######## cpe_muldiv ########
File: src/rtl/cpe_muldiv.sv
// cpe_muldiv: iterative integer multiply/divide unit, one operand bit per cycle.
//
// Ports:
//   clk_w_i       - clock, all state changes on the rising edge
//   res_w_i_l     - synchronous active-low reset
//   start_w_i_h   - launch an operation (taken only when idle)
//   abort_w_i_h   - cancel an operation in CALC or FIXUP
//   funct3_w_i    - operation: MUL, MULH, MULHSU, MULHU, DIV, DIVU, REM, REMU
//   rs1_w_i       - operand A (multiplicand / dividend)
//   rs2_w_i       - operand B (multiplier / divisor)
//   busy_w_o_h    - high while an operation is in progress (incl. DONE)
//   done_w_o_h    - one-cycle completion pulse, result_w_o valid with it
//   result_w_o    - result, held until the next completed operation
module cpe_muldiv #(
    parameter int unsigned XLEN = 32
) (
    input  logic            clk_w_i,
    input  logic            res_w_i_l,
    input  logic            start_w_i_h,
    input  logic            abort_w_i_h,
    input  logic [2:0]      funct3_w_i,
    input  logic [XLEN-1:0] rs1_w_i,
    input  logic [XLEN-1:0] rs2_w_i,
    output logic            busy_w_o_h,
    output logic            done_w_o_h,
    output logic [XLEN-1:0] result_w_o
);

    localparam int unsigned CntW = $clog2(XLEN);
    localparam logic [CntW-1:0] LastStep = CntW'(XLEN - 1);

    typedef enum logic [1:0] {StIdle, StCalc, StFixup, StDone} state_e;

    state_e            state;
    logic [CntW-1:0]   cnt;
    logic [2:0]        op;
    logic [XLEN-1:0]   opnd;      // multiplicand (mul) or divisor (div) magnitude
    logic [2*XLEN-1:0] acc;       // {upper, lower}: product or {remainder, quotient}
    logic              neg;       // negate product / quotient in FIXUP
    logic              rem_neg;   // remainder takes the dividend sign
    logic              special;   // div-by-zero / overflow result preloaded in acc

    // Operand decode at the start edge
    logic            is_div, is_rem, a_signed, b_signed, a_neg, b_neg;
    logic            div_zero, div_ovf;
    logic [XLEN-1:0] a_mag, b_mag, special_val;

    always_comb begin
        is_div   = funct3_w_i[2];
        is_rem   = funct3_w_i[1];
        a_signed = funct3_w_i[2] ? ~funct3_w_i[0] : (funct3_w_i[1:0] != 2'b11);
        b_signed = funct3_w_i[2] ? ~funct3_w_i[0] : ~funct3_w_i[1];
        a_neg    = a_signed & rs1_w_i[XLEN-1];
        b_neg    = b_signed & rs2_w_i[XLEN-1];
        a_mag    = a_neg ? -rs1_w_i : rs1_w_i;
        b_mag    = b_neg ? -rs2_w_i : rs2_w_i;
        div_zero = is_div && (rs2_w_i == '0);
        div_ovf  = is_div && !funct3_w_i[0] && (rs2_w_i == '1) &&
                   (rs1_w_i == {1'b1, {(XLEN-1){1'b0}}});
        if (div_zero) begin
            special_val = is_rem ? rs1_w_i : '1;
        end else begin
            special_val = is_rem ? '0 : rs1_w_i;
        end
    end

    // One iteration of shift-add multiply and restoring divide
    logic [XLEN:0]     mul_sum, div_part, div_diff;
    logic              div_ok;
    logic [2*XLEN-1:0] mul_next, div_next;

    always_comb begin
        mul_sum  = {1'b0, acc[2*XLEN-1:XLEN]} + (acc[0] ? {1'b0, opnd} : '0);
        mul_next = {mul_sum, acc[XLEN-1:1]};
        div_part = acc[2*XLEN-1:XLEN-1];
        div_diff = div_part - {1'b0, opnd};
        div_ok   = ~div_diff[XLEN];
        div_next = {(div_ok ? div_diff[XLEN-1:0] : div_part[XLEN-1:0]),
                    acc[XLEN-2:0], div_ok};
    end

    // Sign fixup and final select
    logic [2*XLEN-1:0] prod_fix;
    logic [XLEN-1:0]   quo_fix, rem_fix, fix_res;

    always_comb begin
        prod_fix = neg ? -acc : acc;
        quo_fix  = neg ? -acc[XLEN-1:0] : acc[XLEN-1:0];
        rem_fix  = rem_neg ? -acc[2*XLEN-1:XLEN] : acc[2*XLEN-1:XLEN];
        if (special) begin
            fix_res = acc[XLEN-1:0];
        end else if (op[2]) begin
            fix_res = op[1] ? rem_fix : quo_fix;
        end else if (op == 3'b000) begin
            fix_res = prod_fix[XLEN-1:0];
        end else begin
            fix_res = prod_fix[2*XLEN-1:XLEN];
        end
    end

    always_ff @(posedge clk_w_i) begin
        if (!res_w_i_l) begin
            state      <= StIdle;
            cnt        <= '0;
            op         <= '0;
            opnd       <= '0;
            acc        <= '0;
            neg        <= 1'b0;
            rem_neg    <= 1'b0;
            special    <= 1'b0;
            busy_w_o_h <= 1'b0;
            done_w_o_h <= 1'b0;
            result_w_o <= '0;
        end else begin
            case (state)
                StIdle: begin
                    done_w_o_h <= 1'b0;
                    if (start_w_i_h) begin
                        op         <= funct3_w_i;
                        cnt        <= '0;
                        neg        <= a_neg ^ b_neg;
                        rem_neg    <= a_neg;
                        special    <= div_zero | div_ovf;
                        opnd       <= is_div ? b_mag : a_mag;
                        busy_w_o_h <= 1'b1;
                        if (div_zero || div_ovf) begin
                            acc   <= {{XLEN{1'b0}}, special_val};
                            state <= StFixup;
                        end else begin
                            acc   <= {{XLEN{1'b0}}, (is_div ? a_mag : b_mag)};
                            state <= StCalc;
                        end
                    end
                end
                StCalc: begin
                    if (abort_w_i_h) begin
                        state      <= StIdle;
                        busy_w_o_h <= 1'b0;
                    end else begin
                        acc <= op[2] ? div_next : mul_next;
                        cnt <= cnt + 1'b1;
                        if (cnt == LastStep) begin
                            state <= StFixup;
                        end
                    end
                end
                StFixup: begin
                    if (abort_w_i_h) begin
                        state      <= StIdle;
                        busy_w_o_h <= 1'b0;
                    end else begin
                        result_w_o <= fix_res;
                        done_w_o_h <= 1'b1;
                        state      <= StDone;
                    end
                end
                default: begin  // StDone: abort is ignored here
                    state      <= StIdle;
                    cnt        <= '0;
                    busy_w_o_h <= 1'b0;
                    done_w_o_h <= 1'b0;
                end
            endcase
        end
    end

endmodule

File: config.mk
export PLATFORM = sky130hd
export DESIGN_NAME = cpe_muldiv
export DESIGN_NICKNAME = d
export VERILOG_FILES = /design/src/rtl/cpe_muldiv.sv
export SDC_FILE = /design/constraint.sdc
export NUM_CORES = 1
export LEC_CHECK = 0
export ABC_CLOCK_PERIOD_IN_PS = 10900
export CORE_MARGIN = 3
export CORE_UTILIZATION = 60
export DETAILED_ROUTE_END_ITERATION = 6
export HOLD_SLACK_MARGIN = 0.02
export PLACE_DENSITY = 0.85
export RECOVER_POWER = 25
export SYNTH_ARGS = -nofsm -noshare
export SYNTH_HDL_FRONTEND = slang
export SYNTH_SLANG_ARGS = --single-unit
File: constraint.sdc
create_clock -name clk_w_i -period 10.9 [get_ports clk_w_i]
set_clock_uncertainty 0.05 [all_clocks]
set_input_delay 3.27 -clock clk_w_i [delete_from_list [all_inputs] [get_ports clk_w_i]]
set_output_delay 3.27 -clock clk_w_i [all_outputs]
set_load 0.05 [all_outputs]
cpe_muldiv, track usage over the die:
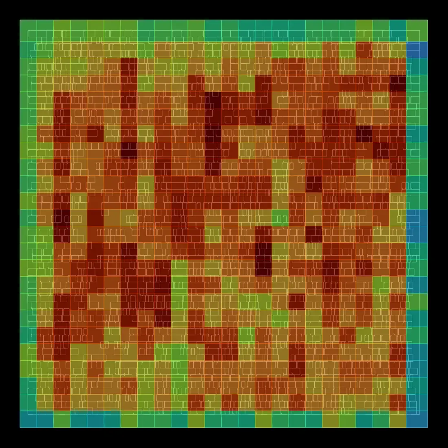
GRT busiest layer: met2
Overall Global Routing Usage: 41.9%

==> results.tsv <==
metric	value	unit
status	finished, violations left	
violations	max-capacitance violations, max-slew violations	
pg_clk	0.000610	W
die_area	28000	µm²
yosys.area_share.adder	6.89	%
hold_viol	0	
dp_hpwl	45400	µm
die_h	167	µm
buf_share	7.14	%
route.met2.wl	26100	µm
max_cap_viol_count	1	
r2r_cells	14	
dieWidth	167	µm
htree_levels	4	
met1_usage	54.4	%
crit_cells	9	
seq-power	0.000696	W
avgSynthCellArea	6.99	µm²
crit_required	11220	ps
path_max_fanout	60	
vias	18000	
routed-wl-met3	7030	µm
finalMaxSlewViolations	32	
top_logic_kind	AND-OR/OR-AND gates	
logic_area	11800	µm²
lay_top_count	nand2_1	
cpe_muldiv, cell sizes after repair:
Scale: 3 px per µm.
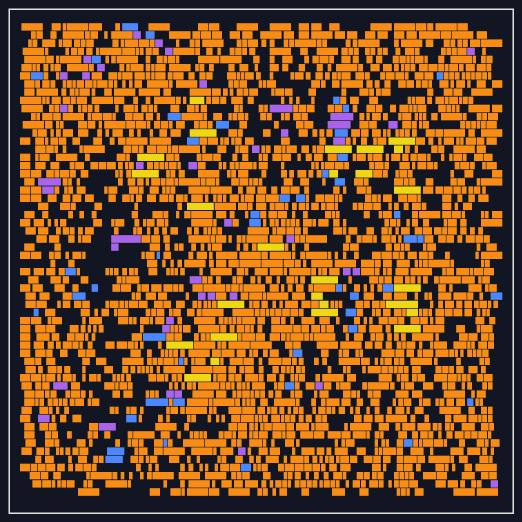
| colour | size | cells | most used |
|---|---|---|---|
| blue | x2 | 45 | or2_2 |
| purple | x3 and x4 | 41 | buf_4 |
| yellow | x6 and larger | 26 | clkbuf_16 |
| orange | x1 and smaller | 2115 | nand2_1 |
fin area: 17200 µm²
Final WS setup: 2830 ps
count of plain and timing-repair buffers: 130
Synth-to-Final Area Change: 9.95%

-- registers in the layout (all words and copies together) (netlist names) --
register	flops
result_w_o	32
op	3
cnt	5
neg	1
done_w_o_h	1
busy_w_o_h	1
rem_neg	1
opnd	32
state	2
acc	64
special	1
-- cell usage after synthesis, types with 27 or more instances --
cell type  number
nand2_1       278
ha_1           75
a31oi_1        27
nand4_1        28
o21ai_0       171
nor2_1        194
o211ai_1       47
nor3_1         49
clkbuf_1      142
a211oi_1       32
a21oi_1       204
dfxtp_1       143
or3_1          33
xnor2_1        92
nand3_1        54
mux2i_1        56
inv_1          72
xor2_1        104

######## add_serial_seq_flat ########
add_serial_seq_flat, cell sizes after repair:
Scale: 4 px per µm.
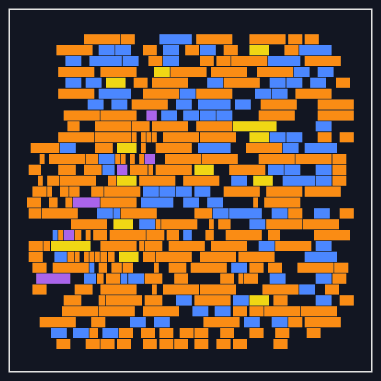
add_serial_seq_flat, track usage over the die:
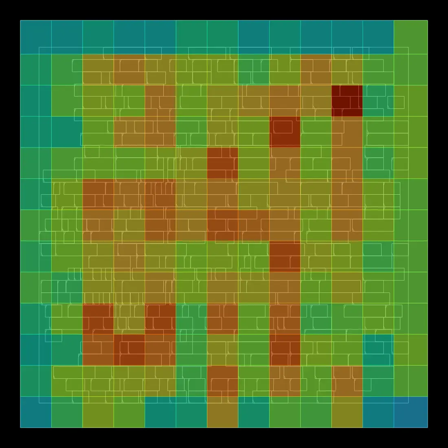
**src/rtl/add_serial_pkg.sv**
```systemverilog
// Shared definitions for the bit-serial adder sequencer and its result FIFO.
package add_serial_pkg;
  localparam int ADD_W        = 8;
  localparam int ADD_LAT_DFLT = 9;

  typedef enum logic [1:0] {
    ST_IDLE    = 2'd0,
    ST_LAUNCH  = 2'd1,
    ST_WAIT    = 2'd2,
    ST_CAPTURE = 2'd3
  } seq_state_e;
endpackage

```
**src/rtl/add_serial_seq_if.sv**
```systemverilog
// Operand stream, add_serial pin bundle and result stream of the sequencer.
interface add_serial_seq_if #(
  parameter int TAG_W = 4
);
  logic                             in_valid;
  logic                             in_ready;
  logic [add_serial_pkg::ADD_W-1:0] in_a;
  logic [add_serial_pkg::ADD_W-1:0] in_b;
  logic                             add_en;
  logic [add_serial_pkg::ADD_W-1:0] add_a;
  logic [add_serial_pkg::ADD_W-1:0] add_b;
  logic [add_serial_pkg::ADD_W-1:0] add_out;
  logic                             res_valid;
  logic                             res_ready;
  logic [add_serial_pkg::ADD_W-1:0] res_data;
  logic [TAG_W-1:0]                 res_tag;
  logic                             busy;

  modport master (
    output in_valid, in_a, in_b, add_out, res_ready,
    input  in_ready, add_en, add_a, add_b, res_valid, res_data, res_tag, busy
  );

  modport slave (
    input  in_valid, in_a, in_b, add_out, res_ready,
    output in_ready, add_en, add_a, add_b, res_valid, res_data, res_tag, busy
  );
endinterface

```
**src/rtl/add_serial_res_fifo.sv**
```systemverilog
// Small synchronous result FIFO; head entry is presented combinationally.
module add_serial_res_fifo #(
  parameter int DEPTH = 4,
  parameter int W     = 12
) (
  input  logic                     clk,
  input  logic                     rst,
  input  logic                     push,
  input  logic [W-1:0]             push_data,
  input  logic                     pop,
  output logic [W-1:0]             head,
  output logic                     full,
  output logic                     empty,
  output logic [$clog2(DEPTH):0]   count
);
  localparam int AW = $clog2(DEPTH);

  logic [W-1:0]  mem_q [DEPTH];
  logic [W-1:0]  mem_d [DEPTH];
  logic [AW-1:0] wr_ptr_q, wr_ptr_d;
  logic [AW-1:0] rd_ptr_q, rd_ptr_d;
  logic [AW:0]   count_q, count_d;
  logic          push_ok, pop_ok;

  assign full    = (count_q == (AW+1)'(DEPTH));
  assign empty   = (count_q == '0);
  assign count   = count_q;
  assign head    = mem_q[rd_ptr_q];
  assign push_ok = push && !full;
  assign pop_ok  = pop && !empty;

  // Pointers wrap naturally because DEPTH is a power of two.
  always_comb begin
    mem_d    = mem_q;
    wr_ptr_d = wr_ptr_q;
    rd_ptr_d = rd_ptr_q;
    count_d  = count_q;
    if (push_ok) begin
      mem_d[wr_ptr_q] = push_data;
      wr_ptr_d        = wr_ptr_q + AW'(1);
    end
    if (pop_ok) begin
      rd_ptr_d = rd_ptr_q + AW'(1);
    end
    if (push_ok && !pop_ok) begin
      count_d = count_q + (AW+1)'(1);
    end else if (pop_ok && !push_ok) begin
      count_d = count_q - (AW+1)'(1);
    end
  end

  always_ff @(posedge clk or posedge rst) begin
    if (rst) begin
      for (int i = 0; i < DEPTH; i++) mem_q[i] <= '0;
      wr_ptr_q <= '0;
      rd_ptr_q <= '0;
      count_q  <= '0;
    end else begin
      mem_q    <= mem_d;
      wr_ptr_q <= wr_ptr_d;
      rd_ptr_q <= rd_ptr_d;
      count_q  <= count_d;
    end
  end
endmodule

```
**src/rtl/add_serial_seq.sv**
```systemverilog
// Launches one add_serial operation at a time, waits out its serial latency,
// and queues tagged sums for a downstream consumer.
module add_serial_seq
  import add_serial_pkg::*;
#(
  parameter int ADD_LAT = ADD_LAT_DFLT,
  parameter int DEPTH   = 4,
  parameter int TAG_W   = 4
) (
  input logic             clk,
  input logic             rst,
  add_serial_seq_if.slave bus
);
  localparam int CNT_W = $clog2(ADD_LAT + 1);
  localparam int AW    = $clog2(DEPTH);
  localparam int ENT_W = ADD_W + TAG_W;

  seq_state_e       state_q, state_d;
  logic [CNT_W-1:0] wait_cnt_q, wait_cnt_d;
  logic [TAG_W-1:0] tag_q, tag_d;
  logic             add_en_q, add_en_d;
  logic [ADD_W-1:0] add_a_q, add_a_d;
  logic [ADD_W-1:0] add_b_q, add_b_d;

  logic             fifo_push, fifo_pop, fifo_full, fifo_empty;
  logic [AW:0]      fifo_count;
  logic [ENT_W-1:0] fifo_head;
  logic             in_ready;

  assign in_ready = !rst && (state_q == ST_IDLE) && (fifo_count < (AW+1)'(DEPTH));

  // add_en spans the handshake-registered cycle and the LAUNCH cycle, so the
  // adder is guaranteed to observe en while it sits in its own IDLE.
  always_comb begin
    state_d    = state_q;
    wait_cnt_d = wait_cnt_q;
    tag_d      = tag_q;
    add_en_d   = 1'b0;
    add_a_d    = add_a_q;
    add_b_d    = add_b_q;
    fifo_push  = 1'b0;
    case (state_q)
      ST_IDLE: begin
        if (bus.in_valid && in_ready) begin
          add_a_d  = bus.in_a;
          add_b_d  = bus.in_b;
          add_en_d = 1'b1;
          state_d  = ST_LAUNCH;
        end
      end
      ST_LAUNCH: begin
        add_en_d   = 1'b1;
        wait_cnt_d = CNT_W'(1);
        state_d    = ST_WAIT;
      end
      ST_WAIT: begin
        wait_cnt_d = wait_cnt_q + CNT_W'(1);
        if (wait_cnt_q == CNT_W'(ADD_LAT - 1)) state_d = ST_CAPTURE;
      end
      ST_CAPTURE: begin
        fifo_push  = !fifo_full;
        tag_d      = tag_q + TAG_W'(1);
        wait_cnt_d = '0;
        state_d    = ST_IDLE;
      end
      default: state_d = ST_IDLE;
    endcase
  end

  always_ff @(posedge clk or posedge rst) begin
    if (rst) begin
      state_q    <= ST_IDLE;
      wait_cnt_q <= '0;
      tag_q      <= '0;
      add_en_q   <= 1'b0;
      add_a_q    <= '0;
      add_b_q    <= '0;
    end else begin
      state_q    <= state_d;
      wait_cnt_q <= wait_cnt_d;
      tag_q      <= tag_d;
      add_en_q   <= add_en_d;
      add_a_q    <= add_a_d;
      add_b_q    <= add_b_d;
    end
  end

  assign fifo_pop = !fifo_empty && bus.res_ready;

  add_serial_res_fifo #(
    .DEPTH (DEPTH),
    .W     (ENT_W)
  ) u_fifo (
    .clk       (clk),
    .rst       (rst),
    .push      (fifo_push),
    .push_data ({bus.add_out, tag_q}),
    .pop       (fifo_pop),
    .head      (fifo_head),
    .full      (fifo_full),
    .empty     (fifo_empty),
    .count     (fifo_count)
  );

  assign bus.in_ready  = in_ready;
  assign bus.add_en    = add_en_q;
  assign bus.add_a     = add_a_q;
  assign bus.add_b     = add_b_q;
  assign bus.res_valid = !fifo_empty;
  assign bus.res_data  = fifo_head[TAG_W +: ADD_W];
  assign bus.res_tag   = fifo_head[TAG_W-1:0];
  assign bus.busy      = (state_q != ST_IDLE);
endmodule

```
**src/flat_wrapper.sv**
```systemverilog
// flat-port wrapper written by rule: the top's interface ports become plain ports
module add_serial_seq_flat import add_serial_pkg::*;
#(
  parameter int ADD_LAT = ADD_LAT_DFLT,
  parameter int DEPTH   = 4,
  parameter int TAG_W   = 4
)
  (clk, rst, bus_in_valid, bus_in_a, bus_in_b, bus_add_out, bus_res_ready, bus_in_ready, bus_add_en, bus_add_a, bus_add_b, bus_res_valid, bus_res_data, bus_res_tag, bus_busy);
  add_serial_seq_if #(.TAG_W(TAG_W)) bus_i ();
  input logic clk;
  input logic rst;
  input wire logic [$bits(bus_i.in_valid)-1:0] bus_in_valid;
  input wire logic [$bits(bus_i.in_a)-1:0] bus_in_a;
  input wire logic [$bits(bus_i.in_b)-1:0] bus_in_b;
  input wire logic [$bits(bus_i.add_out)-1:0] bus_add_out;
  input wire logic [$bits(bus_i.res_ready)-1:0] bus_res_ready;
  output wire logic [$bits(bus_i.in_ready)-1:0] bus_in_ready;
  output wire logic [$bits(bus_i.add_en)-1:0] bus_add_en;
  output wire logic [$bits(bus_i.add_a)-1:0] bus_add_a;
  output wire logic [$bits(bus_i.add_b)-1:0] bus_add_b;
  output wire logic [$bits(bus_i.res_valid)-1:0] bus_res_valid;
  output wire logic [$bits(bus_i.res_data)-1:0] bus_res_data;
  output wire logic [$bits(bus_i.res_tag)-1:0] bus_res_tag;
  output wire logic [$bits(bus_i.busy)-1:0] bus_busy;
  assign bus_i.in_valid = bus_in_valid;
  assign bus_i.in_a = bus_in_a;
  assign bus_i.in_b = bus_in_b;
  assign bus_i.add_out = bus_add_out;
  assign bus_i.res_ready = bus_res_ready;
  assign bus_in_ready = bus_i.in_ready;
  assign bus_add_en = bus_i.add_en;
  assign bus_add_a = bus_i.add_a;
  assign bus_add_b = bus_i.add_b;
  assign bus_res_valid = bus_i.res_valid;
  assign bus_res_data = bus_i.res_data;
  assign bus_res_tag = bus_i.res_tag;
  assign bus_busy = bus_i.busy;
  add_serial_seq #(.ADD_LAT(ADD_LAT), .DEPTH(DEPTH), .TAG_W(TAG_W)) u_core (.clk(clk), .rst(rst), .bus(bus_i));
endmodule
```
**config.mk**
```make
export PLATFORM = sky130hd
export DESIGN_NAME = add_serial_seq_flat
export DESIGN_NICKNAME = d
export VERILOG_FILES = /design/src/rtl/add_serial_pkg.sv /design/src/rtl/add_serial_seq_if.sv /design/src/rtl/add_serial_res_fifo.sv /design/src/rtl/add_serial_seq.sv /design/src/flat_wrapper.sv
export SDC_FILE = /design/constraint.sdc
export NUM_CORES = 1
export LEC_CHECK = 0
export ABC_CLOCK_PERIOD_IN_PS = 6100
export CAP_MARGIN = 20
export CORE_MARGIN = 4
export CORE_UTILIZATION = 55
export CTS_CLUSTER_DIAMETER = 60
export CTS_CLUSTER_SIZE = 8
export DETAILED_ROUTE_END_ITERATION = 8
export PLACE_DENSITY = 0.82
export SKIP_CTS_REPAIR_TIMING = 1
export SLEW_MARGIN = 15
export SYNTH_ARGS = -nofsm -noshare
export SYNTH_HDL_FRONTEND = slang
export SYNTH_HIERARCHICAL = 1
export SYNTH_SLANG_ARGS = --single-unit
```
**constraint.sdc**
```tcl
create_clock -name clk -period 6.1 [get_ports clk]
set_input_delay 1.22 -clock clk [delete_from_list [all_inputs] [get_ports clk]]
set_output_delay 1.22 -clock clk [all_outputs]
set_load 0.02 [all_outputs]
```
==> results.tsv <==
metric	value	unit
status	finished, final reports clean	
start_kind	input pin	
antenna_left	0	
tns	0	ps
dp_hpwl	4550	µm
io_pins	60	
clockRootBuffer	clkbuf_8	
hold_viol	0	
warnings	34	
netlist_instances	245	
inv_count	11	
die_area	8150	µm²
largest_reg_flops	48	
min_from	u_core/wait_cnt_q[3]	
buffers	65	
top_area_share	55.1	%
finish.utilization	71.1	%
final_cells	394	
io_buffers	59	
crit_cells	3	
largest_class	registers	
setup_ws	2310	ps
p_int	0.00170	W
Notes on 'cell sizes after repair' of add_serial_seq_flat above:
| colour | size | cells | most used |
|---|---|---|---|
| yellow | x6 and larger | 13 | clkbuf_8 |
| orange | x1 and smaller | 210 | dfrtp_1 |
| blue | x2 | 88 | mux2_2 |
| purple | x3 and x4 | 6 | buf_4 |

Notes on 'track usage over the die' of add_serial_seq_flat above:
DR WL/cell: 17.0 µm
met3 Use GR: 3.17%

## layer usage
layer	vias to the layer above	wire [µm]	GRT usage (%)
li1	1000	-	-
met1	1109	2950	23.4
met2	39	3470	28.6
met3	8	180	3.17
met4	0	116	8.93
met5	-	0	0
## kinds of logic (layout without fill, tap and decap cells)
family          count (synthesis)  count (layout)  synth area share [%]
fa+ha+maj                      14              14                  4.91
buf+inv                        19              91                  3.06
xor+xnor                        9               9                  2.12
mux                            82              82                  28.4
flops                          82              82                  55.1
compound gates                  7               7                  1.11
simple gates                   32              32                  5.34

######## hubris_boot_ctrl ########
hubris_boot_ctrl, cell sizes after repair:
Scale: 3 px per µm.
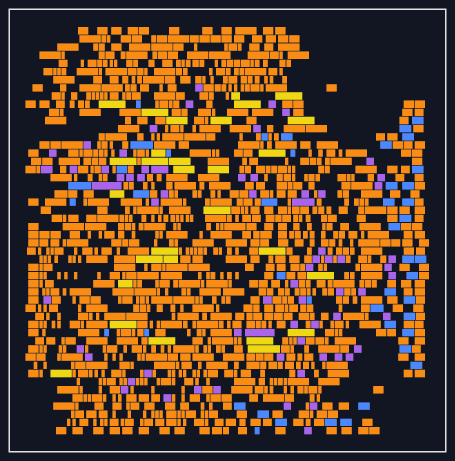
hubris_boot_ctrl, met2 routing:
Scale: 2 px per µm.
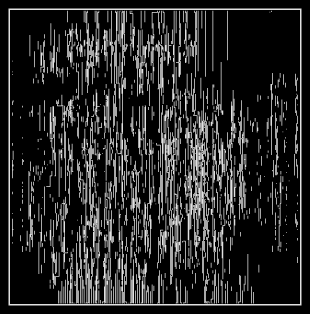
hubris_boot_ctrl, close-up of the layout:
Window x 60 to 85, y 61 to 86 µm. Cells in grey, sequential cells in the stronger grey; small squares are vias.
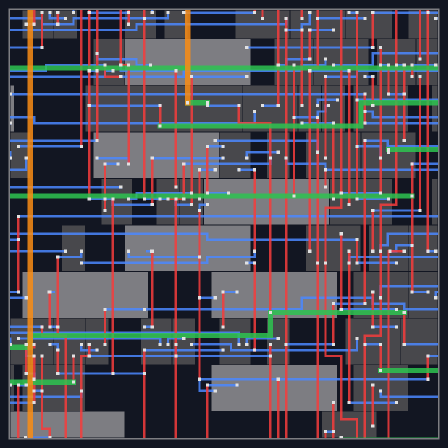
===== config.mk =====
export PLATFORM = sky130hd
export DESIGN_NAME = hubris_boot_ctrl
export DESIGN_NICKNAME = d
export VERILOG_FILES = /design/src/rtl/hubris_boot_pkg.sv /design/src/rtl/hubris_byte_word_assembler.sv /design/src/rtl/hubris_boot_ctrl.sv
export SDC_FILE = /design/constraint.sdc
export NUM_CORES = 1
export LEC_CHECK = 0
export CORE_AREA = 5 5 140 142
export CTS_CLUSTER_DIAMETER = 60
export DETAILED_ROUTE_END_ITERATION = 10
export DIE_AREA = 0 0 145 147
export GPL_ROUTABILITY_DRIVEN = 0
export HOLD_SLACK_MARGIN = 0.05
export PLACE_DENSITY_LB_ADDON = 0.3
export SYNTH_ARGS = -nofsm -noshare
export SYNTH_HDL_FRONTEND = slang
export SYNTH_HIERARCHICAL = 1
export SYNTH_SLANG_ARGS = --single-unit

===== constraint.sdc =====
create_clock -name clk -period 3.48 [get_ports clk]
set_clock_uncertainty 0.1 [all_clocks]
set_input_delay 1.044 -clock clk [delete_from_list [all_inputs] [get_ports clk]]
set_output_delay 1.044 -clock clk [all_outputs]
set_load 0.03 [all_outputs]

===== src/rtl/hubris_boot_pkg.sv =====
// Shared types and constants for the Hubris boot/run sequencer.
// Latency: n/a (package only).
// Backpressure: n/a. Optional checksum phase is enabled by HUBRIS_BOOT_CSUM_EN.
package hubris_boot_pkg;

  typedef enum logic [2:0] {
    LOAD_LEN  = 3'd0,
    LOAD_DATA = 3'd1,
    LOAD_CSUM = 3'd2,
    RUN       = 3'd3,
    HALTED    = 3'd4,
    ERROR     = 3'd5
  } state_t;

  localparam logic [3:0] WRITE_ALL  = 4'hF;
  localparam int         BYTE_CNT_W = 2;

  // The core owns memory port A and is out of reset only in these states.
  function automatic logic core_owns_port(input state_t s);
    return (s == RUN) || (s == HALTED);
  endfunction

  // States in which the byte stream is being consumed.
  function automatic logic is_load(input state_t s);
    return (s == LOAD_LEN) || (s == LOAD_DATA) || (s == LOAD_CSUM);
  endfunction

endpackage


===== src/rtl/hubris_byte_word_assembler.sv =====
// Packs accepted bytes little-endian into 32-bit words (byte 0 -> [7:0]).
// Latency: word_vld/word_nx flag the 4th byte combinationally; word holds it from the next cycle.
// Backpressure: none; caller only strobes byte_vld on accepted bytes.
module hubris_byte_word_assembler
  import hubris_boot_pkg::*;
(
  input  logic        clk,
  input  logic        clear,
  input  logic        byte_vld,
  input  logic [7:0]  byte_dat,
  output logic [31:0] word,
  output logic [31:0] word_nx,
  output logic        word_vld
);

  logic [BYTE_CNT_W-1:0] cnt;
  logic [31:0]           word_q;

  // Newest byte enters at the top so that after four shifts byte 0 sits in [7:0].
  assign word_nx  = {byte_dat, word_q[31:8]};
  assign word_vld = byte_vld && (cnt == '1);
  assign word     = word_q;

  // Byte counter and shift register; clear discards any partial word.
  always_ff @(posedge clk) begin
    if (clear) begin
      cnt    <= '0;
      word_q <= '0;
    end else if (byte_vld) begin
      cnt    <= cnt + 1'b1;
      word_q <= word_nx;
    end
  end

endmodule


===== src/rtl/hubris_boot_ctrl.sv =====
// Boot sequencer: loads a length-prefixed LE byte stream into memory port A, then releases the Hubris core.
// Latency: one memory write per word, issued the cycle after its 4th byte; core leaves reset the cycle after the last write.
// Backpressure: rx_ready registered, high only while loading. HUBRIS_BOOT_CSUM_EN adds a trailing checksum phase.
module hubris_boot_ctrl
  import hubris_boot_pkg::*;
#(
  parameter logic [31:0] LOAD_BASE = 32'h0000_0000,
  parameter int unsigned MAX_WORDS = 65536,
  parameter int          CNT_WIDTH = 32
) (
  input  logic                 clk,
  input  logic                 reset,
  input  logic                 rx_valid,
  input  logic [7:0]           rx_data,
  output logic                 rx_ready,
  input  logic                 restart,
  output logic                 core_reset,
  input  logic                 core_halt,
  input  logic                 core_en_a,
  input  logic [3:0]           core_we_a,
  input  logic [31:0]          core_addr_a,
  input  logic [31:0]          core_din_a,
  output logic                 mem_en_a,
  output logic [3:0]           mem_we_a,
  output logic [31:0]          mem_addr_a,
  output logic [31:0]          mem_din_a,
  output logic [2:0]           state,
  output logic                 error,
  output logic [31:0]          words_loaded,
  output logic [CNT_WIDTH-1:0] run_cycles
);

`ifdef HUBRIS_BOOT_CSUM_EN
  localparam state_t AFTER_DATA = LOAD_CSUM;
`else
  localparam state_t AFTER_DATA = RUN;
`endif

  state_t      state_q, state_nx;
  logic        wr_pending;
  logic [31:0] len;
  logic        accept;
  logic [31:0] asm_word, asm_word_nx;
  logic        asm_vld;
`ifdef HUBRIS_BOOT_CSUM_EN
  logic [31:0] sum;
`endif

  // restart wins over a byte offered in the same cycle.
  assign accept = rx_valid && rx_ready && !restart;
  assign state  = state_q;

  hubris_byte_word_assembler u_asm (
    .clk      (clk),
    .clear    (reset || restart),
    .byte_vld (accept),
    .byte_dat (rx_data),
    .word     (asm_word),
    .word_nx  (asm_word_nx),
    .word_vld (asm_vld)
  );

  // State register.
  always_ff @(posedge clk) begin
    if (reset) state_q <= LOAD_LEN;
    else       state_q <= state_nx;
  end

  // Next-state decode; restart overrides everything including core_halt.
  always_comb begin
    state_nx = state_q;
    if (restart) begin
      state_nx = LOAD_LEN;
    end else begin
      case (state_q)
        LOAD_LEN: begin
          if (asm_vld) begin
            if (asm_word_nx == 32'd0)                 state_nx = AFTER_DATA;
            else if (asm_word_nx > 32'(MAX_WORDS))    state_nx = ERROR;
            else                                      state_nx = LOAD_DATA;
          end
        end
        LOAD_DATA: begin
          if (wr_pending && (words_loaded + 32'd1 == len)) state_nx = AFTER_DATA;
        end
`ifdef HUBRIS_BOOT_CSUM_EN
        LOAD_CSUM: begin
          if (asm_vld) state_nx = (asm_word_nx == sum) ? RUN : ERROR;
        end
`endif
        RUN: begin
          if (core_halt) state_nx = HALTED;
        end
        default: ;
      endcase
    end
  end

  // Load bookkeeping, handshake, core reset and run counter.
  always_ff @(posedge clk) begin
    if (reset || restart) begin
      wr_pending   <= 1'b0;
      words_loaded <= '0;
      len          <= '0;
      run_cycles   <= '0;
      error        <= 1'b0;
      rx_ready     <= 1'b0;
      core_reset   <= 1'b1;
`ifdef HUBRIS_BOOT_CSUM_EN
      sum          <= '0;
`endif
    end else begin
      wr_pending <= (state_q == LOAD_DATA) && asm_vld;
      if (wr_pending) words_loaded <= words_loaded + 32'd1;
      if ((state_q == LOAD_LEN) && asm_vld) len <= asm_word_nx;
      if (state_nx == ERROR) error <= 1'b1;
      // Low on the entry cycle after restart and never high outside loading.
      rx_ready   <= is_load(state_q) && is_load(state_nx);
      core_reset <= !core_owns_port(state_nx);
      if ((state_q == RUN) && !core_halt && (run_cycles != {CNT_WIDTH{1'b1}}))
        run_cycles <= run_cycles + 1'b1;
`ifdef HUBRIS_BOOT_CSUM_EN
      if (wr_pending) sum <= sum + asm_word;
`endif
    end
  end

  // Port A mux: core passthrough while running, otherwise the loader's write.
  always_comb begin
    mem_en_a   = wr_pending;
    mem_we_a   = wr_pending ? WRITE_ALL : 4'h0;
    mem_addr_a = LOAD_BASE + (words_loaded << 2);
    mem_din_a  = asm_word;
    if (core_owns_port(state_q)) begin
      mem_en_a   = core_en_a;
      mem_we_a   = core_we_a;
      mem_addr_a = core_addr_a;
      mem_din_a  = core_din_a;
    end
  end

endmodule


==> results.tsv <==
metric	value	unit
status	finished, final reports clean	
path_cells	nand2b_1 -> o21ai_4 -> buf_12 -> buf_12 -> mux2_2 -> dlygate4sd2_1	
drtPass1Iterations	5	
synth_nets	1083	
ctsResizeCount	60	
yosys-top-cells-count	219 x nand2_1, 137 x dfxtp_1, 96 x nor2_1	
wl_per_cell	15.2	µm
finalClockPeriodUsage	98.1	%
ys_seq_share	35.2	%
cts_tree	done	
finalMaxSlewViolations	0	
p_int	0.00273	W
tightestPinTransition	577	ps
finalSetupViolCount	0	
p_leak	4.19	nW
yosys_cells	998	
postCtsHoldBufs	0	
nNetsFinal	1280	
Notes on 'cell sizes after repair' of hubris_boot_ctrl above:
| colour | size | cells | most used |
|---|---|---|---|
| blue | x2 | 44 | mux2_2 |
| orange | x1 and smaller | 1068 | nand2_1 |
| yellow | x6 and larger | 29 | clkbuf_16 |
| purple | x3 and x4 | 67 | buf_4 |

Notes on 'met2 routing' of hubris_boot_ctrl above:
main direction: vertical
wire length on this layer: 9860 µm
GRT met2 Usage: 31.6%
DRT Wirelength: 22000 µm
Vias: 7537

Notes on 'close-up of the layout' of hubris_boot_ctrl above:
| colour | layer |
|---|---|
| green | M3 |
| orange | M4 |
| blue | M1 |
| red | M2 |
netlist names of flops here include: len (7), u_asm/word (1)
sequential cells in the window: 8
most frequent: nand2_1 (11), xnor2_1 (11)
cells with their middle in the window: 51

layout make-up:
| class | count | area, µm² | area share [%] |
|---|---|---|---|
| well taps | 234 | 293 | 2.73 |
| repair buffers | 275 | 2600 | 24.2 |
| inverters | 12 | 46.3 | 0.431 |
| multi-input cells | 752 | 4480 | 41.7 |
| clock inverters | 11 | 95.1 | 0.886 |
| clock buffers | 21 | 480 | 4.48 |
| flip-flops and latches | 137 | 2750 | 25.6 |
routing by layer:
layer / GRT usage (%) / vias up
li1: - / 3764
met1: 27.3 / 3461
met2: 31.6 / 276
met3: 4.84 / 36
met4: 6.45 / 0
met5: 0 / -

######## data_mem_ctrl ########
$ cat src/rtl/rv_mem_pkg.sv
// Shared definitions for the RV32I data-memory path: funct3 codes, FSM states, request checks.
// Latency: none (package only).
// Backpressure: none (package only).
package rv_mem_pkg;

    localparam logic [2:0] F3_B  = 3'd0;
    localparam logic [2:0] F3_H  = 3'd1;
    localparam logic [2:0] F3_W  = 3'd2;
    localparam logic [2:0] F3_BU = 3'd4;
    localparam logic [2:0] F3_HU = 3'd5;

    typedef enum logic [2:0] {
        ST_IDLE  = 3'd0,
        ST_READ  = 3'd1,
        ST_WAIT  = 3'd2,
        ST_WRITE = 3'd3,
        ST_RESP  = 3'd4
    } state_t;

    // True when the request must be answered with an error and never touch the RAM:
    // an undefined funct3 for its direction, or a half/word access off its natural boundary.
    function automatic logic req_bad(input logic we, input logic [2:0] f3, input logic [1:0] addr_lo);
        logic illegal;
        logic misaligned;
        if (we) begin
            illegal = (f3 > F3_W);
        end else begin
            illegal = (f3 == 3'd3) || (f3 == 3'd6) || (f3 == 3'd7);
        end
        misaligned = ((f3[1:0] == 2'd1) && addr_lo[0]) ||
                     ((f3[1:0] == 2'd2) && (addr_lo != 2'b00));
        return illegal || misaligned;
    endfunction

endpackage

$ cat src/rtl/mem_lane_align.sv
// Byte/half lane merge for stores and lane select with sign/zero extension for loads.
// Latency: purely combinational.
// Backpressure: none; the caller decides when the outputs are sampled.
module mem_lane_align
    import rv_mem_pkg::*;
(
    input  logic [1:0]  addr_lo_i,
    input  logic [2:0]  func3_i,
    input  logic [31:0] word_i,
    input  logic [31:0] wdata_i,
    output logic [31:0] wword_o,
    output logic [31:0] rdata_o
);

    logic [7:0]  byte_sel;
    logic [15:0] half_sel;

    assign byte_sel = word_i[{addr_lo_i, 3'b000} +: 8];
    assign half_sel = word_i[{addr_lo_i[1], 4'b0000} +: 16];

    // Store merge: overwrite only the addressed lane, keep the rest of the RAM word.
    always_comb begin
        wword_o = word_i;
        case (func3_i[1:0])
            2'd0:    wword_o[{addr_lo_i, 3'b000} +: 8]      = wdata_i[7:0];
            2'd1:    wword_o[{addr_lo_i[1], 4'b0000} +: 16] = wdata_i[15:0];
            default: wword_o = wdata_i;
        endcase
    end

    // Load extract: pick the addressed lane and extend it to 32 bits.
    always_comb begin
        rdata_o = word_i;
        case (func3_i)
            F3_B:    rdata_o = {{24{byte_sel[7]}}, byte_sel};
            F3_BU:   rdata_o = {24'd0, byte_sel};
            F3_H:    rdata_o = {{16{half_sel[15]}}, half_sel};
            F3_HU:   rdata_o = {16'd0, half_sel};
            default: rdata_o = word_i;
        endcase
    end

endmodule

$ cat src/rtl/data_mem_ctrl.sv
// Sequential load/store controller between execute stage and a single-port synchronous data RAM.
// Latency (accept edge to response cycle, read latency 1): load 3, SB/SH 4, SW 2, error 1.
// Backpressure: one request at a time; oREQ_READY is low from the cycle after accept until the cycle after oRSP_VALID.
module data_mem_ctrl
    import rv_mem_pkg::*;
#(
    parameter int RAM_RD_LATENCY = 1
)
(
    input  logic        iCLK,
    input  logic        iRST_N,
    input  logic        iREQ_VALID,
    output logic        oREQ_READY,
    input  logic        iREQ_WE,
    input  logic [2:0]  iFUNC3,
    input  logic [31:0] iADDR,
    input  logic [31:0] iWDATA,
    output logic        oRSP_VALID,
    output logic        oRSP_ERR,
    output logic [31:0] oRDATA,
    output logic        oRAM_CE,
    output logic        oRAM_WR,
    output logic [31:0] oRAM_ADDR,
    output logic [31:0] oRAM_DATA,
    input  logic [31:0] iRAM_DATA
);

    localparam logic [1:0] LAST_WAIT = 2'(RAM_RD_LATENCY - 1);

    state_t      state_q, state_d;
    logic [1:0]  wait_cnt_q, wait_cnt_d;
    logic        we_q, we_d;
    logic [2:0]  f3_q, f3_d;
    logic [1:0]  alo_q, alo_d;
    logic [15:0] wdata_q, wdata_d;
    logic        ready_q, ready_d;
    logic        rsp_vld_q, rsp_vld_d;
    logic        rsp_err_q, rsp_err_d;
    logic [31:0] rdata_q, rdata_d;
    logic        ce_q, ce_d;
    logic        wr_q, wr_d;
    logic [31:0] ram_addr_q, ram_addr_d;
    logic [31:0] ram_data_q, ram_data_d;

    logic [31:0] merged;
    logic [31:0] extracted;

    // The RAM word is only meaningful on the last WAIT cycle; on that edge it is captured
    // straight into the write-data register (RMW) or the load-data register (load).
    mem_lane_align u_align (
        .addr_lo_i (alo_q),
        .func3_i   (f3_q),
        .word_i    (iRAM_DATA),
        .wdata_i   ({16'd0, wdata_q}),
        .wword_o   (merged),
        .rdata_o   (extracted)
    );

    // Next-state and next-output decode; every output is registered so it lines up with its state.
    always_comb begin
        state_d    = state_q;
        wait_cnt_d = wait_cnt_q;
        we_d       = we_q;
        f3_d       = f3_q;
        alo_d      = alo_q;
        wdata_d    = wdata_q;
        ready_d    = 1'b0;
        rsp_vld_d  = 1'b0;
        rsp_err_d  = rsp_err_q;
        rdata_d    = rdata_q;
        ce_d       = 1'b0;
        wr_d       = 1'b0;
        ram_addr_d = ram_addr_q;
        ram_data_d = ram_data_q;

        case (state_q)
            ST_IDLE: begin
                if (iREQ_VALID && ready_q) begin
                    we_d    = iREQ_WE;
                    f3_d    = iFUNC3;
                    alo_d   = iADDR[1:0];
                    wdata_d = iWDATA[15:0];
                    if (req_bad(iREQ_WE, iFUNC3, iADDR[1:0])) begin
                        state_d   = ST_RESP;
                        rsp_vld_d = 1'b1;
                        rsp_err_d = 1'b1;
                        rdata_d   = 32'd0;
                    end else if (iREQ_WE && (iFUNC3 == F3_W)) begin
                        state_d    = ST_WRITE;
                        ce_d       = 1'b1;
                        wr_d       = 1'b1;
                        ram_addr_d = {iADDR[31:2], 2'b00};
                        ram_data_d = iWDATA;
                    end else begin
                        state_d    = ST_READ;
                        ce_d       = 1'b1;
                        ram_addr_d = {iADDR[31:2], 2'b00};
                    end
                end else begin
                    ready_d = 1'b1;
                end
            end
            ST_READ: begin
                state_d    = ST_WAIT;
                wait_cnt_d = 2'd0;
            end
            ST_WAIT: begin
                if (wait_cnt_q == LAST_WAIT) begin
                    if (we_q) begin
                        state_d    = ST_WRITE;
                        ce_d       = 1'b1;
                        wr_d       = 1'b1;
                        ram_data_d = merged;
                    end else begin
                        state_d   = ST_RESP;
                        rsp_vld_d = 1'b1;
                        rsp_err_d = 1'b0;
                        rdata_d   = extracted;
                    end
                end else begin
                    wait_cnt_d = wait_cnt_q + 2'd1;
                end
            end
            ST_WRITE: begin
                state_d   = ST_RESP;
                rsp_vld_d = 1'b1;
                rsp_err_d = 1'b0;
                rdata_d   = 32'd0;
            end
            ST_RESP: begin
                state_d = ST_IDLE;
                ready_d = 1'b1;
            end
            default: begin
                state_d = ST_IDLE;
            end
        endcase
    end

    // State and output registers; reset aborts any operation, including a pending RMW write.
    always_ff @(posedge iCLK or negedge iRST_N) begin
        if (!iRST_N) begin
            state_q    <= ST_IDLE;
            wait_cnt_q <= 2'd0;
            we_q       <= 1'b0;
            f3_q       <= 3'd0;
            alo_q      <= 2'd0;
            wdata_q    <= 16'd0;
            ready_q    <= 1'b0;
            rsp_vld_q  <= 1'b0;
            rsp_err_q  <= 1'b0;
            rdata_q    <= 32'd0;
            ce_q       <= 1'b0;
            wr_q       <= 1'b0;
            ram_addr_q <= 32'd0;
            ram_data_q <= 32'd0;
        end else begin
            state_q    <= state_d;
            wait_cnt_q <= wait_cnt_d;
            we_q       <= we_d;
            f3_q       <= f3_d;
            alo_q      <= alo_d;
            wdata_q    <= wdata_d;
            ready_q    <= ready_d;
            rsp_vld_q  <= rsp_vld_d;
            rsp_err_q  <= rsp_err_d;
            rdata_q    <= rdata_d;
            ce_q       <= ce_d;
            wr_q       <= wr_d;
            ram_addr_q <= ram_addr_d;
            ram_data_q <= ram_data_d;
        end
    end

    assign oREQ_READY = ready_q;
    assign oRSP_VALID = rsp_vld_q;
    assign oRSP_ERR   = rsp_err_q;
    assign oRDATA     = rdata_q;
    assign oRAM_CE    = ce_q;
    assign oRAM_WR    = wr_q;
    assign oRAM_ADDR  = ram_addr_q;
    assign oRAM_DATA  = ram_data_q;

endmodule

$ cat config.mk
export PLATFORM = sky130hd
export DESIGN_NAME = data_mem_ctrl
export DESIGN_NICKNAME = d
export VERILOG_FILES = /design/src/rtl/rv_mem_pkg.sv /design/src/rtl/mem_lane_align.sv /design/src/rtl/data_mem_ctrl.sv
export SDC_FILE = /design/constraint.sdc
export NUM_CORES = 1
export LEC_CHECK = 0
export CAP_MARGIN = 20
export CORE_MARGIN = 8
export CORE_UTILIZATION = 44
export CTS_BUF_LIST = sky130_fd_sc_hd__clkbuf_8
export CTS_CLUSTER_DIAMETER = 60
export DETAILED_ROUTE_END_ITERATION = 10
export GPL_TIMING_DRIVEN = 1
export HOLD_SLACK_MARGIN = 0.15
export PLACE_DENSITY = 0.79
export SLEW_MARGIN = 15
export SYNTH_ARGS = -nofsm -noshare
export SYNTH_HDL_FRONTEND = slang
export SYNTH_SLANG_ARGS = --single-unit
$ cat constraint.sdc
create_clock -name iCLK -period 2.58 [get_ports iCLK]
set_clock_uncertainty 0.2 [all_clocks]
set_input_delay 0.516 -clock iCLK [delete_from_list [all_inputs] [get_ports iCLK]]
set_output_delay 0.516 -clock iCLK [all_outputs]
set_load 0.1 [all_outputs]
data_mem_ctrl, close-up of the layout:
Window x 57 to 82, y 57 to 82 µm. Cells in grey, sequential cells in the stronger grey; small squares are vias.
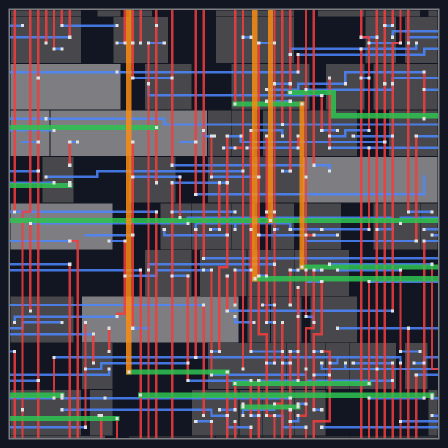
| colour | layer |
|---|---|
| orange | M4 |
| blue | M1 |
| green | M3 |
| red | M2 |
netlist names of flops here include: alo_q (2), wdata_q (2)
cells with their middle in the window: 47
sequential cells in the window: 5
most frequent: buf_4 (10), inv_1 (5), dfrtp_1 (5)

data_mem_ctrl, met2 routing:
Scale: 3 px per µm.
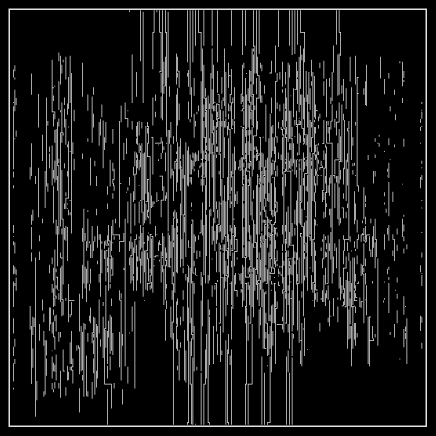
share of all routed wire: 45%
longest straight run: 53.4 µm
nets with wire on the layer: 805
wire length on this layer: 9820 µm
main direction: vertical

==> results.tsv <==
metric	value	unit
path_max_fanout	33	
antenna_left	0	
top_area_cell	dfrtp_1	
largest_class	registers	
postCtsHoldBufs	1	
cp_num_buf_inv	1	
status	finished, final reports clean	
crit_family	AND-OR/OR-AND gates	
comb_share	34.2	%
crit_arrival	2610	ps
final_cell_area	9150	µm²
cts_max_path_buffers	2	
critPathCaptureType	flip-flop	
finalClockPeriodUsage	96.1	%
yosys.area_share.adder	1.14	%
nClkBuffers	18	
grt_max_degree	44	
final_cell_mix	132 x buf_4, 125 x dfrtp_1, 101 x clkdlybuf4s50_1, 82 x mux2_2, 46 x nand2_1	
finish.utilization	62.7	%
buffers	240	
data_mem_ctrl, where the registers sit:
Scale: 3 px per µm. Other sequential cells in the stronger grey, the rest of the logic in the fainter grey.
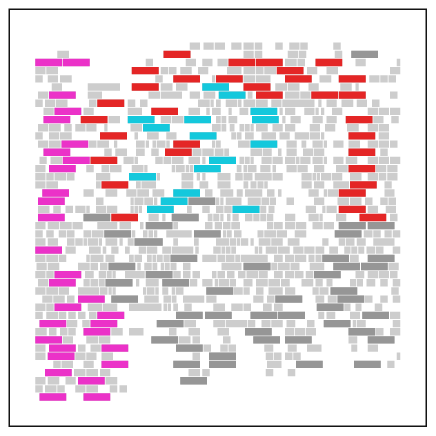
| colour | netlist name | sequential cells |
|---|---|---|
| cyan | wdata_q | 16 |
| red | oRAM_DATA | 32 |
| magenta | oRAM_ADDR | 30 |

-- worst min path at each step --
stage	start	to	slack [ps]
detailed placement	wait_cnt_q[0]	wait_cnt_q[0]	270
floorplan	iRST_N	alo_q[0]	20
global route	oRDATA[4]	oRDATA[4]	320
CTS	oRAM_DATA[16]	oRAM_DATA[16]	310
finish	oRSP_ERR	oRSP_ERR	300
global placement	wait_cnt_q[0]	wait_cnt_q[0]	260
-- flip-flops by register name, summed over array words and instances (netlist names), 2 cells and up --
name and cells:
oRAM_DATA 32, wait_cnt_q 2, oRDATA 32, wdata_q 16, alo_q 2, f3_q 3, oRAM_ADDR 30, state_q 3

######## exec_unit_flat ########
exec_unit_flat, met2 routing:
Scale: 4 px per µm.
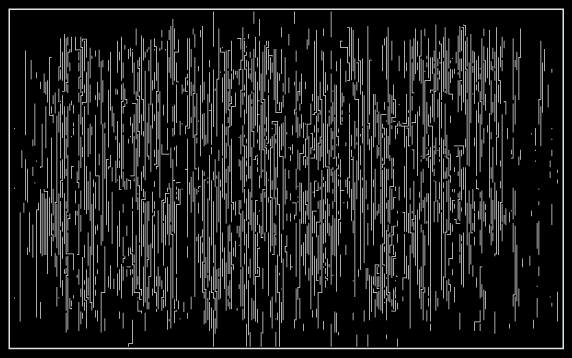
exec_unit_flat, cell sizes after repair:
Scale: 4 px per µm.
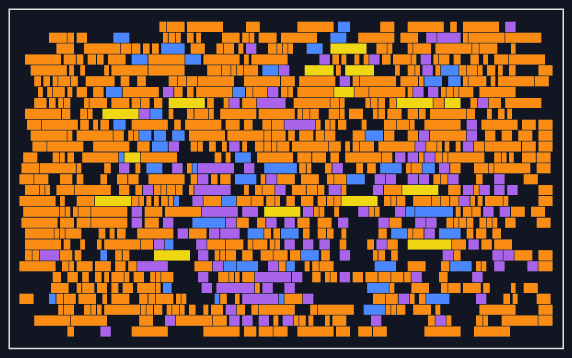
===== config.mk =====
export PLATFORM = sky130hd
export DESIGN_NAME = exec_unit_flat
export DESIGN_NICKNAME = d
export VERILOG_FILES = /design/src/rtl/exec_unit_if.sv /design/src/rtl/exec_unit.sv /design/src/flat_wrapper.sv
export SDC_FILE = /design/constraint.sdc
export NUM_CORES = 1
export LEC_CHECK = 0
export CORE_ASPECT_RATIO = 0.6
export CORE_MARGIN = 2
export CORE_UTILIZATION = 53
export DETAILED_ROUTE_END_ITERATION = 10
export GPL_TIMING_DRIVEN = 1
export PLACE_DENSITY = 0.77
export SYNTH_ARGS = -nofsm -noshare
export SYNTH_HDL_FRONTEND = slang
export SYNTH_SLANG_ARGS = --single-unit

===== constraint.sdc =====
create_clock -name clk -period 2.8 [get_ports clk]
set_input_delay 0.56 -clock clk [delete_from_list [all_inputs] [get_ports clk]]
set_output_delay 0.56 -clock clk [all_outputs]
set_load 0.05 [all_outputs]

===== src/rtl/exec_unit_if.sv =====
// ============================================================================
// exec_unit_if : request/result bundle between a requester and exec_unit.
// Rev 1.0
// ============================================================================
`default_nettype none

interface exec_unit_if;
  logic [7:0] A;
  logic [7:0] B;
  logic [2:0] op;
  logic       valid_in;
  logic [7:0] ans_tmp;
  logic [7:0] data_out_buff;
  logic [7:0] B_ex;
  logic       carry;
  logic       zero;
  logic       dz;
  logic       busy;
  logic       done;

  modport master (
    output A, B, op, valid_in,
    input  ans_tmp, data_out_buff, B_ex, carry, zero, dz, busy, done
  );

  modport slave (
    input  A, B, op, valid_in,
    output ans_tmp, data_out_buff, B_ex, carry, zero, dz, busy, done
  );
endinterface

`default_nettype wire


===== src/rtl/exec_unit.sv =====
// ============================================================================
// exec_unit : 8-bit ALU with single-cycle logic/arith ops and 8-iteration
//             shift-add multiply / restoring divide.   Rev 1.0
// ============================================================================
`default_nettype none

module exec_unit (
  input wire logic   clk,
  input wire logic   reset,
  exec_unit_if.slave bus
);

  localparam logic [2:0] OP_ADD = 3'b000;
  localparam logic [2:0] OP_SUB = 3'b001;
  localparam logic [2:0] OP_AND = 3'b010;
  localparam logic [2:0] OP_OR  = 3'b011;
  localparam logic [2:0] OP_XOR = 3'b100;
  localparam logic [2:0] OP_SHL = 3'b101;
  localparam logic [2:0] OP_MUL = 3'b110;
  localparam logic [2:0] OP_DIV = 3'b111;

  typedef enum logic [1:0] {
    S_IDLE    = 2'd0,
    S_MUL_RUN = 2'd1,
    S_DIV_RUN = 2'd2
  } state_t;

  state_t      state_q, state_d;
  logic [2:0]  cnt_q, cnt_d;
  logic [7:0]  a_q, a_d;
  logic [7:0]  b_q, b_d;
  logic [15:0] prod_q, prod_d;
  logic [7:0]  quo_q, quo_d;
  logic [7:0]  rem_q, rem_d;

  logic [7:0]  ans_q, ans_d;
  logic [7:0]  dob_q, dob_d;
  logic [7:0]  bex_q, bex_d;
  logic        carry_q, carry_d;
  logic        zero_q, zero_d;
  logic        dz_q, dz_d;
  logic        busy_q, busy_d;
  logic        done_q, done_d;

  // Single-cycle datapath
  logic [8:0]  sum9, diff9;
  logic [7:0]  alu_res, alu_hi;
  logic        alu_c, alu_dz;

  assign sum9  = {1'b0, bus.A} + {1'b0, bus.B};
  assign diff9 = {1'b0, bus.A} - {1'b0, bus.B};

  always_comb begin
    alu_res = 8'h00;
    alu_hi  = 8'h00;
    alu_c   = 1'b0;
    alu_dz  = 1'b0;
    case (bus.op)
      OP_ADD: begin alu_res = sum9[7:0];  alu_c = sum9[8];  end
      OP_SUB: begin alu_res = diff9[7:0]; alu_c = diff9[8]; end
      OP_AND: alu_res = bus.A & bus.B;
      OP_OR:  alu_res = bus.A | bus.B;
      OP_XOR: alu_res = bus.A ^ bus.B;
      OP_SHL: begin alu_res = {bus.A[6:0], 1'b0}; alu_c = bus.A[7]; end
      // Only the divide-by-zero case ever completes a DIV here.
      OP_DIV: begin alu_res = 8'hFF; alu_hi = bus.A; alu_dz = 1'b1; end
      default: ;
    endcase
  end

  // Multiply step: add multiplicand into the high half when the LSB is set, then shift right.
  logic [8:0]  mul_add;
  logic [15:0] mul_step;
  assign mul_add  = {1'b0, prod_q[15:8]} + (prod_q[0] ? {1'b0, a_q} : 9'd0);
  assign mul_step = {mul_add, prod_q[7:1]};

  // Divide step: shift next dividend bit into the remainder and trial-subtract.
  logic [8:0]  div_sh;
  logic        div_ge;
  logic [7:0]  div_rem;
  logic [7:0]  div_quo;
  assign div_sh  = {rem_q, quo_q[7]};
  assign div_ge  = (div_sh >= {1'b0, b_q});
  assign div_rem = div_ge ? (div_sh[7:0] - b_q) : div_sh[7:0];
  assign div_quo = {quo_q[6:0], div_ge};

  always_comb begin
    state_d = state_q;
    cnt_d   = cnt_q;
    a_d     = a_q;
    b_d     = b_q;
    prod_d  = prod_q;
    quo_d   = quo_q;
    rem_d   = rem_q;
    ans_d   = ans_q;
    dob_d   = dob_q;
    bex_d   = bex_q;
    carry_d = carry_q;
    zero_d  = zero_q;
    dz_d    = dz_q;
    busy_d  = busy_q;
    done_d  = 1'b0;

    case (state_q)
      S_IDLE: begin
        if (bus.valid_in) begin
          bex_d = bus.B;
          if (bus.op == OP_MUL) begin
            state_d = S_MUL_RUN;
            cnt_d   = 3'd0;
            a_d     = bus.A;
            prod_d  = {8'h00, bus.B};
            busy_d  = 1'b1;
          end else if (bus.op == OP_DIV && bus.B != 8'h00) begin
            state_d = S_DIV_RUN;
            cnt_d   = 3'd0;
            b_d     = bus.B;
            quo_d   = bus.A;
            rem_d   = 8'h00;
            busy_d  = 1'b1;
          end else begin
            ans_d   = alu_res;
            dob_d   = alu_hi;
            carry_d = alu_c;
            dz_d    = alu_dz;
            zero_d  = (alu_res == 8'h00);
            done_d  = 1'b1;
          end
        end
      end

      S_MUL_RUN: begin
        prod_d = mul_step;
        cnt_d  = cnt_q + 3'd1;
        if (cnt_q == 3'd7) begin
          state_d = S_IDLE;
          busy_d  = 1'b0;
          done_d  = 1'b1;
          ans_d   = mul_step[7:0];
          dob_d   = mul_step[15:8];
          carry_d = 1'b0;
          dz_d    = 1'b0;
          zero_d  = (mul_step[7:0] == 8'h00);
        end
      end

      S_DIV_RUN: begin
        quo_d = div_quo;
        rem_d = div_rem;
        cnt_d = cnt_q + 3'd1;
        if (cnt_q == 3'd7) begin
          state_d = S_IDLE;
          busy_d  = 1'b0;
          done_d  = 1'b1;
          ans_d   = div_quo;
          dob_d   = div_rem;
          carry_d = 1'b0;
          dz_d    = 1'b0;
          zero_d  = (div_quo == 8'h00);
        end
      end

      default: begin
        state_d = S_IDLE;
        busy_d  = 1'b0;
      end
    endcase
  end

  always_ff @(posedge clk or posedge reset) begin
    if (reset) begin
      state_q <= S_IDLE;
      cnt_q   <= 3'd0;
      a_q     <= 8'h00;
      b_q     <= 8'h00;
      prod_q  <= 16'h0000;
      quo_q   <= 8'h00;
      rem_q   <= 8'h00;
      ans_q   <= 8'h00;
      dob_q   <= 8'h00;
      bex_q   <= 8'h00;
      carry_q <= 1'b0;
      zero_q  <= 1'b1;
      dz_q    <= 1'b0;
      busy_q  <= 1'b0;
      done_q  <= 1'b0;
    end else begin
      state_q <= state_d;
      cnt_q   <= cnt_d;
      a_q     <= a_d;
      b_q     <= b_d;
      prod_q  <= prod_d;
      quo_q   <= quo_d;
      rem_q   <= rem_d;
      ans_q   <= ans_d;
      dob_q   <= dob_d;
      bex_q   <= bex_d;
      carry_q <= carry_d;
      zero_q  <= zero_d;
      dz_q    <= dz_d;
      busy_q  <= busy_d;
      done_q  <= done_d;
    end
  end

  assign bus.ans_tmp       = ans_q;
  assign bus.data_out_buff = dob_q;
  assign bus.B_ex          = bex_q;
  assign bus.carry         = carry_q;
  assign bus.zero          = zero_q;
  assign bus.dz            = dz_q;
  assign bus.busy          = busy_q;
  assign bus.done          = done_q;

endmodule

`default_nettype wire


===== src/flat_wrapper.sv =====
// flat-port wrapper written by rule: the top's interface ports become plain ports
module exec_unit_flat 
  (clk, reset, bus_A, bus_B, bus_op, bus_valid_in, bus_ans_tmp, bus_data_out_buff, bus_B_ex, bus_carry, bus_zero, bus_dz, bus_busy, bus_done);
  exec_unit_if bus_i ();
  input wire logic clk;
  input wire logic reset;
  input wire logic [$bits(bus_i.A)-1:0] bus_A;
  input wire logic [$bits(bus_i.B)-1:0] bus_B;
  input wire logic [$bits(bus_i.op)-1:0] bus_op;
  input wire logic [$bits(bus_i.valid_in)-1:0] bus_valid_in;
  output wire logic [$bits(bus_i.ans_tmp)-1:0] bus_ans_tmp;
  output wire logic [$bits(bus_i.data_out_buff)-1:0] bus_data_out_buff;
  output wire logic [$bits(bus_i.B_ex)-1:0] bus_B_ex;
  output wire logic [$bits(bus_i.carry)-1:0] bus_carry;
  output wire logic [$bits(bus_i.zero)-1:0] bus_zero;
  output wire logic [$bits(bus_i.dz)-1:0] bus_dz;
  output wire logic [$bits(bus_i.busy)-1:0] bus_busy;
  output wire logic [$bits(bus_i.done)-1:0] bus_done;
  assign bus_i.A = bus_A;
  assign bus_i.B = bus_B;
  assign bus_i.op = bus_op;
  assign bus_i.valid_in = bus_valid_in;
  assign bus_ans_tmp = bus_i.ans_tmp;
  assign bus_data_out_buff = bus_i.data_out_buff;
  assign bus_B_ex = bus_i.B_ex;
  assign bus_carry = bus_i.carry;
  assign bus_zero = bus_i.zero;
  assign bus_dz = bus_i.dz;
  assign bus_busy = bus_i.busy;
  assign bus_done = bus_i.done;
  exec_unit u_core (.clk(clk), .reset(reset), .bus(bus_i));
endmodule

==> results.tsv <==
metric	value	unit
ys_chip_area	5720	µm²
ys_seq_share	35.9	%
topCellsByArea	dfrtp_1 35%, ha_1 10%, o21ai_0 5.6%	
cp_common_cell	buf_4	
worstSetupStartpoint	bus_B[4]	
tightestPinTransition	1040	ps
synthXorXnorAreaFrac	1.68	%
sequentialPowerShare	27.0	%
cp_num_buf_inv	5	
drtPass1Iterations	7	
initCoreUtil	54.3	%
top_area_share	35.4	%
switchingPower	0.00346	W
gp_congestion	0.996	
switching_share	45.8	%
skew	6.02	ps
path_class	input pin to flip-flop	
min_from	u_core.bus.ans_tmp[0]	
edf_count	0	
first_global_vias	5648	
status	finished, final reports clean	
largest_reg_flops	16	
synth_area	5720	µm²
whs_path_depth	2	
synth-main-ff-cell	dfrtp_1	
ir_drop	917	µV
mux_area_share	6.39	%
hold_viol	0	
## Picture notes: 'met2 routing' of exec_unit_flat
longest straight run: 41.8 µm
share of all routed wire: 43%

## Picture notes: 'cell sizes after repair' of exec_unit_flat
| colour | size | cells | most used |
|---|---|---|---|
| purple | x3 and x4 | 116 | buf_4 |
| blue | x2 | 53 | mux2_2 |
| yellow | x6 and larger | 15 | clkbuf_16 |
| orange | x1 and smaller | 612 | nand2_1 |
Synth-to-Final Area Change: 33.5%
Final WS setup: 4.70 ps
fin area: 7630 µm²
count of plain and timing-repair buffers: 155

metal layers:
layer,GRT usage [%],part of all wire [%],vias up
li1,-,-,2636
met1,48.0,46,2712
met2,50.5,43,299
met3,9.98,10,28
met4,8.44,1.6,0
met5,0,0,-
cell type report:
cell class / instances / area, µm² / share of cell area [%]
tap: 139 / 174 / 2.28
clock buffer: 12 / 246 / 3.23
timing repair buffer: 155 / 1320 / 17.3
clock inverter: 4 / 51.3 / 0.672
multi-input combinational: 502 / 3630 / 47.5
antenna: 1 / 2.50 / 0.0328
sequential: 82 / 2050 / 26.9
inverter: 41 / 155 / 2.03

######## mest_pro_fetch_ctrl ########
mest_pro_fetch_ctrl, where the registers sit:
Scale: 4 px per µm. Other sequential cells in the stronger grey, the rest of the logic in the fainter grey.
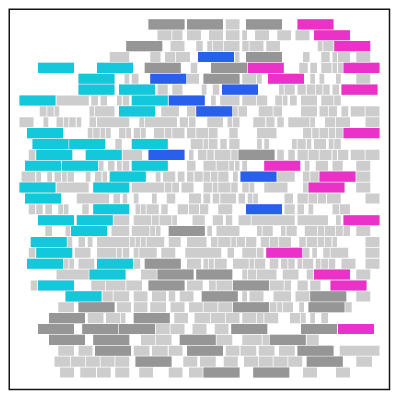
mest_pro_fetch_ctrl, cell sizes after repair:
Scale: 4 px per µm.
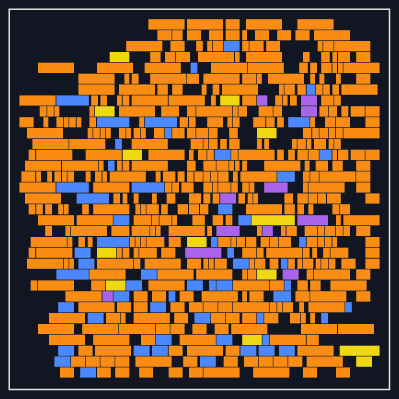
===== src/rtl/mest_pro_fetch_ctrl.sv =====
// Fetch/decode sequencer: fetches 20-bit words, issues them to execute,
// then resolves the next PC from jump/return/halt flags with a return-address stack.
module mest_pro_fetch_ctrl #(
  parameter int PC_W        = 8,
  parameter int STACK_DEPTH = 4,
  parameter int CNT_W       = 16
) (
  input  logic             clk,
  input  logic             i_reset_n,
  input  logic             i_start,
  output logic [PC_W-1:0]  o_imem_addr,
  output logic             o_imem_rd,
  input  logic [19:0]      i_imem_data,
  output logic             o_execute,
  output logic [3:0]       o_op_code,
  output logic [7:0]       o_operand1,
  output logic [7:0]       o_operand2,
  input  logic             i_exec_done,
  input  logic             i_jump,
  input  logic             i_return_pc,
  input  logic             i_end_of_code,
  output logic [PC_W-1:0]  o_pc,
  output logic             o_halted,
  output logic             o_fault,
  output logic [CNT_W-1:0] o_instr_count
);

  localparam int SP_W  = $clog2(STACK_DEPTH + 1);
  localparam int IDX_W = (STACK_DEPTH > 1) ? $clog2(STACK_DEPTH) : 1;

  typedef enum logic [2:0] {
    S_IDLE, S_FETCH, S_MEM, S_ISSUE, S_WAIT, S_HALT
  } state_t;

  state_t state, state_nx;

  logic [PC_W-1:0]  stack [STACK_DEPTH];
  logic [SP_W-1:0]  sp, sp_nx;
  logic [PC_W-1:0]  pc_nx, pc_inc, stack_top;
  logic [IDX_W-1:0] push_idx, pop_idx;
  logic             stack_full, stack_empty, push;
  logic             fault_nx;
  logic [CNT_W-1:0] count_nx, count_inc;
  logic [3:0]       op_nx;
  logic [7:0]       op1_nx, op2_nx;
  logic [PC_W-1:0]  imem_addr_nx;

  assign pc_inc      = o_pc + PC_W'(1);
  assign stack_full  = (sp == SP_W'(STACK_DEPTH));
  assign stack_empty = (sp == '0);
  assign push_idx    = IDX_W'(sp);
  assign pop_idx     = IDX_W'(sp - SP_W'(1));
  assign stack_top   = stack[pop_idx];
  assign count_inc   = (&o_instr_count) ? o_instr_count : o_instr_count + CNT_W'(1);

  always_comb begin
    state_nx = state;
    pc_nx    = o_pc;
    sp_nx    = sp;
    push     = 1'b0;
    fault_nx = o_fault;
    count_nx = o_instr_count;
    op_nx    = o_op_code;
    op1_nx   = o_operand1;
    op2_nx   = o_operand2;

    case (state)
      S_IDLE, S_HALT: begin
        if (i_start) begin
          state_nx = S_FETCH;
          pc_nx    = '0;
          sp_nx    = '0;
          fault_nx = 1'b0;
          count_nx = '0;
        end
      end
      S_FETCH: state_nx = S_MEM;
      S_MEM: begin
        state_nx                = S_ISSUE;
        {op_nx, op1_nx, op2_nx} = i_imem_data;
      end
      S_ISSUE: state_nx = S_WAIT;
      S_WAIT: begin
        // Flags only matter together with done; halt wins over jump over return.
        if (i_exec_done) begin
          if (i_end_of_code) begin
            state_nx = S_HALT;
          end else if (i_jump) begin
            if (stack_full) begin
              fault_nx = 1'b1;
              state_nx = S_HALT;
            end else begin
              push     = 1'b1;
              sp_nx    = sp + SP_W'(1);
              pc_nx    = o_operand1[PC_W-1:0];
              count_nx = count_inc;
              state_nx = S_FETCH;
            end
          end else if (i_return_pc) begin
            if (stack_empty) begin
              fault_nx = 1'b1;
              state_nx = S_HALT;
            end else begin
              sp_nx    = sp - SP_W'(1);
              pc_nx    = stack_top;
              count_nx = count_inc;
              state_nx = S_FETCH;
            end
          end else begin
            pc_nx    = pc_inc;
            count_nx = count_inc;
            state_nx = S_FETCH;
          end
        end
      end
      default: state_nx = S_IDLE;
    endcase
  end

  assign imem_addr_nx = (state_nx == S_FETCH) ? pc_nx : o_imem_addr;

  // Strobes are decoded from the next state so they line up with the state they belong to.
  always_ff @(posedge clk or negedge i_reset_n) begin
    if (!i_reset_n) begin
      state         <= S_IDLE;
      o_pc          <= '0;
      sp            <= '0;
      o_fault       <= 1'b0;
      o_instr_count <= '0;
      o_op_code     <= '0;
      o_operand1    <= '0;
      o_operand2    <= '0;
      o_imem_addr   <= '0;
      o_imem_rd     <= 1'b0;
      o_execute     <= 1'b0;
      o_halted      <= 1'b0;
      for (int i = 0; i < STACK_DEPTH; i++) stack[i] <= '0;
    end else begin
      state         <= state_nx;
      o_pc          <= pc_nx;
      sp            <= sp_nx;
      o_fault       <= fault_nx;
      o_instr_count <= count_nx;
      o_op_code     <= op_nx;
      o_operand1    <= op1_nx;
      o_operand2    <= op2_nx;
      o_imem_addr   <= imem_addr_nx;
      o_imem_rd     <= (state_nx == S_FETCH);
      o_execute     <= (state_nx == S_ISSUE);
      o_halted      <= (state_nx == S_HALT);
      if (push) stack[push_idx] <= pc_inc;
    end
  end

endmodule

===== config.mk =====
export PLATFORM = sky130hd
export DESIGN_NAME = mest_pro_fetch_ctrl
export DESIGN_NICKNAME = d
export VERILOG_FILES = /design/src/rtl/mest_pro_fetch_ctrl.sv
export SDC_FILE = /design/constraint.sdc
export NUM_CORES = 1
export LEC_CHECK = 0
export ABC_AREA = 0
export CAP_MARGIN = 20
export CORE_MARGIN = 2
export CORE_UTILIZATION = 57
export CTS_CLUSTER_SIZE = 14
export DETAILED_ROUTE_END_ITERATION = 10
export GPL_TIMING_DRIVEN = 0
export PLACE_DENSITY = 0.85
export SLEW_MARGIN = 20
export SYNTH_ARGS = -nofsm -noshare
export SYNTH_HDL_FRONTEND = slang
export SYNTH_SLANG_ARGS = --single-unit

===== constraint.sdc =====
create_clock -name clk -period 4.2 [get_ports clk]
set_clock_uncertainty 0.1 [all_clocks]
set_input_delay 0.84 -clock clk [delete_from_list [all_inputs] [get_ports clk]]
set_output_delay 0.84 -clock clk [all_outputs]
set_load 0.01 [all_outputs]

==> results.tsv <==
metric	value	unit
netlist_instances	439	
ys_async_sr_fraction	100	%
cts_sinks	94	
switchingPower	0.00103	W
drt_wl_total	12000	µm
largest_reg_flops	32	
io_pins	83	
pg_clk	0.000598	W
synth-main-ff-cell	dfrtp_1	
sequentialPowerShare	40.9	%
status	finished, final reports clean	
place_ws	1120	ps
grt.overflow.total	0	
topCellsByArea	dfrtp_1 50%, mux2_2 6.0%, nand2_1 5.0%	
synth_cell_types	69	
tns	0	ps
Notes on 'where the registers sit' of mest_pro_fetch_ctrl above:
| colour | netlist name | sequential cells |
|---|---|---|
| cyan | stack | 32 |
| blue | o_pc | 8 |
| magenta | o_instr_count | 16 |
not coloured: 38

Notes on 'cell sizes after repair' of mest_pro_fetch_ctrl above:
| colour | size | cells |
|---|---|---|
| yellow | x6 and larger | 13 |
| blue | x2 | 56 |
| purple | x3 and x4 | 11 |
| orange | x1 and smaller | 455 |
Synth-to-Final Area Change: 24.5%
count of plain and timing-repair buffers: 105
fin area: 5840 µm²
Final WS setup: 1250 ps

## cell type report
cell class | instances | area [µm²] | area share [%]
Timing Repair Buffer | 81 | 830 | 14.2
Clock inverter | 3 | 45.0 | 0.771
Buffer | 24 | 113 | 1.93
Tap cell | 105 | 131 | 2.25
Clock buffer | 12 | 145 | 2.49
Inverter | 7 | 26.3 | 0.450
Multi-Input combinational cell | 314 | 2200 | 37.6
Sequential cell | 94 | 2350 | 40.3

######## muldiv_sequencer_flat ########
muldiv_sequencer_flat, placement density heat map:
Scale: 2 px per µm. 17 x 17 tiles, from black (low) to pale yellow (high), 0 to 100% covered.
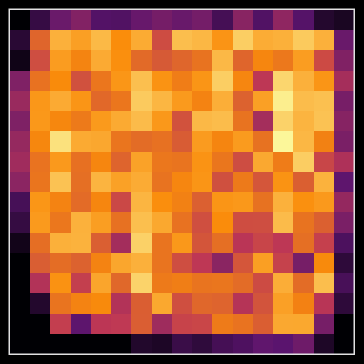
===== src/rtl/muldiv_pkg.sv =====
// Shared definitions for the multiply/divide sequencer: op encodings,
// FSM state type and default operand/counter widths.
package muldiv_pkg;

  localparam int MD_WIDTH = 32;
  localparam int MD_CNT_W = $clog2(MD_WIDTH);

  localparam logic [2:0] OP_MULT  = 3'd0;
  localparam logic [2:0] OP_MULTU = 3'd1;
  localparam logic [2:0] OP_DIV   = 3'd2;
  localparam logic [2:0] OP_DIVU  = 3'd3;
  localparam logic [2:0] OP_MTHI  = 3'd4;
  localparam logic [2:0] OP_MTLO  = 3'd5;

  typedef enum logic [1:0] {
    S_IDLE,
    S_COMPUTE,
    S_FINISH
  } state_e;

  // Ops 0-3 are multi-cycle arithmetic; bit 1 selects divide, bit 0 selects unsigned.
  function automatic logic op_is_arith(logic [2:0] op);
    return ~op[2];
  endfunction

endpackage


===== src/rtl/muldiv_sequencer_if.sv =====
// Request/response bundle between the instruction controller and the
// multiply/divide sequencer.
interface muldiv_sequencer_if
  import muldiv_pkg::*;
#(
  parameter int WIDTH = MD_WIDTH
) ();

  logic             start;
  logic [2:0]       op;
  logic [WIDTH-1:0] operand_a;
  logic [WIDTH-1:0] operand_b;
  logic             mf_req;
  logic             hilo_sel;
  logic [WIDTH-1:0] read_data;
  logic             busy;
  logic             done;
  logic             stall;

  modport master (
    output start, op, operand_a, operand_b, mf_req, hilo_sel,
    input  read_data, busy, done, stall
  );

  modport slave (
    input  start, op, operand_a, operand_b, mf_req, hilo_sel,
    output read_data, busy, done, stall
  );

endinterface


===== src/rtl/muldiv_step.sv =====
// One radix-2 iteration on the {acc_hi, acc_lo} pair.
// Multiply: acc_lo holds the multiplier, operand the multiplicand.
// Divide:   acc_hi holds the partial remainder, acc_lo the dividend/quotient,
//           operand the divisor.
module muldiv_step
  import muldiv_pkg::*;
#(
  parameter int WIDTH = MD_WIDTH
) (
  input  logic             is_div_i,
  input  logic [WIDTH-1:0] acc_hi_i,
  input  logic [WIDTH-1:0] acc_lo_i,
  input  logic [WIDTH-1:0] operand_i,
  output logic [WIDTH-1:0] acc_hi_o,
  output logic [WIDTH-1:0] acc_lo_o
);

  logic [WIDTH:0]   sum;
  logic [WIDTH:0]   rem_sh;
  logic [WIDTH-1:0] diff;

  // Shift-add for multiply, shift/trial-subtract for divide.
  always_comb begin
    sum      = {1'b0, acc_hi_i} + (acc_lo_i[0] ? {1'b0, operand_i} : {(WIDTH+1){1'b0}});
    rem_sh   = {acc_hi_i, acc_lo_i[WIDTH-1]};
    // Only used when rem_sh >= divisor, so the true difference fits in WIDTH bits.
    diff     = rem_sh[WIDTH-1:0] - operand_i;
    acc_hi_o = sum[WIDTH:1];
    acc_lo_o = {sum[0], acc_lo_i[WIDTH-1:1]};
    if (is_div_i) begin
      if (rem_sh >= {1'b0, operand_i}) begin
        acc_hi_o = diff;
        acc_lo_o = {acc_lo_i[WIDTH-2:0], 1'b1};
      end else begin
        acc_hi_o = rem_sh[WIDTH-1:0];
        acc_lo_o = {acc_lo_i[WIDTH-2:0], 1'b0};
      end
    end
  end

endmodule


===== src/rtl/muldiv_sequencer.sv =====
// Multi-cycle MULT/MULTU/DIV/DIVU sequencer owning HI/LO. Operands are
// made non-negative on entry, WIDTH radix-2 steps run in COMPUTE, and
// signs are restored in FINISH when HI/LO are written.
module muldiv_sequencer
  import muldiv_pkg::*;
#(
  parameter int WIDTH = MD_WIDTH
) (
  input logic                clk_i,
  input logic                rst_i,
  muldiv_sequencer_if.slave  bus
);

  localparam int CNT_W = $clog2(WIDTH);

  state_e             state_q, state_d;
  logic [CNT_W-1:0]   count_q, count_d;
  logic [WIDTH-1:0]   acc_hi_q, acc_hi_d;
  logic [WIDTH-1:0]   acc_lo_q, acc_lo_d;
  logic [WIDTH-1:0]   operand_q, operand_d;
  logic               is_div_q, is_div_d;
  logic               neg_res_q, neg_res_d;
  logic               neg_rem_q, neg_rem_d;
  logic [WIDTH-1:0]   hi_q, hi_d;
  logic [WIDTH-1:0]   lo_q, lo_d;
  logic               busy_q, busy_d;
  logic               done_q, done_d;

  logic               signed_op;
  logic [WIDTH-1:0]   a_abs;
  logic [WIDTH-1:0]   b_abs;
  logic [2*WIDTH-1:0] prod;
  logic [2*WIDTH-1:0] prod_neg;
  logic [WIDTH-1:0]   step_hi;
  logic [WIDTH-1:0]   step_lo;

  muldiv_step #(.WIDTH(WIDTH)) u_step (
    .is_div_i  (is_div_q),
    .acc_hi_i  (acc_hi_q),
    .acc_lo_i  (acc_lo_q),
    .operand_i (operand_q),
    .acc_hi_o  (step_hi),
    .acc_lo_o  (step_lo)
  );

  // State register and datapath registers; reset abandons any operation in flight.
  always_ff @(posedge clk_i) begin
    if (rst_i) begin
      state_q   <= S_IDLE;
      count_q   <= '0;
      acc_hi_q  <= '0;
      acc_lo_q  <= '0;
      operand_q <= '0;
      is_div_q  <= 1'b0;
      neg_res_q <= 1'b0;
      neg_rem_q <= 1'b0;
      hi_q      <= '0;
      lo_q      <= '0;
      busy_q    <= 1'b0;
      done_q    <= 1'b0;
    end else begin
      state_q   <= state_d;
      count_q   <= count_d;
      acc_hi_q  <= acc_hi_d;
      acc_lo_q  <= acc_lo_d;
      operand_q <= operand_d;
      is_div_q  <= is_div_d;
      neg_res_q <= neg_res_d;
      neg_rem_q <= neg_rem_d;
      hi_q      <= hi_d;
      lo_q      <= lo_d;
      busy_q    <= busy_d;
      done_q    <= done_d;
    end
  end

  // Next-state logic: accept work in IDLE, iterate in COMPUTE, sign fix-up and HI/LO write in FINISH.
  always_comb begin
    state_d   = state_q;
    count_d   = count_q;
    acc_hi_d  = acc_hi_q;
    acc_lo_d  = acc_lo_q;
    operand_d = operand_q;
    is_div_d  = is_div_q;
    neg_res_d = neg_res_q;
    neg_rem_d = neg_rem_q;
    hi_d      = hi_q;
    lo_d      = lo_q;
    done_d    = 1'b0;
    signed_op = 1'b0;
    a_abs     = bus.operand_a;
    b_abs     = bus.operand_b;
    prod      = {acc_hi_q, acc_lo_q};
    prod_neg  = -prod;

    case (state_q)
      S_IDLE: begin
        if (bus.start) begin
          if (op_is_arith(bus.op)) begin
            signed_op = ~bus.op[0];
            if (signed_op && bus.operand_a[WIDTH-1]) a_abs = -bus.operand_a;
            if (signed_op && bus.operand_b[WIDTH-1]) b_abs = -bus.operand_b;
            is_div_d  = bus.op[1];
            acc_hi_d  = '0;
            // Divide keeps the dividend in acc_lo; multiply keeps the multiplier there.
            acc_lo_d  = bus.op[1] ? a_abs : b_abs;
            operand_d = bus.op[1] ? b_abs : a_abs;
            neg_res_d = signed_op & (bus.operand_a[WIDTH-1] ^ bus.operand_b[WIDTH-1]);
            neg_rem_d = signed_op & bus.operand_a[WIDTH-1];
            count_d   = '0;
            state_d   = S_COMPUTE;
          end else if (bus.op == OP_MTHI) begin
            hi_d = bus.operand_a;
          end else if (bus.op == OP_MTLO) begin
            lo_d = bus.operand_a;
          end
        end
      end

      S_COMPUTE: begin
        acc_hi_d = step_hi;
        acc_lo_d = step_lo;
        count_d  = count_q + CNT_W'(1);
        if (count_q == CNT_W'(WIDTH - 1)) state_d = S_FINISH;
      end

      S_FINISH: begin
        if (!is_div_q) begin
          {hi_d, lo_d} = neg_res_q ? prod_neg : prod;
        end else if (operand_q == '0) begin
          // Divide by zero: the restoring loop naturally leaves all-ones
          // quotient and the dividend magnitude as remainder; no sign fix.
          hi_d = acc_hi_q;
          lo_d = acc_lo_q;
        end else begin
          lo_d = neg_res_q ? -acc_lo_q : acc_lo_q;
          hi_d = neg_rem_q ? -acc_hi_q : acc_hi_q;
        end
        done_d  = 1'b1;
        state_d = S_IDLE;
      end

      default: state_d = S_IDLE;
    endcase

    busy_d = (state_d != S_IDLE);
  end

  assign bus.read_data = bus.hilo_sel ? hi_q : lo_q;
  assign bus.busy      = busy_q;
  assign bus.done      = done_q;
  assign bus.stall     = busy_q & (bus.start | bus.mf_req);

endmodule

===== src/flat_wrapper.sv =====
// flat-port wrapper written by rule: the top's interface ports become plain ports
module muldiv_sequencer_flat import muldiv_pkg::*;
#(
  parameter int WIDTH = MD_WIDTH
)
  (clk_i, rst_i, bus_start, bus_op, bus_operand_a, bus_operand_b, bus_mf_req, bus_hilo_sel, bus_read_data, bus_busy, bus_done, bus_stall);
  muldiv_sequencer_if #(.WIDTH(WIDTH)) bus_i ();
  input logic clk_i;
  input logic rst_i;
  input wire logic [$bits(bus_i.start)-1:0] bus_start;
  input wire logic [$bits(bus_i.op)-1:0] bus_op;
  input wire logic [$bits(bus_i.operand_a)-1:0] bus_operand_a;
  input wire logic [$bits(bus_i.operand_b)-1:0] bus_operand_b;
  input wire logic [$bits(bus_i.mf_req)-1:0] bus_mf_req;
  input wire logic [$bits(bus_i.hilo_sel)-1:0] bus_hilo_sel;
  output wire logic [$bits(bus_i.read_data)-1:0] bus_read_data;
  output wire logic [$bits(bus_i.busy)-1:0] bus_busy;
  output wire logic [$bits(bus_i.done)-1:0] bus_done;
  output wire logic [$bits(bus_i.stall)-1:0] bus_stall;
  assign bus_i.start = bus_start;
  assign bus_i.op = bus_op;
  assign bus_i.operand_a = bus_operand_a;
  assign bus_i.operand_b = bus_operand_b;
  assign bus_i.mf_req = bus_mf_req;
  assign bus_i.hilo_sel = bus_hilo_sel;
  assign bus_read_data = bus_i.read_data;
  assign bus_busy = bus_i.busy;
  assign bus_done = bus_i.done;
  assign bus_stall = bus_i.stall;
  muldiv_sequencer #(.WIDTH(WIDTH)) u_core (.clk_i(clk_i), .rst_i(rst_i), .bus(bus_i));
endmodule

===== config.mk =====
export PLATFORM = sky130hd
export DESIGN_NAME = muldiv_sequencer_flat
export DESIGN_NICKNAME = d
export VERILOG_FILES = /design/src/rtl/muldiv_pkg.sv /design/src/rtl/muldiv_sequencer_if.sv /design/src/rtl/muldiv_step.sv /design/src/rtl/muldiv_sequencer.sv /design/src/flat_wrapper.sv
export SDC_FILE = /design/constraint.sdc
export NUM_CORES = 1
export LEC_CHECK = 0
export CAP_MARGIN = 20
export CORE_MARGIN = 4
export CORE_UTILIZATION = 55
export DETAILED_ROUTE_END_ITERATION = 12
export PLACE_DENSITY = 0.75
export RECOVER_POWER = 100
export SLEW_MARGIN = 20
export SYNTH_ARGS = -nofsm -noshare
export SYNTH_HDL_FRONTEND = slang
export SYNTH_SLANG_ARGS = --single-unit

===== constraint.sdc =====
create_clock -name clk_i -period 3.56 [get_ports clk_i]
set_input_delay 1.068 -clock clk_i [delete_from_list [all_inputs] [get_ports clk_i]]
set_output_delay 1.068 -clock clk_i [all_outputs]
set_load 0.01 [all_outputs]

==> results.tsv <==
metric	value	unit
drc	0	
drive_above_1_share	13.3	%
timing.rr.start	u_core.acc_lo_q[0]	
buf_share	14.3	%
nWellTaps	335	
met3_usage	7.77	%
status	finished, final reports clean	
top_area_share	23.3	%
pg_comb	0.00187	W
power	0.00590	W
hold_viol	0	
core-area	26200	µm²
logic_area	10600	µm²
avgSynthCellArea	7.42	µm²
min_to	u_core.hi_q[9]	
worstSetupStartpoint	bus_hilo_sel	
yosys-top-cells-count	264 x nor2_1, 184 x nand2_1, 172 x dfxtp_1	
slowest_delay	480	ps
finalSetupViolCount	0	
cp_slowest_cell	clkdlybuf4s50_1	
rsz0062_at_grt	true	
comb_share	59.4	%
drt_wl_total	54200	µm
p_int	0.00378	W
gp_congestion	0.985	
start_kind	input pin	
switchingPower	0.00212	W
r2r-end	u_core.hi_q[10]	
flop_area	3440	µm²
synth-main-ff-cell	dfxtp_1	
Notes on 'placement density heat map' of muldiv_sequencer_flat above:
mean over tiles: 59%
fullest tile: 98%
emptiest ninth of the die: bottom left
tiles over 75% full: 34%

## metrics by stage
| step | instance area [µm²] | setup slack [ps] |
|---|---|---|
| 5_1_grt | 17800 | -36.2 |
| 3_5_place_dp | 17300 | -289 |
| 2_1_floorplan | 14800 | 198 |
| 4_1_cts | 17900 | 41.4 |
| 3_3_place_gp | 17300 | -239 |
| 6_report | 17800 | 57.5 |
## timing repair
item	CTS	global route
endpoints found under the setup margin	32	41
gates cloned	1	0
gates resized	4	15
pin swaps	0	1
buffers inserted	0	1

######## ctrl_unit ########
ctrl_unit, cell sizes after repair:
Scale: 6 px per µm.
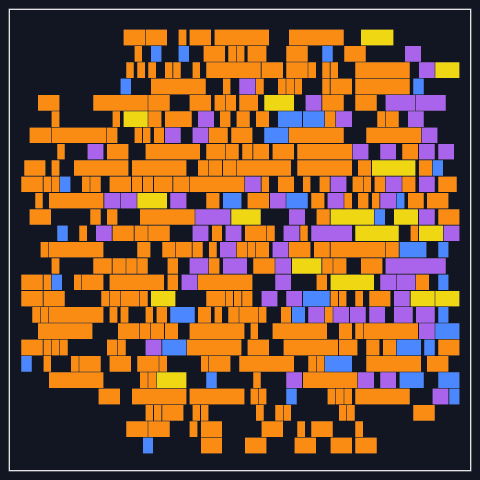
ctrl_unit, close-up of the layout:
Window x 26 to 51, y 26 to 51 µm. Cells in grey, sequential cells in the stronger grey; small squares are vias.
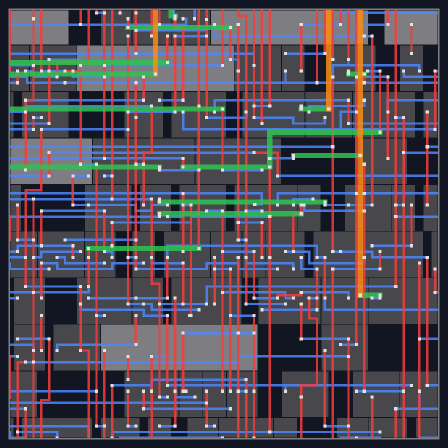
--- src/rtl/proc_pkg.sv ---
// Shared constants and types for the control unit: widths, opcodes, states, opcode classes.
package proc_pkg;

  localparam int DATA_W = 18;
  localparam int ADDR_W = 14;
  localparam int OPC_W  = 4;

  // Opcode map (IR[17:14]); opcodes 1..9 are ALU operations.
  localparam logic [OPC_W-1:0] OP_NOP       = 4'd0;
  localparam logic [OPC_W-1:0] OP_ALU_FIRST = 4'd1;
  localparam logic [OPC_W-1:0] OP_ALU_LAST  = 4'd9;
  localparam logic [OPC_W-1:0] OP_JMP       = 4'd10;
  localparam logic [OPC_W-1:0] OP_JN        = 4'd11;
  localparam logic [OPC_W-1:0] OP_JODD      = 4'd12;
  localparam logic [OPC_W-1:0] OP_LOAD      = 4'd13;
  localparam logic [OPC_W-1:0] OP_STORE     = 4'd14;
  localparam logic [OPC_W-1:0] OP_HALT      = 4'd15;

  // ALU select codes: the select equals the ALU opcode; zero means no operation.
  localparam logic [3:0] ALU_NONE = 4'd0;
  localparam logic [3:0] ALU_ADD  = 4'd1;
  localparam logic [3:0] ALU_SUB  = 4'd2;

  typedef enum logic [2:0] {
    ST_IDLE   = 3'd0,
    ST_FETCH  = 3'd1,
    ST_DECODE = 3'd2,
    ST_EXEC   = 3'd3,
    ST_WB     = 3'd4,
    ST_MEM    = 3'd5,
    ST_HALT   = 3'd6
  } state_t;

  typedef enum logic [2:0] {
    CLS_NOP  = 3'd0,
    CLS_ALU  = 3'd1,
    CLS_JUMP = 3'd2,
    CLS_MEM  = 3'd3,
    CLS_HALT = 3'd4
  } op_class_t;

endpackage

--- src/rtl/ctrl_decode.sv ---
// Combinational opcode classifier: groups the 16 opcodes into the classes the FSM branches on.
module ctrl_decode
  import proc_pkg::*;
(
  input  logic [3:0] opcode,
  output op_class_t  op_class
);

  // Map opcode to class; NOP is the default so every code is covered.
  always_comb begin
    op_class = CLS_NOP;
    if (opcode >= OP_ALU_FIRST && opcode <= OP_ALU_LAST) begin
      op_class = CLS_ALU;
    end else begin
      case (opcode)
        OP_JMP, OP_JN, OP_JODD: op_class = CLS_JUMP;
        OP_LOAD, OP_STORE:      op_class = CLS_MEM;
        OP_HALT:                op_class = CLS_HALT;
        default:                op_class = CLS_NOP;
      endcase
    end
  end

endmodule

--- src/rtl/ctrl_unit.sv ---
// Multi-cycle accumulator-machine controller: fetch/decode/execute FSM with PC, IR and ALU flags.
//
// Memory handshake: mem_req is the valid; mem_ack is the ready. Once mem_req rises, mem_req,
// mem_we and mem_addr stay constant until the cycle in which mem_ack=1 is seen; that cycle
// completes the transfer (ack may arrive in the first request cycle). mem_ack with mem_req=0
// has no effect.
module ctrl_unit #(
  parameter int DATA_W = proc_pkg::DATA_W,
  parameter int ADDR_W = proc_pkg::ADDR_W
) (
  input  logic              clk,
  input  logic              rst_n,
  input  logic              start,
  input  logic [DATA_W-1:0] mem_rdata,
  input  logic              mem_ack,
  input  logic              neg,
  input  logic              lsb,
  output logic              mem_req,
  output logic              mem_we,
  output logic [ADDR_W-1:0] mem_addr,
  output logic [3:0]        alu_sel,
  output logic [ADDR_W-1:0] imm,
  output logic              acc_we,
  output logic              acc_load,
  output logic              busy,
  output logic              halted
);

  import proc_pkg::*;

  state_t            state, state_nxt;
  logic [ADDR_W-1:0] pc, pc_nxt;
  logic [DATA_W-1:0] ir, ir_nxt;
  logic              neg_f, neg_nxt;
  logic              lsb_f, lsb_nxt;
  logic [3:0]        opcode;
  op_class_t         op_class;
  logic              jump_taken;

  assign opcode = ir[DATA_W-1 -: 4];
  assign imm    = ir[ADDR_W-1:0];

  ctrl_decode u_decode (
    .opcode   (opcode),
    .op_class (op_class)
  );

  // Unconditional JMP, or a conditional jump whose latched flag is set.
  assign jump_taken = (opcode == OP_JMP) ||
                      ((opcode == OP_JN)   && neg_f) ||
                      ((opcode == OP_JODD) && lsb_f);

  // State, PC, IR and flag registers; reset clears everything at once.
  always_ff @(posedge clk or negedge rst_n) begin
    if (!rst_n) begin
      state <= ST_IDLE;
      pc    <= '0;
      ir    <= '0;
      neg_f <= 1'b0;
      lsb_f <= 1'b0;
    end else begin
      state <= state_nxt;
      pc    <= pc_nxt;
      ir    <= ir_nxt;
      neg_f <= neg_nxt;
      lsb_f <= lsb_nxt;
    end
  end

  // Next-state logic and Moore/Mealy outputs; all outputs default to 0.
  always_comb begin
    state_nxt = state;
    pc_nxt    = pc;
    ir_nxt    = ir;
    neg_nxt   = neg_f;
    lsb_nxt   = lsb_f;
    mem_req   = 1'b0;
    mem_we    = 1'b0;
    mem_addr  = '0;
    alu_sel   = ALU_NONE;
    acc_we    = 1'b0;
    acc_load  = 1'b0;
    busy      = (state != ST_IDLE) && (state != ST_HALT);
    halted    = (state == ST_HALT);
    case (state)
      ST_IDLE: begin
        if (start) state_nxt = ST_FETCH;
      end
      ST_FETCH: begin
        mem_req  = 1'b1;
        mem_addr = pc;
        if (mem_ack) begin
          ir_nxt    = mem_rdata;
          pc_nxt    = pc + ADDR_W'(1);
          state_nxt = ST_DECODE;
        end
      end
      ST_DECODE: begin
        case (op_class)
          CLS_ALU:  state_nxt = ST_EXEC;
          CLS_MEM:  state_nxt = ST_MEM;
          CLS_HALT: state_nxt = ST_HALT;
          CLS_JUMP: begin
            if (jump_taken) pc_nxt = imm;
            state_nxt = ST_FETCH;
          end
          default:  state_nxt = ST_FETCH;
        endcase
      end
      ST_EXEC: begin
        alu_sel   = opcode;
        state_nxt = ST_WB;
      end
      ST_WB: begin
        alu_sel   = opcode;
        acc_we    = 1'b1;
        neg_nxt   = neg;
        lsb_nxt   = lsb;
        state_nxt = ST_FETCH;
      end
      ST_MEM: begin
        mem_req  = 1'b1;
        mem_addr = imm;
        mem_we   = (opcode == OP_STORE);
        if (mem_ack) begin
          acc_load  = (opcode == OP_LOAD);
          state_nxt = ST_FETCH;
        end
      end
      ST_HALT: begin
        state_nxt = ST_HALT;
      end
      default: begin
        state_nxt = ST_IDLE;
      end
    endcase
  end

endmodule

--- config.mk ---
export PLATFORM = sky130hd
export DESIGN_NAME = ctrl_unit
export DESIGN_NICKNAME = d
export VERILOG_FILES = /design/src/rtl/proc_pkg.sv /design/src/rtl/ctrl_decode.sv /design/src/rtl/ctrl_unit.sv
export SDC_FILE = /design/constraint.sdc
export NUM_CORES = 1
export LEC_CHECK = 0
export CORE_MARGIN = 1.5
export CORE_UTILIZATION = 44
export CTS_CLUSTER_SIZE = 8
export DETAILED_ROUTE_END_ITERATION = 7
export PLACE_DENSITY = 0.76
export SYNTH_ARGS = -nofsm -noshare
export SYNTH_HDL_FRONTEND = slang
export SYNTH_SLANG_ARGS = --single-unit
export TNS_END_PERCENT = 1
--- constraint.sdc ---
create_clock -name clk -period 1.8 [get_ports clk]
set_input_delay 0.36 -clock clk [delete_from_list [all_inputs] [get_ports clk]]
set_output_delay 0.36 -clock clk [all_outputs]
set_load 0.005 [all_outputs]
==> results.tsv <==
metric	value	unit
status	finished, violations left	
violations	negative setup slack	
lay_top_count	nand2_1	
n_antenna_cell	0	
comb_share	37.7	%
setup_ws	-116	ps
largest-register	ir	
synthXorXnorAreaFrac	0	%
finalSetupViolCount	11	
drc	0	
avgSynthCellArea	8.35	µm²
cts_tree	done	
finish.utilization	66.9	%
ys.warnings.count	0	
ff_count	37	
netlist_instances	286	
hp-class	input pin to asynchronous set/reset pin	
path_max_fanout	4	
r2r_slack	-30	ps
pg_clk	0.000557	W
die_area	5880	µm²
Notes on 'cell sizes after repair' of ctrl_unit above:
| colour | size | cells | most used |
|---|---|---|---|
| orange | x1 and smaller | 267 | nand2_1 |
| purple | x3 and x4 | 61 | buf_4 |
| blue | x2 | 35 | clkbuf_2 |
| yellow | x6 and larger | 17 | buf_6 |
fin area: 3460 µm²
Final WS setup: -116 ps
Synth-to-Final Area Change: 45.0%

Notes on 'close-up of the layout' of ctrl_unit above:
| colour | layer |
|---|---|
| orange | M4 |
| green | M3 |
| red | M2 |
| blue | M1 |
most frequent: buf_4 (14), nor2_1 (5)
cells with their middle in the window: 54
sequential cells in the window: 4
netlist names of flops here include: pc (4)

[synth_stat cells, types with 5 or more instances]
master	count	area share, %
nand2_1	64	10
dfrtp_1	37	39
nor2_1	21	3.3
mux2i_1	18	7.5
buf_4	14	4.4
nand3_1	14	2.9
a21oi_1	10	2.1
clkbuf_1	9	1.4
buf_2	8	1.7
and2_1	7	1.8
o21ai_0	7	1.5
inv_1	6	0.94
nor2b_1	5	1.3
[layer usage]
layer	up-vias	routed length [µm]	track usage [%]
li1	1163	-	-
met1	1157	3040	31.2
met2	77	3450	40.5
met3	9	260	4.76
met4	0	61	6.11
met5	-	0	0

######## adder_sum_accumulator ########
adder_sum_accumulator, where the registers sit:
Scale: 3 px per µm. Other sequential cells in the stronger grey, the rest of the logic in the fainter grey.
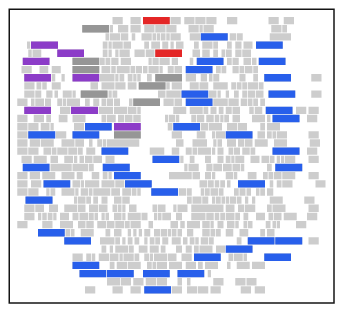
adder_sum_accumulator, met2 routing:
Scale: 3 px per µm.
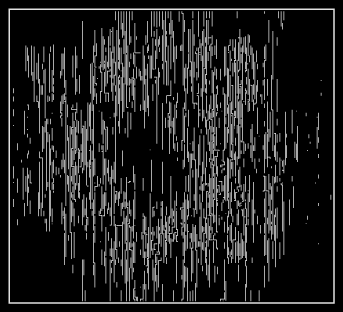
adder_sum_accumulator, cell sizes after repair:
Scale: 4 px per µm.
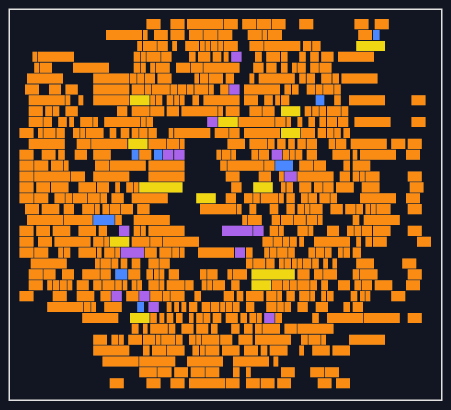
===== config.mk =====
export PLATFORM = sky130hd
export DESIGN_NAME = adder_sum_accumulator
export DESIGN_NICKNAME = d
export VERILOG_FILES = /design/src/rtl/adder_sum_accumulator.sv
export SDC_FILE = /design/constraint.sdc
export NUM_CORES = 1
export LEC_CHECK = 0
export CAP_MARGIN = 20
export CORE_ASPECT_RATIO = 0.9
export CORE_MARGIN = 2
export CORE_UTILIZATION = 46
export CTS_BUF_LIST = sky130_fd_sc_hd__clkbuf_8
export DETAILED_ROUTE_END_ITERATION = 10
export PLACE_DENSITY = 0.84
export SLEW_MARGIN = 10
export SYNTH_ARGS = -nofsm -noshare
export SYNTH_HDL_FRONTEND = slang
export SYNTH_SLANG_ARGS = --single-unit

===== constraint.sdc =====
create_clock -name clk -period 3.4 [get_ports clk]
set_clock_uncertainty 0.15 [all_clocks]
set_input_delay 0.34 -clock clk [delete_from_list [all_inputs] [get_ports clk]]
set_output_delay 0.34 -clock clk [all_outputs]
set_load 0.01 [all_outputs]

===== src/rtl/adder_sum_accumulator.sv =====
// Accumulates a programmed block of adder results {co, s} into an overflow-free total
// and counts carry-outs, presenting the total on a valid/ready output handshake.
module adder_sum_accumulator #(
  parameter  int DATA_W = 32,
  parameter  int CNT_W  = 8,
  localparam int ACC_W  = DATA_W + 1 + CNT_W
) (
  input  logic              clk,
  input  logic              rst_n,
  input  logic              start,
  input  logic [CNT_W-1:0]  len,
  input  logic              in_valid,
  output logic              in_ready,
  input  logic [DATA_W-1:0] s,
  input  logic              co,
  output logic              out_valid,
  input  logic              out_ready,
  output logic [ACC_W-1:0]  acc_out,
  output logic [CNT_W-1:0]  co_count,
  output logic              busy
);

  typedef enum logic [1:0] {
    IDLE  = 2'd0,
    ACCUM = 2'd1,
    DONE  = 2'd2
  } state_t;

  state_t           state, state_nxt;
  logic [CNT_W-1:0] remaining;
  logic             accept;

  // Handshake outputs decode only from the registered state.
  assign in_ready  = (state == ACCUM);
  assign out_valid = (state == DONE);
  assign busy      = (state != IDLE);
  assign accept    = in_valid && in_ready;

  always_ff @(posedge clk or negedge rst_n) begin
    if (!rst_n) state <= IDLE;
    else        state <= state_nxt;
  end

  always_comb begin
    state_nxt = state;
    unique case (state)
      IDLE:    if (start) state_nxt = (len == '0) ? DONE : ACCUM;
      ACCUM:   if (accept && remaining == CNT_W'(1)) state_nxt = DONE;
      DONE:    if (out_ready) state_nxt = IDLE;
      default: state_nxt = IDLE;
    endcase
  end

  always_ff @(posedge clk or negedge rst_n) begin
    if (!rst_n) begin
      acc_out   <= '0;
      co_count  <= '0;
      remaining <= '0;
    end else begin
      if (state == IDLE && start) begin
        remaining <= len;
        acc_out   <= '0;
        co_count  <= '0;
      end else if (accept) begin
        acc_out   <= acc_out + ACC_W'({co, s});
        co_count  <= co_count + CNT_W'(co);
        remaining <= remaining - CNT_W'(1);
      end
    end
  end

endmodule


==> results.tsv <==
metric	value	unit
status	finished, final reports clean	
drive_above_1_share	5.93	%
vias_per_cell	5.96	
rsz0062_at_grt	false	
top_area_cell	dfrtp_1	
cts_tree	done	
final_cells	750	
cts_buffers	9	
vias	4469	
gp_congestion	0.899	
pg_clk	0.000724	W
largest-register	acc_out	
dp_hpwl	9070	µm
slowest_delay	410	ps
path_clk_slew	80	ps
top_usage_layer	met2	
core-area	9530	µm²
final_cell_mix	96 x clkdlybuf4s50_1, 67 x nand2_1, 59 x dfrtp_1, 49 x o21ai_0, 38 x a21oi_1	
syn2layout_area_growth	30.4	%
r2r_cells	10	
clkPwrFrac	15.6	%
final_cell_area	5810	µm²
synthXorXnorAreaFrac	6.09	%
tightestPinTransition	452	ps
setup_ws	305	ps
power_leader	combinational cells	
## Picture notes: 'where the registers sit' of adder_sum_accumulator
| colour | netlist name | sequential cells |
|---|---|---|
| red | state | 2 |
| blue | acc_out | 41 |
| purple | co_count | 8 |

## Picture notes: 'met2 routing' of adder_sum_accumulator
wire length on this layer: 5760 µm
main direction: vertical

## Picture notes: 'cell sizes after repair' of adder_sum_accumulator
| colour | size | cells | most used |
|---|---|---|---|
| blue | x2 | 8 | clkinv_2 |
| orange | x1 and smaller | 587 | clkdlybuf4s50_1 |
| yellow | x6 and larger | 13 | clkbuf_8 |
| purple | x3 and x4 | 16 | buf_4 |

## layout make-up
| cell class | count | area [µm²] |
|---|---|---|
| clock buffer | 10 | 138 |
| clock inverter | 5 | 77.6 |
| fill | 827 | 3720 |
| inverter | 5 | 18.8 |
| multi-input combinational | 434 | 2860 |
| sequential | 59 | 1480 |
| tap | 126 | 158 |
| timing repair buffer | 111 | 1090 |
## metal layers
| metal | vias to the layer above | share of wire (%) |
|---|---|---|
| met5 | - | 0 |
| met3 | 26 | 7.1 |
| li1 | 2135 | - |
| met1 | 2117 | 44 |
| met2 | 191 | 47 |
| met4 | 0 | 2.5 |

######## rv_test_monitor ########
File: src/rtl/rv_test_monitor.sv
// rv_test_monitor: run-control and end-of-test monitor for the pipelined core.
// Arms on a start pulse, counts cycles and retirements, and ends the run on a
// tohost write, a self-loop hang or a timeout, latching the verdict.
module rv_test_monitor #(
   parameter int unsigned        ADDR_W         = 32,
   parameter int unsigned        CNT_W          = 32,
   parameter logic [ADDR_W-1:0]  TOHOST_ADDR    = ADDR_W'(32'h0000_1000),
   parameter int unsigned        TIMEOUT_CYCLES = 100000,
   parameter int unsigned        HANG_LIMIT     = 16
) (
   input  logic              clk,
   input  logic              rst_n,
   input  logic              start,
   input  logic              mem_we,
   input  logic [ADDR_W-1:0] mem_addr,
   input  logic [31:0]       mem_wdata,
   input  logic              retire_valid,
   input  logic [ADDR_W-1:0] retire_pc,
   output logic              busy,
   output logic              done,
   output logic              pass,
   output logic              hang,
   output logic              timeout,
   output logic [30:0]       fail_code,
   output logic [CNT_W-1:0]  cycle_count,
   output logic [CNT_W-1:0]  retire_count
);

   // Hang counter only needs to reach HANG_LIMIT; one spare code keeps it sane when disabled.
   localparam int unsigned        HCNT_W   = $clog2(HANG_LIMIT + 2);
   localparam bit                 HANG_EN  = (HANG_LIMIT != 0);
   localparam bit                 TO_EN    = (TIMEOUT_CYCLES != 0);
   localparam logic [CNT_W-1:0]   TO_LAST  = CNT_W'(TO_EN ? TIMEOUT_CYCLES - 1 : 0);
   localparam logic [HCNT_W-1:0]  HANG_CNT = HCNT_W'(HANG_LIMIT);
   localparam logic [CNT_W-1:0]   CNT_MAX  = '1;
   localparam logic [HCNT_W-1:0]  HCNT_MAX = '1;

   typedef enum logic [1:0] {
      ST_IDLE = 2'd0,
      ST_RUN  = 2'd1,
      ST_DONE = 2'd2
   } state_e;

   state_e              state_q, state_d;
   logic                busy_q, busy_d;
   logic                done_q, done_d;
   logic                pass_q, pass_d;
   logic                hang_q, hang_d;
   logic                timeout_q, timeout_d;
   logic [30:0]         fail_code_q, fail_code_d;
   logic [CNT_W-1:0]    cycle_q, cycle_d;
   logic [CNT_W-1:0]    retire_q, retire_d;
   logic [HCNT_W-1:0]   hcnt_q, hcnt_d;
   logic [ADDR_W-1:0]   last_pc_q, last_pc_d;

   logic                tohost_ev;
   logic                hang_ev;
   logic                to_ev;
   logic [HCNT_W-1:0]   hcnt_upd;

   // State register and all output/counter registers.
   always_ff @(posedge clk or negedge rst_n) begin
      if (!rst_n) begin
         state_q     <= ST_IDLE;
         busy_q      <= 1'b0;
         done_q      <= 1'b0;
         pass_q      <= 1'b0;
         hang_q      <= 1'b0;
         timeout_q   <= 1'b0;
         fail_code_q <= '0;
         cycle_q     <= '0;
         retire_q    <= '0;
         hcnt_q      <= '0;
         last_pc_q   <= '0;
      end else begin
         state_q     <= state_d;
         busy_q      <= busy_d;
         done_q      <= done_d;
         pass_q      <= pass_d;
         hang_q      <= hang_d;
         timeout_q   <= timeout_d;
         fail_code_q <= fail_code_d;
         cycle_q     <= cycle_d;
         retire_q    <= retire_d;
         hcnt_q      <= hcnt_d;
         last_pc_q   <= last_pc_d;
      end
   end

   // Next-state logic: counting and event arbitration in RUN, start clears from any state.
   always_comb begin
      state_d     = state_q;
      pass_d      = pass_q;
      hang_d      = hang_q;
      timeout_d   = timeout_q;
      fail_code_d = fail_code_q;
      cycle_d     = cycle_q;
      retire_d    = retire_q;
      hcnt_d      = hcnt_q;
      last_pc_d   = last_pc_q;

      // A zero count marks the first retirement since start.
      if (hcnt_q != '0 && retire_pc == last_pc_q) begin
         hcnt_upd = (hcnt_q == HCNT_MAX) ? hcnt_q : hcnt_q + HCNT_W'(1);
      end else begin
         hcnt_upd = HCNT_W'(1);
      end

      tohost_ev = mem_we && (mem_addr == TOHOST_ADDR) && mem_wdata[0];
      hang_ev   = HANG_EN && retire_valid && (hcnt_upd == HANG_CNT);
      to_ev     = TO_EN && (cycle_q == TO_LAST);

      case (state_q)
         ST_RUN: begin
            cycle_d = (cycle_q == CNT_MAX) ? cycle_q : cycle_q + CNT_W'(1);
            if (retire_valid) begin
               retire_d  = (retire_q == CNT_MAX) ? retire_q : retire_q + CNT_W'(1);
               hcnt_d    = hcnt_upd;
               last_pc_d = retire_pc;
            end
            if (tohost_ev) begin
               state_d     = ST_DONE;
               pass_d      = (mem_wdata == 32'h1);
               fail_code_d = mem_wdata[31:1];
            end else if (hang_ev) begin
               state_d = ST_DONE;
               hang_d  = 1'b1;
               pass_d  = 1'b0;
            end else if (to_ev) begin
               state_d   = ST_DONE;
               timeout_d = 1'b1;
               pass_d    = 1'b0;
            end
         end
         default: ;
      endcase

      // Start (re)arms from any state and discards any same-edge event.
      if (start) begin
         state_d     = ST_RUN;
         pass_d      = 1'b0;
         hang_d      = 1'b0;
         timeout_d   = 1'b0;
         fail_code_d = '0;
         cycle_d     = '0;
         retire_d    = '0;
         hcnt_d      = '0;
         last_pc_d   = '0;
      end

      busy_d = (state_d == ST_RUN);
      done_d = (state_d == ST_DONE);
   end

   assign busy         = busy_q;
   assign done         = done_q;
   assign pass         = pass_q;
   assign hang         = hang_q;
   assign timeout      = timeout_q;
   assign fail_code    = fail_code_q;
   assign cycle_count  = cycle_q;
   assign retire_count = retire_q;

endmodule
File: config.mk
export PLATFORM = sky130hd
export DESIGN_NAME = rv_test_monitor
export DESIGN_NICKNAME = d
export VERILOG_FILES = /design/src/rtl/rv_test_monitor.sv
export SDC_FILE = /design/constraint.sdc
export NUM_CORES = 1
export LEC_CHECK = 0
export CORE_ASPECT_RATIO = 1.4
export CORE_MARGIN = 1.5
export CORE_UTILIZATION = 49
export DETAILED_ROUTE_END_ITERATION = 10
export MAX_ROUTING_LAYER = met4
export PLACE_DENSITY = 0.8
export SYNTH_ARGS = -nofsm -noshare
export SYNTH_HDL_FRONTEND = slang
export SYNTH_SLANG_ARGS = --single-unit
File: constraint.sdc
create_clock -name clk -period 3 [get_ports clk]
set_input_delay 0.6 -clock clk [delete_from_list [all_inputs] [get_ports clk]]
set_output_delay 0.6 -clock clk [all_outputs]
set_load 0.005 [all_outputs]
rv_test_monitor, met2 routing:
Scale: 2 px per µm.
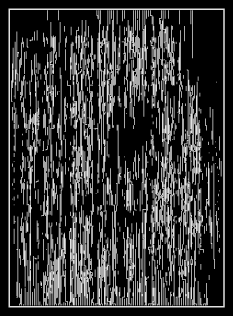
nets with wire on the layer: 910
wire length on this layer: 10600 µm
main direction: vertical
Vias: 6740
DRT Wirelength: 20400 µm
GRT met2 Usage: 47.1%

==> results.tsv <==
metric	value	unit
status	finished, final reports clean	
p_int	0.00347	W
met1_usage	34.9	%
p_leak	3.98	nW
whs	172	ps
top_logic_kind	simple AND/OR/NAND/NOR gates	
synthXorXnorAreaFrac	3.93	%
start_kind	flip-flop	
slowest_delay	450	ps
cts_setup_buffers	0	
route.met2.wl	10600	µm
skew	9.62	ps
path_cells	ha_1 -> nand3_1 -> or3_1 -> a2111oi_2 -> nand4_2 -> a2111oi_2	
ys.warnings.count	0	
grt.overflow.total	0	
cp_common_cell	a2111oi_2	
top_area_cell	dfrtp_1	
warnings	27	
relSlewSlack	51.0	%
gp_congestion	0.889	
simple_gate_share	23.5	%
r2r_slack	500	ps
yosys_cells	735	
critPathCaptureType	flip-flop	
rv_test_monitor, cell sizes after repair:
Scale: 3 px per µm.
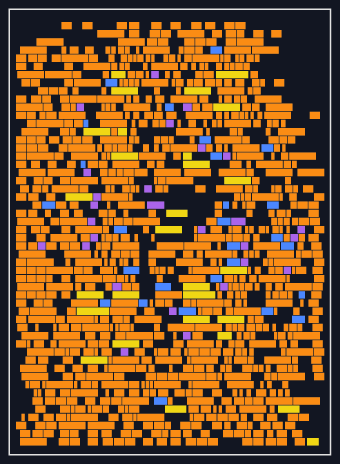
| colour | size | cells | most used |
|---|---|---|---|
| purple | x3 and x4 | 27 | buf_4 |
| blue | x2 | 27 | mux2_2 |
| orange | x1 and smaller | 862 | clkdlybuf4s50_1 |
| yellow | x6 and larger | 28 | clkbuf_16 |
Final WS setup: 497 ps
Synth-to-Final Area Change: 39.1%
fin area: 10200 µm²

[power groups by stage]
stage | registers, W | logic [W] | clock network, W
global route | 0.00194 | 0.000404 | 0.00230
detailed placement | 0.00197 | 0.000372 | 0
global placement | 0.00197 | 0.000366 | 0
CTS | 0.00194 | 0.000373 | 0.00222
floorplan | 0.00196 | 0.000128 | 0
finish | 0.00194 | 0.000369 | 0.00219
[metrics by stage]
step,std cells,setup slack (ps)
floorplan,735,820
global placement,1101,264
detailed placement,1101,189
CTS,1133,467
global route,1133,347
finish,1133,497

######## game_cmd_driver ########
game_cmd_driver, track usage over the die:
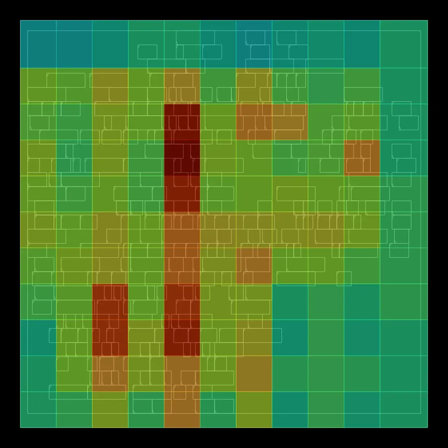
game_cmd_driver, close-up of the layout:
Window x 27 to 52, y 27 to 52 µm. Cells in grey, sequential cells in the stronger grey; small squares are vias.
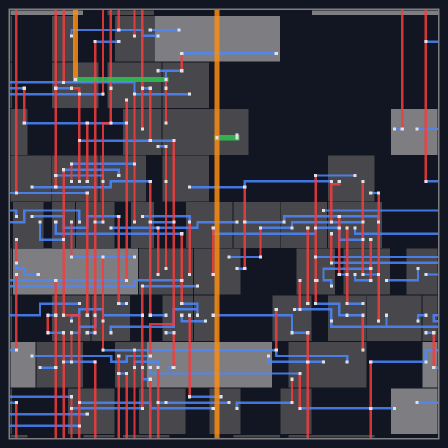
--- src/rtl/game_cmd_driver.sv ---
`default_nettype none
// ============================================================================
//  Module      : game_cmd_driver
//  Description : Takes valid/ready game commands, drives the game-state
//                counter's load/enable/control pins and returns one response
//                per command with winner/loser/cycle/game-over results.
//  Revision    : 1.0 - initial release
// ============================================================================
module game_cmd_driver #(
    parameter int WIDTH = 4,
    parameter int LEN_W = 8,
    parameter int CNT_W = 4
) (
    input  logic             clk,
    input  logic             rst,
    input  logic             cmd_valid,
    output logic             cmd_ready,
    input  logic [1:0]       cmd_op,
    input  logic             cmd_load,
    input  logic [WIDTH-1:0] cmd_init,
    input  logic [LEN_W-1:0] cmd_len,
    output logic [1:0]       game_ctrl,
    output logic             game_en,
    output logic             game_init_load,
    output logic [WIDTH-1:0] game_init_val,
    input  logic             game_winner,
    input  logic             game_loser,
    input  logic             game_over,
    output logic             rsp_valid,
    input  logic             rsp_ready,
    output logic [CNT_W-1:0] rsp_winners,
    output logic [CNT_W-1:0] rsp_losers,
    output logic [LEN_W-1:0] rsp_cycles,
    output logic             rsp_over,
    output logic             busy
);

    localparam logic [2:0] C_IDLE  = 3'd0;
    localparam logic [2:0] C_LOAD  = 3'd1;
    localparam logic [2:0] C_RUN   = 3'd2;
    localparam logic [2:0] C_DRAIN = 3'd3;
    localparam logic [2:0] C_RESP  = 3'd4;

    localparam logic [CNT_W-1:0] C_CNT_MAX = '1;

    logic [2:0]       r_state_q,   w_state_d;
    logic [1:0]       r_op_q,      w_op_d;
    logic [WIDTH-1:0] r_init_q,    w_init_d;
    logic [LEN_W-1:0] r_rem_q,     w_rem_d;
    logic [LEN_W-1:0] r_cycles_q,  w_cycles_d;
    logic [CNT_W-1:0] r_winners_q, w_winners_d;
    logic [CNT_W-1:0] r_losers_q,  w_losers_d;
    logic             r_over_q,    w_over_d;
    logic             w_sample;

    // Flags from the game lag one cycle, so DRAIN also samples them
    assign w_sample = (r_state_q == C_RUN) || (r_state_q == C_DRAIN);

    always_comb begin
        w_state_d   = r_state_q;
        w_op_d      = r_op_q;
        w_init_d    = r_init_q;
        w_rem_d     = r_rem_q;
        w_cycles_d  = r_cycles_q;
        w_winners_d = r_winners_q;
        w_losers_d  = r_losers_q;
        w_over_d    = r_over_q;

        if (w_sample) begin
            if (game_winner && (r_winners_q != C_CNT_MAX)) begin
                w_winners_d = r_winners_q + CNT_W'(1);
            end
            if (game_loser && (r_losers_q != C_CNT_MAX)) begin
                w_losers_d = r_losers_q + CNT_W'(1);
            end
        end

        case (r_state_q)
            C_IDLE: begin
                if (cmd_valid) begin
                    w_op_d      = cmd_op;
                    w_init_d    = cmd_init;
                    w_rem_d     = cmd_len;
                    w_cycles_d  = '0;
                    w_winners_d = '0;
                    w_losers_d  = '0;
                    w_over_d    = 1'b0;
                    if (cmd_load) begin
                        w_state_d = C_LOAD;
                    end else if (cmd_len != '0) begin
                        w_state_d = C_RUN;
                    end else begin
                        w_state_d = C_DRAIN;
                    end
                end
            end
            C_LOAD: begin
                w_state_d = (r_rem_q != '0) ? C_RUN : C_DRAIN;
            end
            C_RUN: begin
                if (game_over) begin
                    w_over_d  = 1'b1;
                    w_state_d = C_RESP;
                end else begin
                    w_rem_d    = r_rem_q - LEN_W'(1);
                    w_cycles_d = r_cycles_q + LEN_W'(1);
                    if (r_rem_q == LEN_W'(1)) begin
                        w_state_d = C_DRAIN;
                    end
                end
            end
            C_DRAIN: begin
                if (game_over) begin
                    w_over_d = 1'b1;
                end
                w_state_d = C_RESP;
            end
            C_RESP: begin
                if (rsp_ready) begin
                    w_state_d = C_IDLE;
                end
            end
            default: begin
                w_state_d = C_IDLE;
            end
        endcase
    end

    always_ff @(posedge clk) begin
        if (rst) begin
            r_state_q   <= C_IDLE;
            r_op_q      <= '0;
            r_init_q    <= '0;
            r_rem_q     <= '0;
            r_cycles_q  <= '0;
            r_winners_q <= '0;
            r_losers_q  <= '0;
            r_over_q    <= 1'b0;
        end else begin
            r_state_q   <= w_state_d;
            r_op_q      <= w_op_d;
            r_init_q    <= w_init_d;
            r_rem_q     <= w_rem_d;
            r_cycles_q  <= w_cycles_d;
            r_winners_q <= w_winners_d;
            r_losers_q  <= w_losers_d;
            r_over_q    <= w_over_d;
        end
    end

    assign cmd_ready      = (r_state_q == C_IDLE);
    assign busy           = (r_state_q != C_IDLE);
    assign game_ctrl      = ((r_state_q == C_LOAD) || (r_state_q == C_RUN) ||
                             (r_state_q == C_DRAIN)) ? r_op_q : 2'b00;
    // Enable falls in the same cycle game_over is seen
    assign game_en        = (r_state_q == C_RUN) && !game_over;
    assign game_init_load = (r_state_q == C_LOAD);
    assign game_init_val  = (r_state_q == C_LOAD) ? r_init_q : '0;
    assign rsp_valid      = (r_state_q == C_RESP);
    assign rsp_winners    = r_winners_q;
    assign rsp_losers     = r_losers_q;
    assign rsp_cycles     = r_cycles_q;
    assign rsp_over       = r_over_q;

endmodule
`default_nettype wire

--- config.mk ---
export PLATFORM = sky130hd
export DESIGN_NAME = game_cmd_driver
export DESIGN_NICKNAME = d
export VERILOG_FILES = /design/src/rtl/game_cmd_driver.sv
export SDC_FILE = /design/constraint.sdc
export NUM_CORES = 1
export LEC_CHECK = 0
export CORE_UTILIZATION = 30
export DETAILED_ROUTE_END_ITERATION = 10
export PLACE_DENSITY = 0.66
export SYNTH_ARGS = -nofsm -noshare
export SYNTH_HDL_FRONTEND = slang
export SYNTH_SLANG_ARGS = --single-unit
--- constraint.sdc ---
create_clock -name clk -period 2.03 [get_ports clk]
set_clock_uncertainty 0.15 [all_clocks]
set_input_delay 0.3045 -clock clk [delete_from_list [all_inputs] [get_ports clk]]
set_output_delay 0.3045 -clock clk [all_outputs]
set_load 0.05 [all_outputs]
==> results.tsv <==
metric	value	unit
combPwrFrac	34.2	%
htree_levels	2	
ir_drop	285	µV
timing.rr.start	r_rem_q[0]	
max_freq	0.504	GHz
status	finished, final reports clean	
pg_clk	0.000522	W
most_common_cell	dfxtp_1	
syn2layout_area_growth	54.3	%
ys_seq_share	39.1	%
clockRootBuffer	clkbuf_8	
die_area	6110	µm²
clkCellAreaFrac	3.40	%
met1_usage	18.1	%
start_kind	flip-flop	
switching_share	33.2	%
Notes on 'track usage over the die' of game_cmd_driver above:
Overall Global Routing Usage: 15.3%
met3 Use GR: 5.81%
DR WL/cell: 12.4 µm

Notes on 'close-up of the layout' of game_cmd_driver above:
| colour | layer |
|---|---|
| blue | M1 |
| green | M3 |
| orange | M4 |
| red | M2 |
cells with their middle in the window: 43
netlist names of flops here include: rsp_cycles (2), r_state_q (1)
sequential cells in the window: 3
most frequent: buf_4 (10)

[timing repair]
item | 4_1_cts | 5_1_grt
pin swaps | 0 | 0
endpoints found under the setup margin | 4 | 5
gates resized | 0 | 3
hold endpoints to repair | 0 | 0
hold buffers | 0 | 0
setup buffers | 2 | 1
[cells by family after synthesis]
group | after synthesis | synth area share, %
buf+inv | 12 | 2.88
simple gates | 90 | 27.6
xor+xnor | 7 | 3.53
flops | 34 | 39.1
compound gates | 49 | 17.9
fa+ha+maj | 6 | 4.32
mux | 8 | 4.60

######## header_txseq ########
header_txseq, met2 routing:
Scale: 6 px per µm.
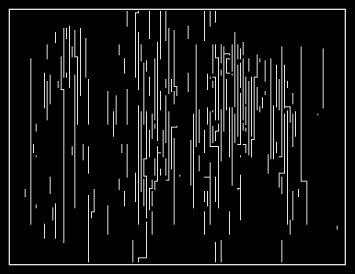
===== config.mk =====
export PLATFORM = sky130hd
export DESIGN_NAME = header_txseq
export DESIGN_NICKNAME = d
export VERILOG_FILES = /design/src/rtl/bt_hdr_pkg.sv /design/src/rtl/header_txseq.sv
export SDC_FILE = /design/constraint.sdc
export NUM_CORES = 1
export LEC_CHECK = 0
export CAP_MARGIN = 20
export CORE_ASPECT_RATIO = 0.75
export CORE_UTILIZATION = 50
export DETAILED_ROUTE_END_ITERATION = 7
export PLACE_DENSITY_LB_ADDON = 0.08
export RECOVER_POWER = 50
export SETUP_SLACK_MARGIN = 0.02
export SLEW_MARGIN = 5
export SYNTH_ARGS = -nofsm -noshare
export SYNTH_HDL_FRONTEND = slang
export SYNTH_SLANG_ARGS = --single-unit

===== constraint.sdc =====
create_clock -name clk_6M -period 3.12 [get_ports clk_6M]
set_input_delay 0.468 -clock clk_6M [delete_from_list [all_inputs] [get_ports clk_6M]]
set_output_delay 0.468 -clock clk_6M [all_outputs]
set_load 0.02 [all_outputs]

===== src/rtl/bt_hdr_pkg.sv =====
// Shared constants and state encoding for the transmit header sequencer.
package bt_hdr_pkg;

  typedef enum logic [1:0] {
    IDLE = 2'd0,
    ARM  = 2'd1,
    HDR  = 2'd2,
    HEC  = 2'd3
  } hdr_state_e;

  localparam int HDR_INFO_BITS = 10;
  localparam int HEC_BITS      = 8;
  localparam int FEC_REP       = 3;
  localparam int LT_ADDR_W     = 3;
  localparam int TYPE_W        = 4;

  localparam logic [3:0] LAST_INFO_BIT = 4'(HDR_INFO_BITS - 1);
  localparam logic [3:0] LAST_HEC_BIT  = 4'(HEC_BITS - 1);
  localparam logic [1:0] LAST_REP      = 2'(FEC_REP - 1);

endpackage


===== src/rtl/header_txseq.sv =====
// Header sequencer: latches header info on start, then walks 10 info bits and
// 8 HEC slots with each bit repeated over three 1 us symbols (FEC 1/3).
module header_txseq
  import bt_hdr_pkg::*;
(
  input  logic                 clk_6M,
  input  logic                 rstz,
  input  logic                 p_1us,
  input  logic                 start_p,
  input  logic                 abort_p,
  input  logic [LT_ADDR_W-1:0] lt_addr,
  input  logic [TYPE_W-1:0]    pk_type,
  input  logic                 flow,
  input  logic                 arqn,
  input  logic                 seqn,
  output logic                 header_st_p,
  output logic                 header_en,
  output logic                 hec_en,
  output logic                 fec31inc_p,
  output logic                 pkheader_bitin,
  output logic                 py_st_p,
  output logic                 busy
);

  hdr_state_e               state, state_nxt;
  logic [HDR_INFO_BITS-1:0] info, info_nxt;
  logic [3:0]               bit_cnt, bit_cnt_nxt;
  logic [1:0]               rep_cnt, rep_cnt_nxt;
  logic                     header_st_nxt, py_st_nxt;
  logic                     sym_last;

  // Final repetition of a bit ends on this p_1us; data stays put through it.
  assign sym_last = p_1us && (rep_cnt == LAST_REP) && ((state == HDR) || (state == HEC));

  always_ff @(posedge clk_6M or negedge rstz) begin
    if (!rstz) begin
      state       <= IDLE;
      info        <= '0;
      bit_cnt     <= '0;
      rep_cnt     <= '0;
      header_st_p <= 1'b0;
      py_st_p     <= 1'b0;
    end else begin
      state       <= state_nxt;
      info        <= info_nxt;
      bit_cnt     <= bit_cnt_nxt;
      rep_cnt     <= rep_cnt_nxt;
      header_st_p <= header_st_nxt;
      py_st_p     <= py_st_nxt;
    end
  end

  always_comb begin
    state_nxt     = state;
    info_nxt      = info;
    bit_cnt_nxt   = bit_cnt;
    rep_cnt_nxt   = rep_cnt;
    header_st_nxt = 1'b0;
    py_st_nxt     = 1'b0;
    case (state)
      IDLE: begin
        if (start_p) begin
          info_nxt      = {seqn, arqn, flow, pk_type, lt_addr};
          header_st_nxt = 1'b1;
          bit_cnt_nxt   = '0;
          rep_cnt_nxt   = '0;
          state_nxt     = ARM;
        end
      end
      ARM: begin
        if (abort_p) begin
          state_nxt = IDLE;
        end else if (p_1us) begin
          bit_cnt_nxt = '0;
          rep_cnt_nxt = '0;
          state_nxt   = HDR;
        end
      end
      HDR, HEC: begin
        if (abort_p) begin
          bit_cnt_nxt = '0;
          rep_cnt_nxt = '0;
          state_nxt   = IDLE;
        end else if (p_1us) begin
          if (rep_cnt != LAST_REP) begin
            rep_cnt_nxt = rep_cnt + 2'd1;
          end else begin
            rep_cnt_nxt = '0;
            if (state == HDR && bit_cnt == LAST_INFO_BIT) begin
              bit_cnt_nxt = '0;
              state_nxt   = HEC;
            end else if (state == HEC && bit_cnt == LAST_HEC_BIT) begin
              bit_cnt_nxt = '0;
              py_st_nxt   = 1'b1;
              state_nxt   = IDLE;
            end else begin
              bit_cnt_nxt = bit_cnt + 4'd1;
            end
          end
        end
      end
      default: state_nxt = IDLE;
    endcase
  end

  assign header_en      = (state == HDR);
  assign hec_en         = (state == HEC);
  assign busy           = (state != IDLE);
  assign fec31inc_p     = sym_last;
  // HEC bit value is inserted by headerpro, so only info bits are driven here.
  assign pkheader_bitin = (state == HDR) ? info[bit_cnt] : 1'b0;

endmodule


==> results.tsv <==
metric	value	unit
antenna_left	0	
largest-register	info	
logic_area	536	µm²
synth-main-ff-cell	dfrtp_1	
cp_slowest_cell	clkdlybuf4s50_1	
drt_first_iter_violations	33	
pg_comb	0.000500	W
ctsResizeCount	0	
maxUsedRoutingLayer	met4	
skew	2.60	ps
largest_reg_flops	10	
dp_cells	133	
drtPass1Iterations	4	
clkLatencyLatePin	300	ps
p_leak	0.548	nW
ff_count	20	
ir_drop	581	µV
flop_area	500	µm²
ys_seq_share	46.2	%
avgSynthCellArea	12.3	µm²
grt.overflow.total	0	
path_clk_slew	100	ps
top_area_share	46.2	%
io_buffers	21	
r2r-end	info[3]	
dpl-instance-area	1320	µm²
status	finished, final reports clean	
## Picture notes: 'met2 routing' of header_txseq
longest straight run: 27.5 µm
main direction: vertical
share of all routed wire: 49%
GRT met2 Usage: 35.9%
DRT Wirelength: 2130 µm

worst min-delay path by stage:
stage | from | to | slack [ps] | cells after the start
after floorplan | rstz | bit_cnt[0] | 170 | 0
after global placement | info[3] | info[3] | 490 | 1
after detailed placement | info[1] | info[1] | 490 | 1
after CTS | info[1] | info[1] | 520 | 1
after global routing | info[2] | info[2] | 540 | 1
final | info[1] | info[1] | 520 | 1
metrics by stage:
stage	setup WS, ps	hold slack, ps
2_1_floorplan	1180	172
3_3_place_gp	733	494
3_5_place_dp	696	494
4_1_cts	359	520
5_1_grt	204	544
6_report	384	522

######## regfile_mp_clr ########
regfile_mp_clr, where the registers sit:
Scale: 1 px per µm. Other sequential cells in the stronger grey, the rest of the logic in the fainter grey.
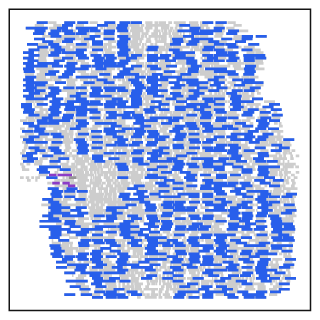
regfile_mp_clr, cell sizes after repair:
Scale: 1.5 px per µm.
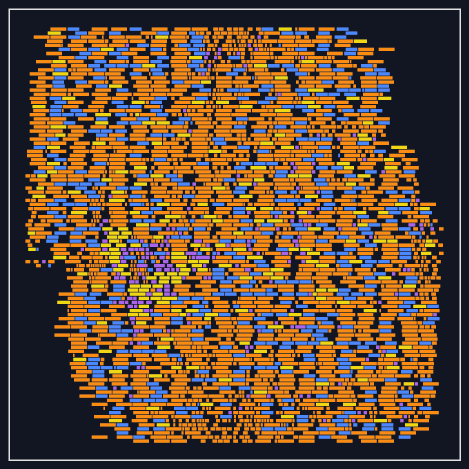
===== src/rtl/regfile_mp_clr.sv =====
// regfile_mp_clr: multi-read-port register file with write bypass and a one-entry-per-cycle clear engine
module regfile_mp_clr #(
  parameter int DWIDTH   = 32,
  parameter int AWIDTH   = 5,
  parameter int DEPTH    = 32,
  parameter int NREAD    = 2,
  parameter int ZERO_REG = 1,
  parameter int BYPASS   = 1
) (
  input  logic                     clk,
  input  logic                     rst,
  input  logic                     we,
  input  logic [AWIDTH-1:0]        waddr,
  input  logic [DWIDTH-1:0]        wdata,
  input  logic [NREAD*AWIDTH-1:0]  raddr,
  output logic [NREAD*DWIDTH-1:0]  rdata,
  input  logic                     clr,
  output logic                     init_busy
);
  localparam int IW = DEPTH > 1 ? $clog2(DEPTH) : 1;
  localparam logic [AWIDTH:0] DEP  = (AWIDTH+1)'(DEPTH);
  localparam logic [AWIDTH:0] LAST = (AWIDTH+1)'(DEPTH - 1);
  typedef enum logic {CLEAR, RUN} state_t;
  state_t state, state_nxt;
  logic [AWIDTH:0] cnt;
  logic [DWIDTH-1:0] mem [DEPTH];
  logic w_ok, wr;
  always_ff @(posedge clk) state <= rst ? CLEAR : state_nxt;
  always_comb state_nxt = clr ? CLEAR : (state == CLEAR && cnt == LAST) ? RUN : state;
  always_comb init_busy = state == CLEAR;
  always_ff @(posedge clk) begin
    if (rst || clr) cnt <= '0;
    else if (state == CLEAR) cnt <= cnt + 1'b1;
  end
  assign w_ok = {1'b0, waddr} < DEP && !(ZERO_REG != 0 && waddr == '0);
  assign wr   = we && w_ok && state == RUN && !clr && !rst;
  always_ff @(posedge clk) begin
    if (state == CLEAR) mem[cnt[IW-1:0]] <= '0;
    else if (wr) mem[waddr[IW-1:0]] <= wdata;
  end
  for (genvar i = 0; i < NREAD; i++) begin : g_rd
    logic [AWIDTH-1:0] ra;
    assign ra = raddr[i*AWIDTH +: AWIDTH];
    assign rdata[i*DWIDTH +: DWIDTH] =
      (state != RUN || rst || {1'b0, ra} >= DEP || (ZERO_REG != 0 && ra == '0)) ? '0 :
      (BYPASS != 0 && wr && waddr == ra) ? wdata : mem[ra[IW-1:0]];
  end
endmodule


===== config.mk =====
export PLATFORM = sky130hd
export DESIGN_NAME = regfile_mp_clr
export DESIGN_NICKNAME = d
export VERILOG_FILES = /design/src/rtl/regfile_mp_clr.sv
export SDC_FILE = /design/constraint.sdc
export NUM_CORES = 1
export LEC_CHECK = 0
export CAP_MARGIN = 10
export CORE_MARGIN = 10
export CORE_UTILIZATION = 62
export CTS_CLUSTER_SIZE = 24
export DETAILED_ROUTE_END_ITERATION = 16
export PLACE_DENSITY = 0.8
export SKIP_LAST_GASP = 1
export SYNTH_ARGS = -nofsm -noshare
export SYNTH_HDL_FRONTEND = slang
export SYNTH_SLANG_ARGS = --single-unit

===== constraint.sdc =====
create_clock -name clk -period 4.75 [get_ports clk]
set_input_delay 0.95 -clock clk [delete_from_list [all_inputs] [get_ports clk]]
set_output_delay 0.95 -clock clk [all_outputs]
set_load 0.02 [all_outputs]

==> results.tsv <==
metric	value	unit
yosys_cells	2495	
cts_max_path_buffers	3	
finalSetupViolCount	2	
synthAoiAreaFrac	6.51	%
ys_async_sr_fraction	0	%
synth_area	48500	µm²
status	finished, violations left	
synthXorXnorAreaFrac	0.271	%
grt.total_usage	33.4	%
yosys-top-cells-count	1024 x edfxtp_1, 479 x mux4_2, 158 x a22oi_1	
mux_area_share	25.0	%
antenna_left	0	
max_freq	0.210	GHz
setup_ws	-16.8	ps
min_to	cnt[5]	
ys_chip_area	48500	µm²
violations	negative setup slack	
avgSynthCellArea	19.4	µm²
largest_class	registers	
finalMaxSlewViolations	0	
io_pins	116	
inv_count	4	
top_usage_layer	met2	
r2r_cells	8	
About 'where the registers sit' of regfile_mp_clr:
| colour | netlist name | sequential cells | where |
|---|---|---|---|
| purple | cnt | 6 | left middle |
| blue | mem | 1024 | widely spread |
not coloured: 1
Reg area: 30900 µm²
Seq power: 0.00992 W
fin util: 73.1%

About 'cell sizes after repair' of regfile_mp_clr:
| colour | size | cells | most used |
|---|---|---|---|
| purple | x3 and x4 | 199 | buf_4 |
| yellow | x6 and larger | 220 | clkbuf_16 |
| orange | x1 and smaller | 1887 | edfxtp_1 |
| blue | x2 | 521 | mux4_2 |
Final WS setup: -16.8 ps
count of plain and timing-repair buffers: 352
fin area: 56600 µm²
Synth-to-Final Area Change: 16.8%

flip-flops by register name, indices dropped and copies added, names as in the netlist:
register,cells
cnt,6
mem,1024
state,1
worst max-delay path: stages:
cell             delay [ps]
clkdlybuf4s50_1         450
buf_12                  170
or4_4                   510
o21ai_4                 190
o31ai_4                 130
buf_12                  180
a211oi_1                430
a211o_1                 170
clkdlybuf4s50_1         620
where the power goes:
| group | internal [W] | switching (W) |
|---|---|---|
| sequential | 0.00990 | 0.0000235 |
| combinational | 0.000529 | 0.000734 |
| clock | 0.00487 | 0.00353 |
| total | 0.0153 | 0.00428 |

######## imem_load_ctrl ########
[src/rtl/imem_load_ctrl_pkg.sv]
// rtl/imem_load_ctrl_pkg.sv - shared state encodings and constants for the IMem loader
package imem_load_ctrl_pkg;

    typedef enum logic [2:0] {
        ST_IDLE,
        ST_LEN,
        ST_DATA,
        ST_REL,
        ST_RUN,
        ST_ERR
    } state_t;

    // Bytes in the length header and in each packed instruction word
    localparam int LEN_BYTES   = 4;
    localparam int BYTE_CNT_W  = $clog2(LEN_BYTES);
    localparam int IMEM_ADDR_W = 13;

endpackage

[src/rtl/imem_load_ctrl_byte_packer.sv]
// rtl/imem_load_ctrl_byte_packer.sv - 8-to-32 little-endian word assembler
module byte_packer
    import imem_load_ctrl_pkg::*;
(
    input  logic        clk,
    input  logic        reset,
    input  logic        clear,
    input  logic        byte_valid,
    input  logic [7:0]  byte_data,
    output logic        word_valid,
    output logic [31:0] word_data
);

    logic [BYTE_CNT_W-1:0] byte_cnt;

    // Drop each byte into its lane; word_valid pulses the cycle after the fourth byte
    always_ff @(posedge clk) begin
        if (reset || clear) begin
            byte_cnt   <= '0;
            word_valid <= 1'b0;
        end else begin
            word_valid <= byte_valid && (byte_cnt == BYTE_CNT_W'(LEN_BYTES - 1));
            if (byte_valid) begin
                word_data[8*byte_cnt +: 8] <= byte_data;
                byte_cnt                   <= byte_cnt + 1'b1;
            end
        end
    end

endmodule

[src/rtl/imem_load_ctrl.sv]
// rtl/imem_load_ctrl.sv - boot loader that fills IMem from a byte stream and releases the core
module imem_load_ctrl
    import imem_load_ctrl_pkg::*;
#(
    parameter int ADDR_W      = IMEM_ADDR_W,
    parameter int TIMEOUT_CYC = 1000000,
    parameter int CNT_W       = 20
) (
    input  logic              clk,
    input  logic              reset,
    input  logic              load_start,
    input  logic              run_req,
    input  logic [7:0]        rx_data,
    input  logic              rx_valid,
    output logic              rx_ready,
    output logic              imem_we,
    output logic [ADDR_W-1:0] imem_waddr,
    output logic [31:0]       imem_wdata,
    output logic              core_hold,
    output logic              core_reset,
    output logic              load_busy,
    output logic              load_err,
    output logic [ADDR_W:0]   words_loaded
);

    // Largest legal word count; the header is compared at full 32-bit width
    localparam logic [31:0] MAX_WORDS = 32'(2 ** ADDR_W);

    state_t           state;
    logic [ADDR_W:0]  len_q;
    logic [ADDR_W:0]  words_q;
    logic [CNT_W-1:0] to_cnt;
    logic             word_valid;
    logic [31:0]      word_data;
    logic             rx_fire;
    logic             start_load;
    logic             in_load;
    logic             timeout_hit;
    logic             last_write;

    assign in_load     = (state == ST_LEN) || (state == ST_DATA);
    assign rx_ready    = in_load;
    assign rx_fire     = rx_valid && rx_ready;
    assign start_load  = load_start &&
                         ((state == ST_IDLE) || (state == ST_RUN) || (state == ST_ERR));
    assign timeout_hit = (TIMEOUT_CYC != 0) && in_load && !rx_fire &&
                         (to_cnt == CNT_W'(TIMEOUT_CYC - 1));

    // The length header goes through the same packer but is never written to IMem
    assign imem_we      = word_valid && (state == ST_DATA);
    assign imem_waddr   = words_q[ADDR_W-1:0];
    assign imem_wdata   = word_data;
    assign words_loaded = words_q;
    assign last_write   = imem_we && ((words_q + 1'b1) == len_q);

    assign core_hold  = (state != ST_RUN);
    assign core_reset = (state == ST_REL);
    assign load_busy  = in_load;
    assign load_err   = (state == ST_ERR);

    byte_packer u_packer (
        .clk        (clk),
        .reset      (reset),
        .clear      (start_load),
        .byte_valid (rx_fire),
        .byte_data  (rx_data),
        .word_valid (word_valid),
        .word_data  (word_data)
    );

    // Load FSM with idle-timeout and word-address bookkeeping
    always_ff @(posedge clk) begin
        if (reset) begin
            state   <= ST_IDLE;
            len_q   <= '0;
            words_q <= '0;
            to_cnt  <= '0;
        end else begin
            if (start_load || rx_fire) begin
                to_cnt <= '0;
            end else if (in_load && (TIMEOUT_CYC != 0)) begin
                to_cnt <= to_cnt + 1'b1;
            end

            if (start_load) begin
                words_q <= '0;
            end else if (imem_we) begin
                words_q <= words_q + 1'b1;
            end

            case (state)
                ST_IDLE: begin
                    if (load_start) begin
                        state <= ST_LEN;
                    end else if (run_req) begin
                        state <= ST_REL;
                    end
                end
                ST_LEN: begin
                    if (word_valid) begin
                        if (word_data == 32'd0) begin
                            state <= ST_REL;
                        end else if (word_data > MAX_WORDS) begin
                            state <= ST_ERR;
                        end else begin
                            len_q <= word_data[ADDR_W:0];
                            state <= ST_DATA;
                        end
                    end else if (timeout_hit) begin
                        state <= ST_ERR;
                    end
                end
                ST_DATA: begin
                    // A final write coinciding with the timeout still completes the load
                    if (last_write) begin
                        state <= ST_REL;
                    end else if (timeout_hit) begin
                        state <= ST_ERR;
                    end
                end
                ST_REL: begin
                    state <= ST_RUN;
                end
                ST_RUN: begin
                    if (load_start) begin
                        state <= ST_LEN;
                    end
                end
                ST_ERR: begin
                    if (load_start) begin
                        state <= ST_LEN;
                    end
                end
                default: begin
                    state <= ST_IDLE;
                end
            endcase
        end
    end

endmodule

[config.mk]
export PLATFORM = sky130hd
export DESIGN_NAME = imem_load_ctrl
export DESIGN_NICKNAME = d
export VERILOG_FILES = /design/src/rtl/imem_load_ctrl_pkg.sv /design/src/rtl/imem_load_ctrl_byte_packer.sv /design/src/rtl/imem_load_ctrl.sv
export SDC_FILE = /design/constraint.sdc
export NUM_CORES = 1
export LEC_CHECK = 0
export CAP_MARGIN = 20
export CORE_UTILIZATION = 48
export CTS_CLUSTER_DIAMETER = 100
export DETAILED_ROUTE_END_ITERATION = 10
export GPL_ROUTABILITY_DRIVEN = 0
export HOLD_SLACK_MARGIN = 0.06
export PLACE_DENSITY_LB_ADDON = 0.2
export SLEW_MARGIN = 10
export SYNTH_ARGS = -nofsm -noshare
export SYNTH_HDL_FRONTEND = slang
export SYNTH_SLANG_ARGS = --single-unit
export TNS_END_PERCENT = 10
[constraint.sdc]
create_clock -name clk -period 2.3 [get_ports clk]
set_clock_uncertainty 0.15 [all_clocks]
set_input_delay 0.46 -clock clk [delete_from_list [all_inputs] [get_ports clk]]
set_output_delay 0.46 -clock clk [all_outputs]
set_load 0.05 [all_outputs]
==> results.tsv <==
metric	value	unit
whs_path_depth	2	
clkPwrFrac	36.0	%
path_cells	buf_4 -> clkdlybuf4s50_1	
core-area	8760	µm²
grt_antenna_before_repair	0	
synth_cell_types	59	
relSlewSlack	50.4	%
fill_cells	713	
place_ws	0.974	ps
crit_cells	2	
endpoint	imem_wdata[7]	
pg_comb	0.000474	W
path_clk_slew	90	ps
drive_above_1_share	17.4	%
top_area_cell	dfxtp_1	
io_buffers	77	
nWellTaps	108	
io_pins	78	
ys_seq_share	46.8	%
status	finished, final reports clean	
crit_required	1690	ps
## registers in the layout (all words and copies together) (netlist names)
signal,count
u_packer.byte_cnt,2
to_cnt,20
u_packer.word_valid,1
len_q,14
words_loaded,14
u_packer.word_data,32
state,3
## logic make-up (layout without fill, tap and decap cells)
family	after synthesis	after routing	share of synthesized area (%)
xor+xnor	44	44	9.00
buf+inv	36	136	6.02
compound gates	41	41	6.42
flops	86	86	46.8
fa+ha+maj	7	7	2.01
simple gates	199	199	25.8
mux	17	17	4.01
imem_load_ctrl, met2 routing:
Scale: 4 px per µm.
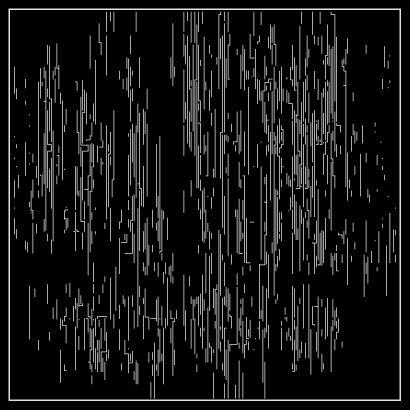
nets with wire on the layer: 472
longest straight run: 39.8 µm
wire length on this layer: 4400 µm
main direction: vertical
share of all routed wire: 47%
Vias: 3421
GRT met2 Usage: 32.8%
DRT Wirelength: 9420 µm

imem_load_ctrl, where the registers sit:
Scale: 4 px per µm. Other sequential cells in the stronger grey, the rest of the logic in the fainter grey.
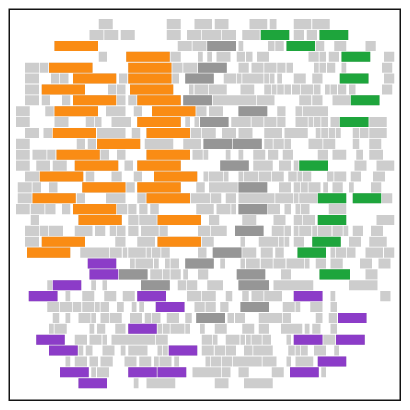
| colour | netlist name | sequential cells |
|---|---|---|
| purple | to_cnt | 20 |
| green | words_loaded | 14 |
| orange | u_packer.word_data | 32 |
not coloured: 20


######## inst_sequencer ########
inst_sequencer, track usage over the die:
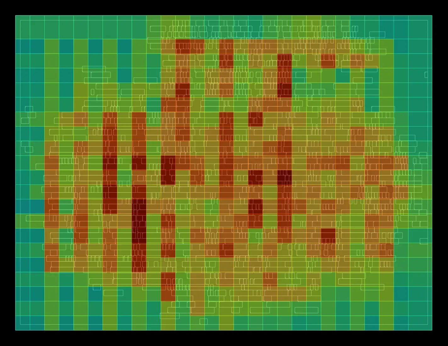
inst_sequencer, met2 routing:
Scale: 2 px per µm.
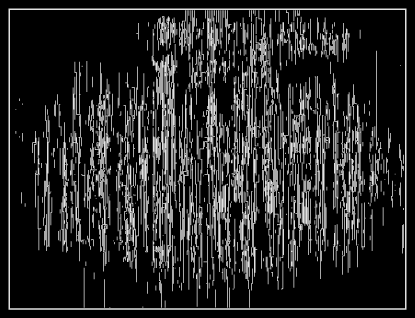
--- src/rtl/inst_sequencer.sv ---
// Program buffer that is filled over a valid/ready port and replayed one instruction per cycle onto the S-Machine CPU.
// Optional PC divergence check is enabled by defining INST_SEQ_PC_CHECK_EN.
module inst_sequencer #(
    parameter int INST_W = 16,
    parameter int ADDR_W = 8,
    parameter int DEPTH  = 16,
    parameter int CNT_W  = 8
) (
    input  logic                       clk,
    input  logic                       rst,
    input  logic                       clear,
    input  logic                       load_valid,
    input  logic [INST_W-1:0]          load_inst,
    output logic                       load_ready,
    input  logic                       start,
    input  logic                       loop_mode,
    input  logic                       stall,
    input  logic                       abort,
    output logic [INST_W-1:0]          inst,
    output logic                       enable,
    output logic                       busy,
    output logic                       done,
    output logic [CNT_W-1:0]           issue_count,
    output logic [CNT_W-1:0]           loop_count,
    output logic [$clog2(DEPTH+1)-1:0] buf_count,
    input  logic [ADDR_W-1:0]          pc_in,
    output logic                       pc_error
);

    localparam int AW = $clog2(DEPTH);
    localparam int CW = $clog2(DEPTH+1);

    typedef enum logic [1:0] {S_IDLE, S_RUN, S_DONE} state_t;

    state_t             state_q, state_d;
    logic [AW-1:0]      wr_ptr_q, wr_ptr_d;
    logic [AW-1:0]      rd_ptr_q, rd_ptr_d;
    logic [CW-1:0]      buf_count_q, buf_count_d;
    logic [INST_W-1:0]  inst_q, inst_d;
    logic               enable_q, enable_d;
    logic               done_q, done_d;
    logic [CNT_W-1:0]   issue_count_q, issue_count_d;
    logic [CNT_W-1:0]   loop_count_q, loop_count_d;
    logic               loop_mode_q, loop_mode_d;
    logic               pc_error_q, pc_error_d;
    logic               wr_en;
    logic               pc_mismatch;
    logic [INST_W-1:0]  mem_q [DEPTH];

`ifdef INST_SEQ_PC_CHECK_EN
    // The CPU PC should equal the issue count one cycle after each issue.
    logic              chk_q;
    logic [ADDR_W-1:0] exp_pc_q;

    always_ff @(posedge clk) begin
        if (rst) begin
            chk_q    <= 1'b0;
            exp_pc_q <= '0;
        end else begin
            chk_q    <= enable_q;
            exp_pc_q <= ADDR_W'(issue_count_q);
        end
    end

    assign pc_mismatch = chk_q && (pc_in != exp_pc_q);
`else
    logic unused_pc;
    assign unused_pc   = ^pc_in;
    assign pc_mismatch = 1'b0;
`endif

    always_comb begin
        state_d       = state_q;
        wr_ptr_d      = wr_ptr_q;
        rd_ptr_d      = rd_ptr_q;
        buf_count_d   = buf_count_q;
        inst_d        = inst_q;
        enable_d      = 1'b0;
        done_d        = 1'b0;
        issue_count_d = issue_count_q;
        loop_count_d  = loop_count_q;
        loop_mode_d   = loop_mode_q;
        pc_error_d    = pc_error_q | pc_mismatch;
        wr_en         = 1'b0;
        load_ready    = (state_q == S_IDLE) && (buf_count_q < CW'(DEPTH));

        case (state_q)
            S_IDLE: begin
                if (clear) begin
                    wr_ptr_d    = '0;
                    buf_count_d = '0;
                end else if (load_valid && load_ready) begin
                    wr_en       = 1'b1;
                    wr_ptr_d    = wr_ptr_q + AW'(1);
                    buf_count_d = buf_count_q + CW'(1);
                end
                // A simultaneous clear empties the buffer, so it also cancels the start.
                if (start && !clear && buf_count_q != '0) begin
                    state_d       = S_RUN;
                    rd_ptr_d      = '0;
                    issue_count_d = '0;
                    loop_count_d  = '0;
                    pc_error_d    = 1'b0;
                    loop_mode_d   = loop_mode;
                end
            end
            S_RUN: begin
                if (abort) begin
                    state_d  = S_IDLE;
                    rd_ptr_d = '0;
                end else if (!stall) begin
                    inst_d        = mem_q[rd_ptr_q];
                    enable_d      = 1'b1;
                    issue_count_d = issue_count_q + CNT_W'(1);
                    if (CW'(rd_ptr_q) == buf_count_q - CW'(1)) begin
                        rd_ptr_d = '0;
                        if (loop_mode_q) begin
                            loop_count_d = loop_count_q + CNT_W'(1);
                        end else begin
                            state_d = S_DONE;
                        end
                    end else begin
                        rd_ptr_d = rd_ptr_q + AW'(1);
                    end
                end
            end
            S_DONE: begin
                state_d  = S_IDLE;
                rd_ptr_d = '0;
                done_d   = !abort;
            end
            default: state_d = S_IDLE;
        endcase
    end

    always_ff @(posedge clk) begin
        if (rst) begin
            state_q       <= S_IDLE;
            wr_ptr_q      <= '0;
            rd_ptr_q      <= '0;
            buf_count_q   <= '0;
            inst_q        <= '0;
            enable_q      <= 1'b0;
            done_q        <= 1'b0;
            issue_count_q <= '0;
            loop_count_q  <= '0;
            loop_mode_q   <= 1'b0;
            pc_error_q    <= 1'b0;
        end else begin
            state_q       <= state_d;
            wr_ptr_q      <= wr_ptr_d;
            rd_ptr_q      <= rd_ptr_d;
            buf_count_q   <= buf_count_d;
            inst_q        <= inst_d;
            enable_q      <= enable_d;
            done_q        <= done_d;
            issue_count_q <= issue_count_d;
            loop_count_q  <= loop_count_d;
            loop_mode_q   <= loop_mode_d;
            pc_error_q    <= pc_error_d;
        end
    end

    always_ff @(posedge clk) begin
        if (wr_en) begin
            mem_q[wr_ptr_q] <= load_inst;
        end
    end

    assign inst        = inst_q;
    assign enable      = enable_q;
    assign busy        = (state_q == S_RUN);
    assign done        = done_q;
    assign issue_count = issue_count_q;
    assign loop_count  = loop_count_q;
    assign buf_count   = buf_count_q;
    assign pc_error    = pc_error_q;

endmodule

--- config.mk ---
export PLATFORM = sky130hd
export DESIGN_NAME = inst_sequencer
export DESIGN_NICKNAME = d
export VERILOG_FILES = /design/src/rtl/inst_sequencer.sv
export SDC_FILE = /design/constraint.sdc
export NUM_CORES = 1
export LEC_CHECK = 0
export ABC_AREA = 1
export CORE_ASPECT_RATIO = 0.75
export CORE_MARGIN = 2
export CORE_UTILIZATION = 45
export CTS_CLUSTER_SIZE = 8
export DETAILED_ROUTE_END_ITERATION = 12
export PLACE_DENSITY = 0.76
export SKIP_LAST_GASP = 1
export SYNTH_ARGS = -nofsm -noshare
export SYNTH_HDL_FRONTEND = slang
export SYNTH_SLANG_ARGS = --single-unit
--- constraint.sdc ---
create_clock -name clk -period 1.91 [get_ports clk]
set_input_delay 0.191 -clock clk [delete_from_list [all_inputs] [get_ports clk]]
set_output_delay 0.191 -clock clk [all_outputs]
set_load 0.01 [all_outputs]
==> results.tsv <==
metric	value	unit
ir_drop	500	µV
path_max_fanout	6	
core.rowCount	53	
slowest_delay	330	ps
synth_nets	1174	
r2r_slack	90	ps
die_area	29500	µm²
topCellsByArea	edfxtp_1 61%, nor2_1 8.2%, dfxtp_1 7.9%	
power	0.0153	W
r2r_cells	9	
dpl-instance-area	14100	µm²
avgSynthCellArea	11.2	µm²
finalMaxSlewViolations	0	
status	finished, final reports clean	
final_cell_area	15500	µm²
maxUsedRoutingLayer	met4	
hold_viol	0	
path_class	flip-flop to flip-flop	
cts_sinks	306	
finalClockPeriodUsage	95.2	%
drive_above_1_share	12.0	%
path_clk_slew	50	ps
synth-seq-cells	306	
ff_count	306	
ctsResizeCount	3	
cp_slowest_cell	dfxtp_1	
## Picture notes: 'track usage over the die' of inst_sequencer
fin util: 55.7%
GRT met2 Usage: 32.3%
GRT busiest layer: met2
Overall Global Routing Usage: 20.1%
met3 Use GR: 3.55%

## Picture notes: 'met2 routing' of inst_sequencer
main direction: vertical
nets with wire on the layer: 965
DRT Wirelength: 29200 µm
Vias: 8852

==> cell families (layout without fill, tap and decap cells) <==
family                     after synthesis  count (layout)  share of synthesized area, %
AOI/OAI and AO/OA                      254             254                          11.5
xor gates and xnor gates                 3               3                         0.208
adders and majority gates                9               9                         0.891
buffers and inverters                  118             257                          4.33
DFF                                    306             306                          68.7
other                                    1               2                        0.0297
and+or+nand+nor                        442             442                          14.3
==> power by group <==
part	internal (W)	leakage (nW)	switching, W	total (W)
registers	0.00729	2.71	0.0000321	0.00732
logic	0.000333	2.05	0.000619	0.000952
clock network	0.00431	0.597	0.00268	0.00698

######## fetch_unit_flat ########
fetch_unit_flat, met2 routing:
Scale: 2 px per µm.
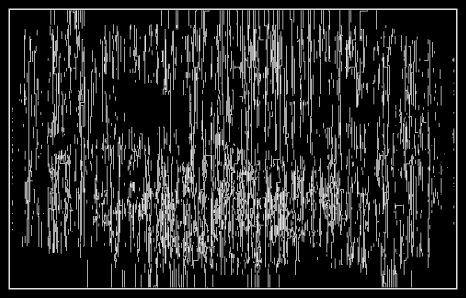
===== config.mk =====
export PLATFORM = sky130hd
export DESIGN_NAME = fetch_unit_flat
export DESIGN_NICKNAME = d
export VERILOG_FILES = /design/src/rtl/fetch_unit_if.sv /design/src/rtl/fetch_unit.sv /design/src/flat_wrapper.sv
export SDC_FILE = /design/constraint.sdc
export NUM_CORES = 1
export LEC_CHECK = 0
export CAP_MARGIN = 20
export CORE_AREA = 4 4 219 135
export CTS_CLUSTER_SIZE = 28
export DETAILED_ROUTE_END_ITERATION = 6
export DIE_AREA = 0 0 223 139
export GPL_ROUTABILITY_DRIVEN = 0
export GPL_TIMING_DRIVEN = 0
export PLACE_DENSITY = 0.72
export SKIP_CTS_REPAIR_TIMING = 1
export SLEW_MARGIN = 20
export SYNTH_ARGS = -nofsm -noshare
export SYNTH_HDL_FRONTEND = slang
export SYNTH_SLANG_ARGS = --single-unit

===== constraint.sdc =====
create_clock -name clk -period 2.9 [get_ports clk]
set_input_delay 0.29 -clock clk [delete_from_list [all_inputs] [get_ports clk]]
set_output_delay 0.29 -clock clk [all_outputs]
set_load 0.1 [all_outputs]

===== src/rtl/fetch_unit_if.sv =====
// Instruction-memory read bus between fetch_unit (master) and instruction memory (slave).
// imemAddr must stay stable while imemReq=1 and imemAck=0.
interface fetch_unit_if;
    logic        imemReq;
    logic [31:0] imemAddr;
    logic        imemAck;
    logic [31:0] imemData;

    modport master (output imemReq, imemAddr, input imemAck, imemData);
    modport slave  (input imemReq, imemAddr, output imemAck, imemData);
endinterface


===== src/rtl/fetch_unit.sv =====
// Instruction-fetch stage: fetch PC, req/ack imem reads, prefetch queue, STALL/FLUSH handling.
// Optional FETCH_PERF_EN adds a 32-bit bubbleCount of cycles with validOut=0.
module fetch_unit #(
    parameter logic [31:0] RESET_PC = 32'h0,
    parameter int          QDEPTH   = 4,
    parameter logic [31:0] PC_INC   = 32'd4
) (
    input  logic              clk,
    input  logic              rst,
    input  logic              STALL,
    input  logic              FLUSH,
    input  logic [31:0]       branchTarget,
    fetch_unit_if.master      imem,
    output logic              validOut,
    output logic [31:0]       PCOut,
    output logic [31:0]       instructionOut
`ifdef FETCH_PERF_EN
    ,
    output logic [31:0]       bubbleCount
`endif
);
    localparam int AW = $clog2(QDEPTH);
    localparam int CW = AW + 1;

    typedef enum logic [1:0] {IDLE, WAIT, SQUASH} state_t;

    state_t          state, nstate;
    logic [31:0]     fetch_pc, addr_q;
    logic [31:0]     pc_q  [QDEPTH];
    logic [31:0]     ins_q [QDEPTH];
    logic [AW-1:0]   rd_ptr, wr_ptr;
    logic [CW-1:0]   cnt, cnt_after;
    logic            pushing, popping;

    assign pushing   = (state == WAIT) && imem.imemAck && !FLUSH;
    assign popping   = (cnt != '0) && !STALL && !FLUSH;
    assign cnt_after = cnt + CW'(pushing) - CW'(popping);

    always_ff @(posedge clk) begin
        if (!rst) state <= IDLE;
        else      state <= nstate;
    end

    // Back-to-back request only while the slot it will occupy is guaranteed free.
    always_comb begin
        nstate = state;
        case (state)
            IDLE:   if (!FLUSH && cnt < CW'(QDEPTH)) nstate = WAIT;
            WAIT: begin
                if (FLUSH)              nstate = imem.imemAck ? IDLE : SQUASH;
                else if (imem.imemAck)  nstate = (cnt_after < CW'(QDEPTH)) ? WAIT : IDLE;
            end
            SQUASH: if (imem.imemAck)   nstate = IDLE;
            default:                    nstate = IDLE;
        endcase
    end

    always_comb begin
        imem.imemReq   = (state != IDLE);
        imem.imemAddr  = addr_q;
        validOut       = (cnt != '0);
        PCOut          = validOut ? pc_q[rd_ptr]  : 32'h0;
        instructionOut = validOut ? ins_q[rd_ptr] : 32'h0;
    end

    always_ff @(posedge clk) begin
        if (!rst) begin
            fetch_pc <= RESET_PC;
            addr_q   <= 32'h0;
            rd_ptr   <= '0;
            wr_ptr   <= '0;
            cnt      <= '0;
        end else begin
            if (FLUSH) begin
                fetch_pc <= branchTarget;
                rd_ptr   <= '0;
                wr_ptr   <= '0;
                cnt      <= '0;
            end else begin
                if (pushing) begin
                    pc_q[wr_ptr]  <= imem.imemAddr;
                    ins_q[wr_ptr] <= imem.imemData;
                    wr_ptr        <= wr_ptr + AW'(1);
                    fetch_pc      <= fetch_pc + PC_INC;
                end
                if (popping) rd_ptr <= rd_ptr + AW'(1);
                cnt <= cnt_after;
            end
            // addr_q only moves when a new request starts; held through WAIT and SQUASH.
            if (state == IDLE && nstate == WAIT)
                addr_q <= fetch_pc;
            else if (pushing && nstate == WAIT)
                addr_q <= fetch_pc + PC_INC;
        end
    end

`ifdef FETCH_PERF_EN
    always_ff @(posedge clk) begin
        if (!rst)          bubbleCount <= 32'h0;
        else if (!validOut) bubbleCount <= bubbleCount + 32'd1;
    end
`endif

endmodule


===== src/flat_wrapper.sv =====
// flat-port wrapper written by rule: the top's interface ports become plain ports
module fetch_unit_flat 
#(
    parameter logic [31:0] RESET_PC = 32'h0,
    parameter int          QDEPTH   = 4,
    parameter logic [31:0] PC_INC   = 32'd4
)
  (clk, rst, STALL, FLUSH, branchTarget, validOut, PCOut, instructionOut, imem_imemReq, imem_imemAddr, imem_imemAck, imem_imemData);
  fetch_unit_if imem_i ();
  input  logic clk;
  input  logic rst;
  input  logic STALL;
  input  logic FLUSH;
  input  logic [31:0] branchTarget;
  output logic validOut;
  output logic [31:0] PCOut;
  output logic [31:0] instructionOut;
  output wire logic [$bits(imem_i.imemReq)-1:0] imem_imemReq;
  output wire logic [$bits(imem_i.imemAddr)-1:0] imem_imemAddr;
  input wire logic [$bits(imem_i.imemAck)-1:0] imem_imemAck;
  input wire logic [$bits(imem_i.imemData)-1:0] imem_imemData;
  assign imem_imemReq = imem_i.imemReq;
  assign imem_imemAddr = imem_i.imemAddr;
  assign imem_i.imemAck = imem_imemAck;
  assign imem_i.imemData = imem_imemData;
  fetch_unit #(.RESET_PC(RESET_PC), .QDEPTH(QDEPTH), .PC_INC(PC_INC)) u_core (.clk(clk), .rst(rst), .STALL(STALL), .FLUSH(FLUSH), .branchTarget(branchTarget), .imem(imem_i), .validOut(validOut), .PCOut(PCOut), .instructionOut(instructionOut));
endmodule

==> results.tsv <==
metric	value	unit
grt_antenna_before_repair	0	
p_int	0.00770	W
yosys.area_share.adder	0.790	%
skew	21.2	ps
io_buffers	165	
top_area_cell	edfxtp_1	
netlist_instances	897	
crit_arrival	3620	ps
dpl-instance-area	15900	µm²
path_max_fanout	10	
ys.warnings.count	0	
finalSetupViolCount	41	
path_class	flip-flop to flip-flop	
switchingPower	0.00229	W
rsz0062_at_grt	true	
status	finished, violations left	
edf_count	256	
violations	negative setup slack	
whs_path_depth	3	
switching_share	22.9	%
cts_sinks	331	
r2r-end	u_core.imem.imemAddr[25]	
core.rowCount	47	
htree_levels	1	
routed-wl-met3	2820	µm
setup_ws	-269	ps
grt.total_usage	21.3	%
drt_wl_total	33800	µm
About 'met2 routing' of fetch_unit_flat:
main direction: vertical
longest straight run: 69.4 µm
GRT met2 Usage: 31.7%
Vias: 8738

## cell type report
cell class	instances	area [µm²]	area share [%]
flip-flops and latches	331	9200	54.5
multi-input cells	493	4280	25.4
repair buffers	182	1580	9.38
clock buffers	43	841	4.98
well taps	367	459	2.72
plain buffers	58	327	1.93
clock inverters	12	145	0.860
inverters	13	48.8	0.289
## state kept, by name, summed over array words and instances (netlist names), named ones only
name	cells
u_core.state	2
u_core.pc_q	128
u_core.rd_ptr	2
u_core.wr_ptr	2
u_core.imem.imemAddr	32
u_core.fetch_pc	32
u_core.ins_q	128
u_core.cnt	3

######## nn_frame_driver_flat ########
nn_frame_driver_flat, where the registers sit:
Scale: 2 px per µm. Other sequential cells in the stronger grey, the rest of the logic in the fainter grey.
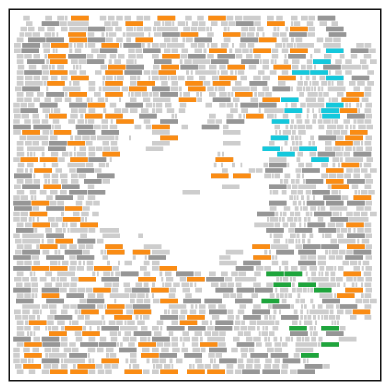
<file path="config.mk">
export PLATFORM = sky130hd
export DESIGN_NAME = nn_frame_driver_flat
export DESIGN_NICKNAME = d
export VERILOG_FILES = /design/src/rtl/nn_drv_pkg.sv /design/src/rtl/nn_frame_driver_if.sv /design/src/rtl/nn_result_scorer.sv /design/src/rtl/nn_frame_driver.sv /design/src/flat_wrapper.sv
export SDC_FILE = /design/constraint.sdc
export NUM_CORES = 1
export LEC_CHECK = 0
export CAP_MARGIN = 40
export CORE_UTILIZATION = 42
export CTS_BUF_LIST = sky130_fd_sc_hd__clkbuf_4 sky130_fd_sc_hd__clkbuf_8 sky130_fd_sc_hd__clkbuf_16
export CTS_CLUSTER_DIAMETER = 40
export CTS_CLUSTER_SIZE = 12
export DETAILED_ROUTE_END_ITERATION = 10
export PLACE_DENSITY = 0.77
export REMOVE_ABC_BUFFERS = 1
export SLEW_MARGIN = 0
export SYNTH_ARGS = -nofsm -noshare
export SYNTH_HDL_FRONTEND = slang
export SYNTH_SLANG_ARGS = --single-unit
</file>
<file path="constraint.sdc">
create_clock -name clk -period 10.6 [get_ports clk]
set_input_delay 1.06 -clock clk [delete_from_list [all_inputs] [get_ports clk]]
set_output_delay 1.06 -clock clk [all_outputs]
set_load 0.005 [all_outputs]
</file>
<file path="src/rtl/nn_drv_pkg.sv">
// Shared definitions for the inference-core frame driver:
// FSM state encoding and default beat / class widths.
package nn_drv_pkg;

    localparam int IN_W_DEF    = 128;
    localparam int CLASSES_DEF = 10;

    localparam logic [1:0] ST_IDLE    = 2'd0;
    localparam logic [1:0] ST_SEND_HI = 2'd1;
    localparam logic [1:0] ST_SEND_LO = 2'd2;
    localparam logic [1:0] ST_REPORT  = 2'd3;

    typedef enum logic [1:0] {
        IDLE    = ST_IDLE,
        SEND_HI = ST_SEND_HI,
        SEND_LO = ST_SEND_LO,
        REPORT  = ST_REPORT
    } state_t;

endpackage

</file>
<file path="src/rtl/nn_frame_driver_if.sv">
// Bundle of frame handshake, core beat/result and scoreboard signals.
// master: the frame driver (drives ready, beats, results, counters).
// slave:  the environment (host frame source + inference core).
interface nn_frame_driver_if
    import nn_drv_pkg::*;
#(
    parameter int IN_W    = IN_W_DEF,
    parameter int CLASSES = CLASSES_DEF,
    parameter int CNT_W   = 16
);

    logic                 frame_valid;
    logic                 frame_ready;
    logic [2*IN_W-1:0]    frame_data;
    logic [CLASSES-1:0]   frame_label;
    logic [IN_W-1:0]      nn_in;
    logic                 nn_updown;
    logic                 nn_done;
    logic [CLASSES-1:0]   nn_out_onehot;
    logic                 res_valid;
    logic [CLASSES-1:0]   res_onehot;
    logic                 res_pass;
    logic                 res_timeout;
    logic [CNT_W-1:0]     correct_cnt;
    logic [CNT_W-1:0]     incorrect_cnt;
    logic                 clr_cnt;
    logic                 busy;

    modport master (
        input  frame_valid, frame_data, frame_label,
        input  nn_done, nn_out_onehot, clr_cnt,
        output frame_ready, nn_in, nn_updown,
        output res_valid, res_onehot, res_pass, res_timeout,
        output correct_cnt, incorrect_cnt, busy
    );

    modport slave (
        output frame_valid, frame_data, frame_label,
        output nn_done, nn_out_onehot, clr_cnt,
        input  frame_ready, nn_in, nn_updown,
        input  res_valid, res_onehot, res_pass, res_timeout,
        input  correct_cnt, incorrect_cnt, busy
    );

endinterface

</file>
<file path="src/rtl/nn_result_scorer.sv">
// Captures a core result, scores it against the label and keeps
// saturating pass/fail counters.
// In: capture_i/timeout_i/onehot_i/label_i (REPORT entry), report_i, clr_i.
// Out: res_* result registers, correct_o / incorrect_o counters.
module nn_result_scorer #(
    parameter int CLASSES = 10,
    parameter int CNT_W   = 16
) (
    input  logic               clk,
    input  logic               rst,
    input  logic               capture_i,
    input  logic               timeout_i,
    input  logic [CLASSES-1:0] onehot_i,
    input  logic [CLASSES-1:0] label_i,
    input  logic               report_i,
    input  logic               clr_i,
    output logic               res_valid_o,
    output logic [CLASSES-1:0] res_onehot_o,
    output logic               res_pass_o,
    output logic               res_timeout_o,
    output logic [CNT_W-1:0]   correct_o,
    output logic [CNT_W-1:0]   incorrect_o
);

    logic               res_valid_q;
    logic [CLASSES-1:0] res_onehot_q;
    logic               res_pass_q;
    logic               res_timeout_q;
    logic [CNT_W-1:0]   corr_q, corr_d;
    logic [CNT_W-1:0]   inc_q, inc_d;

    // Counters bump during REPORT from the already-scored result,
    // so a clear presented in that same cycle takes priority.
    always_comb begin
        corr_d = corr_q;
        inc_d  = inc_q;
        if (clr_i) begin
            corr_d = '0;
            inc_d  = '0;
        end else if (report_i) begin
            if (res_pass_q) begin
                if (~&corr_q) corr_d = corr_q + 1'b1;
            end else begin
                if (~&inc_q) inc_d = inc_q + 1'b1;
            end
        end
    end

    always_ff @(posedge clk or posedge rst) begin
        if (rst) begin
            res_valid_q   <= 1'b0;
            res_onehot_q  <= '0;
            res_pass_q    <= 1'b0;
            res_timeout_q <= 1'b0;
            corr_q        <= '0;
            inc_q         <= '0;
        end else begin
            res_valid_q <= capture_i;
            if (capture_i) begin
                res_onehot_q  <= onehot_i;
                res_pass_q    <= (onehot_i == label_i) & ~timeout_i;
                res_timeout_q <= timeout_i;
            end
            corr_q <= corr_d;
            inc_q  <= inc_d;
        end
    end

    assign res_valid_o   = res_valid_q;
    assign res_onehot_o  = res_onehot_q;
    assign res_pass_o    = res_pass_q;
    assign res_timeout_o = res_timeout_q;
    assign correct_o     = corr_q;
    assign incorrect_o   = inc_q;

endmodule

</file>
<file path="src/rtl/nn_frame_driver.sv">
// Two-beat frame initiator for the inference core: sends upper then
// lower half, waits for a fresh done (or timeout) and scores the result.
// Ports: clk, rst (async, active high), bus (nn_frame_driver_if.master).
module nn_frame_driver
    import nn_drv_pkg::*;
#(
    parameter int IN_W        = IN_W_DEF,
    parameter int CLASSES     = CLASSES_DEF,
    parameter int TIMEOUT_CYC = 1024,
    parameter int CNT_W       = 16
) (
    input  logic              clk,
    input  logic              rst,
    nn_frame_driver_if.master bus
);

    localparam int TW = (TIMEOUT_CYC > 1) ? $clog2(TIMEOUT_CYC) : 1;
    localparam logic [TW-1:0] T_LAST = TW'(TIMEOUT_CYC - 1);

    state_t             state_q, state_d;
    logic [2*IN_W-1:0]  frame_q, frame_d;
    logic [CLASSES-1:0] label_q, label_d;
    logic [IN_W-1:0]    nn_in_q, nn_in_d;
    logic               updown_q, updown_d;
    logic               armed_q, armed_d;
    logic [TW-1:0]      tmr_q, tmr_d;
    logic               capture;
    logic               timeout;
    logic [CLASSES-1:0] cap_onehot;

    always_comb begin
        state_d  = state_q;
        frame_d  = frame_q;
        label_d  = label_q;
        nn_in_d  = nn_in_q;
        updown_d = updown_q;
        armed_d  = armed_q;
        tmr_d    = tmr_q;
        capture  = 1'b0;
        timeout  = 1'b0;
        unique case (state_q)
            IDLE: begin
                if (bus.frame_valid) begin
                    frame_d  = bus.frame_data;
                    label_d  = bus.frame_label;
                    nn_in_d  = bus.frame_data[2*IN_W-1:IN_W];
                    updown_d = 1'b0;
                    state_d  = SEND_HI;
                end
            end
            SEND_HI: begin
                nn_in_d  = frame_q[IN_W-1:0];
                updown_d = 1'b1;
                // A done still high here is left over from the
                // previous frame; arm only once it has been seen low.
                armed_d  = ~bus.nn_done;
                tmr_d    = '0;
                state_d  = SEND_LO;
            end
            SEND_LO: begin
                if (!bus.nn_done) armed_d = 1'b1;
                if (bus.nn_done && armed_q) begin
                    capture = 1'b1;
                    state_d = REPORT;
                end else if (tmr_q == T_LAST) begin
                    capture = 1'b1;
                    timeout = 1'b1;
                    state_d = REPORT;
                end else begin
                    tmr_d = tmr_q + 1'b1;
                end
            end
            REPORT: state_d = IDLE;
            default: state_d = IDLE;
        endcase
    end

    always_ff @(posedge clk or posedge rst) begin
        if (rst) begin
            state_q  <= IDLE;
            frame_q  <= '0;
            label_q  <= '0;
            nn_in_q  <= '0;
            updown_q <= 1'b0;
            armed_q  <= 1'b0;
            tmr_q    <= '0;
        end else begin
            state_q  <= state_d;
            frame_q  <= frame_d;
            label_q  <= label_d;
            nn_in_q  <= nn_in_d;
            updown_q <= updown_d;
            armed_q  <= armed_d;
            tmr_q    <= tmr_d;
        end
    end

    assign cap_onehot = timeout ? '0 : bus.nn_out_onehot;

    nn_result_scorer #(
        .CLASSES (CLASSES),
        .CNT_W   (CNT_W)
    ) u_scorer (
        .clk           (clk),
        .rst           (rst),
        .capture_i     (capture),
        .timeout_i     (timeout),
        .onehot_i      (cap_onehot),
        .label_i       (label_q),
        .report_i      (state_q == REPORT),
        .clr_i         (bus.clr_cnt),
        .res_valid_o   (bus.res_valid),
        .res_onehot_o  (bus.res_onehot),
        .res_pass_o    (bus.res_pass),
        .res_timeout_o (bus.res_timeout),
        .correct_o     (bus.correct_cnt),
        .incorrect_o   (bus.incorrect_cnt)
    );

    assign bus.frame_ready = (state_q == IDLE);
    assign bus.busy        = (state_q != IDLE);
    assign bus.nn_in       = nn_in_q;
    assign bus.nn_updown   = updown_q;

endmodule

</file>
<file path="src/flat_wrapper.sv">
// flat-port wrapper written by rule: the top's interface ports become plain ports
module nn_frame_driver_flat import nn_drv_pkg::*;
#(
    parameter int IN_W        = IN_W_DEF,
    parameter int CLASSES     = CLASSES_DEF,
    parameter int TIMEOUT_CYC = 1024,
    parameter int CNT_W       = 16
)
  (clk, rst, bus_frame_valid, bus_frame_data, bus_frame_label, bus_nn_done, bus_nn_out_onehot, bus_clr_cnt, bus_frame_ready, bus_nn_in, bus_nn_updown, bus_res_valid, bus_res_onehot, bus_res_pass, bus_res_timeout, bus_correct_cnt, bus_incorrect_cnt, bus_busy);
  nn_frame_driver_if #(.IN_W(IN_W), .CLASSES(CLASSES), .CNT_W(CNT_W)) bus_i ();
  input  logic clk;
  input  logic rst;
  input wire logic [$bits(bus_i.frame_valid)-1:0] bus_frame_valid;
  input wire logic [$bits(bus_i.frame_data)-1:0] bus_frame_data;
  input wire logic [$bits(bus_i.frame_label)-1:0] bus_frame_label;
  input wire logic [$bits(bus_i.nn_done)-1:0] bus_nn_done;
  input wire logic [$bits(bus_i.nn_out_onehot)-1:0] bus_nn_out_onehot;
  input wire logic [$bits(bus_i.clr_cnt)-1:0] bus_clr_cnt;
  output wire logic [$bits(bus_i.frame_ready)-1:0] bus_frame_ready;
  output wire logic [$bits(bus_i.nn_in)-1:0] bus_nn_in;
  output wire logic [$bits(bus_i.nn_updown)-1:0] bus_nn_updown;
  output wire logic [$bits(bus_i.res_valid)-1:0] bus_res_valid;
  output wire logic [$bits(bus_i.res_onehot)-1:0] bus_res_onehot;
  output wire logic [$bits(bus_i.res_pass)-1:0] bus_res_pass;
  output wire logic [$bits(bus_i.res_timeout)-1:0] bus_res_timeout;
  output wire logic [$bits(bus_i.correct_cnt)-1:0] bus_correct_cnt;
  output wire logic [$bits(bus_i.incorrect_cnt)-1:0] bus_incorrect_cnt;
  output wire logic [$bits(bus_i.busy)-1:0] bus_busy;
  assign bus_i.frame_valid = bus_frame_valid;
  assign bus_i.frame_data = bus_frame_data;
  assign bus_i.frame_label = bus_frame_label;
  assign bus_i.nn_done = bus_nn_done;
  assign bus_i.nn_out_onehot = bus_nn_out_onehot;
  assign bus_i.clr_cnt = bus_clr_cnt;
  assign bus_frame_ready = bus_i.frame_ready;
  assign bus_nn_in = bus_i.nn_in;
  assign bus_nn_updown = bus_i.nn_updown;
  assign bus_res_valid = bus_i.res_valid;
  assign bus_res_onehot = bus_i.res_onehot;
  assign bus_res_pass = bus_i.res_pass;
  assign bus_res_timeout = bus_i.res_timeout;
  assign bus_correct_cnt = bus_i.correct_cnt;
  assign bus_incorrect_cnt = bus_i.incorrect_cnt;
  assign bus_busy = bus_i.busy;
  nn_frame_driver #(.IN_W(IN_W), .CLASSES(CLASSES), .TIMEOUT_CYC(TIMEOUT_CYC), .CNT_W(CNT_W)) u_core (.clk(clk), .rst(rst), .bus(bus_i));
endmodule
</file>
==> results.tsv <==
metric	value	unit
final_cells	2114	
status	finished, final reports clean	
dp_hpwl	28400	µm
skew	20.6	ps
syn2layout_area_growth	48.6	%
gr-usage-met2	39.7	%
combPwrFrac	35.8	%
top_area_share	57.8	%
max_freq	0.300	GHz
n_antenna_cell	0	
min_from	u_core.bus.nn_in[77]	
dp_cells	2027	
drive_above_1_share	15.5	%
pg_comb	0.00210	W
cts_setup_buffers	0	
ff_count	325	
initCoreUtil	43.0	%
clockRootBuffer	clkbuf_16	
## Picture notes: 'where the registers sit' of nn_frame_driver_flat
| colour | netlist name | sequential cells | where |
|---|---|---|---|
| orange | u_core.bus.nn_in | 128 | widely spread |
| green | u_core.tmr_q | 10 | bottom right |
| cyan | u_core.u_scorer.correct_o | 16 | top right |

[synthesized netlist by cell type (all sizes together), types with 2 or more instances]
cell / instances
dfrtp: 325
nand2: 156
o21ai: 146
mux2: 140
mux2i: 130
clkbuf: 52
nor2: 36
buf: 16
xor2: 15
inv: 14
nand3: 14
xnor2: 14
a21oi: 13
nand4: 10
a22o: 9
and2: 8
and3: 8
ha: 7
nor3: 6
nor4: 6
o31ai: 6
nand2b: 5
or3: 5
and4: 4
o2111ai: 4
a2111oi: 3
a211oi: 3
nor2b: 3
o211ai: 3
a21boi: 2
a41oi: 2
or4b: 2

######## snake_hazard_ctrl ########
snake_hazard_ctrl, cell sizes after repair:
Scale: 12 px per µm.
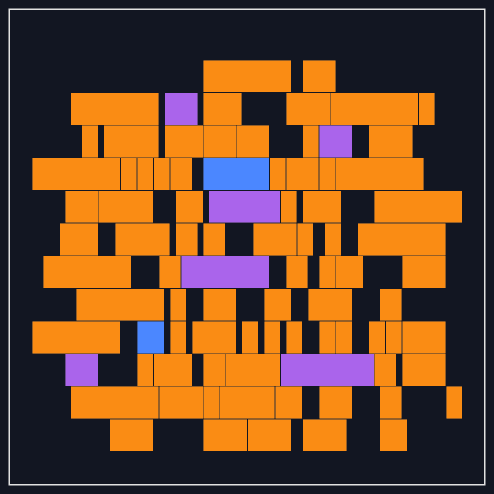
snake_hazard_ctrl, close-up of the layout:
Window x 7 to 32, y 7 to 32 µm. Cells in grey, sequential cells in the stronger grey; small squares are vias.
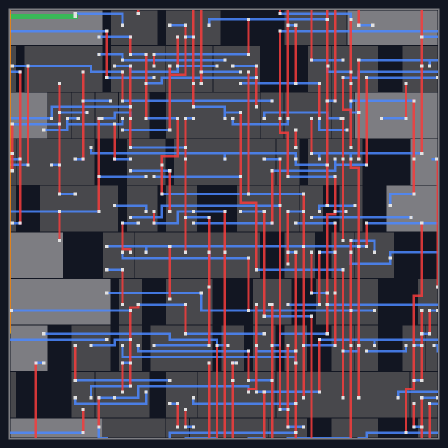
`config.mk`:
```
export PLATFORM = sky130hd
export DESIGN_NAME = snake_hazard_ctrl
export DESIGN_NICKNAME = d
export VERILOG_FILES = /design/src/rtl/snake_game_pkg.sv /design/src/rtl/hazard_frame_timer.sv /design/src/rtl/snake_hazard_ctrl.sv
export SDC_FILE = /design/constraint.sdc
export NUM_CORES = 1
export LEC_CHECK = 0
export CORE_MARGIN = 1.5
export CORE_UTILIZATION = 50
export CTS_CLUSTER_SIZE = 10
export DETAILED_ROUTE_END_ITERATION = 16
export PLACE_DENSITY_LB_ADDON = 0.3
export SYNTH_ARGS = -nofsm -noshare
export SYNTH_HDL_FRONTEND = slang
export SYNTH_SLANG_ARGS = --single-unit
export TNS_END_PERCENT = 5
```
`constraint.sdc`:
```
create_clock -name clk -period 2.6 [get_ports clk]
set_input_delay 0.39 -clock clk [delete_from_list [all_inputs] [get_ports clk]]
set_output_delay 0.39 -clock clk [all_outputs]
set_load 0.005 [all_outputs]
```
`src/rtl/snake_game_pkg.sv`:
```
// Shared snake game types and default constants.
// Holds the hazard FSM state enum, lives width and parameter defaults.
package snake_game_pkg;

    typedef enum logic [1:0] {
        PLAY   = 2'd0,
        HIT    = 2'd1,
        INVULN = 2'd2,
        OVER   = 2'd3
    } hazard_state_t;

    localparam int unsigned LIVES_W           = 3;
    localparam int unsigned LIVES_DEF         = 3;
    localparam int unsigned INVULN_FRAMES_DEF = 60;
    localparam int unsigned BLINK_FRAMES_DEF  = 8;

endpackage

```
`src/rtl/hazard_frame_timer.sv`:
```
// Loadable down-counter advanced by frame ticks.
// Ports: clk, reset (sync, active-low), load_i/load_val_i reload the count,
// tick_i decrements, expire_o flags the tick that takes the count 1 -> 0.
module hazard_frame_timer #(
    parameter int unsigned W = 1
) (
    input  logic         clk,
    input  logic         reset,
    input  logic         load_i,
    input  logic [W-1:0] load_val_i,
    input  logic         tick_i,
    output logic         expire_o
);

    logic [W-1:0] cnt_q;
    logic [W-1:0] cnt_d;

    assign expire_o = tick_i && (cnt_q == W'(1));

    always_comb begin
        cnt_d = cnt_q;
        if (load_i) begin
            cnt_d = load_val_i;
        end else if (tick_i && (cnt_q != '0)) begin
            cnt_d = cnt_q - W'(1);
        end
    end

    always_ff @(posedge clk) begin
        if (!reset) begin
            cnt_q <= '0;
        end else begin
            cnt_q <= cnt_d;
        end
    end

endmodule

```
`src/rtl/snake_hazard_ctrl.sv`:
```
// Turns the spider collision level into lives, respawn, invulnerability and
// game over. Ports: clk, reset (sync, active-low), frame_tick, hazard_hit,
// start in; lives, hit_pulse, respawn, invuln, snake_visible, game_over out.
// Macro SNAKE_HAZARD_BLINK_EN adds a blinking snake_visible during INVULN.
module snake_hazard_ctrl
    import snake_game_pkg::*;
#(
    parameter int unsigned LIVES         = LIVES_DEF,
    parameter int unsigned INVULN_FRAMES = INVULN_FRAMES_DEF,
    parameter int unsigned BLINK_FRAMES  = BLINK_FRAMES_DEF
) (
    input  logic               clk,
    input  logic               reset,
    input  logic               frame_tick,
    input  logic               hazard_hit,
    input  logic               start,
    output logic [LIVES_W-1:0] lives,
    output logic               hit_pulse,
    output logic               respawn,
    output logic               invuln,
    output logic               snake_visible,
    output logic               game_over
);

    localparam int unsigned IW = $clog2(INVULN_FRAMES + 1);

    if (LIVES < 1 || LIVES > 7) begin : g_bad_lives
        $error("LIVES must be 1..7");
    end
    if (INVULN_FRAMES < 1) begin : g_bad_invuln
        $error("INVULN_FRAMES must be >= 1");
    end
    if (BLINK_FRAMES < 1) begin : g_bad_blink
        $error("BLINK_FRAMES must be >= 1");
    end

    hazard_state_t      state_q, state_d;
    logic [LIVES_W-1:0] lives_q, lives_d;
    logic               inv_load;
    logic               inv_tick;
    logic               inv_expire;

    // Ticks only count inside INVULN, so a tick during HIT is dropped.
    assign inv_tick = frame_tick && (state_q == INVULN);

    hazard_frame_timer #(
        .W (IW)
    ) u_inv_timer (
        .clk        (clk),
        .reset      (reset),
        .load_i     (inv_load),
        .load_val_i (IW'(INVULN_FRAMES)),
        .tick_i     (inv_tick),
        .expire_o   (inv_expire)
    );

    always_comb begin
        state_d  = state_q;
        lives_d  = lives_q;
        inv_load = 1'b0;
        unique case (state_q)
            PLAY: begin
                if (hazard_hit) begin
                    lives_d = lives_q - LIVES_W'(1);
                    state_d = HIT;
                end
            end
            HIT: begin
                if (lives_q != '0) begin
                    inv_load = 1'b1;
                    state_d  = INVULN;
                end else begin
                    state_d = OVER;
                end
            end
            INVULN: begin
                if (inv_expire) begin
                    state_d = PLAY;
                end
            end
            OVER: begin
                if (start) begin
                    lives_d = LIVES_W'(LIVES);
                    state_d = PLAY;
                end
            end
            default: state_d = PLAY;
        endcase
    end

    always_ff @(posedge clk) begin
        if (!reset) begin
            state_q <= PLAY;
            lives_q <= LIVES_W'(LIVES);
        end else begin
            state_q <= state_d;
            lives_q <= lives_d;
        end
    end

    assign lives     = lives_q;
    assign hit_pulse = (state_q == HIT);
    assign respawn   = (state_q == HIT) && (lives_q != '0);
    assign invuln    = (state_q == INVULN);
    assign game_over = (state_q == OVER);

`ifdef SNAKE_HAZARD_BLINK_EN
    localparam int unsigned BW = $clog2(BLINK_FRAMES + 1);

    logic blink_expire;
    logic vis_q, vis_d;

    // Reloaded on INVULN entry and after every half-period.
    hazard_frame_timer #(
        .W (BW)
    ) u_blink_timer (
        .clk        (clk),
        .reset      (reset),
        .load_i     (inv_load || blink_expire),
        .load_val_i (BW'(BLINK_FRAMES)),
        .tick_i     (inv_tick),
        .expire_o   (blink_expire)
    );

    // Leaving INVULN forces visible even if a blink edge lands on that tick.
    always_comb begin
        vis_d = vis_q;
        unique case (state_q)
            HIT:    vis_d = 1'b0;
            INVULN: begin
                if (inv_expire) begin
                    vis_d = 1'b1;
                end else if (blink_expire) begin
                    vis_d = ~vis_q;
                end
            end
            OVER:   vis_d = start;
            default: vis_d = 1'b1;
        endcase
    end

    always_ff @(posedge clk) begin
        if (!reset) begin
            vis_q <= 1'b1;
        end else begin
            vis_q <= vis_d;
        end
    end

    assign snake_visible = vis_q;
`else
    assign snake_visible = 1'b1;
`endif

endmodule

```
==> results.tsv <==
metric	value	unit
final_cells	101	
dp_cells	97	
start_kind	flip-flop	
ys_seq_share	33.0	%
status	finished, final reports clean	
drive_above_1_share	9.20	%
dp_hpwl	1010	µm
htree_levels	1	
yosys_cells	75	
path_class	flip-flop to output port	
tns	0	ps
logic_area	394	µm²
final_cell_area	795	µm²
met1_usage	23.4	%
finalSetupViolCount	0	
drt_wl_total	1250	µm
crit_required	2210	ps
p_per_area	518	nW/µm²
yosys.area_share.adder	9.38	%
dieWidth	39.5	µm
max_freq	0.469	GHz
Notes on 'cell sizes after repair' of snake_hazard_ctrl above:
| colour | size | cells |
|---|---|---|
| blue | x2 | 2 |
| purple | x3 and x4 | 6 |
| orange | x1 and smaller | 79 |

Notes on 'close-up of the layout' of snake_hazard_ctrl above:
| colour | layer |
|---|---|
| orange | M4 |
| red | M2 |
| green | M3 |
| blue | M1 |
most frequent: nand2_1 (9), inv_1 (6)
sequential cells in the window: 4
cells with their middle in the window: 59
netlist names of flops here include: u_inv_timer.cnt_q (3), state_q (1)

-- worst max-delay path, stage by stage (launching register included) --
cell,delay (ps)
dfxtp_1,370
inv_1,90
ha_1,200
nand2b_1,90
nand2_1,90
inv_1,120
clkdlybuf4s50_1,510
-- power breakdown --
group / leakage (nW) / internal (W) / switching, W
Sequential: 0.0902 / 0.000182 / 0.0000222
Clock: 0.0150 / 0.0000595 / 0.0000545
Combinational: 0.228 / 0.0000505 / 0.0000436
-- flip-flops by register name (all words and copies together) (netlist names) --
register           cells
state_q                2
lives                  3
u_inv_timer.cnt_q      6

######## mod_controller_scheduler ########
mod_controller_scheduler, close-up of the layout:
Window x 32 to 57, y 32 to 57 µm. Cells in grey, sequential cells in the stronger grey; small squares are vias.
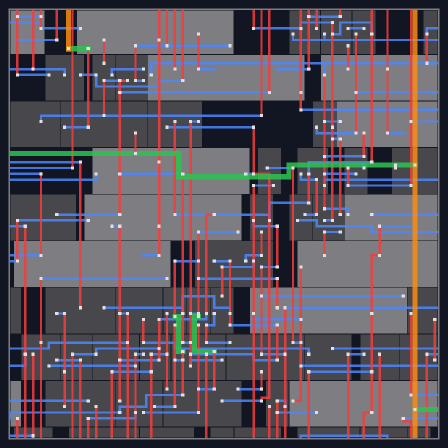
mod_controller_scheduler, cell sizes after repair:
Scale: 6 px per µm.
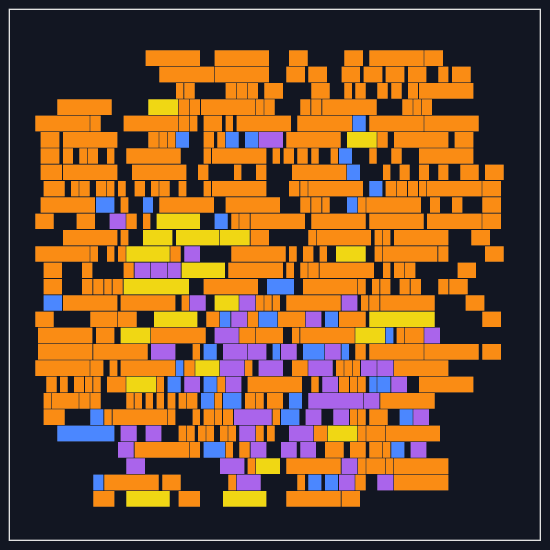
File: src/rtl/mod_controller_scheduler.sv
// Poll scheduler for two NES pads sharing one latch/pulse pair.
// Runs frame-scheduled or forced polls, deserializes both data lines and publishes snapshots plus newly-pressed masks.
module mod_controller_scheduler #(
   parameter int CLK_DIV    = 6,
   parameter int POLL_EVERY = 1
) (
   input  logic       in_clk_controller,
   input  logic       in_rst_n,
   input  logic       in_vsync,
   input  logic       in_force_poll,
   input  logic [1:0] in_pad_data,
   output logic       out_controller_latch,
   output logic       out_controller_pulse,
   output logic [7:0] out_buttons0,
   output logic [7:0] out_buttons1,
   output logic [7:0] out_pressed0,
   output logic [7:0] out_pressed1,
   output logic       out_valid,
   output logic       out_busy
);

   localparam logic [2:0] ST_IDLE     = 3'd0;
   localparam logic [2:0] ST_LATCH    = 3'd1;
   localparam logic [2:0] ST_GAP      = 3'd2;
   localparam logic [2:0] ST_PULSE_HI = 3'd3;
   localparam logic [2:0] ST_PULSE_LO = 3'd4;
   localparam logic [2:0] ST_DONE     = 3'd5;

   localparam logic [7:0] PH_RELOAD  = 8'(CLK_DIV - 1);
   localparam logic [3:0] FRAME_LAST = 4'(POLL_EVERY - 1);

   logic [2:0] state_r, state_s;
   logic [7:0] phase_r;
   logic       half_r;
   logic [2:0] bit_cnt_r;
   logic [7:0] shift0_r, shift1_r, shift0_s, shift1_s;
   logic       pending_r, pending_s;
   logic [3:0] frame_cnt_r;
   logic       vsync_prev_r;
   logic       frame_evt_s, sched_s, trigger_s, phase_end_s, sample_s, state_chg_s;

   // Next-state, trigger and sampling decode
   always_comb begin
      frame_evt_s = vsync_prev_r & ~in_vsync;
      sched_s     = frame_evt_s && (frame_cnt_r == FRAME_LAST);
      trigger_s   = sched_s | in_force_poll;
      phase_end_s = (phase_r == 8'd0);
      shift0_s    = {~in_pad_data[0], shift0_r[7:1]};
      shift1_s    = {~in_pad_data[1], shift1_r[7:1]};
      sample_s    = 1'b0;
      state_s     = state_r;
      case (state_r)
         ST_IDLE: begin
            if (trigger_s || pending_r) state_s = ST_LATCH;
            else                        state_s = ST_IDLE;
         end
         // Latch spans two phase periods so the phase counter stays 8 bits wide
         ST_LATCH: begin
            if (phase_end_s && half_r) state_s = ST_GAP;
            else                       state_s = ST_LATCH;
         end
         ST_GAP: begin
            if (phase_end_s) begin
               state_s  = ST_PULSE_HI;
               sample_s = 1'b1;
            end else begin
               state_s  = ST_GAP;
            end
         end
         ST_PULSE_HI: begin
            if (phase_end_s) state_s = ST_PULSE_LO;
            else             state_s = ST_PULSE_HI;
         end
         ST_PULSE_LO: begin
            if (phase_end_s) begin
               sample_s = 1'b1;
               if (bit_cnt_r == 3'd7) state_s = ST_DONE;
               else                   state_s = ST_PULSE_HI;
            end else begin
               state_s = ST_PULSE_LO;
            end
         end
         ST_DONE: begin
            if (pending_r) state_s = ST_LATCH;
            else           state_s = ST_IDLE;
         end
         default: state_s = ST_IDLE;
      endcase
      state_chg_s = (state_s != state_r);
      // Starting a poll absorbs every trigger that is still pending
      if (state_chg_s && (state_s == ST_LATCH)) pending_s = 1'b0;
      else if ((state_r != ST_IDLE) && trigger_s) pending_s = 1'b1;
      else pending_s = pending_r;
   end

   // Vsync edge tracking and frame divider
   always_ff @(posedge in_clk_controller or negedge in_rst_n) begin
      if (!in_rst_n) begin
         vsync_prev_r <= 1'b1;
         frame_cnt_r  <= 4'd0;
      end else begin
         vsync_prev_r <= in_vsync;
         if (frame_evt_s) begin
            if (sched_s) frame_cnt_r <= 4'd0;
            else         frame_cnt_r <= frame_cnt_r + 4'd1;
         end else begin
            frame_cnt_r <= frame_cnt_r;
         end
      end
   end

   // Sequencer state, phase timing, bit counting and shift registers
   always_ff @(posedge in_clk_controller or negedge in_rst_n) begin
      if (!in_rst_n) begin
         state_r   <= ST_IDLE;
         pending_r <= 1'b0;
         phase_r   <= 8'd0;
         half_r    <= 1'b0;
         bit_cnt_r <= 3'd0;
         shift0_r  <= 8'd0;
         shift1_r  <= 8'd0;
      end else begin
         state_r   <= state_s;
         pending_r <= pending_s;
         if (state_chg_s) begin
            phase_r <= PH_RELOAD;
            half_r  <= 1'b0;
         end else if (phase_end_s && (state_r == ST_LATCH)) begin
            phase_r <= PH_RELOAD;
            half_r  <= 1'b1;
         end else if (!phase_end_s) begin
            phase_r <= phase_r - 8'd1;
         end
         if (state_chg_s && (state_s == ST_LATCH)) bit_cnt_r <= 3'd0;
         else if (sample_s)                        bit_cnt_r <= bit_cnt_r + 3'd1;
         if (sample_s) begin
            shift0_r <= shift0_s;
            shift1_r <= shift1_s;
         end
      end
   end

   // Registered pad lines, status and snapshot publication
   always_ff @(posedge in_clk_controller or negedge in_rst_n) begin
      if (!in_rst_n) begin
         out_controller_latch <= 1'b0;
         out_controller_pulse <= 1'b0;
         out_busy             <= 1'b0;
         out_valid            <= 1'b0;
         out_buttons0         <= 8'd0;
         out_buttons1         <= 8'd0;
         out_pressed0         <= 8'd0;
         out_pressed1         <= 8'd0;
      end else begin
         out_controller_latch <= (state_s == ST_LATCH);
         out_controller_pulse <= (state_s == ST_PULSE_HI);
         out_busy             <= (state_s != ST_IDLE);
         out_valid            <= (state_s == ST_DONE);
         // DONE is only entered on the bit-7 sample, so shift*_s holds the full snapshot
         if (state_s == ST_DONE) begin
            out_buttons0 <= shift0_s;
            out_buttons1 <= shift1_s;
            out_pressed0 <= shift0_s & ~out_buttons0;
            out_pressed1 <= shift1_s & ~out_buttons1;
         end
      end
   end

endmodule

File: config.mk
export PLATFORM = sky130hd
export DESIGN_NAME = mod_controller_scheduler
export DESIGN_NICKNAME = d
export VERILOG_FILES = /design/src/rtl/mod_controller_scheduler.sv
export SDC_FILE = /design/constraint.sdc
export NUM_CORES = 1
export LEC_CHECK = 0
export ABC_AREA = 1
export CAP_MARGIN = 40
export CORE_MARGIN = 4
export CORE_UTILIZATION = 49
export CTS_CLUSTER_SIZE = 20
export DETAILED_ROUTE_END_ITERATION = 10
export GPL_ROUTABILITY_DRIVEN = 0
export PLACE_DENSITY = 0.75
export SETUP_SLACK_MARGIN = 0.3
export SYNTH_ARGS = -nofsm -noshare
export SYNTH_HDL_FRONTEND = slang
export SYNTH_SLANG_ARGS = --single-unit
export TNS_END_PERCENT = 10
File: constraint.sdc
create_clock -name in_clk_controller -period 1.8 [get_ports in_clk_controller]
set_input_delay 0.27 -clock in_clk_controller [delete_from_list [all_inputs] [get_ports in_clk_controller]]
set_output_delay 0.27 -clock in_clk_controller [all_outputs]
set_load 0.03 [all_outputs]
==> results.tsv <==
metric	value	unit
grt.overflow.total	0	
p_leak	2.26	nW
worstSetupStartpoint	phase_r[1]	
clkCellAreaFrac	5.00	%
drive_above_1_share	25.8	%
synth_nets	342	
violations	negative setup slack	
postCtsHoldBufs	1	
routed-wl-met3	299	µm
largest_class	registers	
max_freq	0.538	GHz
path_clk_slew	70	ps
mux_area_share	0	%
synth-main-ff-cell	dfrtp_1	
avgSynthCellArea	9.57	µm²
io_pins	42	
route.met2.wl	3030	µm
synth_cell_types	33	
ff_count	71	
finalSetupViolCount	33	
setup_ws	-59.4	ps
status	finished, violations left	
die_area	7790	µm²
flop_area	1780	µm²
clockRootBuffer	clkbuf_8	
top_logic_kind	simple AND/OR/NAND/NOR gates	
place_ws	-185	ps
top_area_cell	dfrtp_1	
## Picture notes: 'close-up of the layout' of mod_controller_scheduler
| colour | layer |
|---|---|
| orange | M4 |
| green | M3 |
| red | M2 |
| blue | M1 |
most frequent: dfrtp_1 (11), nand2_1 (9), o21ai_0 (5)
sequential cells in the window: 11
netlist names of flops here include: bit_cnt_r (3), shift1_r (3)
cells with their middle in the window: 47

## Picture notes: 'cell sizes after repair' of mod_controller_scheduler
| colour | size | cells | most used |
|---|---|---|---|
| blue | x2 | 38 | nand2_2 |
| yellow | x6 and larger | 21 | clkbuf_8 |
| purple | x3 and x4 | 48 | buf_4 |
| orange | x1 and smaller | 308 | dfrtp_1 |
Final WS setup: -59.4 ps
Synth-to-Final Area Change: 33.2%
fin area: 4210 µm²
count of plain and timing-repair buffers: 81

==> registers in the layout, indices dropped and copies added (netlist names), 4 cells and up <==
| register | flops |
|---|---|
| out_buttons0 | 8 |
| out_buttons1 | 8 |
| out_pressed0 | 8 |
| out_pressed1 | 8 |
| phase_r | 8 |
| shift0_r | 7 |
| shift1_r | 7 |
| frame_cnt_r | 4 |

######## disparity_subblock_check ########
disparity_subblock_check, placement density heat map:
Scale: 8 px per µm. 9 x 10 tiles, from black (low) to pale yellow (high), 0 to 100% covered.
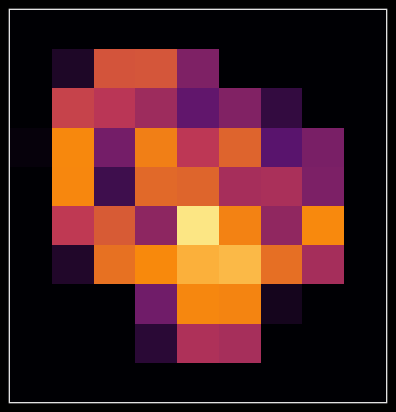
disparity_subblock_check, met2 routing:
Scale: 8 px per µm.
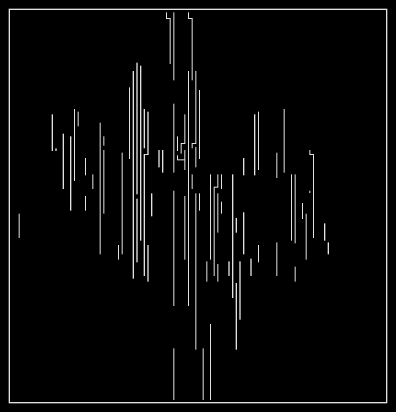
disparity_subblock_check, close-up of the layout:
Window x 11 to 36, y 12 to 37 µm. Cells in grey, sequential cells in the stronger grey; small squares are vias.
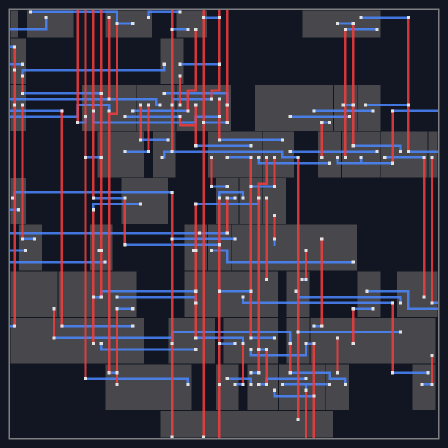
[src/rtl/pcs_8b10b_pkg.sv]
// Shared 8b/10b PCS constants, FSM encoding and helpers.
// Used by the receive disparity checker and its sub-block checker.
package pcs_8b10b_pkg;

  localparam logic [9:0] K28_5_RDN = 10'b0011111010;
  localparam logic [9:0] K28_5_RDP = 10'b1100000101;

  localparam logic RD_NEG = 1'b0;
  localparam logic RD_POS = 1'b1;

  typedef enum logic {
    SEEK  = 1'b0,
    TRACK = 1'b1
  } rd_state_e;

  typedef struct packed {
    logic rd;
    logic disp_err;
    logic code_err;
  } sub_res_t;

  function automatic logic [2:0] ones6(
    input logic [5:0] v
  );
    logic [2:0] n;
    n = 3'd0;
    for (int i = 0; i < 6; i++) begin
      n = n + {2'b00, v[i]};
    end
    return n;
  endfunction

endpackage

[src/rtl/disparity_subblock_check.sv]
// Running-disparity check of one 6b or 4b sub-block.
// Purely combinational; sel6 picks the 6-bit rules.
module disparity_subblock_check
  import pcs_8b10b_pkg::*;
(
  input  logic       rd_in,
  input  logic [5:0] sub_blk,
  input  logic       sel6,
  output logic       rd_next,
  output logic       disp_err,
  output logic       code_err
);

  logic [5:0] w_bits;
  logic [2:0] w_ones;
  logic [2:0] w_half;
  logic       w_hi;
  logic       w_lo;
  logic       w_p2;
  logic       w_m2;
  logic       w_sp_pos;
  logic       w_sp_neg;
  sub_res_t   w_res;

  assign w_bits = sel6 ? sub_blk
                       : {2'b00, sub_blk[3:0]};
  assign w_ones = ones6(w_bits);
  assign w_half = sel6 ? 3'd3 : 3'd2;

  assign w_hi = w_ones > (w_half + 3'd1);
  assign w_lo = (w_ones + 3'd1) < w_half;
  assign w_p2 = w_ones == (w_half + 3'd1);
  assign w_m2 = (w_ones + 3'd1) == w_half;

  assign w_sp_pos = sel6
    ? (sub_blk == 6'b000111)
    : (sub_blk[3:0] == 4'b0011);
  assign w_sp_neg = sel6
    ? (sub_blk == 6'b111000)
    : (sub_blk[3:0] == 4'b1100);

  // Unbalanced groups only raise code_err and
  // follow the ones majority for their RD.
  always_comb begin
    w_res = '{rd: rd_in,
              disp_err: 1'b0,
              code_err: 1'b0};
    unique case (1'b1)
      w_hi: begin
        w_res.code_err = 1'b1;
        w_res.rd       = RD_POS;
      end
      w_lo: begin
        w_res.code_err = 1'b1;
        w_res.rd       = RD_NEG;
      end
      w_p2: begin
        w_res.disp_err = rd_in != RD_NEG;
        w_res.rd       = RD_POS;
      end
      w_m2: begin
        w_res.disp_err = rd_in != RD_POS;
        w_res.rd       = RD_NEG;
      end
      w_sp_pos: begin
        w_res.disp_err = rd_in != RD_POS;
        w_res.rd       = RD_POS;
      end
      w_sp_neg: begin
        w_res.disp_err = rd_in != RD_NEG;
        w_res.rd       = RD_NEG;
      end
      default: ;
    endcase
  end

  assign rd_next  = w_res.rd;
  assign disp_err = w_res.disp_err;
  assign code_err = w_res.code_err;

endmodule

[config.mk]
export PLATFORM = sky130hd
export DESIGN_NAME = disparity_subblock_check
export DESIGN_NICKNAME = d
export VERILOG_FILES = /design/src/rtl/pcs_8b10b_pkg.sv /design/src/rtl/disparity_subblock_check.sv
export SDC_FILE = /design/constraint.sdc
export NUM_CORES = 1
export LEC_CHECK = 0
export CORE_AREA = 5 5 42 44
export DETAILED_ROUTE_END_ITERATION = 8
export DIE_AREA = 0 0 47 49
export PLACE_DENSITY = 0.56
export SYNTH_ARGS = -nofsm -noshare
export SYNTH_HDL_FRONTEND = slang
export SYNTH_SLANG_ARGS = --single-unit
[constraint.sdc]
create_clock -name vclk -period 5.54
set_clock_uncertainty 0.15 [all_clocks]
set_input_delay 1.108 -clock vclk [all_inputs]
set_output_delay 1.108 -clock vclk [all_outputs]
set_load 0.005 [all_outputs]
==> results.tsv <==
metric	value	unit
top_logic_kind	adder cells	
seq_share	0	%
core.rowCount	14	
max_cap_viol_count	0	
cp_slowest_cell	fa_1	
finalSetupViolCount	0	
n_antenna_cell	0	
wl_per_cell	11.3	µm
nNetsFinal	88	
worstSetupStartpoint	sub_blk[0]	
crit_cells	15	
status	finished, final reports clean	
cts_setup_buffers	0	
period_needed	5430	ps
gp_congestion	0.789	
wl_met1	396	µm
postCtsHoldBufs	0	
synthXorXnorAreaFrac	2.53	%
maxUsedRoutingLayer	met3	
antenna_left	0	
synth_area	347	µm²
cp_common_cell	fa_1	
nWellTaps	16	
endpoint	rd_next	
nClkBuffers	0	
buffers	20	
yosys.area_share.adder	46.2	%
avgSynthCellArea	7.37	µm²
buf_share	27.6	%
About 'placement density heat map' of disparity_subblock_check:
nearly empty tiles: 50%
fullest tile: 95%
emptiest ninth of the die: bottom left
tiles over 75% full: 3.3%
mean over tiles: 25%
densest ninth of the die: middle
fin util: 41.8%
core footprint: 1400 µm²
Pre-Place Util: 24.7%

About 'met2 routing' of disparity_subblock_check:
main direction: vertical
longest straight run: 29.2 µm
share of all routed wire: 54%
nets with wire on the layer: 67
DRT Wirelength: 939 µm
Vias: 360

About 'close-up of the layout' of disparity_subblock_check:
| colour | layer |
|---|---|
| blue | M1 |
| red | M2 |
sequential cells in the window: 0
cells with their middle in the window: 46
most frequent: inv_1 (10), nand2_1 (6), buf_4 (6)

stage by stage:
stage	hold slack, ps	cells	cell area (µm²)
after global routing	2640	83	586
after global placement	3150	82	537
final	2610	83	586
after CTS	2810	82	536
after detailed placement	3180	82	537
after floorplan	2230	47	347
power breakdown:
part           internal (W)  switching, W  total [W]
Combinational     0.0000892     0.0000647   0.000154
Sequential                0             0          0
Clock                     0             0          0
layout by cell type, fill, tap and decap left out, drive strengths merged, types with 2 or more instances in the layout:
cell	count
ha	8
clkbuf	2
buf	10
inv	12
nand2	6
nor2b	2
fa	3
clkdlybuf4s15	2
clkdlybuf4s50	5
a21oi	2
o21ai	2

######## echo_gate_peak ########
`config.mk`:
```
export PLATFORM = sky130hd
export DESIGN_NAME = echo_gate_peak
export DESIGN_NICKNAME = d
export VERILOG_FILES = /design/src/rtl/echo_gate_pkg.sv /design/src/rtl/echo_rectify.sv /design/src/rtl/echo_gate_peak.sv
export SDC_FILE = /design/constraint.sdc
export NUM_CORES = 1
export LEC_CHECK = 0
export CAP_MARGIN = 20
export CORE_UTILIZATION = 57
export DETAILED_ROUTE_END_ITERATION = 10
export GPL_ROUTABILITY_DRIVEN = 0
export PLACE_DENSITY = 0.85
export REMOVE_ABC_BUFFERS = 1
export SYNTH_ARGS = -nofsm -noshare
export SYNTH_HDL_FRONTEND = slang
export SYNTH_HIERARCHICAL = 1
export SYNTH_SLANG_ARGS = --single-unit
```
`constraint.sdc`:
```
create_clock -name clk_sys -period 5.7 [get_ports clk_sys]
set_clock_uncertainty 0.1 [all_clocks]
set_input_delay 1.14 -clock clk_sys [delete_from_list [all_inputs] [get_ports clk_sys]]
set_output_delay 1.14 -clock clk_sys [all_outputs]
set_load 0.05 [all_outputs]
```
`src/rtl/echo_gate_pkg.sv`:
```
`default_nettype none
//==============================================================================
// Module      : echo_gate_pkg
// Description : Shared definitions for the echo gate peak evaluator: default
//               sample/index widths, the gate FSM state type and the
//               offset-binary midscale constant.
// Ports       : none (package)
// Revision    : 1.0 - initial release
//==============================================================================
package echo_gate_pkg;

   localparam int DW_DEFAULT = 14;   // ADC sample width
   localparam int CW_DEFAULT = 16;   // sample index / gate counter width

   typedef enum logic [1:0] {
      IDLE    = 2'd0,
      ARMED   = 2'd1,
      IN_GATE = 2'd2,
      DONE    = 2'd3
   } gate_state_t;

   // 2^(dw-1): the offset-binary code that represents zero volts
   function automatic int unsigned midscale(input int unsigned dw);
      return 32'd1 << (dw - 1);
   endfunction

   localparam int unsigned c_midscale = midscale(DW_DEFAULT);

endpackage
`default_nettype wire

```
`src/rtl/echo_rectify.sv`:
```
`default_nettype none
//==============================================================================
// Module      : echo_rectify
// Description : Registered offset-binary to magnitude conversion. The sample
//               valid strobe and sample index travel alongside the magnitude
//               so downstream logic sees all three aligned.
// Ports       : clk_sys, RESET_N (sync, active-low)
//               i_valid/i_data/i_idx  - raw sample, code and index
//               o_valid/o_mag/o_idx   - one cycle later: magnitude and index
// Revision    : 1.0 - initial release
//==============================================================================
module echo_rectify
   import echo_gate_pkg::*;
#(
   parameter int DW = DW_DEFAULT,
   parameter int CW = CW_DEFAULT
) (
   input  logic          clk_sys,
   input  logic          RESET_N,
   input  logic          i_valid,
   input  logic [DW-1:0] i_data,
   input  logic [CW-1:0] i_idx,
   output logic          o_valid,
   output logic [DW-2:0] o_mag,
   output logic [CW-1:0] o_idx
);

   localparam logic [DW-1:0] c_mid    = DW'(midscale(DW));
   localparam logic [DW-1:0] c_mid_m1 = c_mid - DW'(1);

   logic [DW-1:0] w_mag_full;
   logic          w_unused_msb;
   logic          r_valid;
   logic [DW-2:0] r_mag;
   logic [CW-1:0] r_idx;

   // Upper half: code - mid. Lower half: (mid-1) - code. Both fit in DW-1 bits,
   // so the top bit of the DW-wide result is always zero.
   always_comb begin
      w_mag_full = i_data[DW-1] ? (i_data - c_mid) : (c_mid_m1 - i_data);
   end
   assign w_unused_msb = w_mag_full[DW-1];

   always_ff @(posedge clk_sys) begin
      if (!RESET_N) begin
         r_valid <= 1'b0;
         r_mag   <= '0;
         r_idx   <= '0;
      end else begin
         r_valid <= i_valid;
         if (i_valid) begin
            r_mag <= w_mag_full[DW-2:0];
            r_idx <= i_idx;
         end
      end
   end

   assign o_valid = r_valid;
   assign o_mag   = r_mag;
   assign o_idx   = r_idx;

endmodule
`default_nettype wire

```
`src/rtl/echo_gate_peak.sv`:
```
`default_nettype none
//==============================================================================
// Module      : echo_gate_peak
// Description : Per-burst echo evaluator. Tracks the peak rectified amplitude
//               and its sample index inside a programmable gate window,
//               reports it once per burst and raises a threshold alarm.
// Build macro : ECHO_ALARM_LATCH_EN - when defined, gate_alarm is sticky until
//               alarm_clr; otherwise it follows the last completed gate.
// Ports       : clk_sys, RESET_N (sync, active-low)
//               i_burst_syn     - burst start pulse (restarts / aborts)
//               i_AD_sample_en  - acquisition window; falling edge ends gate
//               i_sample_valid/i_sample_data - ADC sample strobe and code
//               i_gate_start/i_gate_width    - gate, latched at burst start
//               i_threshold     - alarm threshold on magnitude
//               i_alarm_clr     - clear of the sticky alarm
//               o_peak_amp/o_peak_pos - result of last completed gate
//               o_result_valid  - one-cycle result pulse
//               o_gate_alarm    - alarm request
//               o_busy          - burst in progress
// Revision    : 1.0 - initial release
//==============================================================================
module echo_gate_peak
   import echo_gate_pkg::*;
#(
   parameter int DW = DW_DEFAULT,
   parameter int CW = CW_DEFAULT
) (
   input  logic          clk_sys,
   input  logic          RESET_N,
   input  logic          i_burst_syn,
   input  logic          i_AD_sample_en,
   input  logic          i_sample_valid,
   input  logic [DW-1:0] i_sample_data,
   input  logic [CW-1:0] i_gate_start,
   input  logic [CW-1:0] i_gate_width,
   input  logic [DW-2:0] i_threshold,
   input  logic          i_alarm_clr,
   output logic [DW-2:0] o_peak_amp,
   output logic [CW-1:0] o_peak_pos,
   output logic          o_result_valid,
   output logic          o_gate_alarm,
   output logic          o_busy
);

   gate_state_t   r_state;
   gate_state_t   w_next_state;
   logic          w_load;

   logic [CW-1:0] r_idx;
   logic [CW-1:0] r_gate_start;
   logic [CW:0]   r_gate_end;
   logic          r_gate_zero;
   logic          r_en_d;
   logic          r_fall;

   logic          w_accept;
   logic          w_rect_valid;
   logic [DW-2:0] w_rect_mag;
   logic [CW-1:0] w_rect_idx;
   logic          w_in_gate;
   logic          w_last;
   logic          w_track;
   logic          w_upd;
   logic [DW-2:0] w_new_max;
   logic [CW-1:0] w_new_pos;
   logic          w_hit;

   logic [DW-2:0] r_max;
   logic [CW-1:0] r_pos;
   logic [DW-2:0] r_peak_amp;
   logic [CW-1:0] r_peak_pos;
   logic          r_alarm;

   // A sample coinciding with burst_syn belongs to neither burst.
   assign w_accept = i_sample_valid & i_AD_sample_en & ~i_burst_syn;

   // Sample index counter and burst-latched gate parameters
   always_ff @(posedge clk_sys) begin
      if (!RESET_N) begin
         r_idx        <= '0;
         r_gate_start <= '0;
         r_gate_end   <= '0;
         r_gate_zero  <= 1'b0;
      end else if (i_burst_syn) begin
         r_idx        <= '0;
         r_gate_start <= i_gate_start;
         r_gate_end   <= {1'b0, i_gate_start} + {1'b0, i_gate_width};
         r_gate_zero  <= (i_gate_width == '0);
      end else if (w_accept && (r_idx != '1)) begin
         r_idx <= r_idx + 1'b1;
      end
   end

   // The falling edge is delayed one cycle so it lines up with the rectifier
   // stage: the last sample before the edge is already in r_max when we act.
   always_ff @(posedge clk_sys) begin
      if (!RESET_N) begin
         r_en_d <= 1'b0;
         r_fall <= 1'b0;
      end else begin
         r_en_d <= i_AD_sample_en;
         r_fall <= r_en_d & ~i_AD_sample_en;
      end
   end

   echo_rectify #(
      .DW (DW),
      .CW (CW)
   ) u_rectify (
      .clk_sys (clk_sys),
      .RESET_N (RESET_N),
      .i_valid (w_accept),
      .i_data  (i_sample_data),
      .i_idx   (r_idx),
      .o_valid (w_rect_valid),
      .o_mag   (w_rect_mag),
      .o_idx   (w_rect_idx)
   );

   // gate_end is CW+1 bits wide, so a gate running past the counter range
   // never wraps to a small end value.
   assign w_in_gate = w_rect_valid
                    && (w_rect_idx >= r_gate_start)
                    && ({1'b0, w_rect_idx} < r_gate_end);
   assign w_last    = w_in_gate
                    && ({1'b0, w_rect_idx} == (r_gate_end - {{CW{1'b0}}, 1'b1}));
   assign w_track   = ((r_state == ARMED) || (r_state == IN_GATE)) && w_in_gate;
   assign w_upd     = w_track && (w_rect_mag > r_max);   // strict: ties keep first
   assign w_new_max = w_upd ? w_rect_mag : r_max;
   assign w_new_pos = w_upd ? w_rect_idx : r_pos;

   // FSM state register
   always_ff @(posedge clk_sys) begin
      if (!RESET_N) begin
         r_state <= IDLE;
      end else begin
         r_state <= w_next_state;
      end
   end

   // FSM next state; w_load marks the transition into DONE where the result
   // registers capture the max including any sample in the rectifier stage.
   always_comb begin
      w_next_state = r_state;
      w_load       = 1'b0;
      case (r_state)
         IDLE: begin
            if (i_burst_syn) w_next_state = ARMED;
         end
         ARMED: begin
            if (i_burst_syn) begin
               w_next_state = ARMED;
            end else if (r_gate_zero || w_last || r_fall) begin
               // a one-sample gate completes without visiting IN_GATE
               w_next_state = DONE;
            end else if (w_in_gate) begin
               w_next_state = IN_GATE;
            end
         end
         IN_GATE: begin
            if (i_burst_syn) begin
               w_next_state = ARMED;
            end else if (w_last || r_fall) begin
               w_next_state = DONE;
            end
         end
         DONE: begin
            w_next_state = i_burst_syn ? ARMED : IDLE;
         end
         default: begin
            w_next_state = IDLE;
         end
      endcase
      if (w_next_state == DONE) w_load = 1'b1;
   end

   assign w_hit = w_load && !r_gate_zero && (w_new_max >= i_threshold);

   // Running max, result registers and alarm
   always_ff @(posedge clk_sys) begin
      if (!RESET_N) begin
         r_max      <= '0;
         r_pos      <= '0;
         r_peak_amp <= '0;
         r_peak_pos <= '0;
      end else begin
         if (i_burst_syn) begin
            r_max <= '0;
            r_pos <= '0;
         end else if (w_upd) begin
            r_max <= w_rect_mag;
            r_pos <= w_rect_idx;
         end
         if (w_load) begin
            r_peak_amp <= w_new_max;
            r_peak_pos <= w_new_pos;
         end
      end
   end

`ifdef ECHO_ALARM_LATCH_EN
   // Sticky alarm: a new alarm beats a simultaneous clear.
   always_ff @(posedge clk_sys) begin
      if (!RESET_N) begin
         r_alarm <= 1'b0;
      end else if (w_hit) begin
         r_alarm <= 1'b1;
      end else if (i_alarm_clr) begin
         r_alarm <= 1'b0;
      end
   end
`else
   logic w_unused_clr;
   assign w_unused_clr = i_alarm_clr;

   always_ff @(posedge clk_sys) begin
      if (!RESET_N) begin
         r_alarm <= 1'b0;
      end else if (w_load) begin
         r_alarm <= w_hit;
      end
   end
`endif

   assign o_peak_amp     = r_peak_amp;
   assign o_peak_pos     = r_peak_pos;
   assign o_result_valid = (r_state == DONE);
   assign o_gate_alarm   = r_alarm;
   assign o_busy         = (r_state != IDLE);

endmodule
`default_nettype wire

```
echo_gate_peak, close-up of the layout:
Window x 50 to 75, y 50 to 75 µm. Cells in grey, sequential cells in the stronger grey; small squares are vias.
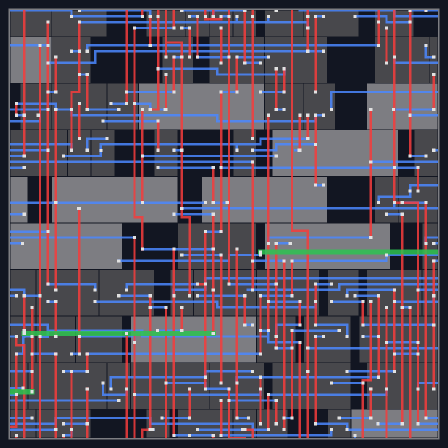
| colour | layer |
|---|---|
| green | M3 |
| blue | M1 |
| red | M2 |
sequential cells in the window: 9
most frequent: dfxtp_1 (9), nor2_1 (7)
cells with their middle in the window: 63
netlist names of flops here include: r_idx (3), u_rectify/o_idx (3), r_pos (2)

echo_gate_peak, where the registers sit:
Scale: 3 px per µm. Other sequential cells in the stronger grey, the rest of the logic in the fainter grey.
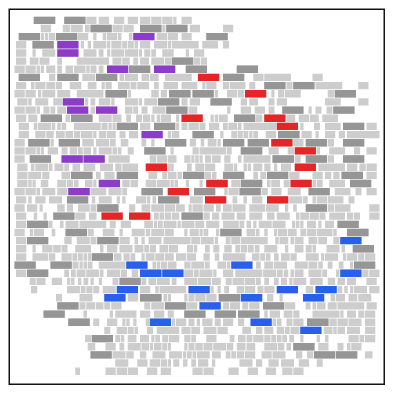
| colour | netlist name | sequential cells |
|---|---|---|
| red | u_rectify/o_idx | 16 |
| purple | u_rectify/o_mag | 13 |
| blue | r_gate_end | 17 |
not coloured: 97
Reg area: 2860 µm²
Seq power: 0.00106 W

area by class of cell:
type                       count  area (µm²)  share of cell area [%]
sequential                   143        2860                    28.1
clock buffer                  19         443                    4.35
inverter                      73         274                    2.69
tap                          184         230                    2.26
multi-input combinational    674        5200                    51.1
timing repair buffer         101         988                    9.71
clock inverter                13         174                    1.71
worst min-delay path, delay by kind of cell, from the launching register on:
family        cells  cell delay [ps]
mux               1               50
flops             1              310
simple gates      1               50
per-stage QoR:
stage	util, %	setup slack [ps]
global route	69.8	615
detailed placement	65.5	1030
floorplan	-	-818
global placement	65.5	1180
finish	69.8	979
CTS	69.8	967
==> results.tsv <==
metric	value	unit
synth_area	8550	µm²
p_per_area	255	nW/µm²
routed-wl-met3	729	µm
synth_cell_types	66	
period_needed	4720	ps
initCoreUtil	58.6	%
r2r_cells	20	
route.met2.wl	9270	µm
warnings	30	
synthXorXnorAreaFrac	5.74	%
grt_antenna_before_repair	0	
rsz0062_at_grt	false	
status	finished, final reports clean	
path_max_fanout	13	
drive_above_1_share	8.60	%
drt_wl_total	18600	µm
finalMaxSlewViolations	0	
gr-usage-met2	44.4	%
p_leak	4.18	nW

######## vec_operand_loader ########
vec_operand_loader, cell sizes after repair:
Scale: 4 px per µm.
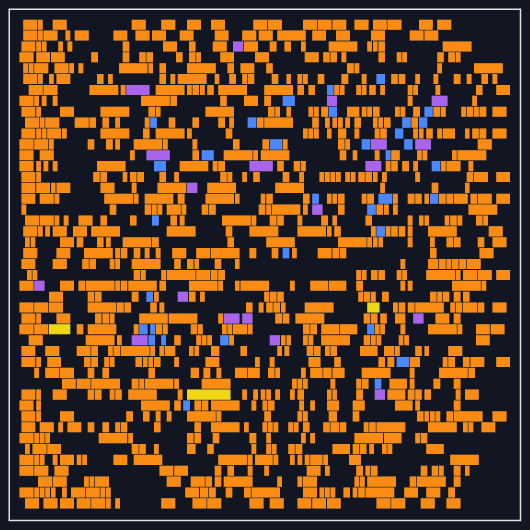
**config.mk**
```make
export PLATFORM = sky130hd
export DESIGN_NAME = vec_operand_loader
export DESIGN_NICKNAME = d
export VERILOG_FILES = /design/src/rtl/vec_operand_loader.sv
export SDC_FILE = /design/constraint.sdc
export NUM_CORES = 1
export LEC_CHECK = 0
export ABC_AREA = 1
export CAP_MARGIN = 20
export CELL_PAD_IN_SITES_DETAIL_PLACEMENT = 0
export CELL_PAD_IN_SITES_GLOBAL_PLACEMENT = 1
export CORE_MARGIN = 2
export CORE_UTILIZATION = 34
export CTS_BUF_LIST = sky130_fd_sc_hd__clkbuf_2
export DETAILED_ROUTE_END_ITERATION = 10
export PLACE_DENSITY_LB_ADDON = 0.08
export SYNTH_ARGS = -nofsm -noshare
export SYNTH_HDL_FRONTEND = slang
export SYNTH_SLANG_ARGS = --single-unit
```
**constraint.sdc**
```tcl
create_clock -name clk -period 7.1 [get_ports clk]
set_input_delay 2.13 -clock clk [delete_from_list [all_inputs] [get_ports clk]]
set_output_delay 2.13 -clock clk [all_outputs]
set_load 0.02 [all_outputs]
```
**src/rtl/vec_operand_loader.sv**
```systemverilog
// -----------------------------------------------------------------------------
// vec_operand_loader
//
// Fetches element pairs a[i], b[i] from a word-wide memory and writes them into
// the operand buffers of the vector adder. When all pairs are loaded it kicks
// the adder controller, waits for its sum_ready, then pulses done. Only one
// memory read is outstanding at any time, and a new pair is not started until
// both halves of the current one have returned.
//
// Parameters
//   ADDR_W  memory address width (byte addresses, word-aligned reads)
//   DATA_W  element / memory word width
//   IDX_W   element index width (same as the adder's len / cur_idx)
//
// Ports
//   clk          clock, all state updates on posedge
//   reset        synchronous active-low reset
//   start        load request, sampled only while idle
//   base_a       byte address of a[0]
//   base_b       byte address of b[0]
//   len          element count N (elements 0..N-1)
//   mem_read     read request, held until mem_resp
//   mem_address  word-aligned read address
//   mem_rdata    read data, valid with mem_resp
//   mem_resp     read completes this cycle
//   buf_we_a     write strobe into operand buffer a
//   buf_we_b     write strobe into operand buffer b
//   buf_idx      buffer write index
//   buf_wdata    buffer write data (pass-through of mem_rdata)
//   add_en       one-cycle start pulse to the adder controller
//   sum_ready    adder controller reports the sum is complete
//   busy         loader is not idle
//   done         one-cycle completion pulse
// -----------------------------------------------------------------------------
module vec_operand_loader #(
  parameter int unsigned ADDR_W = 32,
  parameter int unsigned DATA_W = 32,
  parameter int unsigned IDX_W  = 8
) (
  input  logic              clk,
  input  logic              reset,
  input  logic              start,
  input  logic [ADDR_W-1:0] base_a,
  input  logic [ADDR_W-1:0] base_b,
  input  logic [IDX_W-1:0]  len,
  output logic              mem_read,
  output logic [ADDR_W-1:0] mem_address,
  input  logic [DATA_W-1:0] mem_rdata,
  input  logic              mem_resp,
  output logic              buf_we_a,
  output logic              buf_we_b,
  output logic [IDX_W-1:0]  buf_idx,
  output logic [DATA_W-1:0] buf_wdata,
  output logic              add_en,
  input  logic              sum_ready,
  output logic              busy,
  output logic              done
);

  // ---------------------------------------------------------------------------
  // State encoding
  // ---------------------------------------------------------------------------
  localparam logic [2:0] S_IDLE     = 3'd0;
  localparam logic [2:0] S_RD_A     = 3'd1;
  localparam logic [2:0] S_RD_B     = 3'd2;
  localparam logic [2:0] S_KICK     = 3'd3;
  localparam logic [2:0] S_WAIT_SUM = 3'd4;
  localparam logic [2:0] S_DONE     = 3'd5;

  localparam logic [IDX_W-1:0] IDX_ONE = IDX_W'(1);

  logic [2:0]        state_q;
  logic [2:0]        state_d;

  // Transaction parameters captured at start; later changes on the inputs
  // have no effect on a load in progress.
  logic [ADDR_W-1:0] base_a_q;
  logic [ADDR_W-1:0] base_b_q;
  logic [IDX_W-1:0]  len_q;
  logic [IDX_W-1:0]  idx_q;

  logic              in_idle;
  logic              in_rd_a;
  logic              in_rd_b;
  logic              accept_a;
  logic              accept_b;
  logic              last_pair;
  logic [ADDR_W-1:0] rd_base;
  logic [ADDR_W-1:0] idx_offset;

  assign in_idle = (state_q == S_IDLE);
  assign in_rd_a = (state_q == S_RD_A);
  assign in_rd_b = (state_q == S_RD_B);

  // NOTE: the buffer strobes are combinational from mem_resp, so a response
  // landing in the same cycle reset is asserted would otherwise still write
  // the buffer before the state register falls back to idle. Qualifying with
  // reset keeps a dying transaction from corrupting the operands.
  assign accept_a = in_rd_a & mem_resp & reset;
  assign accept_b = in_rd_b & mem_resp & reset;

  // Index compare stays in IDX_W bits, so len = 2^IDX_W-1 ends at idx 2^IDX_W-2.
  // len = 0 never reaches the read states, so the wrap of len_q-1 is harmless.
  assign last_pair = (idx_q == (len_q - IDX_ONE));

  // Element i lives at base + 4*i; the sum wraps modulo 2^ADDR_W.
  assign idx_offset = ADDR_W'(idx_q) << 2;
  assign rd_base    = in_rd_b ? base_b_q : base_a_q;

  // ---------------------------------------------------------------------------
  // Next-state logic
  // ---------------------------------------------------------------------------
  // NOTE: state_d gets a default before the case so every path assigns it;
  // a missing default here is what turns a decoder into an inferred latch.
  always_comb begin
    state_d = state_q;
    unique case (state_q)
      S_IDLE: begin
        if (start) begin
          state_d = (len == '0) ? S_KICK : S_RD_A;
        end
      end
      S_RD_A: begin
        if (mem_resp) begin
          state_d = S_RD_B;
        end
      end
      S_RD_B: begin
        if (mem_resp) begin
          state_d = last_pair ? S_KICK : S_RD_A;
        end
      end
      S_KICK: begin
        state_d = S_WAIT_SUM;
      end
      S_WAIT_SUM: begin
        if (sum_ready) begin
          state_d = S_DONE;
        end
      end
      S_DONE: begin
        state_d = S_IDLE;
      end
      default: begin
        state_d = S_IDLE;
      end
    endcase
  end

  // ---------------------------------------------------------------------------
  // State and transaction registers
  // ---------------------------------------------------------------------------
  // NOTE: reset is sampled at the clock edge like any other input, and all
  // registered state uses non-blocking assignments so every register in this
  // block sees the pre-edge values of the others.
  always_ff @(posedge clk) begin
    if (!reset) begin
      state_q  <= S_IDLE;
      base_a_q <= '0;
      base_b_q <= '0;
      len_q    <= '0;
      idx_q    <= '0;
    end else begin
      state_q <= state_d;
      if (in_idle && start) begin
        base_a_q <= base_a;
        base_b_q <= base_b;
        len_q    <= len;
        idx_q    <= '0;
      end else if (accept_b && !last_pair) begin
        // Advance only after the b half lands, so a and b share one index.
        idx_q <= idx_q + IDX_ONE;
      end
    end
  end

  // ---------------------------------------------------------------------------
  // Outputs
  // ---------------------------------------------------------------------------
  assign mem_read    = in_rd_a | in_rd_b;
  assign mem_address = mem_read ? (rd_base + idx_offset) : '0;

  assign buf_we_a  = accept_a;
  assign buf_we_b  = accept_b;
  assign buf_idx   = idx_q;
  assign buf_wdata = (accept_a | accept_b) ? mem_rdata : '0;

  assign add_en = (state_q == S_KICK);
  assign busy   = ~in_idle;
  assign done   = (state_q == S_DONE);

endmodule

```
==> results.tsv <==
metric	value	unit
path_clk_slew	240	ps
lay_top_count	clkdlybuf4s50_1	
antenna_left	0	
cts_setup_buffers	0	
n_antenna_cell	0	
max_cap_viol_count	0	
path_cells	inv_2 -> nor2_4 -> nand2_2 -> o21ai_0 -> fa_1 -> nand2_1 -> inv_1 -> nand2_1 -> nand2_1 -> a21oi_1 -> nor2_2 -> inv_2 -> nor2_4 -> nand2_1 -> a21oi_1 -> clkdlybuf4s50_1	
finalClockPeriodUsage	90.7	%
initCoreUtil	34.5	%
whs	465	ps
dp_cells	1162	
io_buffers	186	
gr-usage-met2	33.4	%
wl_per_cell	14.5	µm
top_area_cell	dfxtp_1	
p_leak	2.96	nW
status	finished, final reports clean	
flop_area	1660	µm²
comb_share	39.6	%
hp-class	flip-flop to flip-flop	
finalSetupViolCount	0	
crit_family	simple AND/OR/NAND/NOR gates	
dieWidth	127	µm
period_needed	6440	ps
grt_max_degree	79	
logic_area	2880	µm²
About 'cell sizes after repair' of vec_operand_loader:
| colour | size | cells |
|---|---|---|
| yellow | x6 and larger | 3 |
| orange | x1 and smaller | 934 |
| blue | x2 | 34 |
| purple | x3 and x4 | 19 |
fin area: 7260 µm²
count of plain and timing-repair buffers: 194

==> cell families (layout without fill, tap and decap cells) <==
family / after synthesis / in the layout / synth area share (%)
xor gates and xnor gates: 11 / 11 / 1.86
AOI/OAI and AO/OA: 207 / 207 / 21.3
adders and majority gates: 13 / 13 / 3.28
and+or+nand+nor: 347 / 347 / 28.9
buffers and inverters: 160 / 329 / 12.6
DFF: 83 / 83 / 32.1
==> power breakdown <==
part	switching [W]	internal (W)	leakage, nW	total [W]
logic	0.000351	0.000216	2.22	0.000567
registers	0.0000242	0.000522	0.683	0.000547
clock network	0.000183	0.0000821	0.0622	0.000265

######## time_keeper_flat ########
time_keeper_flat, cell sizes after repair:
Scale: 4 px per µm.
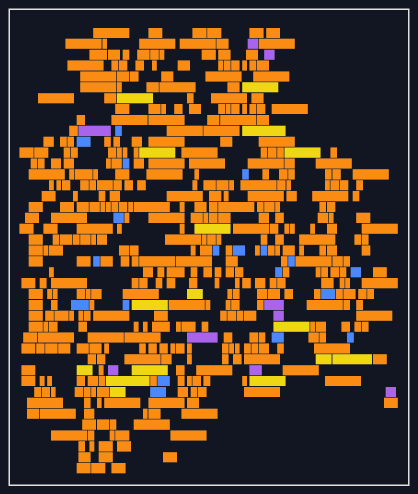
time_keeper_flat, close-up of the layout:
Window x 37 to 62, y 47 to 72 µm. Cells in grey, sequential cells in the stronger grey; small squares are vias.
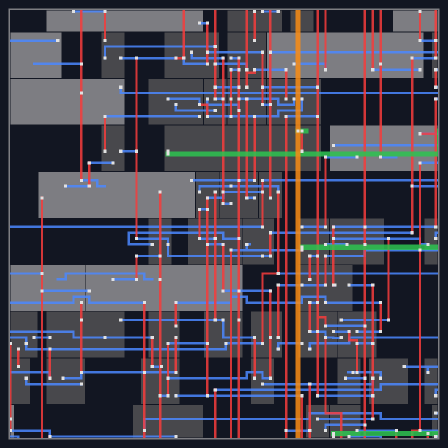
<file path="config.mk">
export PLATFORM = sky130hd
export DESIGN_NAME = time_keeper_flat
export DESIGN_NICKNAME = d
export VERILOG_FILES = /design/src/rtl/time_keeper_pkg.sv /design/src/rtl/time_keeper_if.sv /design/src/rtl/time_keeper_bcd_digit_counter.sv /design/src/rtl/time_keeper.sv /design/src/flat_wrapper.sv
export SDC_FILE = /design/constraint.sdc
export NUM_CORES = 1
export LEC_CHECK = 0
export CAP_MARGIN = 15
export CORE_ASPECT_RATIO = 1.2
export CORE_MARGIN = 2
export CORE_UTILIZATION = 35
export DETAILED_ROUTE_END_ITERATION = 6
export GPL_TIMING_DRIVEN = 0
export SKIP_CTS_REPAIR_TIMING = 1
export SYNTH_ARGS = -nofsm -noshare
export SYNTH_HDL_FRONTEND = slang
export SYNTH_HIERARCHICAL = 1
export SYNTH_SLANG_ARGS = --single-unit
</file>
<file path="constraint.sdc">
create_clock -name clk -period 4.1 [get_ports clk]
set_input_delay 0.41 -clock clk [delete_from_list [all_inputs] [get_ports clk]]
set_output_delay 0.41 -clock clk [all_outputs]
set_load 0.02 [all_outputs]
</file>
<file path="src/rtl/time_keeper_pkg.sv">
// Shared types and constants for the time_keeper block.
//   bcd_t          : one BCD digit (4 bit)
//   SEC_MAX        : last second value before the minute rolls over
//   MIN_TENS_MAX   : highest legal minute tens digit
//   HOUR_MAX_TENS  : highest legal hour tens digit (24 h clock)
//   HOUR_MAX_ONES_AT_2 : highest hour ones digit when hour tens is 2
//   bcd_time_valid : range check applied to a user load request
package time_keeper_pkg;

  typedef logic [3:0] bcd_t;

  localparam logic [5:0] SEC_MAX            = 6'd59;
  localparam bcd_t       BCD_MAX            = 4'd9;
  localparam bcd_t       MIN_TENS_MAX       = 4'd5;
  localparam bcd_t       HOUR_MAX_TENS      = 4'd2;
  localparam bcd_t       HOUR_MAX_ONES_AT_2 = 4'd3;

  function automatic logic bcd_time_valid(bcd_t hr_tens, bcd_t hr_ones,
                                          bcd_t mn_tens, bcd_t mn_ones);
    logic hr_ok;
    hr_ok = (hr_tens == HOUR_MAX_TENS) ? (hr_ones <= HOUR_MAX_ONES_AT_2)
                                       : (hr_ones <= BCD_MAX);
    return (mn_tens <= MIN_TENS_MAX) && (mn_ones <= BCD_MAX) &&
           (hr_tens <= HOUR_MAX_TENS) && hr_ok;
  endfunction

endpackage

</file>
<file path="src/rtl/time_keeper_if.sv">
// Control/status bundle between the time_keeper and its user.
//   master : drives run_en, set_load, set_* digits; observes time and status
//   slave  : the time_keeper side
// Digits: first = minute ones, second = minute tens, third = hour ones,
// fourth = hour tens. refresh selects the digit being scanned.
interface time_keeper_if;
  import time_keeper_pkg::*;

  logic       run_en;
  logic       set_load;
  bcd_t       set_first, set_second, set_third, set_fourth;
  bcd_t       first, second, third, fourth;
  logic [1:0] refresh;
  logic       sec_tick;
  logic       colon;
  logic       load_err;

  modport master (
    output run_en, set_load, set_first, set_second, set_third, set_fourth,
    input  first, second, third, fourth, refresh, sec_tick, colon, load_err
  );

  modport slave (
    input  run_en, set_load, set_first, set_second, set_third, set_fourth,
    output first, second, third, fourth, refresh, sec_tick, colon, load_err
  );

endinterface

</file>
<file path="src/rtl/time_keeper_bcd_digit_counter.sv">
// Two-digit BCD counter (ones/tens) with a programmable wrap point.
// Counts up on inc_i; the ones digit wraps at 9 except when tens is at
// TENS_MAX, where it wraps at ONES_MAX_AT_TOP and the pair returns to 00.
//   clk, rst_n          : clock, async active-low reset (pair -> 00)
//   inc_i               : advance by one
//   load_i, load_*_i    : parallel load, wins over inc_i
//   ones_o, tens_o      : registered digits
//   carry_o             : high when this inc_i wraps the pair to 00
module time_keeper_bcd_digit_counter
  import time_keeper_pkg::*;
#(
  parameter bcd_t TENS_MAX        = 4'd5,
  parameter bcd_t ONES_MAX_AT_TOP = 4'd9
) (
  input  logic clk,
  input  logic rst_n,
  input  logic inc_i,
  input  logic load_i,
  input  bcd_t load_ones_i,
  input  bcd_t load_tens_i,
  output bcd_t ones_o,
  output bcd_t tens_o,
  output logic carry_o
);

  bcd_t ones_q, ones_d, tens_q, tens_d;
  logic at_top, ones_wrap;

  always_comb begin
    at_top    = (tens_q == TENS_MAX);
    ones_wrap = at_top ? (ones_q == ONES_MAX_AT_TOP) : (ones_q == BCD_MAX);
    carry_o   = inc_i && !load_i && at_top && ones_wrap;
    ones_d    = ones_q;
    tens_d    = tens_q;
    if (load_i) begin
      ones_d = load_ones_i;
      tens_d = load_tens_i;
    end else if (inc_i) begin
      if (ones_wrap) begin
        ones_d = '0;
        tens_d = at_top ? '0 : tens_q + 4'd1;
      end else begin
        ones_d = ones_q + 4'd1;
      end
    end
  end

  always_ff @(posedge clk or negedge rst_n) begin
    if (!rst_n) begin
      ones_q <= '0;
      tens_q <= '0;
    end else begin
      ones_q <= ones_d;
      tens_q <= tens_d;
    end
  end

  assign ones_o = ones_q;
  assign tens_o = tens_q;

endmodule

</file>
<file path="src/rtl/time_keeper.sv">
// Timekeeping stage for the 4-digit display mux: 1 Hz prescaler, HH:MM
// BCD time of day (24 h), user time load with range check, and the
// free-running digit-scan counter.
//   clk, rst_n : clock, async active-low reset (everything -> 0)
//   tk (slave) : run_en / set_load / set_* in; digits, refresh,
//                sec_tick, colon, load_err out (all registered)
module time_keeper
  import time_keeper_pkg::*;
#(
  parameter int CLK_HZ       = 100_000_000,
  parameter int REFRESH_BITS = 18
) (
  input  logic         clk,
  input  logic         rst_n,
  time_keeper_if.slave tk
);

  localparam int            PW       = (CLK_HZ > 1) ? $clog2(CLK_HZ) : 1;
  localparam logic [PW-1:0] PRESC_TC = PW'(CLK_HZ - 1);

  logic [PW-1:0]           presc_q, presc_d;
  logic [5:0]              sec_q, sec_d;
  logic [REFRESH_BITS-1:0] scan_q;
  logic                    sec_tick_q, colon_q, colon_d, load_err_q;
  logic                    load_ok, load_bad, wrap, tick, min_inc, hr_inc;
  logic                    hr_carry_unused;
  bcd_t                    mn_ones, mn_tens, hr_ones, hr_tens;

  always_comb begin
    load_ok  = tk.set_load &&  bcd_time_valid(tk.set_fourth, tk.set_third,
                                              tk.set_second, tk.set_first);
    load_bad = tk.set_load && !bcd_time_valid(tk.set_fourth, tk.set_third,
                                              tk.set_second, tk.set_first);
    wrap     = tk.run_en && (presc_q == PRESC_TC);
    // An accepted load on the rollover cycle swallows that second.
    tick     = wrap && !load_ok;
    min_inc  = tick && (sec_q == SEC_MAX);

    presc_d  = presc_q;
    sec_d    = sec_q;
    colon_d  = colon_q;
    if (load_ok) begin
      presc_d = '0;
      sec_d   = '0;
      colon_d = 1'b0;
    end else begin
      if (tk.run_en) presc_d = wrap ? '0 : presc_q + PW'(1);
      if (tick) begin
        sec_d   = (sec_q == SEC_MAX) ? 6'd0 : sec_q + 6'd1;
        colon_d = ~colon_q;
      end
    end
  end

  always_ff @(posedge clk or negedge rst_n) begin
    if (!rst_n) begin
      presc_q    <= '0;
      sec_q      <= '0;
      scan_q     <= '0;
      sec_tick_q <= 1'b0;
      colon_q    <= 1'b0;
      load_err_q <= 1'b0;
    end else begin
      presc_q    <= presc_d;
      sec_q      <= sec_d;
      scan_q     <= scan_q + REFRESH_BITS'(1);
      sec_tick_q <= tick;
      colon_q    <= colon_d;
      load_err_q <= load_bad;
    end
  end

  time_keeper_bcd_digit_counter #(
    .TENS_MAX        (MIN_TENS_MAX),
    .ONES_MAX_AT_TOP (BCD_MAX)
  ) u_min (
    .clk         (clk),
    .rst_n       (rst_n),
    .inc_i       (min_inc),
    .load_i      (load_ok),
    .load_ones_i (tk.set_first),
    .load_tens_i (tk.set_second),
    .ones_o      (mn_ones),
    .tens_o      (mn_tens),
    .carry_o     (hr_inc)
  );

  // 23 -> 00 wrap; the day carry has no consumer.
  time_keeper_bcd_digit_counter #(
    .TENS_MAX        (HOUR_MAX_TENS),
    .ONES_MAX_AT_TOP (HOUR_MAX_ONES_AT_2)
  ) u_hr (
    .clk         (clk),
    .rst_n       (rst_n),
    .inc_i       (hr_inc),
    .load_i      (load_ok),
    .load_ones_i (tk.set_third),
    .load_tens_i (tk.set_fourth),
    .ones_o      (hr_ones),
    .tens_o      (hr_tens),
    .carry_o     (hr_carry_unused)
  );

  assign tk.first    = mn_ones;
  assign tk.second   = mn_tens;
  assign tk.third    = hr_ones;
  assign tk.fourth   = hr_tens;
  assign tk.refresh  = scan_q[REFRESH_BITS-1 -: 2];
  assign tk.sec_tick = sec_tick_q;
  assign tk.colon    = colon_q;
  assign tk.load_err = load_err_q;

endmodule

</file>
<file path="src/flat_wrapper.sv">
// flat-port wrapper written by rule: the top's interface ports become plain ports
module time_keeper_flat import time_keeper_pkg::*;
#(
  parameter int CLK_HZ       = 100_000_000,
  parameter int REFRESH_BITS = 18
)
  (clk, rst_n, tk_run_en, tk_set_load, tk_set_first, tk_set_second, tk_set_third, tk_set_fourth, tk_first, tk_second, tk_third, tk_fourth, tk_refresh, tk_sec_tick, tk_colon, tk_load_err);
  time_keeper_if tk_i ();
  input  logic clk;
  input  logic rst_n;
  input wire logic [$bits(tk_i.run_en)-1:0] tk_run_en;
  input wire logic [$bits(tk_i.set_load)-1:0] tk_set_load;
  input wire logic [$bits(tk_i.set_first)-1:0] tk_set_first;
  input wire logic [$bits(tk_i.set_second)-1:0] tk_set_second;
  input wire logic [$bits(tk_i.set_third)-1:0] tk_set_third;
  input wire logic [$bits(tk_i.set_fourth)-1:0] tk_set_fourth;
  output wire logic [$bits(tk_i.first)-1:0] tk_first;
  output wire logic [$bits(tk_i.second)-1:0] tk_second;
  output wire logic [$bits(tk_i.third)-1:0] tk_third;
  output wire logic [$bits(tk_i.fourth)-1:0] tk_fourth;
  output wire logic [$bits(tk_i.refresh)-1:0] tk_refresh;
  output wire logic [$bits(tk_i.sec_tick)-1:0] tk_sec_tick;
  output wire logic [$bits(tk_i.colon)-1:0] tk_colon;
  output wire logic [$bits(tk_i.load_err)-1:0] tk_load_err;
  assign tk_i.run_en = tk_run_en;
  assign tk_i.set_load = tk_set_load;
  assign tk_i.set_first = tk_set_first;
  assign tk_i.set_second = tk_set_second;
  assign tk_i.set_third = tk_set_third;
  assign tk_i.set_fourth = tk_set_fourth;
  assign tk_first = tk_i.first;
  assign tk_second = tk_i.second;
  assign tk_third = tk_i.third;
  assign tk_fourth = tk_i.fourth;
  assign tk_refresh = tk_i.refresh;
  assign tk_sec_tick = tk_i.sec_tick;
  assign tk_colon = tk_i.colon;
  assign tk_load_err = tk_i.load_err;
  time_keeper #(.CLK_HZ(CLK_HZ), .REFRESH_BITS(REFRESH_BITS)) u_core (.clk(clk), .rst_n(rst_n), .tk(tk_i));
endmodule
</file>
==> results.tsv <==
metric	value	unit
status	finished, final reports clean	
largest_reg_flops	27	
final_cells	598	
grt.total_usage	16.3	%
hp-class	flip-flop to flip-flop	
nClkBuffers	10	
io_pins	41	
switchingPower	0.000580	W
die_h	119	µm
setup_ws	374	ps
drt_first_iter_violations	171	
synth_area	3830	µm²
crit_required	4350	ps
top_usage_layer	met2	
drc	0	
period_needed	3730	ps
Notes on 'cell sizes after repair' of time_keeper_flat above:
| colour | size | cells | most used |
|---|---|---|---|
| blue | x2 | 19 | buf_2 |
| orange | x1 and smaller | 425 | dfrtp_1 |
| yellow | x6 and larger | 16 | clkbuf_16 |
| purple | x3 and x4 | 9 | buf_4 |

Notes on 'close-up of the layout' of time_keeper_flat above:
| colour | layer |
|---|---|
| green | M3 |
| red | M2 |
| blue | M1 |
| orange | M4 |
cells with their middle in the window: 40
netlist names of flops here include: u_core/presc_q (4), u_core/tk.load_err (1)
most frequent: nand2_1 (6), dfrtp_1 (5), nand3_1 (4)
sequential cells in the window: 5

[path summary, 6_finish.rpt]
kind	from	end	slack (ps)	depth (start not counted)
worst min register to register	u_core/scan_q[11]	u_core/scan_q[11]	470	1
max in group asynchronous	rst_n	u_core/u_hr/ones_o[3]	3050	3
worst max register to register	u_core/presc_q[0]	u_core/u_hr/tens_o[1]	370	13
min in group asynchronous	rst_n	u_core/presc_q[16]	500	2
worst min-delay path	u_core/scan_q[11]	u_core/scan_q[11]	470	1
worst max-delay path	u_core/presc_q[0]	u_core/u_hr/tens_o[1]	370	13

######## ibex_vector_load_unit_flat ########
ibex_vector_load_unit_flat, met2 routing:
Scale: 2 px per µm.
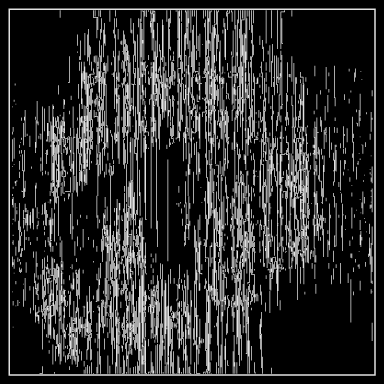
ibex_vector_load_unit_flat, close-up of the layout:
Window x 79 to 104, y 79 to 104 µm. Cells in grey, sequential cells in the stronger grey; small squares are vias.
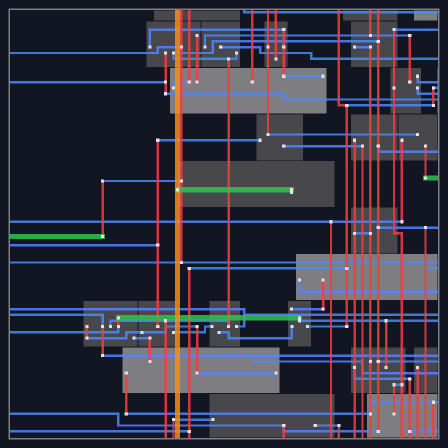
<file path="config.mk">
export PLATFORM = sky130hd
export DESIGN_NAME = ibex_vector_load_unit_flat
export DESIGN_NICKNAME = d
export VERILOG_FILES = /design/src/rtl/ibex_vector_load_unit_if.sv /design/src/rtl/ibex_vector_load_unit.sv /design/src/flat_wrapper.sv
export SDC_FILE = /design/constraint.sdc
export NUM_CORES = 1
export LEC_CHECK = 0
export CAP_MARGIN = 5
export CORE_UTILIZATION = 40
export DETAILED_ROUTE_END_ITERATION = 6
export PLACE_DENSITY = 0.76
export SKIP_LAST_GASP = 1
export SYNTH_ARGS = -nofsm -noshare
export SYNTH_HDL_FRONTEND = slang
export SYNTH_SLANG_ARGS = --single-unit
export TNS_END_PERCENT = 50
</file>
<file path="constraint.sdc">
create_clock -name clk_i -period 3.3 [get_ports clk_i]
set_input_delay 0.66 -clock clk_i [delete_from_list [all_inputs] [get_ports clk_i]]
set_output_delay 0.66 -clock clk_i [all_outputs]
set_load 0.01 [all_outputs]
</file>
<file path="src/rtl/ibex_vector_load_unit_if.sv">
// Data-memory request/response bus between the vector load unit and memory.
// The load unit drives the request side through the master modport.
interface ibex_vector_load_unit_if;
    logic        data_req_o;
    logic [31:0] data_addr_o;
    logic        data_we_o;
    logic [3:0]  data_be_o;
    logic        data_gnt_i;
    logic        data_rvalid_i;
    logic        data_err_i;
    logic [31:0] data_rdata_i;

    modport master (
        output data_req_o,
        output data_addr_o,
        output data_we_o,
        output data_be_o,
        input  data_gnt_i,
        input  data_rvalid_i,
        input  data_err_i,
        input  data_rdata_i
    );

    modport slave (
        input  data_req_o,
        input  data_addr_o,
        input  data_we_o,
        input  data_be_o,
        output data_gnt_i,
        output data_rvalid_i,
        output data_err_i,
        output data_rdata_i
    );
endinterface

</file>
<file path="src/rtl/ibex_vector_load_unit.sv">
// Vector load unit: fetches 1/2/4 consecutive 32-bit words into lanes of a
// 128-bit buffer, then writes them to the vector register file in one cycle.
//
// state | meaning
// IDLE  | waiting for start_i; rejects illegal vlmul / misaligned base
// REQ   | data request held on the bus until granted
// WAIT  | one request outstanding, waiting for rvalid
// WRITE | single-cycle register-file write of the assembled buffer
module ibex_vector_load_unit (
    input  logic                            clk_i,
    input  logic                            rstn_i,
    input  logic                            start_i,
    input  logic [31:0]                     base_addr_i,
    input  logic [4:0]                      vd_i,
    input  logic [2:0]                      vlmul_i,
    output logic                            busy_o,
    output logic                            done_o,
    output logic                            err_o,
    ibex_vector_load_unit_if.master         mem,
    output logic [127:0]                    v_wdata_o,
    output logic [4:0]                      v_waddr_o,
    output logic                            v_we_o,
    output logic                            v_load_en_o,
    output logic [3:0]                      v_wnum_o
);

    typedef enum logic [1:0] {
        IDLE  = 2'b00,
        REQ   = 2'b01,
        WAIT  = 2'b10,
        WRITE = 2'b11
    } state_t;

    state_t       state;
    logic [127:0] buffer;
    logic [1:0]   word_cnt;
    logic [1:0]   last_cnt;
    logic [1:0]   lane_base;
    logic [31:0]  addr;
    logic         req;

    logic         start_legal;
    logic [1:0]   last_cnt_in;
    logic [1:0]   lane_base_in;
    logic [1:0]   lane;
    logic [127:0] buffer_next;

    // Last word index and first destination lane for each group size.
    always_comb begin
        start_legal  = 1'b0;
        last_cnt_in  = 2'd0;
        lane_base_in = 2'd0;
        case (vlmul_i)
            3'b000: begin
                start_legal  = 1'b1;
                last_cnt_in  = 2'd0;
                lane_base_in = vd_i[1:0];
            end
            3'b001: begin
                start_legal  = 1'b1;
                last_cnt_in  = 2'd1;
                lane_base_in = {vd_i[1], 1'b0};
            end
            3'b010: begin
                start_legal  = 1'b1;
                last_cnt_in  = 2'd3;
                lane_base_in = 2'd0;
            end
            default: begin
                start_legal  = 1'b0;
                last_cnt_in  = 2'd0;
                lane_base_in = 2'd0;
            end
        endcase
        if (base_addr_i[1:0] != 2'b00) begin
            start_legal = 1'b0;
        end
    end

    always_comb begin
        lane        = lane_base + word_cnt;
        buffer_next = buffer;
        buffer_next[{lane, 5'b00000} +: 32] = mem.data_rdata_i;
    end

    always_ff @(posedge clk_i or negedge rstn_i) begin
        if (!rstn_i) begin
            state       <= IDLE;
            buffer      <= '0;
            word_cnt    <= '0;
            last_cnt    <= '0;
            lane_base   <= '0;
            addr        <= '0;
            req         <= 1'b0;
            busy_o      <= 1'b0;
            done_o      <= 1'b0;
            err_o       <= 1'b0;
            v_we_o      <= 1'b0;
            v_load_en_o <= 1'b0;
            v_wdata_o   <= '0;
            v_waddr_o   <= '0;
        end else begin
            err_o       <= 1'b0;
            done_o      <= 1'b0;
            v_we_o      <= 1'b0;
            v_load_en_o <= 1'b0;
            v_wdata_o   <= '0;
            case (state)
                IDLE: begin
                    if (start_i) begin
                        if (start_legal) begin
                            state     <= REQ;
                            buffer    <= '0;
                            word_cnt  <= '0;
                            last_cnt  <= last_cnt_in;
                            lane_base <= lane_base_in;
                            addr      <= base_addr_i;
                            v_waddr_o <= vd_i;
                            req       <= 1'b1;
                            busy_o    <= 1'b1;
                        end else begin
                            err_o <= 1'b1;
                        end
                    end
                end
                REQ: begin
                    if (mem.data_gnt_i) begin
                        state <= WAIT;
                        req   <= 1'b0;
                    end
                end
                WAIT: begin
                    if (mem.data_rvalid_i) begin
                        if (mem.data_err_i) begin
                            state  <= IDLE;
                            buffer <= '0;
                            busy_o <= 1'b0;
                            err_o  <= 1'b1;
                        end else if (word_cnt == last_cnt) begin
                            state       <= WRITE;
                            buffer      <= buffer_next;
                            v_wdata_o   <= buffer_next;
                            v_we_o      <= 1'b1;
                            v_load_en_o <= 1'b1;
                            done_o      <= 1'b1;
                        end else begin
                            state    <= REQ;
                            buffer   <= buffer_next;
                            word_cnt <= word_cnt + 2'd1;
                            addr     <= addr + 32'd4;
                            req      <= 1'b1;
                        end
                    end
                end
                WRITE: begin
                    state  <= IDLE;
                    busy_o <= 1'b0;
                end
                default: begin
                    state  <= IDLE;
                    busy_o <= 1'b0;
                    req    <= 1'b0;
                end
            endcase
        end
    end

    assign mem.data_req_o  = req;
    assign mem.data_addr_o = addr;
    assign mem.data_we_o   = 1'b0;
    assign mem.data_be_o   = 4'b1111;
    assign v_wnum_o        = 4'b0000;

endmodule

</file>
<file path="src/flat_wrapper.sv">
// flat-port wrapper written by rule: the top's interface ports become plain ports
module ibex_vector_load_unit_flat 
  (clk_i, rstn_i, start_i, base_addr_i, vd_i, vlmul_i, busy_o, done_o, err_o, v_wdata_o, v_waddr_o, v_we_o, v_load_en_o, v_wnum_o, mem_data_req_o, mem_data_addr_o, mem_data_we_o, mem_data_be_o, mem_data_gnt_i, mem_data_rvalid_i, mem_data_err_i, mem_data_rdata_i);
  ibex_vector_load_unit_if mem_i ();
  input  logic clk_i;
  input  logic rstn_i;
  input  logic start_i;
  input  logic [31:0] base_addr_i;
  input  logic [4:0] vd_i;
  input  logic [2:0] vlmul_i;
  output logic busy_o;
  output logic done_o;
  output logic err_o;
  output logic [127:0] v_wdata_o;
  output logic [4:0] v_waddr_o;
  output logic v_we_o;
  output logic v_load_en_o;
  output logic [3:0] v_wnum_o;
  output wire logic [$bits(mem_i.data_req_o)-1:0] mem_data_req_o;
  output wire logic [$bits(mem_i.data_addr_o)-1:0] mem_data_addr_o;
  output wire logic [$bits(mem_i.data_we_o)-1:0] mem_data_we_o;
  output wire logic [$bits(mem_i.data_be_o)-1:0] mem_data_be_o;
  input wire logic [$bits(mem_i.data_gnt_i)-1:0] mem_data_gnt_i;
  input wire logic [$bits(mem_i.data_rvalid_i)-1:0] mem_data_rvalid_i;
  input wire logic [$bits(mem_i.data_err_i)-1:0] mem_data_err_i;
  input wire logic [$bits(mem_i.data_rdata_i)-1:0] mem_data_rdata_i;
  assign mem_data_req_o = mem_i.data_req_o;
  assign mem_data_addr_o = mem_i.data_addr_o;
  assign mem_data_we_o = mem_i.data_we_o;
  assign mem_data_be_o = mem_i.data_be_o;
  assign mem_i.data_gnt_i = mem_data_gnt_i;
  assign mem_i.data_rvalid_i = mem_data_rvalid_i;
  assign mem_i.data_err_i = mem_data_err_i;
  assign mem_i.data_rdata_i = mem_data_rdata_i;
  ibex_vector_load_unit u_core (.clk_i(clk_i), .rstn_i(rstn_i), .start_i(start_i), .base_addr_i(base_addr_i), .vd_i(vd_i), .vlmul_i(vlmul_i), .busy_o(busy_o), .done_o(done_o), .err_o(err_o), .mem(mem_i), .v_wdata_o(v_wdata_o), .v_waddr_o(v_waddr_o), .v_we_o(v_we_o), .v_load_en_o(v_load_en_o), .v_wnum_o(v_wnum_o));
endmodule
</file>
==> results.tsv <==
metric	value	unit
status	finished, final reports clean	
netlist_instances	1262	
comb_share	29.2	%
r2r_cells	8	
io_buffers	248	
sequentialPowerShare	38.3	%
crit_family	simple AND/OR/NAND/NOR gates	
first_global_vias	10500	
gp_congestion	0.874	
dp_hpwl	25600	µm
clockRootBuffer	clkbuf_16	
maxUsedRoutingLayer	met4	
antenna_left	0	
finish.utilization	53.7	%
n_antenna_cell	0	
yosys_cells	1262	
wl_met1	16700	µm
logic_area	4970	µm²
path_cells	ha_1 -> xnor2_1 -> xnor2_1 -> inv_1 -> ha_2 -> nor3b_2 -> nor2b_4 -> a22o_1	
core-area	31700	µm²
drt_wl_total	38600	µm
met1_usage	32.5	%
grt_antenna_before_repair	0	
finalClockPeriodUsage	90.7	%
cp_common_cell	xnor2_1	
r2r-end	u_core.buffer[54]	
## Picture notes: 'met2 routing' of ibex_vector_load_unit_flat
nets with wire on the layer: 1299
longest straight run: 76.2 µm

## Picture notes: 'close-up of the layout' of ibex_vector_load_unit_flat
| colour | layer |
|---|---|
| red | M2 |
| orange | M4 |
| blue | M1 |
| green | M3 |
cells with their middle in the window: 19
netlist names of flops here include: u_core.buffer (2), u_core.v_wdata_o (1)
most frequent: buf_4 (5), a22o_1 (3), dfrtp_1 (3)
sequential cells in the window: 3

==> cell families (layout without fill, tap and decap cells) <==
| family | after synthesis | after routing | share of synthesized area (%) |
|---|---|---|---|
| adders and majority gates | 5 | 5 | 0.482 |
| DFF | 305 | 305 | 58.8 |
| other | 2 | 9 | 0.0579 |
| buffers and inverters | 116 | 348 | 3.91 |
| xor gates and xnor gates | 5 | 5 | 0.337 |
| muxes | 1 | 1 | 0.0867 |
| and+or+nand+nor | 468 | 468 | 17.8 |
| AOI/OAI and AO/OA | 360 | 360 | 18.5 |

######## key_debounce_loader ########
key_debounce_loader, cell sizes after repair:
Scale: 8 px per µm.
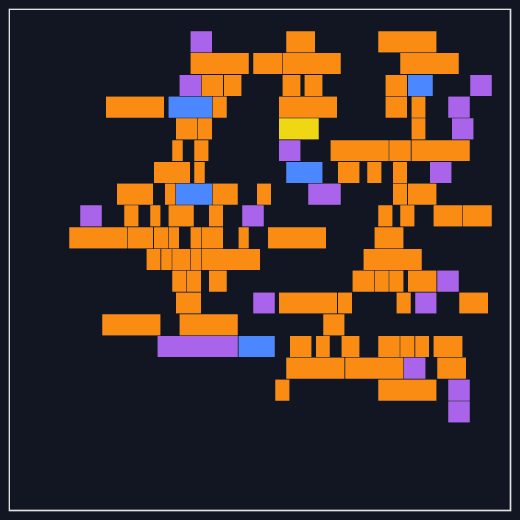
key_debounce_loader, close-up of the layout:
Window x 19 to 44, y 19 to 44 µm. Cells in grey, sequential cells in the stronger grey; small squares are vias.
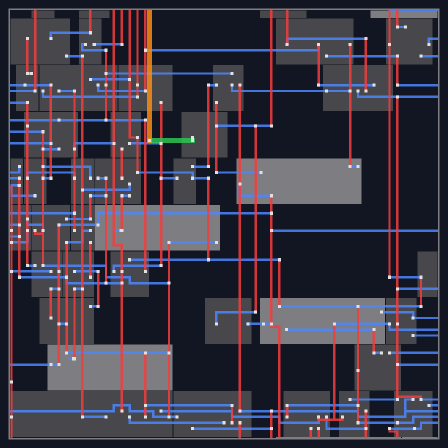
### src/rtl/key_debounce_loader.sv
// Pushbutton conditioner: two-flop synchroniser, debounce FSM, one load strobe per accepted press
// with a registered switch snapshot. Define PRESS_COUNT_EN to add an 8-bit press counter output.
module key_debounce_loader #(
    parameter int WIDTH           = 8,
    parameter int DEBOUNCE_CYCLES = 16
) (
    input  logic             clk,
    input  logic             resetnot,
    input  logic             key_n,
    input  logic [WIDTH-1:0] sw,
    output logic [WIDTH-1:0] d_out,
    output logic             load_pulse,
    output logic             key_clean,
    output logic [1:0]       state_dbg
`ifdef PRESS_COUNT_EN
    ,
    output logic [7:0]       press_count
`endif
);

    localparam int CW = $clog2(DEBOUNCE_CYCLES + 1);
    localparam logic [CW-1:0] CNT_MAX = CW'(DEBOUNCE_CYCLES);

    typedef enum logic [1:0] {
        RELEASED     = 2'd0,
        PRESS_WAIT   = 2'd1,
        PRESSED      = 2'd2,
        RELEASE_WAIT = 2'd3
    } state_t;

    state_t        state, state_nxt;
    logic [CW-1:0] cnt, cnt_nxt;
    logic          s1, s2;
    logic          accept;
    logic          key_clean_nxt;

    // Handshake: none; load_pulse is a one-cycle strobe qualifying d_out, no back-pressure.
    always_ff @(posedge clk) begin
        if (!resetnot) begin
            s1         <= 1'b1;
            s2         <= 1'b1;
            state      <= RELEASED;
            cnt        <= '0;
            d_out      <= '0;
            load_pulse <= 1'b0;
            key_clean  <= 1'b0;
        end else begin
            s1         <= key_n;
            s2         <= s1;
            state      <= state_nxt;
            cnt        <= cnt_nxt;
            load_pulse <= accept;
            key_clean  <= key_clean_nxt;
            if (accept) begin
                d_out <= sw;
            end
        end
    end

    always_comb begin
        state_nxt = state;
        cnt_nxt   = cnt;
        accept    = 1'b0;
        case (state)
            RELEASED: begin
                if (!s2) begin
                    state_nxt = PRESS_WAIT;
                    cnt_nxt   = CW'(1);
                end else begin
                    cnt_nxt = '0;
                end
            end
            PRESS_WAIT: begin
                if (s2) begin
                    state_nxt = RELEASED;
                    cnt_nxt   = '0;
                end else if (cnt == CNT_MAX) begin
                    state_nxt = PRESSED;
                    cnt_nxt   = '0;
                    accept    = 1'b1;
                end else begin
                    cnt_nxt = cnt + CW'(1);
                end
            end
            PRESSED: begin
                if (s2) begin
                    state_nxt = RELEASE_WAIT;
                    cnt_nxt   = CW'(1);
                end
            end
            RELEASE_WAIT: begin
                // A low sample returns to PRESSED silently: a release glitch is not a new press.
                if (!s2) begin
                    state_nxt = PRESSED;
                    cnt_nxt   = '0;
                end else if (cnt == CNT_MAX) begin
                    state_nxt = RELEASED;
                    cnt_nxt   = '0;
                end else begin
                    cnt_nxt = cnt + CW'(1);
                end
            end
            default: begin
                state_nxt = RELEASED;
                cnt_nxt   = '0;
            end
        endcase
        key_clean_nxt = (state_nxt == PRESSED) || (state_nxt == RELEASE_WAIT);
    end

    assign state_dbg = state;

`ifdef PRESS_COUNT_EN
    always_ff @(posedge clk) begin
        if (!resetnot) begin
            press_count <= 8'd0;
        end else if (load_pulse) begin
            press_count <= press_count + 8'd1;
        end
    end
`endif

endmodule

### config.mk
export PLATFORM = sky130hd
export DESIGN_NAME = key_debounce_loader
export DESIGN_NICKNAME = d
export VERILOG_FILES = /design/src/rtl/key_debounce_loader.sv
export SDC_FILE = /design/constraint.sdc
export NUM_CORES = 1
export LEC_CHECK = 0
export CAP_MARGIN = 20
export CORE_MARGIN = 2
export CORE_UTILIZATION = 25
export DETAILED_ROUTE_END_ITERATION = 16
export HOLD_SLACK_MARGIN = 0.02
export PLACE_DENSITY = 0.51
export SYNTH_ARGS = -nofsm -noshare
export SYNTH_HDL_FRONTEND = slang
export SYNTH_SLANG_ARGS = --single-unit
### constraint.sdc
create_clock -name clk -period 2.9 [get_ports clk]
set_input_delay 0.29 -clock clk [delete_from_list [all_inputs] [get_ports clk]]
set_output_delay 0.29 -clock clk [all_outputs]
set_load 0.1 [all_outputs]
==> results.tsv <==
metric	value	unit
mux_area_share	0	%
die_h	62.5	µm
top_logic_kind	simple AND/OR/NAND/NOR gates	
vias	700	
yosys.area_share.adder	2.93	%
switchingPower	0.0000886	W
drt_first_iter_violations	33	
largest_reg_flops	8	
whs_path_depth	1	
cts_max_path_buffers	2	
n_antenna_cell	0	
comb_share	39.1	%
drc	0	
p_int	0.000342	W
clockRootBuffer	clkbuf_4	
top_area_share	42.2	%
io_pins	23	
synth-main-ff-cell	dfxtp_1	
clkLatencyLatePin	290	ps
hold_viol	0	
status	finished, final reports clean	
## Picture notes: 'cell sizes after repair' of key_debounce_loader
| colour | size | cells | most used |
|---|---|---|---|
| blue | x2 | 5 | and4bb_2 |
| purple | x3 and x4 | 17 | buf_4 |
| yellow | x6 and larger | 1 | clkbuf_8 |
| orange | x1 and smaller | 85 | dfxtp_1 |
Synth-to-Final Area Change: 26.8%
fin area: 1080 µm²

## Picture notes: 'close-up of the layout' of key_debounce_loader
| colour | layer |
|---|---|
| green | M3 |
| orange | M4 |
| blue | M1 |
| red | M2 |
sequential cells in the window: 4
netlist names of flops here include: cnt (2)
most frequent: nand2_1 (5), dfxtp_1 (4), a21boi_1 (3)
cells with their middle in the window: 35

## worst reg2reg max path, stage by stage (launching register included)
cell and delay (ps):
dfxtp_1 390, inv_1 70, ha_1 250, nand4bb_4 200, o21ai_0 140, a2111oi_2 370
## per-stage QoR
step	power [W]	utilization (%)	setup WS, ps
3_5_place_dp	0.000284	31.6	1250
2_1_floorplan	0.000269	-	1000
4_1_cts	0.000440	32.7	1350
5_1_grt	0.000453	32.7	1250
6_report	0.000431	32.7	1380
3_3_place_gp	0.000284	31.6	1250


==> layout pictures side by side <==
Met2 routing.
image #1
Scale: 4 px per µm.
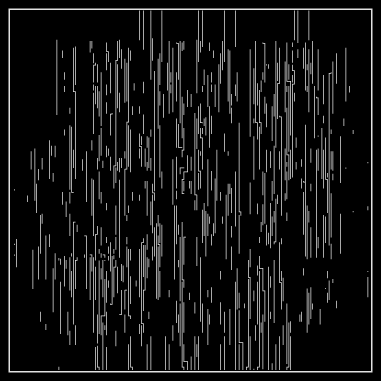
image #2
Scale: 2 px per µm.
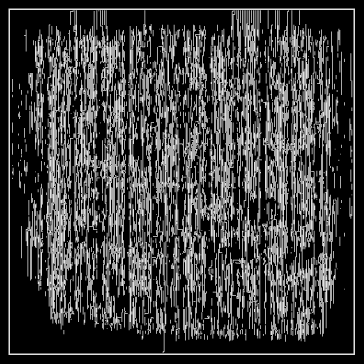
image #3
Scale: 3 px per µm.
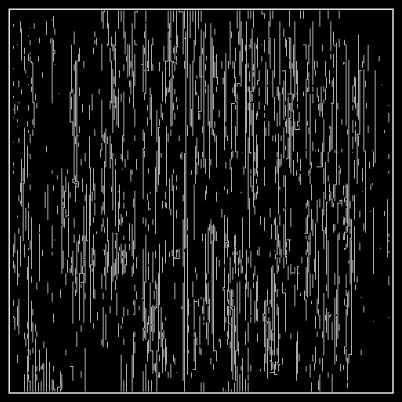
image #4
Scale: 4 px per µm.
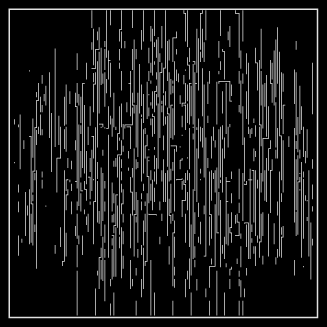
image #5
Scale: 3 px per µm.
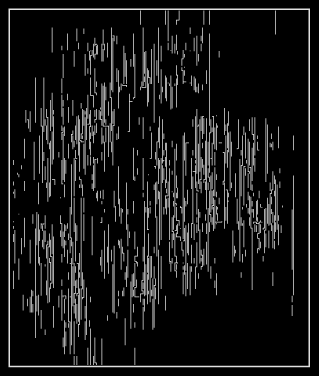
image #6
Scale: 6 px per µm.
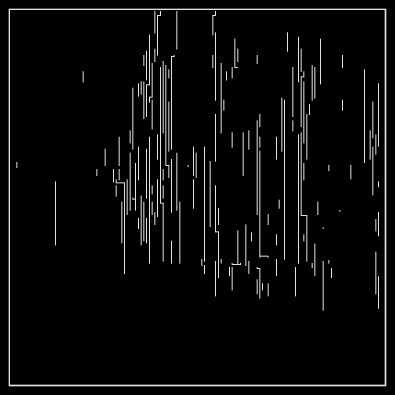
image #2 -> muldiv_sequencer_flat
image #1 -> add_serial_seq_flat
image #4 -> ctrl_unit
image #5 -> time_keeper_flat
image #6 -> key_debounce_loader
image #3 -> vec_operand_loader


==> notes/layouts.md <==
Pictures saved along the way, in no particular order.

Close-up of the layout.
shot_01.png
Window x 73 to 98, y 73 to 98 µm. Cells in grey, sequential cells in the stronger grey; small squares are vias.
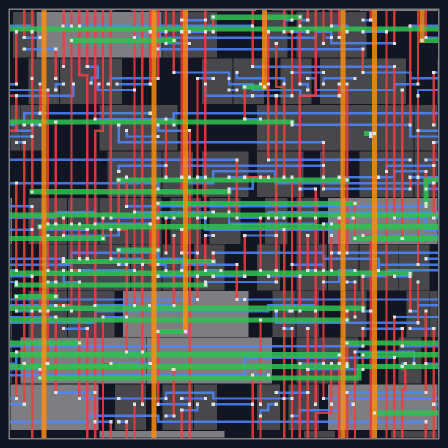
shot_02.png
Window x 35 to 60, y 35 to 60 µm. Cells in grey, sequential cells in the stronger grey; small squares are vias.
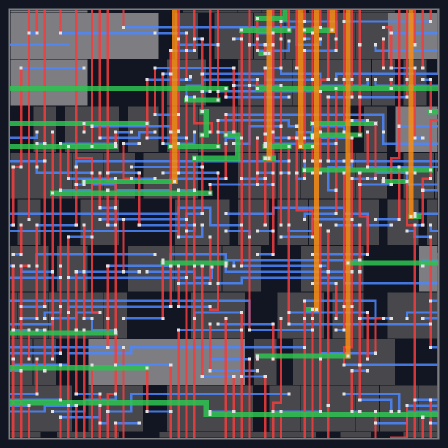
shot_03.png
Window x 15 to 40, y 9 to 34 µm. Cells in grey, sequential cells in the stronger grey; small squares are vias.
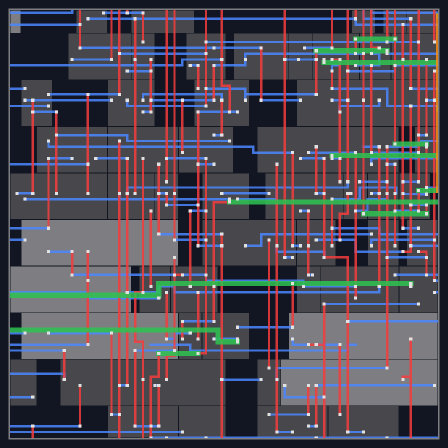
shot_04.png
Window x 36 to 61, y 36 to 61 µm. Cells in grey, sequential cells in the stronger grey; small squares are vias.
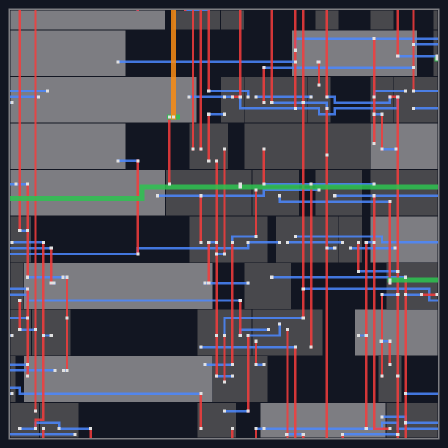
shot_05.png
Window x 57 to 82, y 30 to 55 µm. Cells in grey, sequential cells in the stronger grey; small squares are vias.
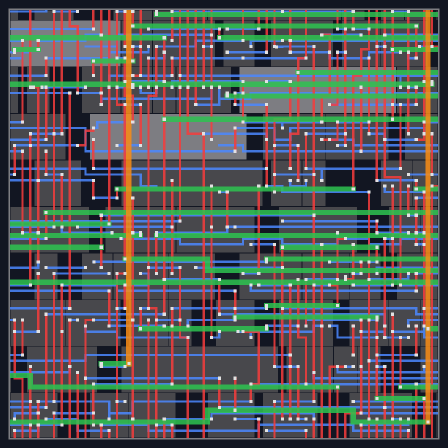
shot_06.png
Window x 41 to 66, y 36 to 61 µm. Cells in grey, sequential cells in the stronger grey; small squares are vias.
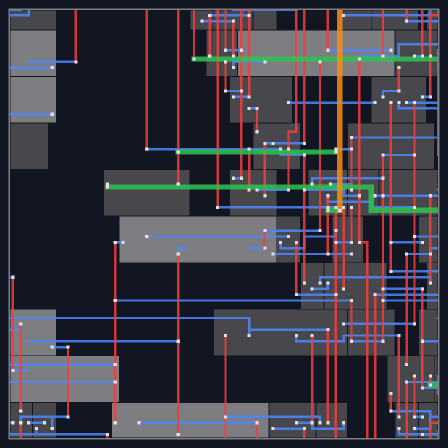
shot_04.png is imem_load_ctrl.
shot_05.png is exec_unit_flat.
shot_01.png is muldiv_sequencer_flat.
shot_02.png is mest_pro_fetch_ctrl.
shot_06.png is adder_sum_accumulator.
shot_03.png is header_txseq.

Key to shot_03.png:
| colour | layer |
|---|---|
| orange | M4 |
| green | M3 |
| blue | M1 |
| red | M2 |
cells with their middle in the window: 47
sequential cells in the window: 5
most frequent: mux2_2 (5), dfrtp_1 (5)
netlist names of flops here include: info (3), bit_cnt (2)

Power is estimated from default activity; no workload was simulated.
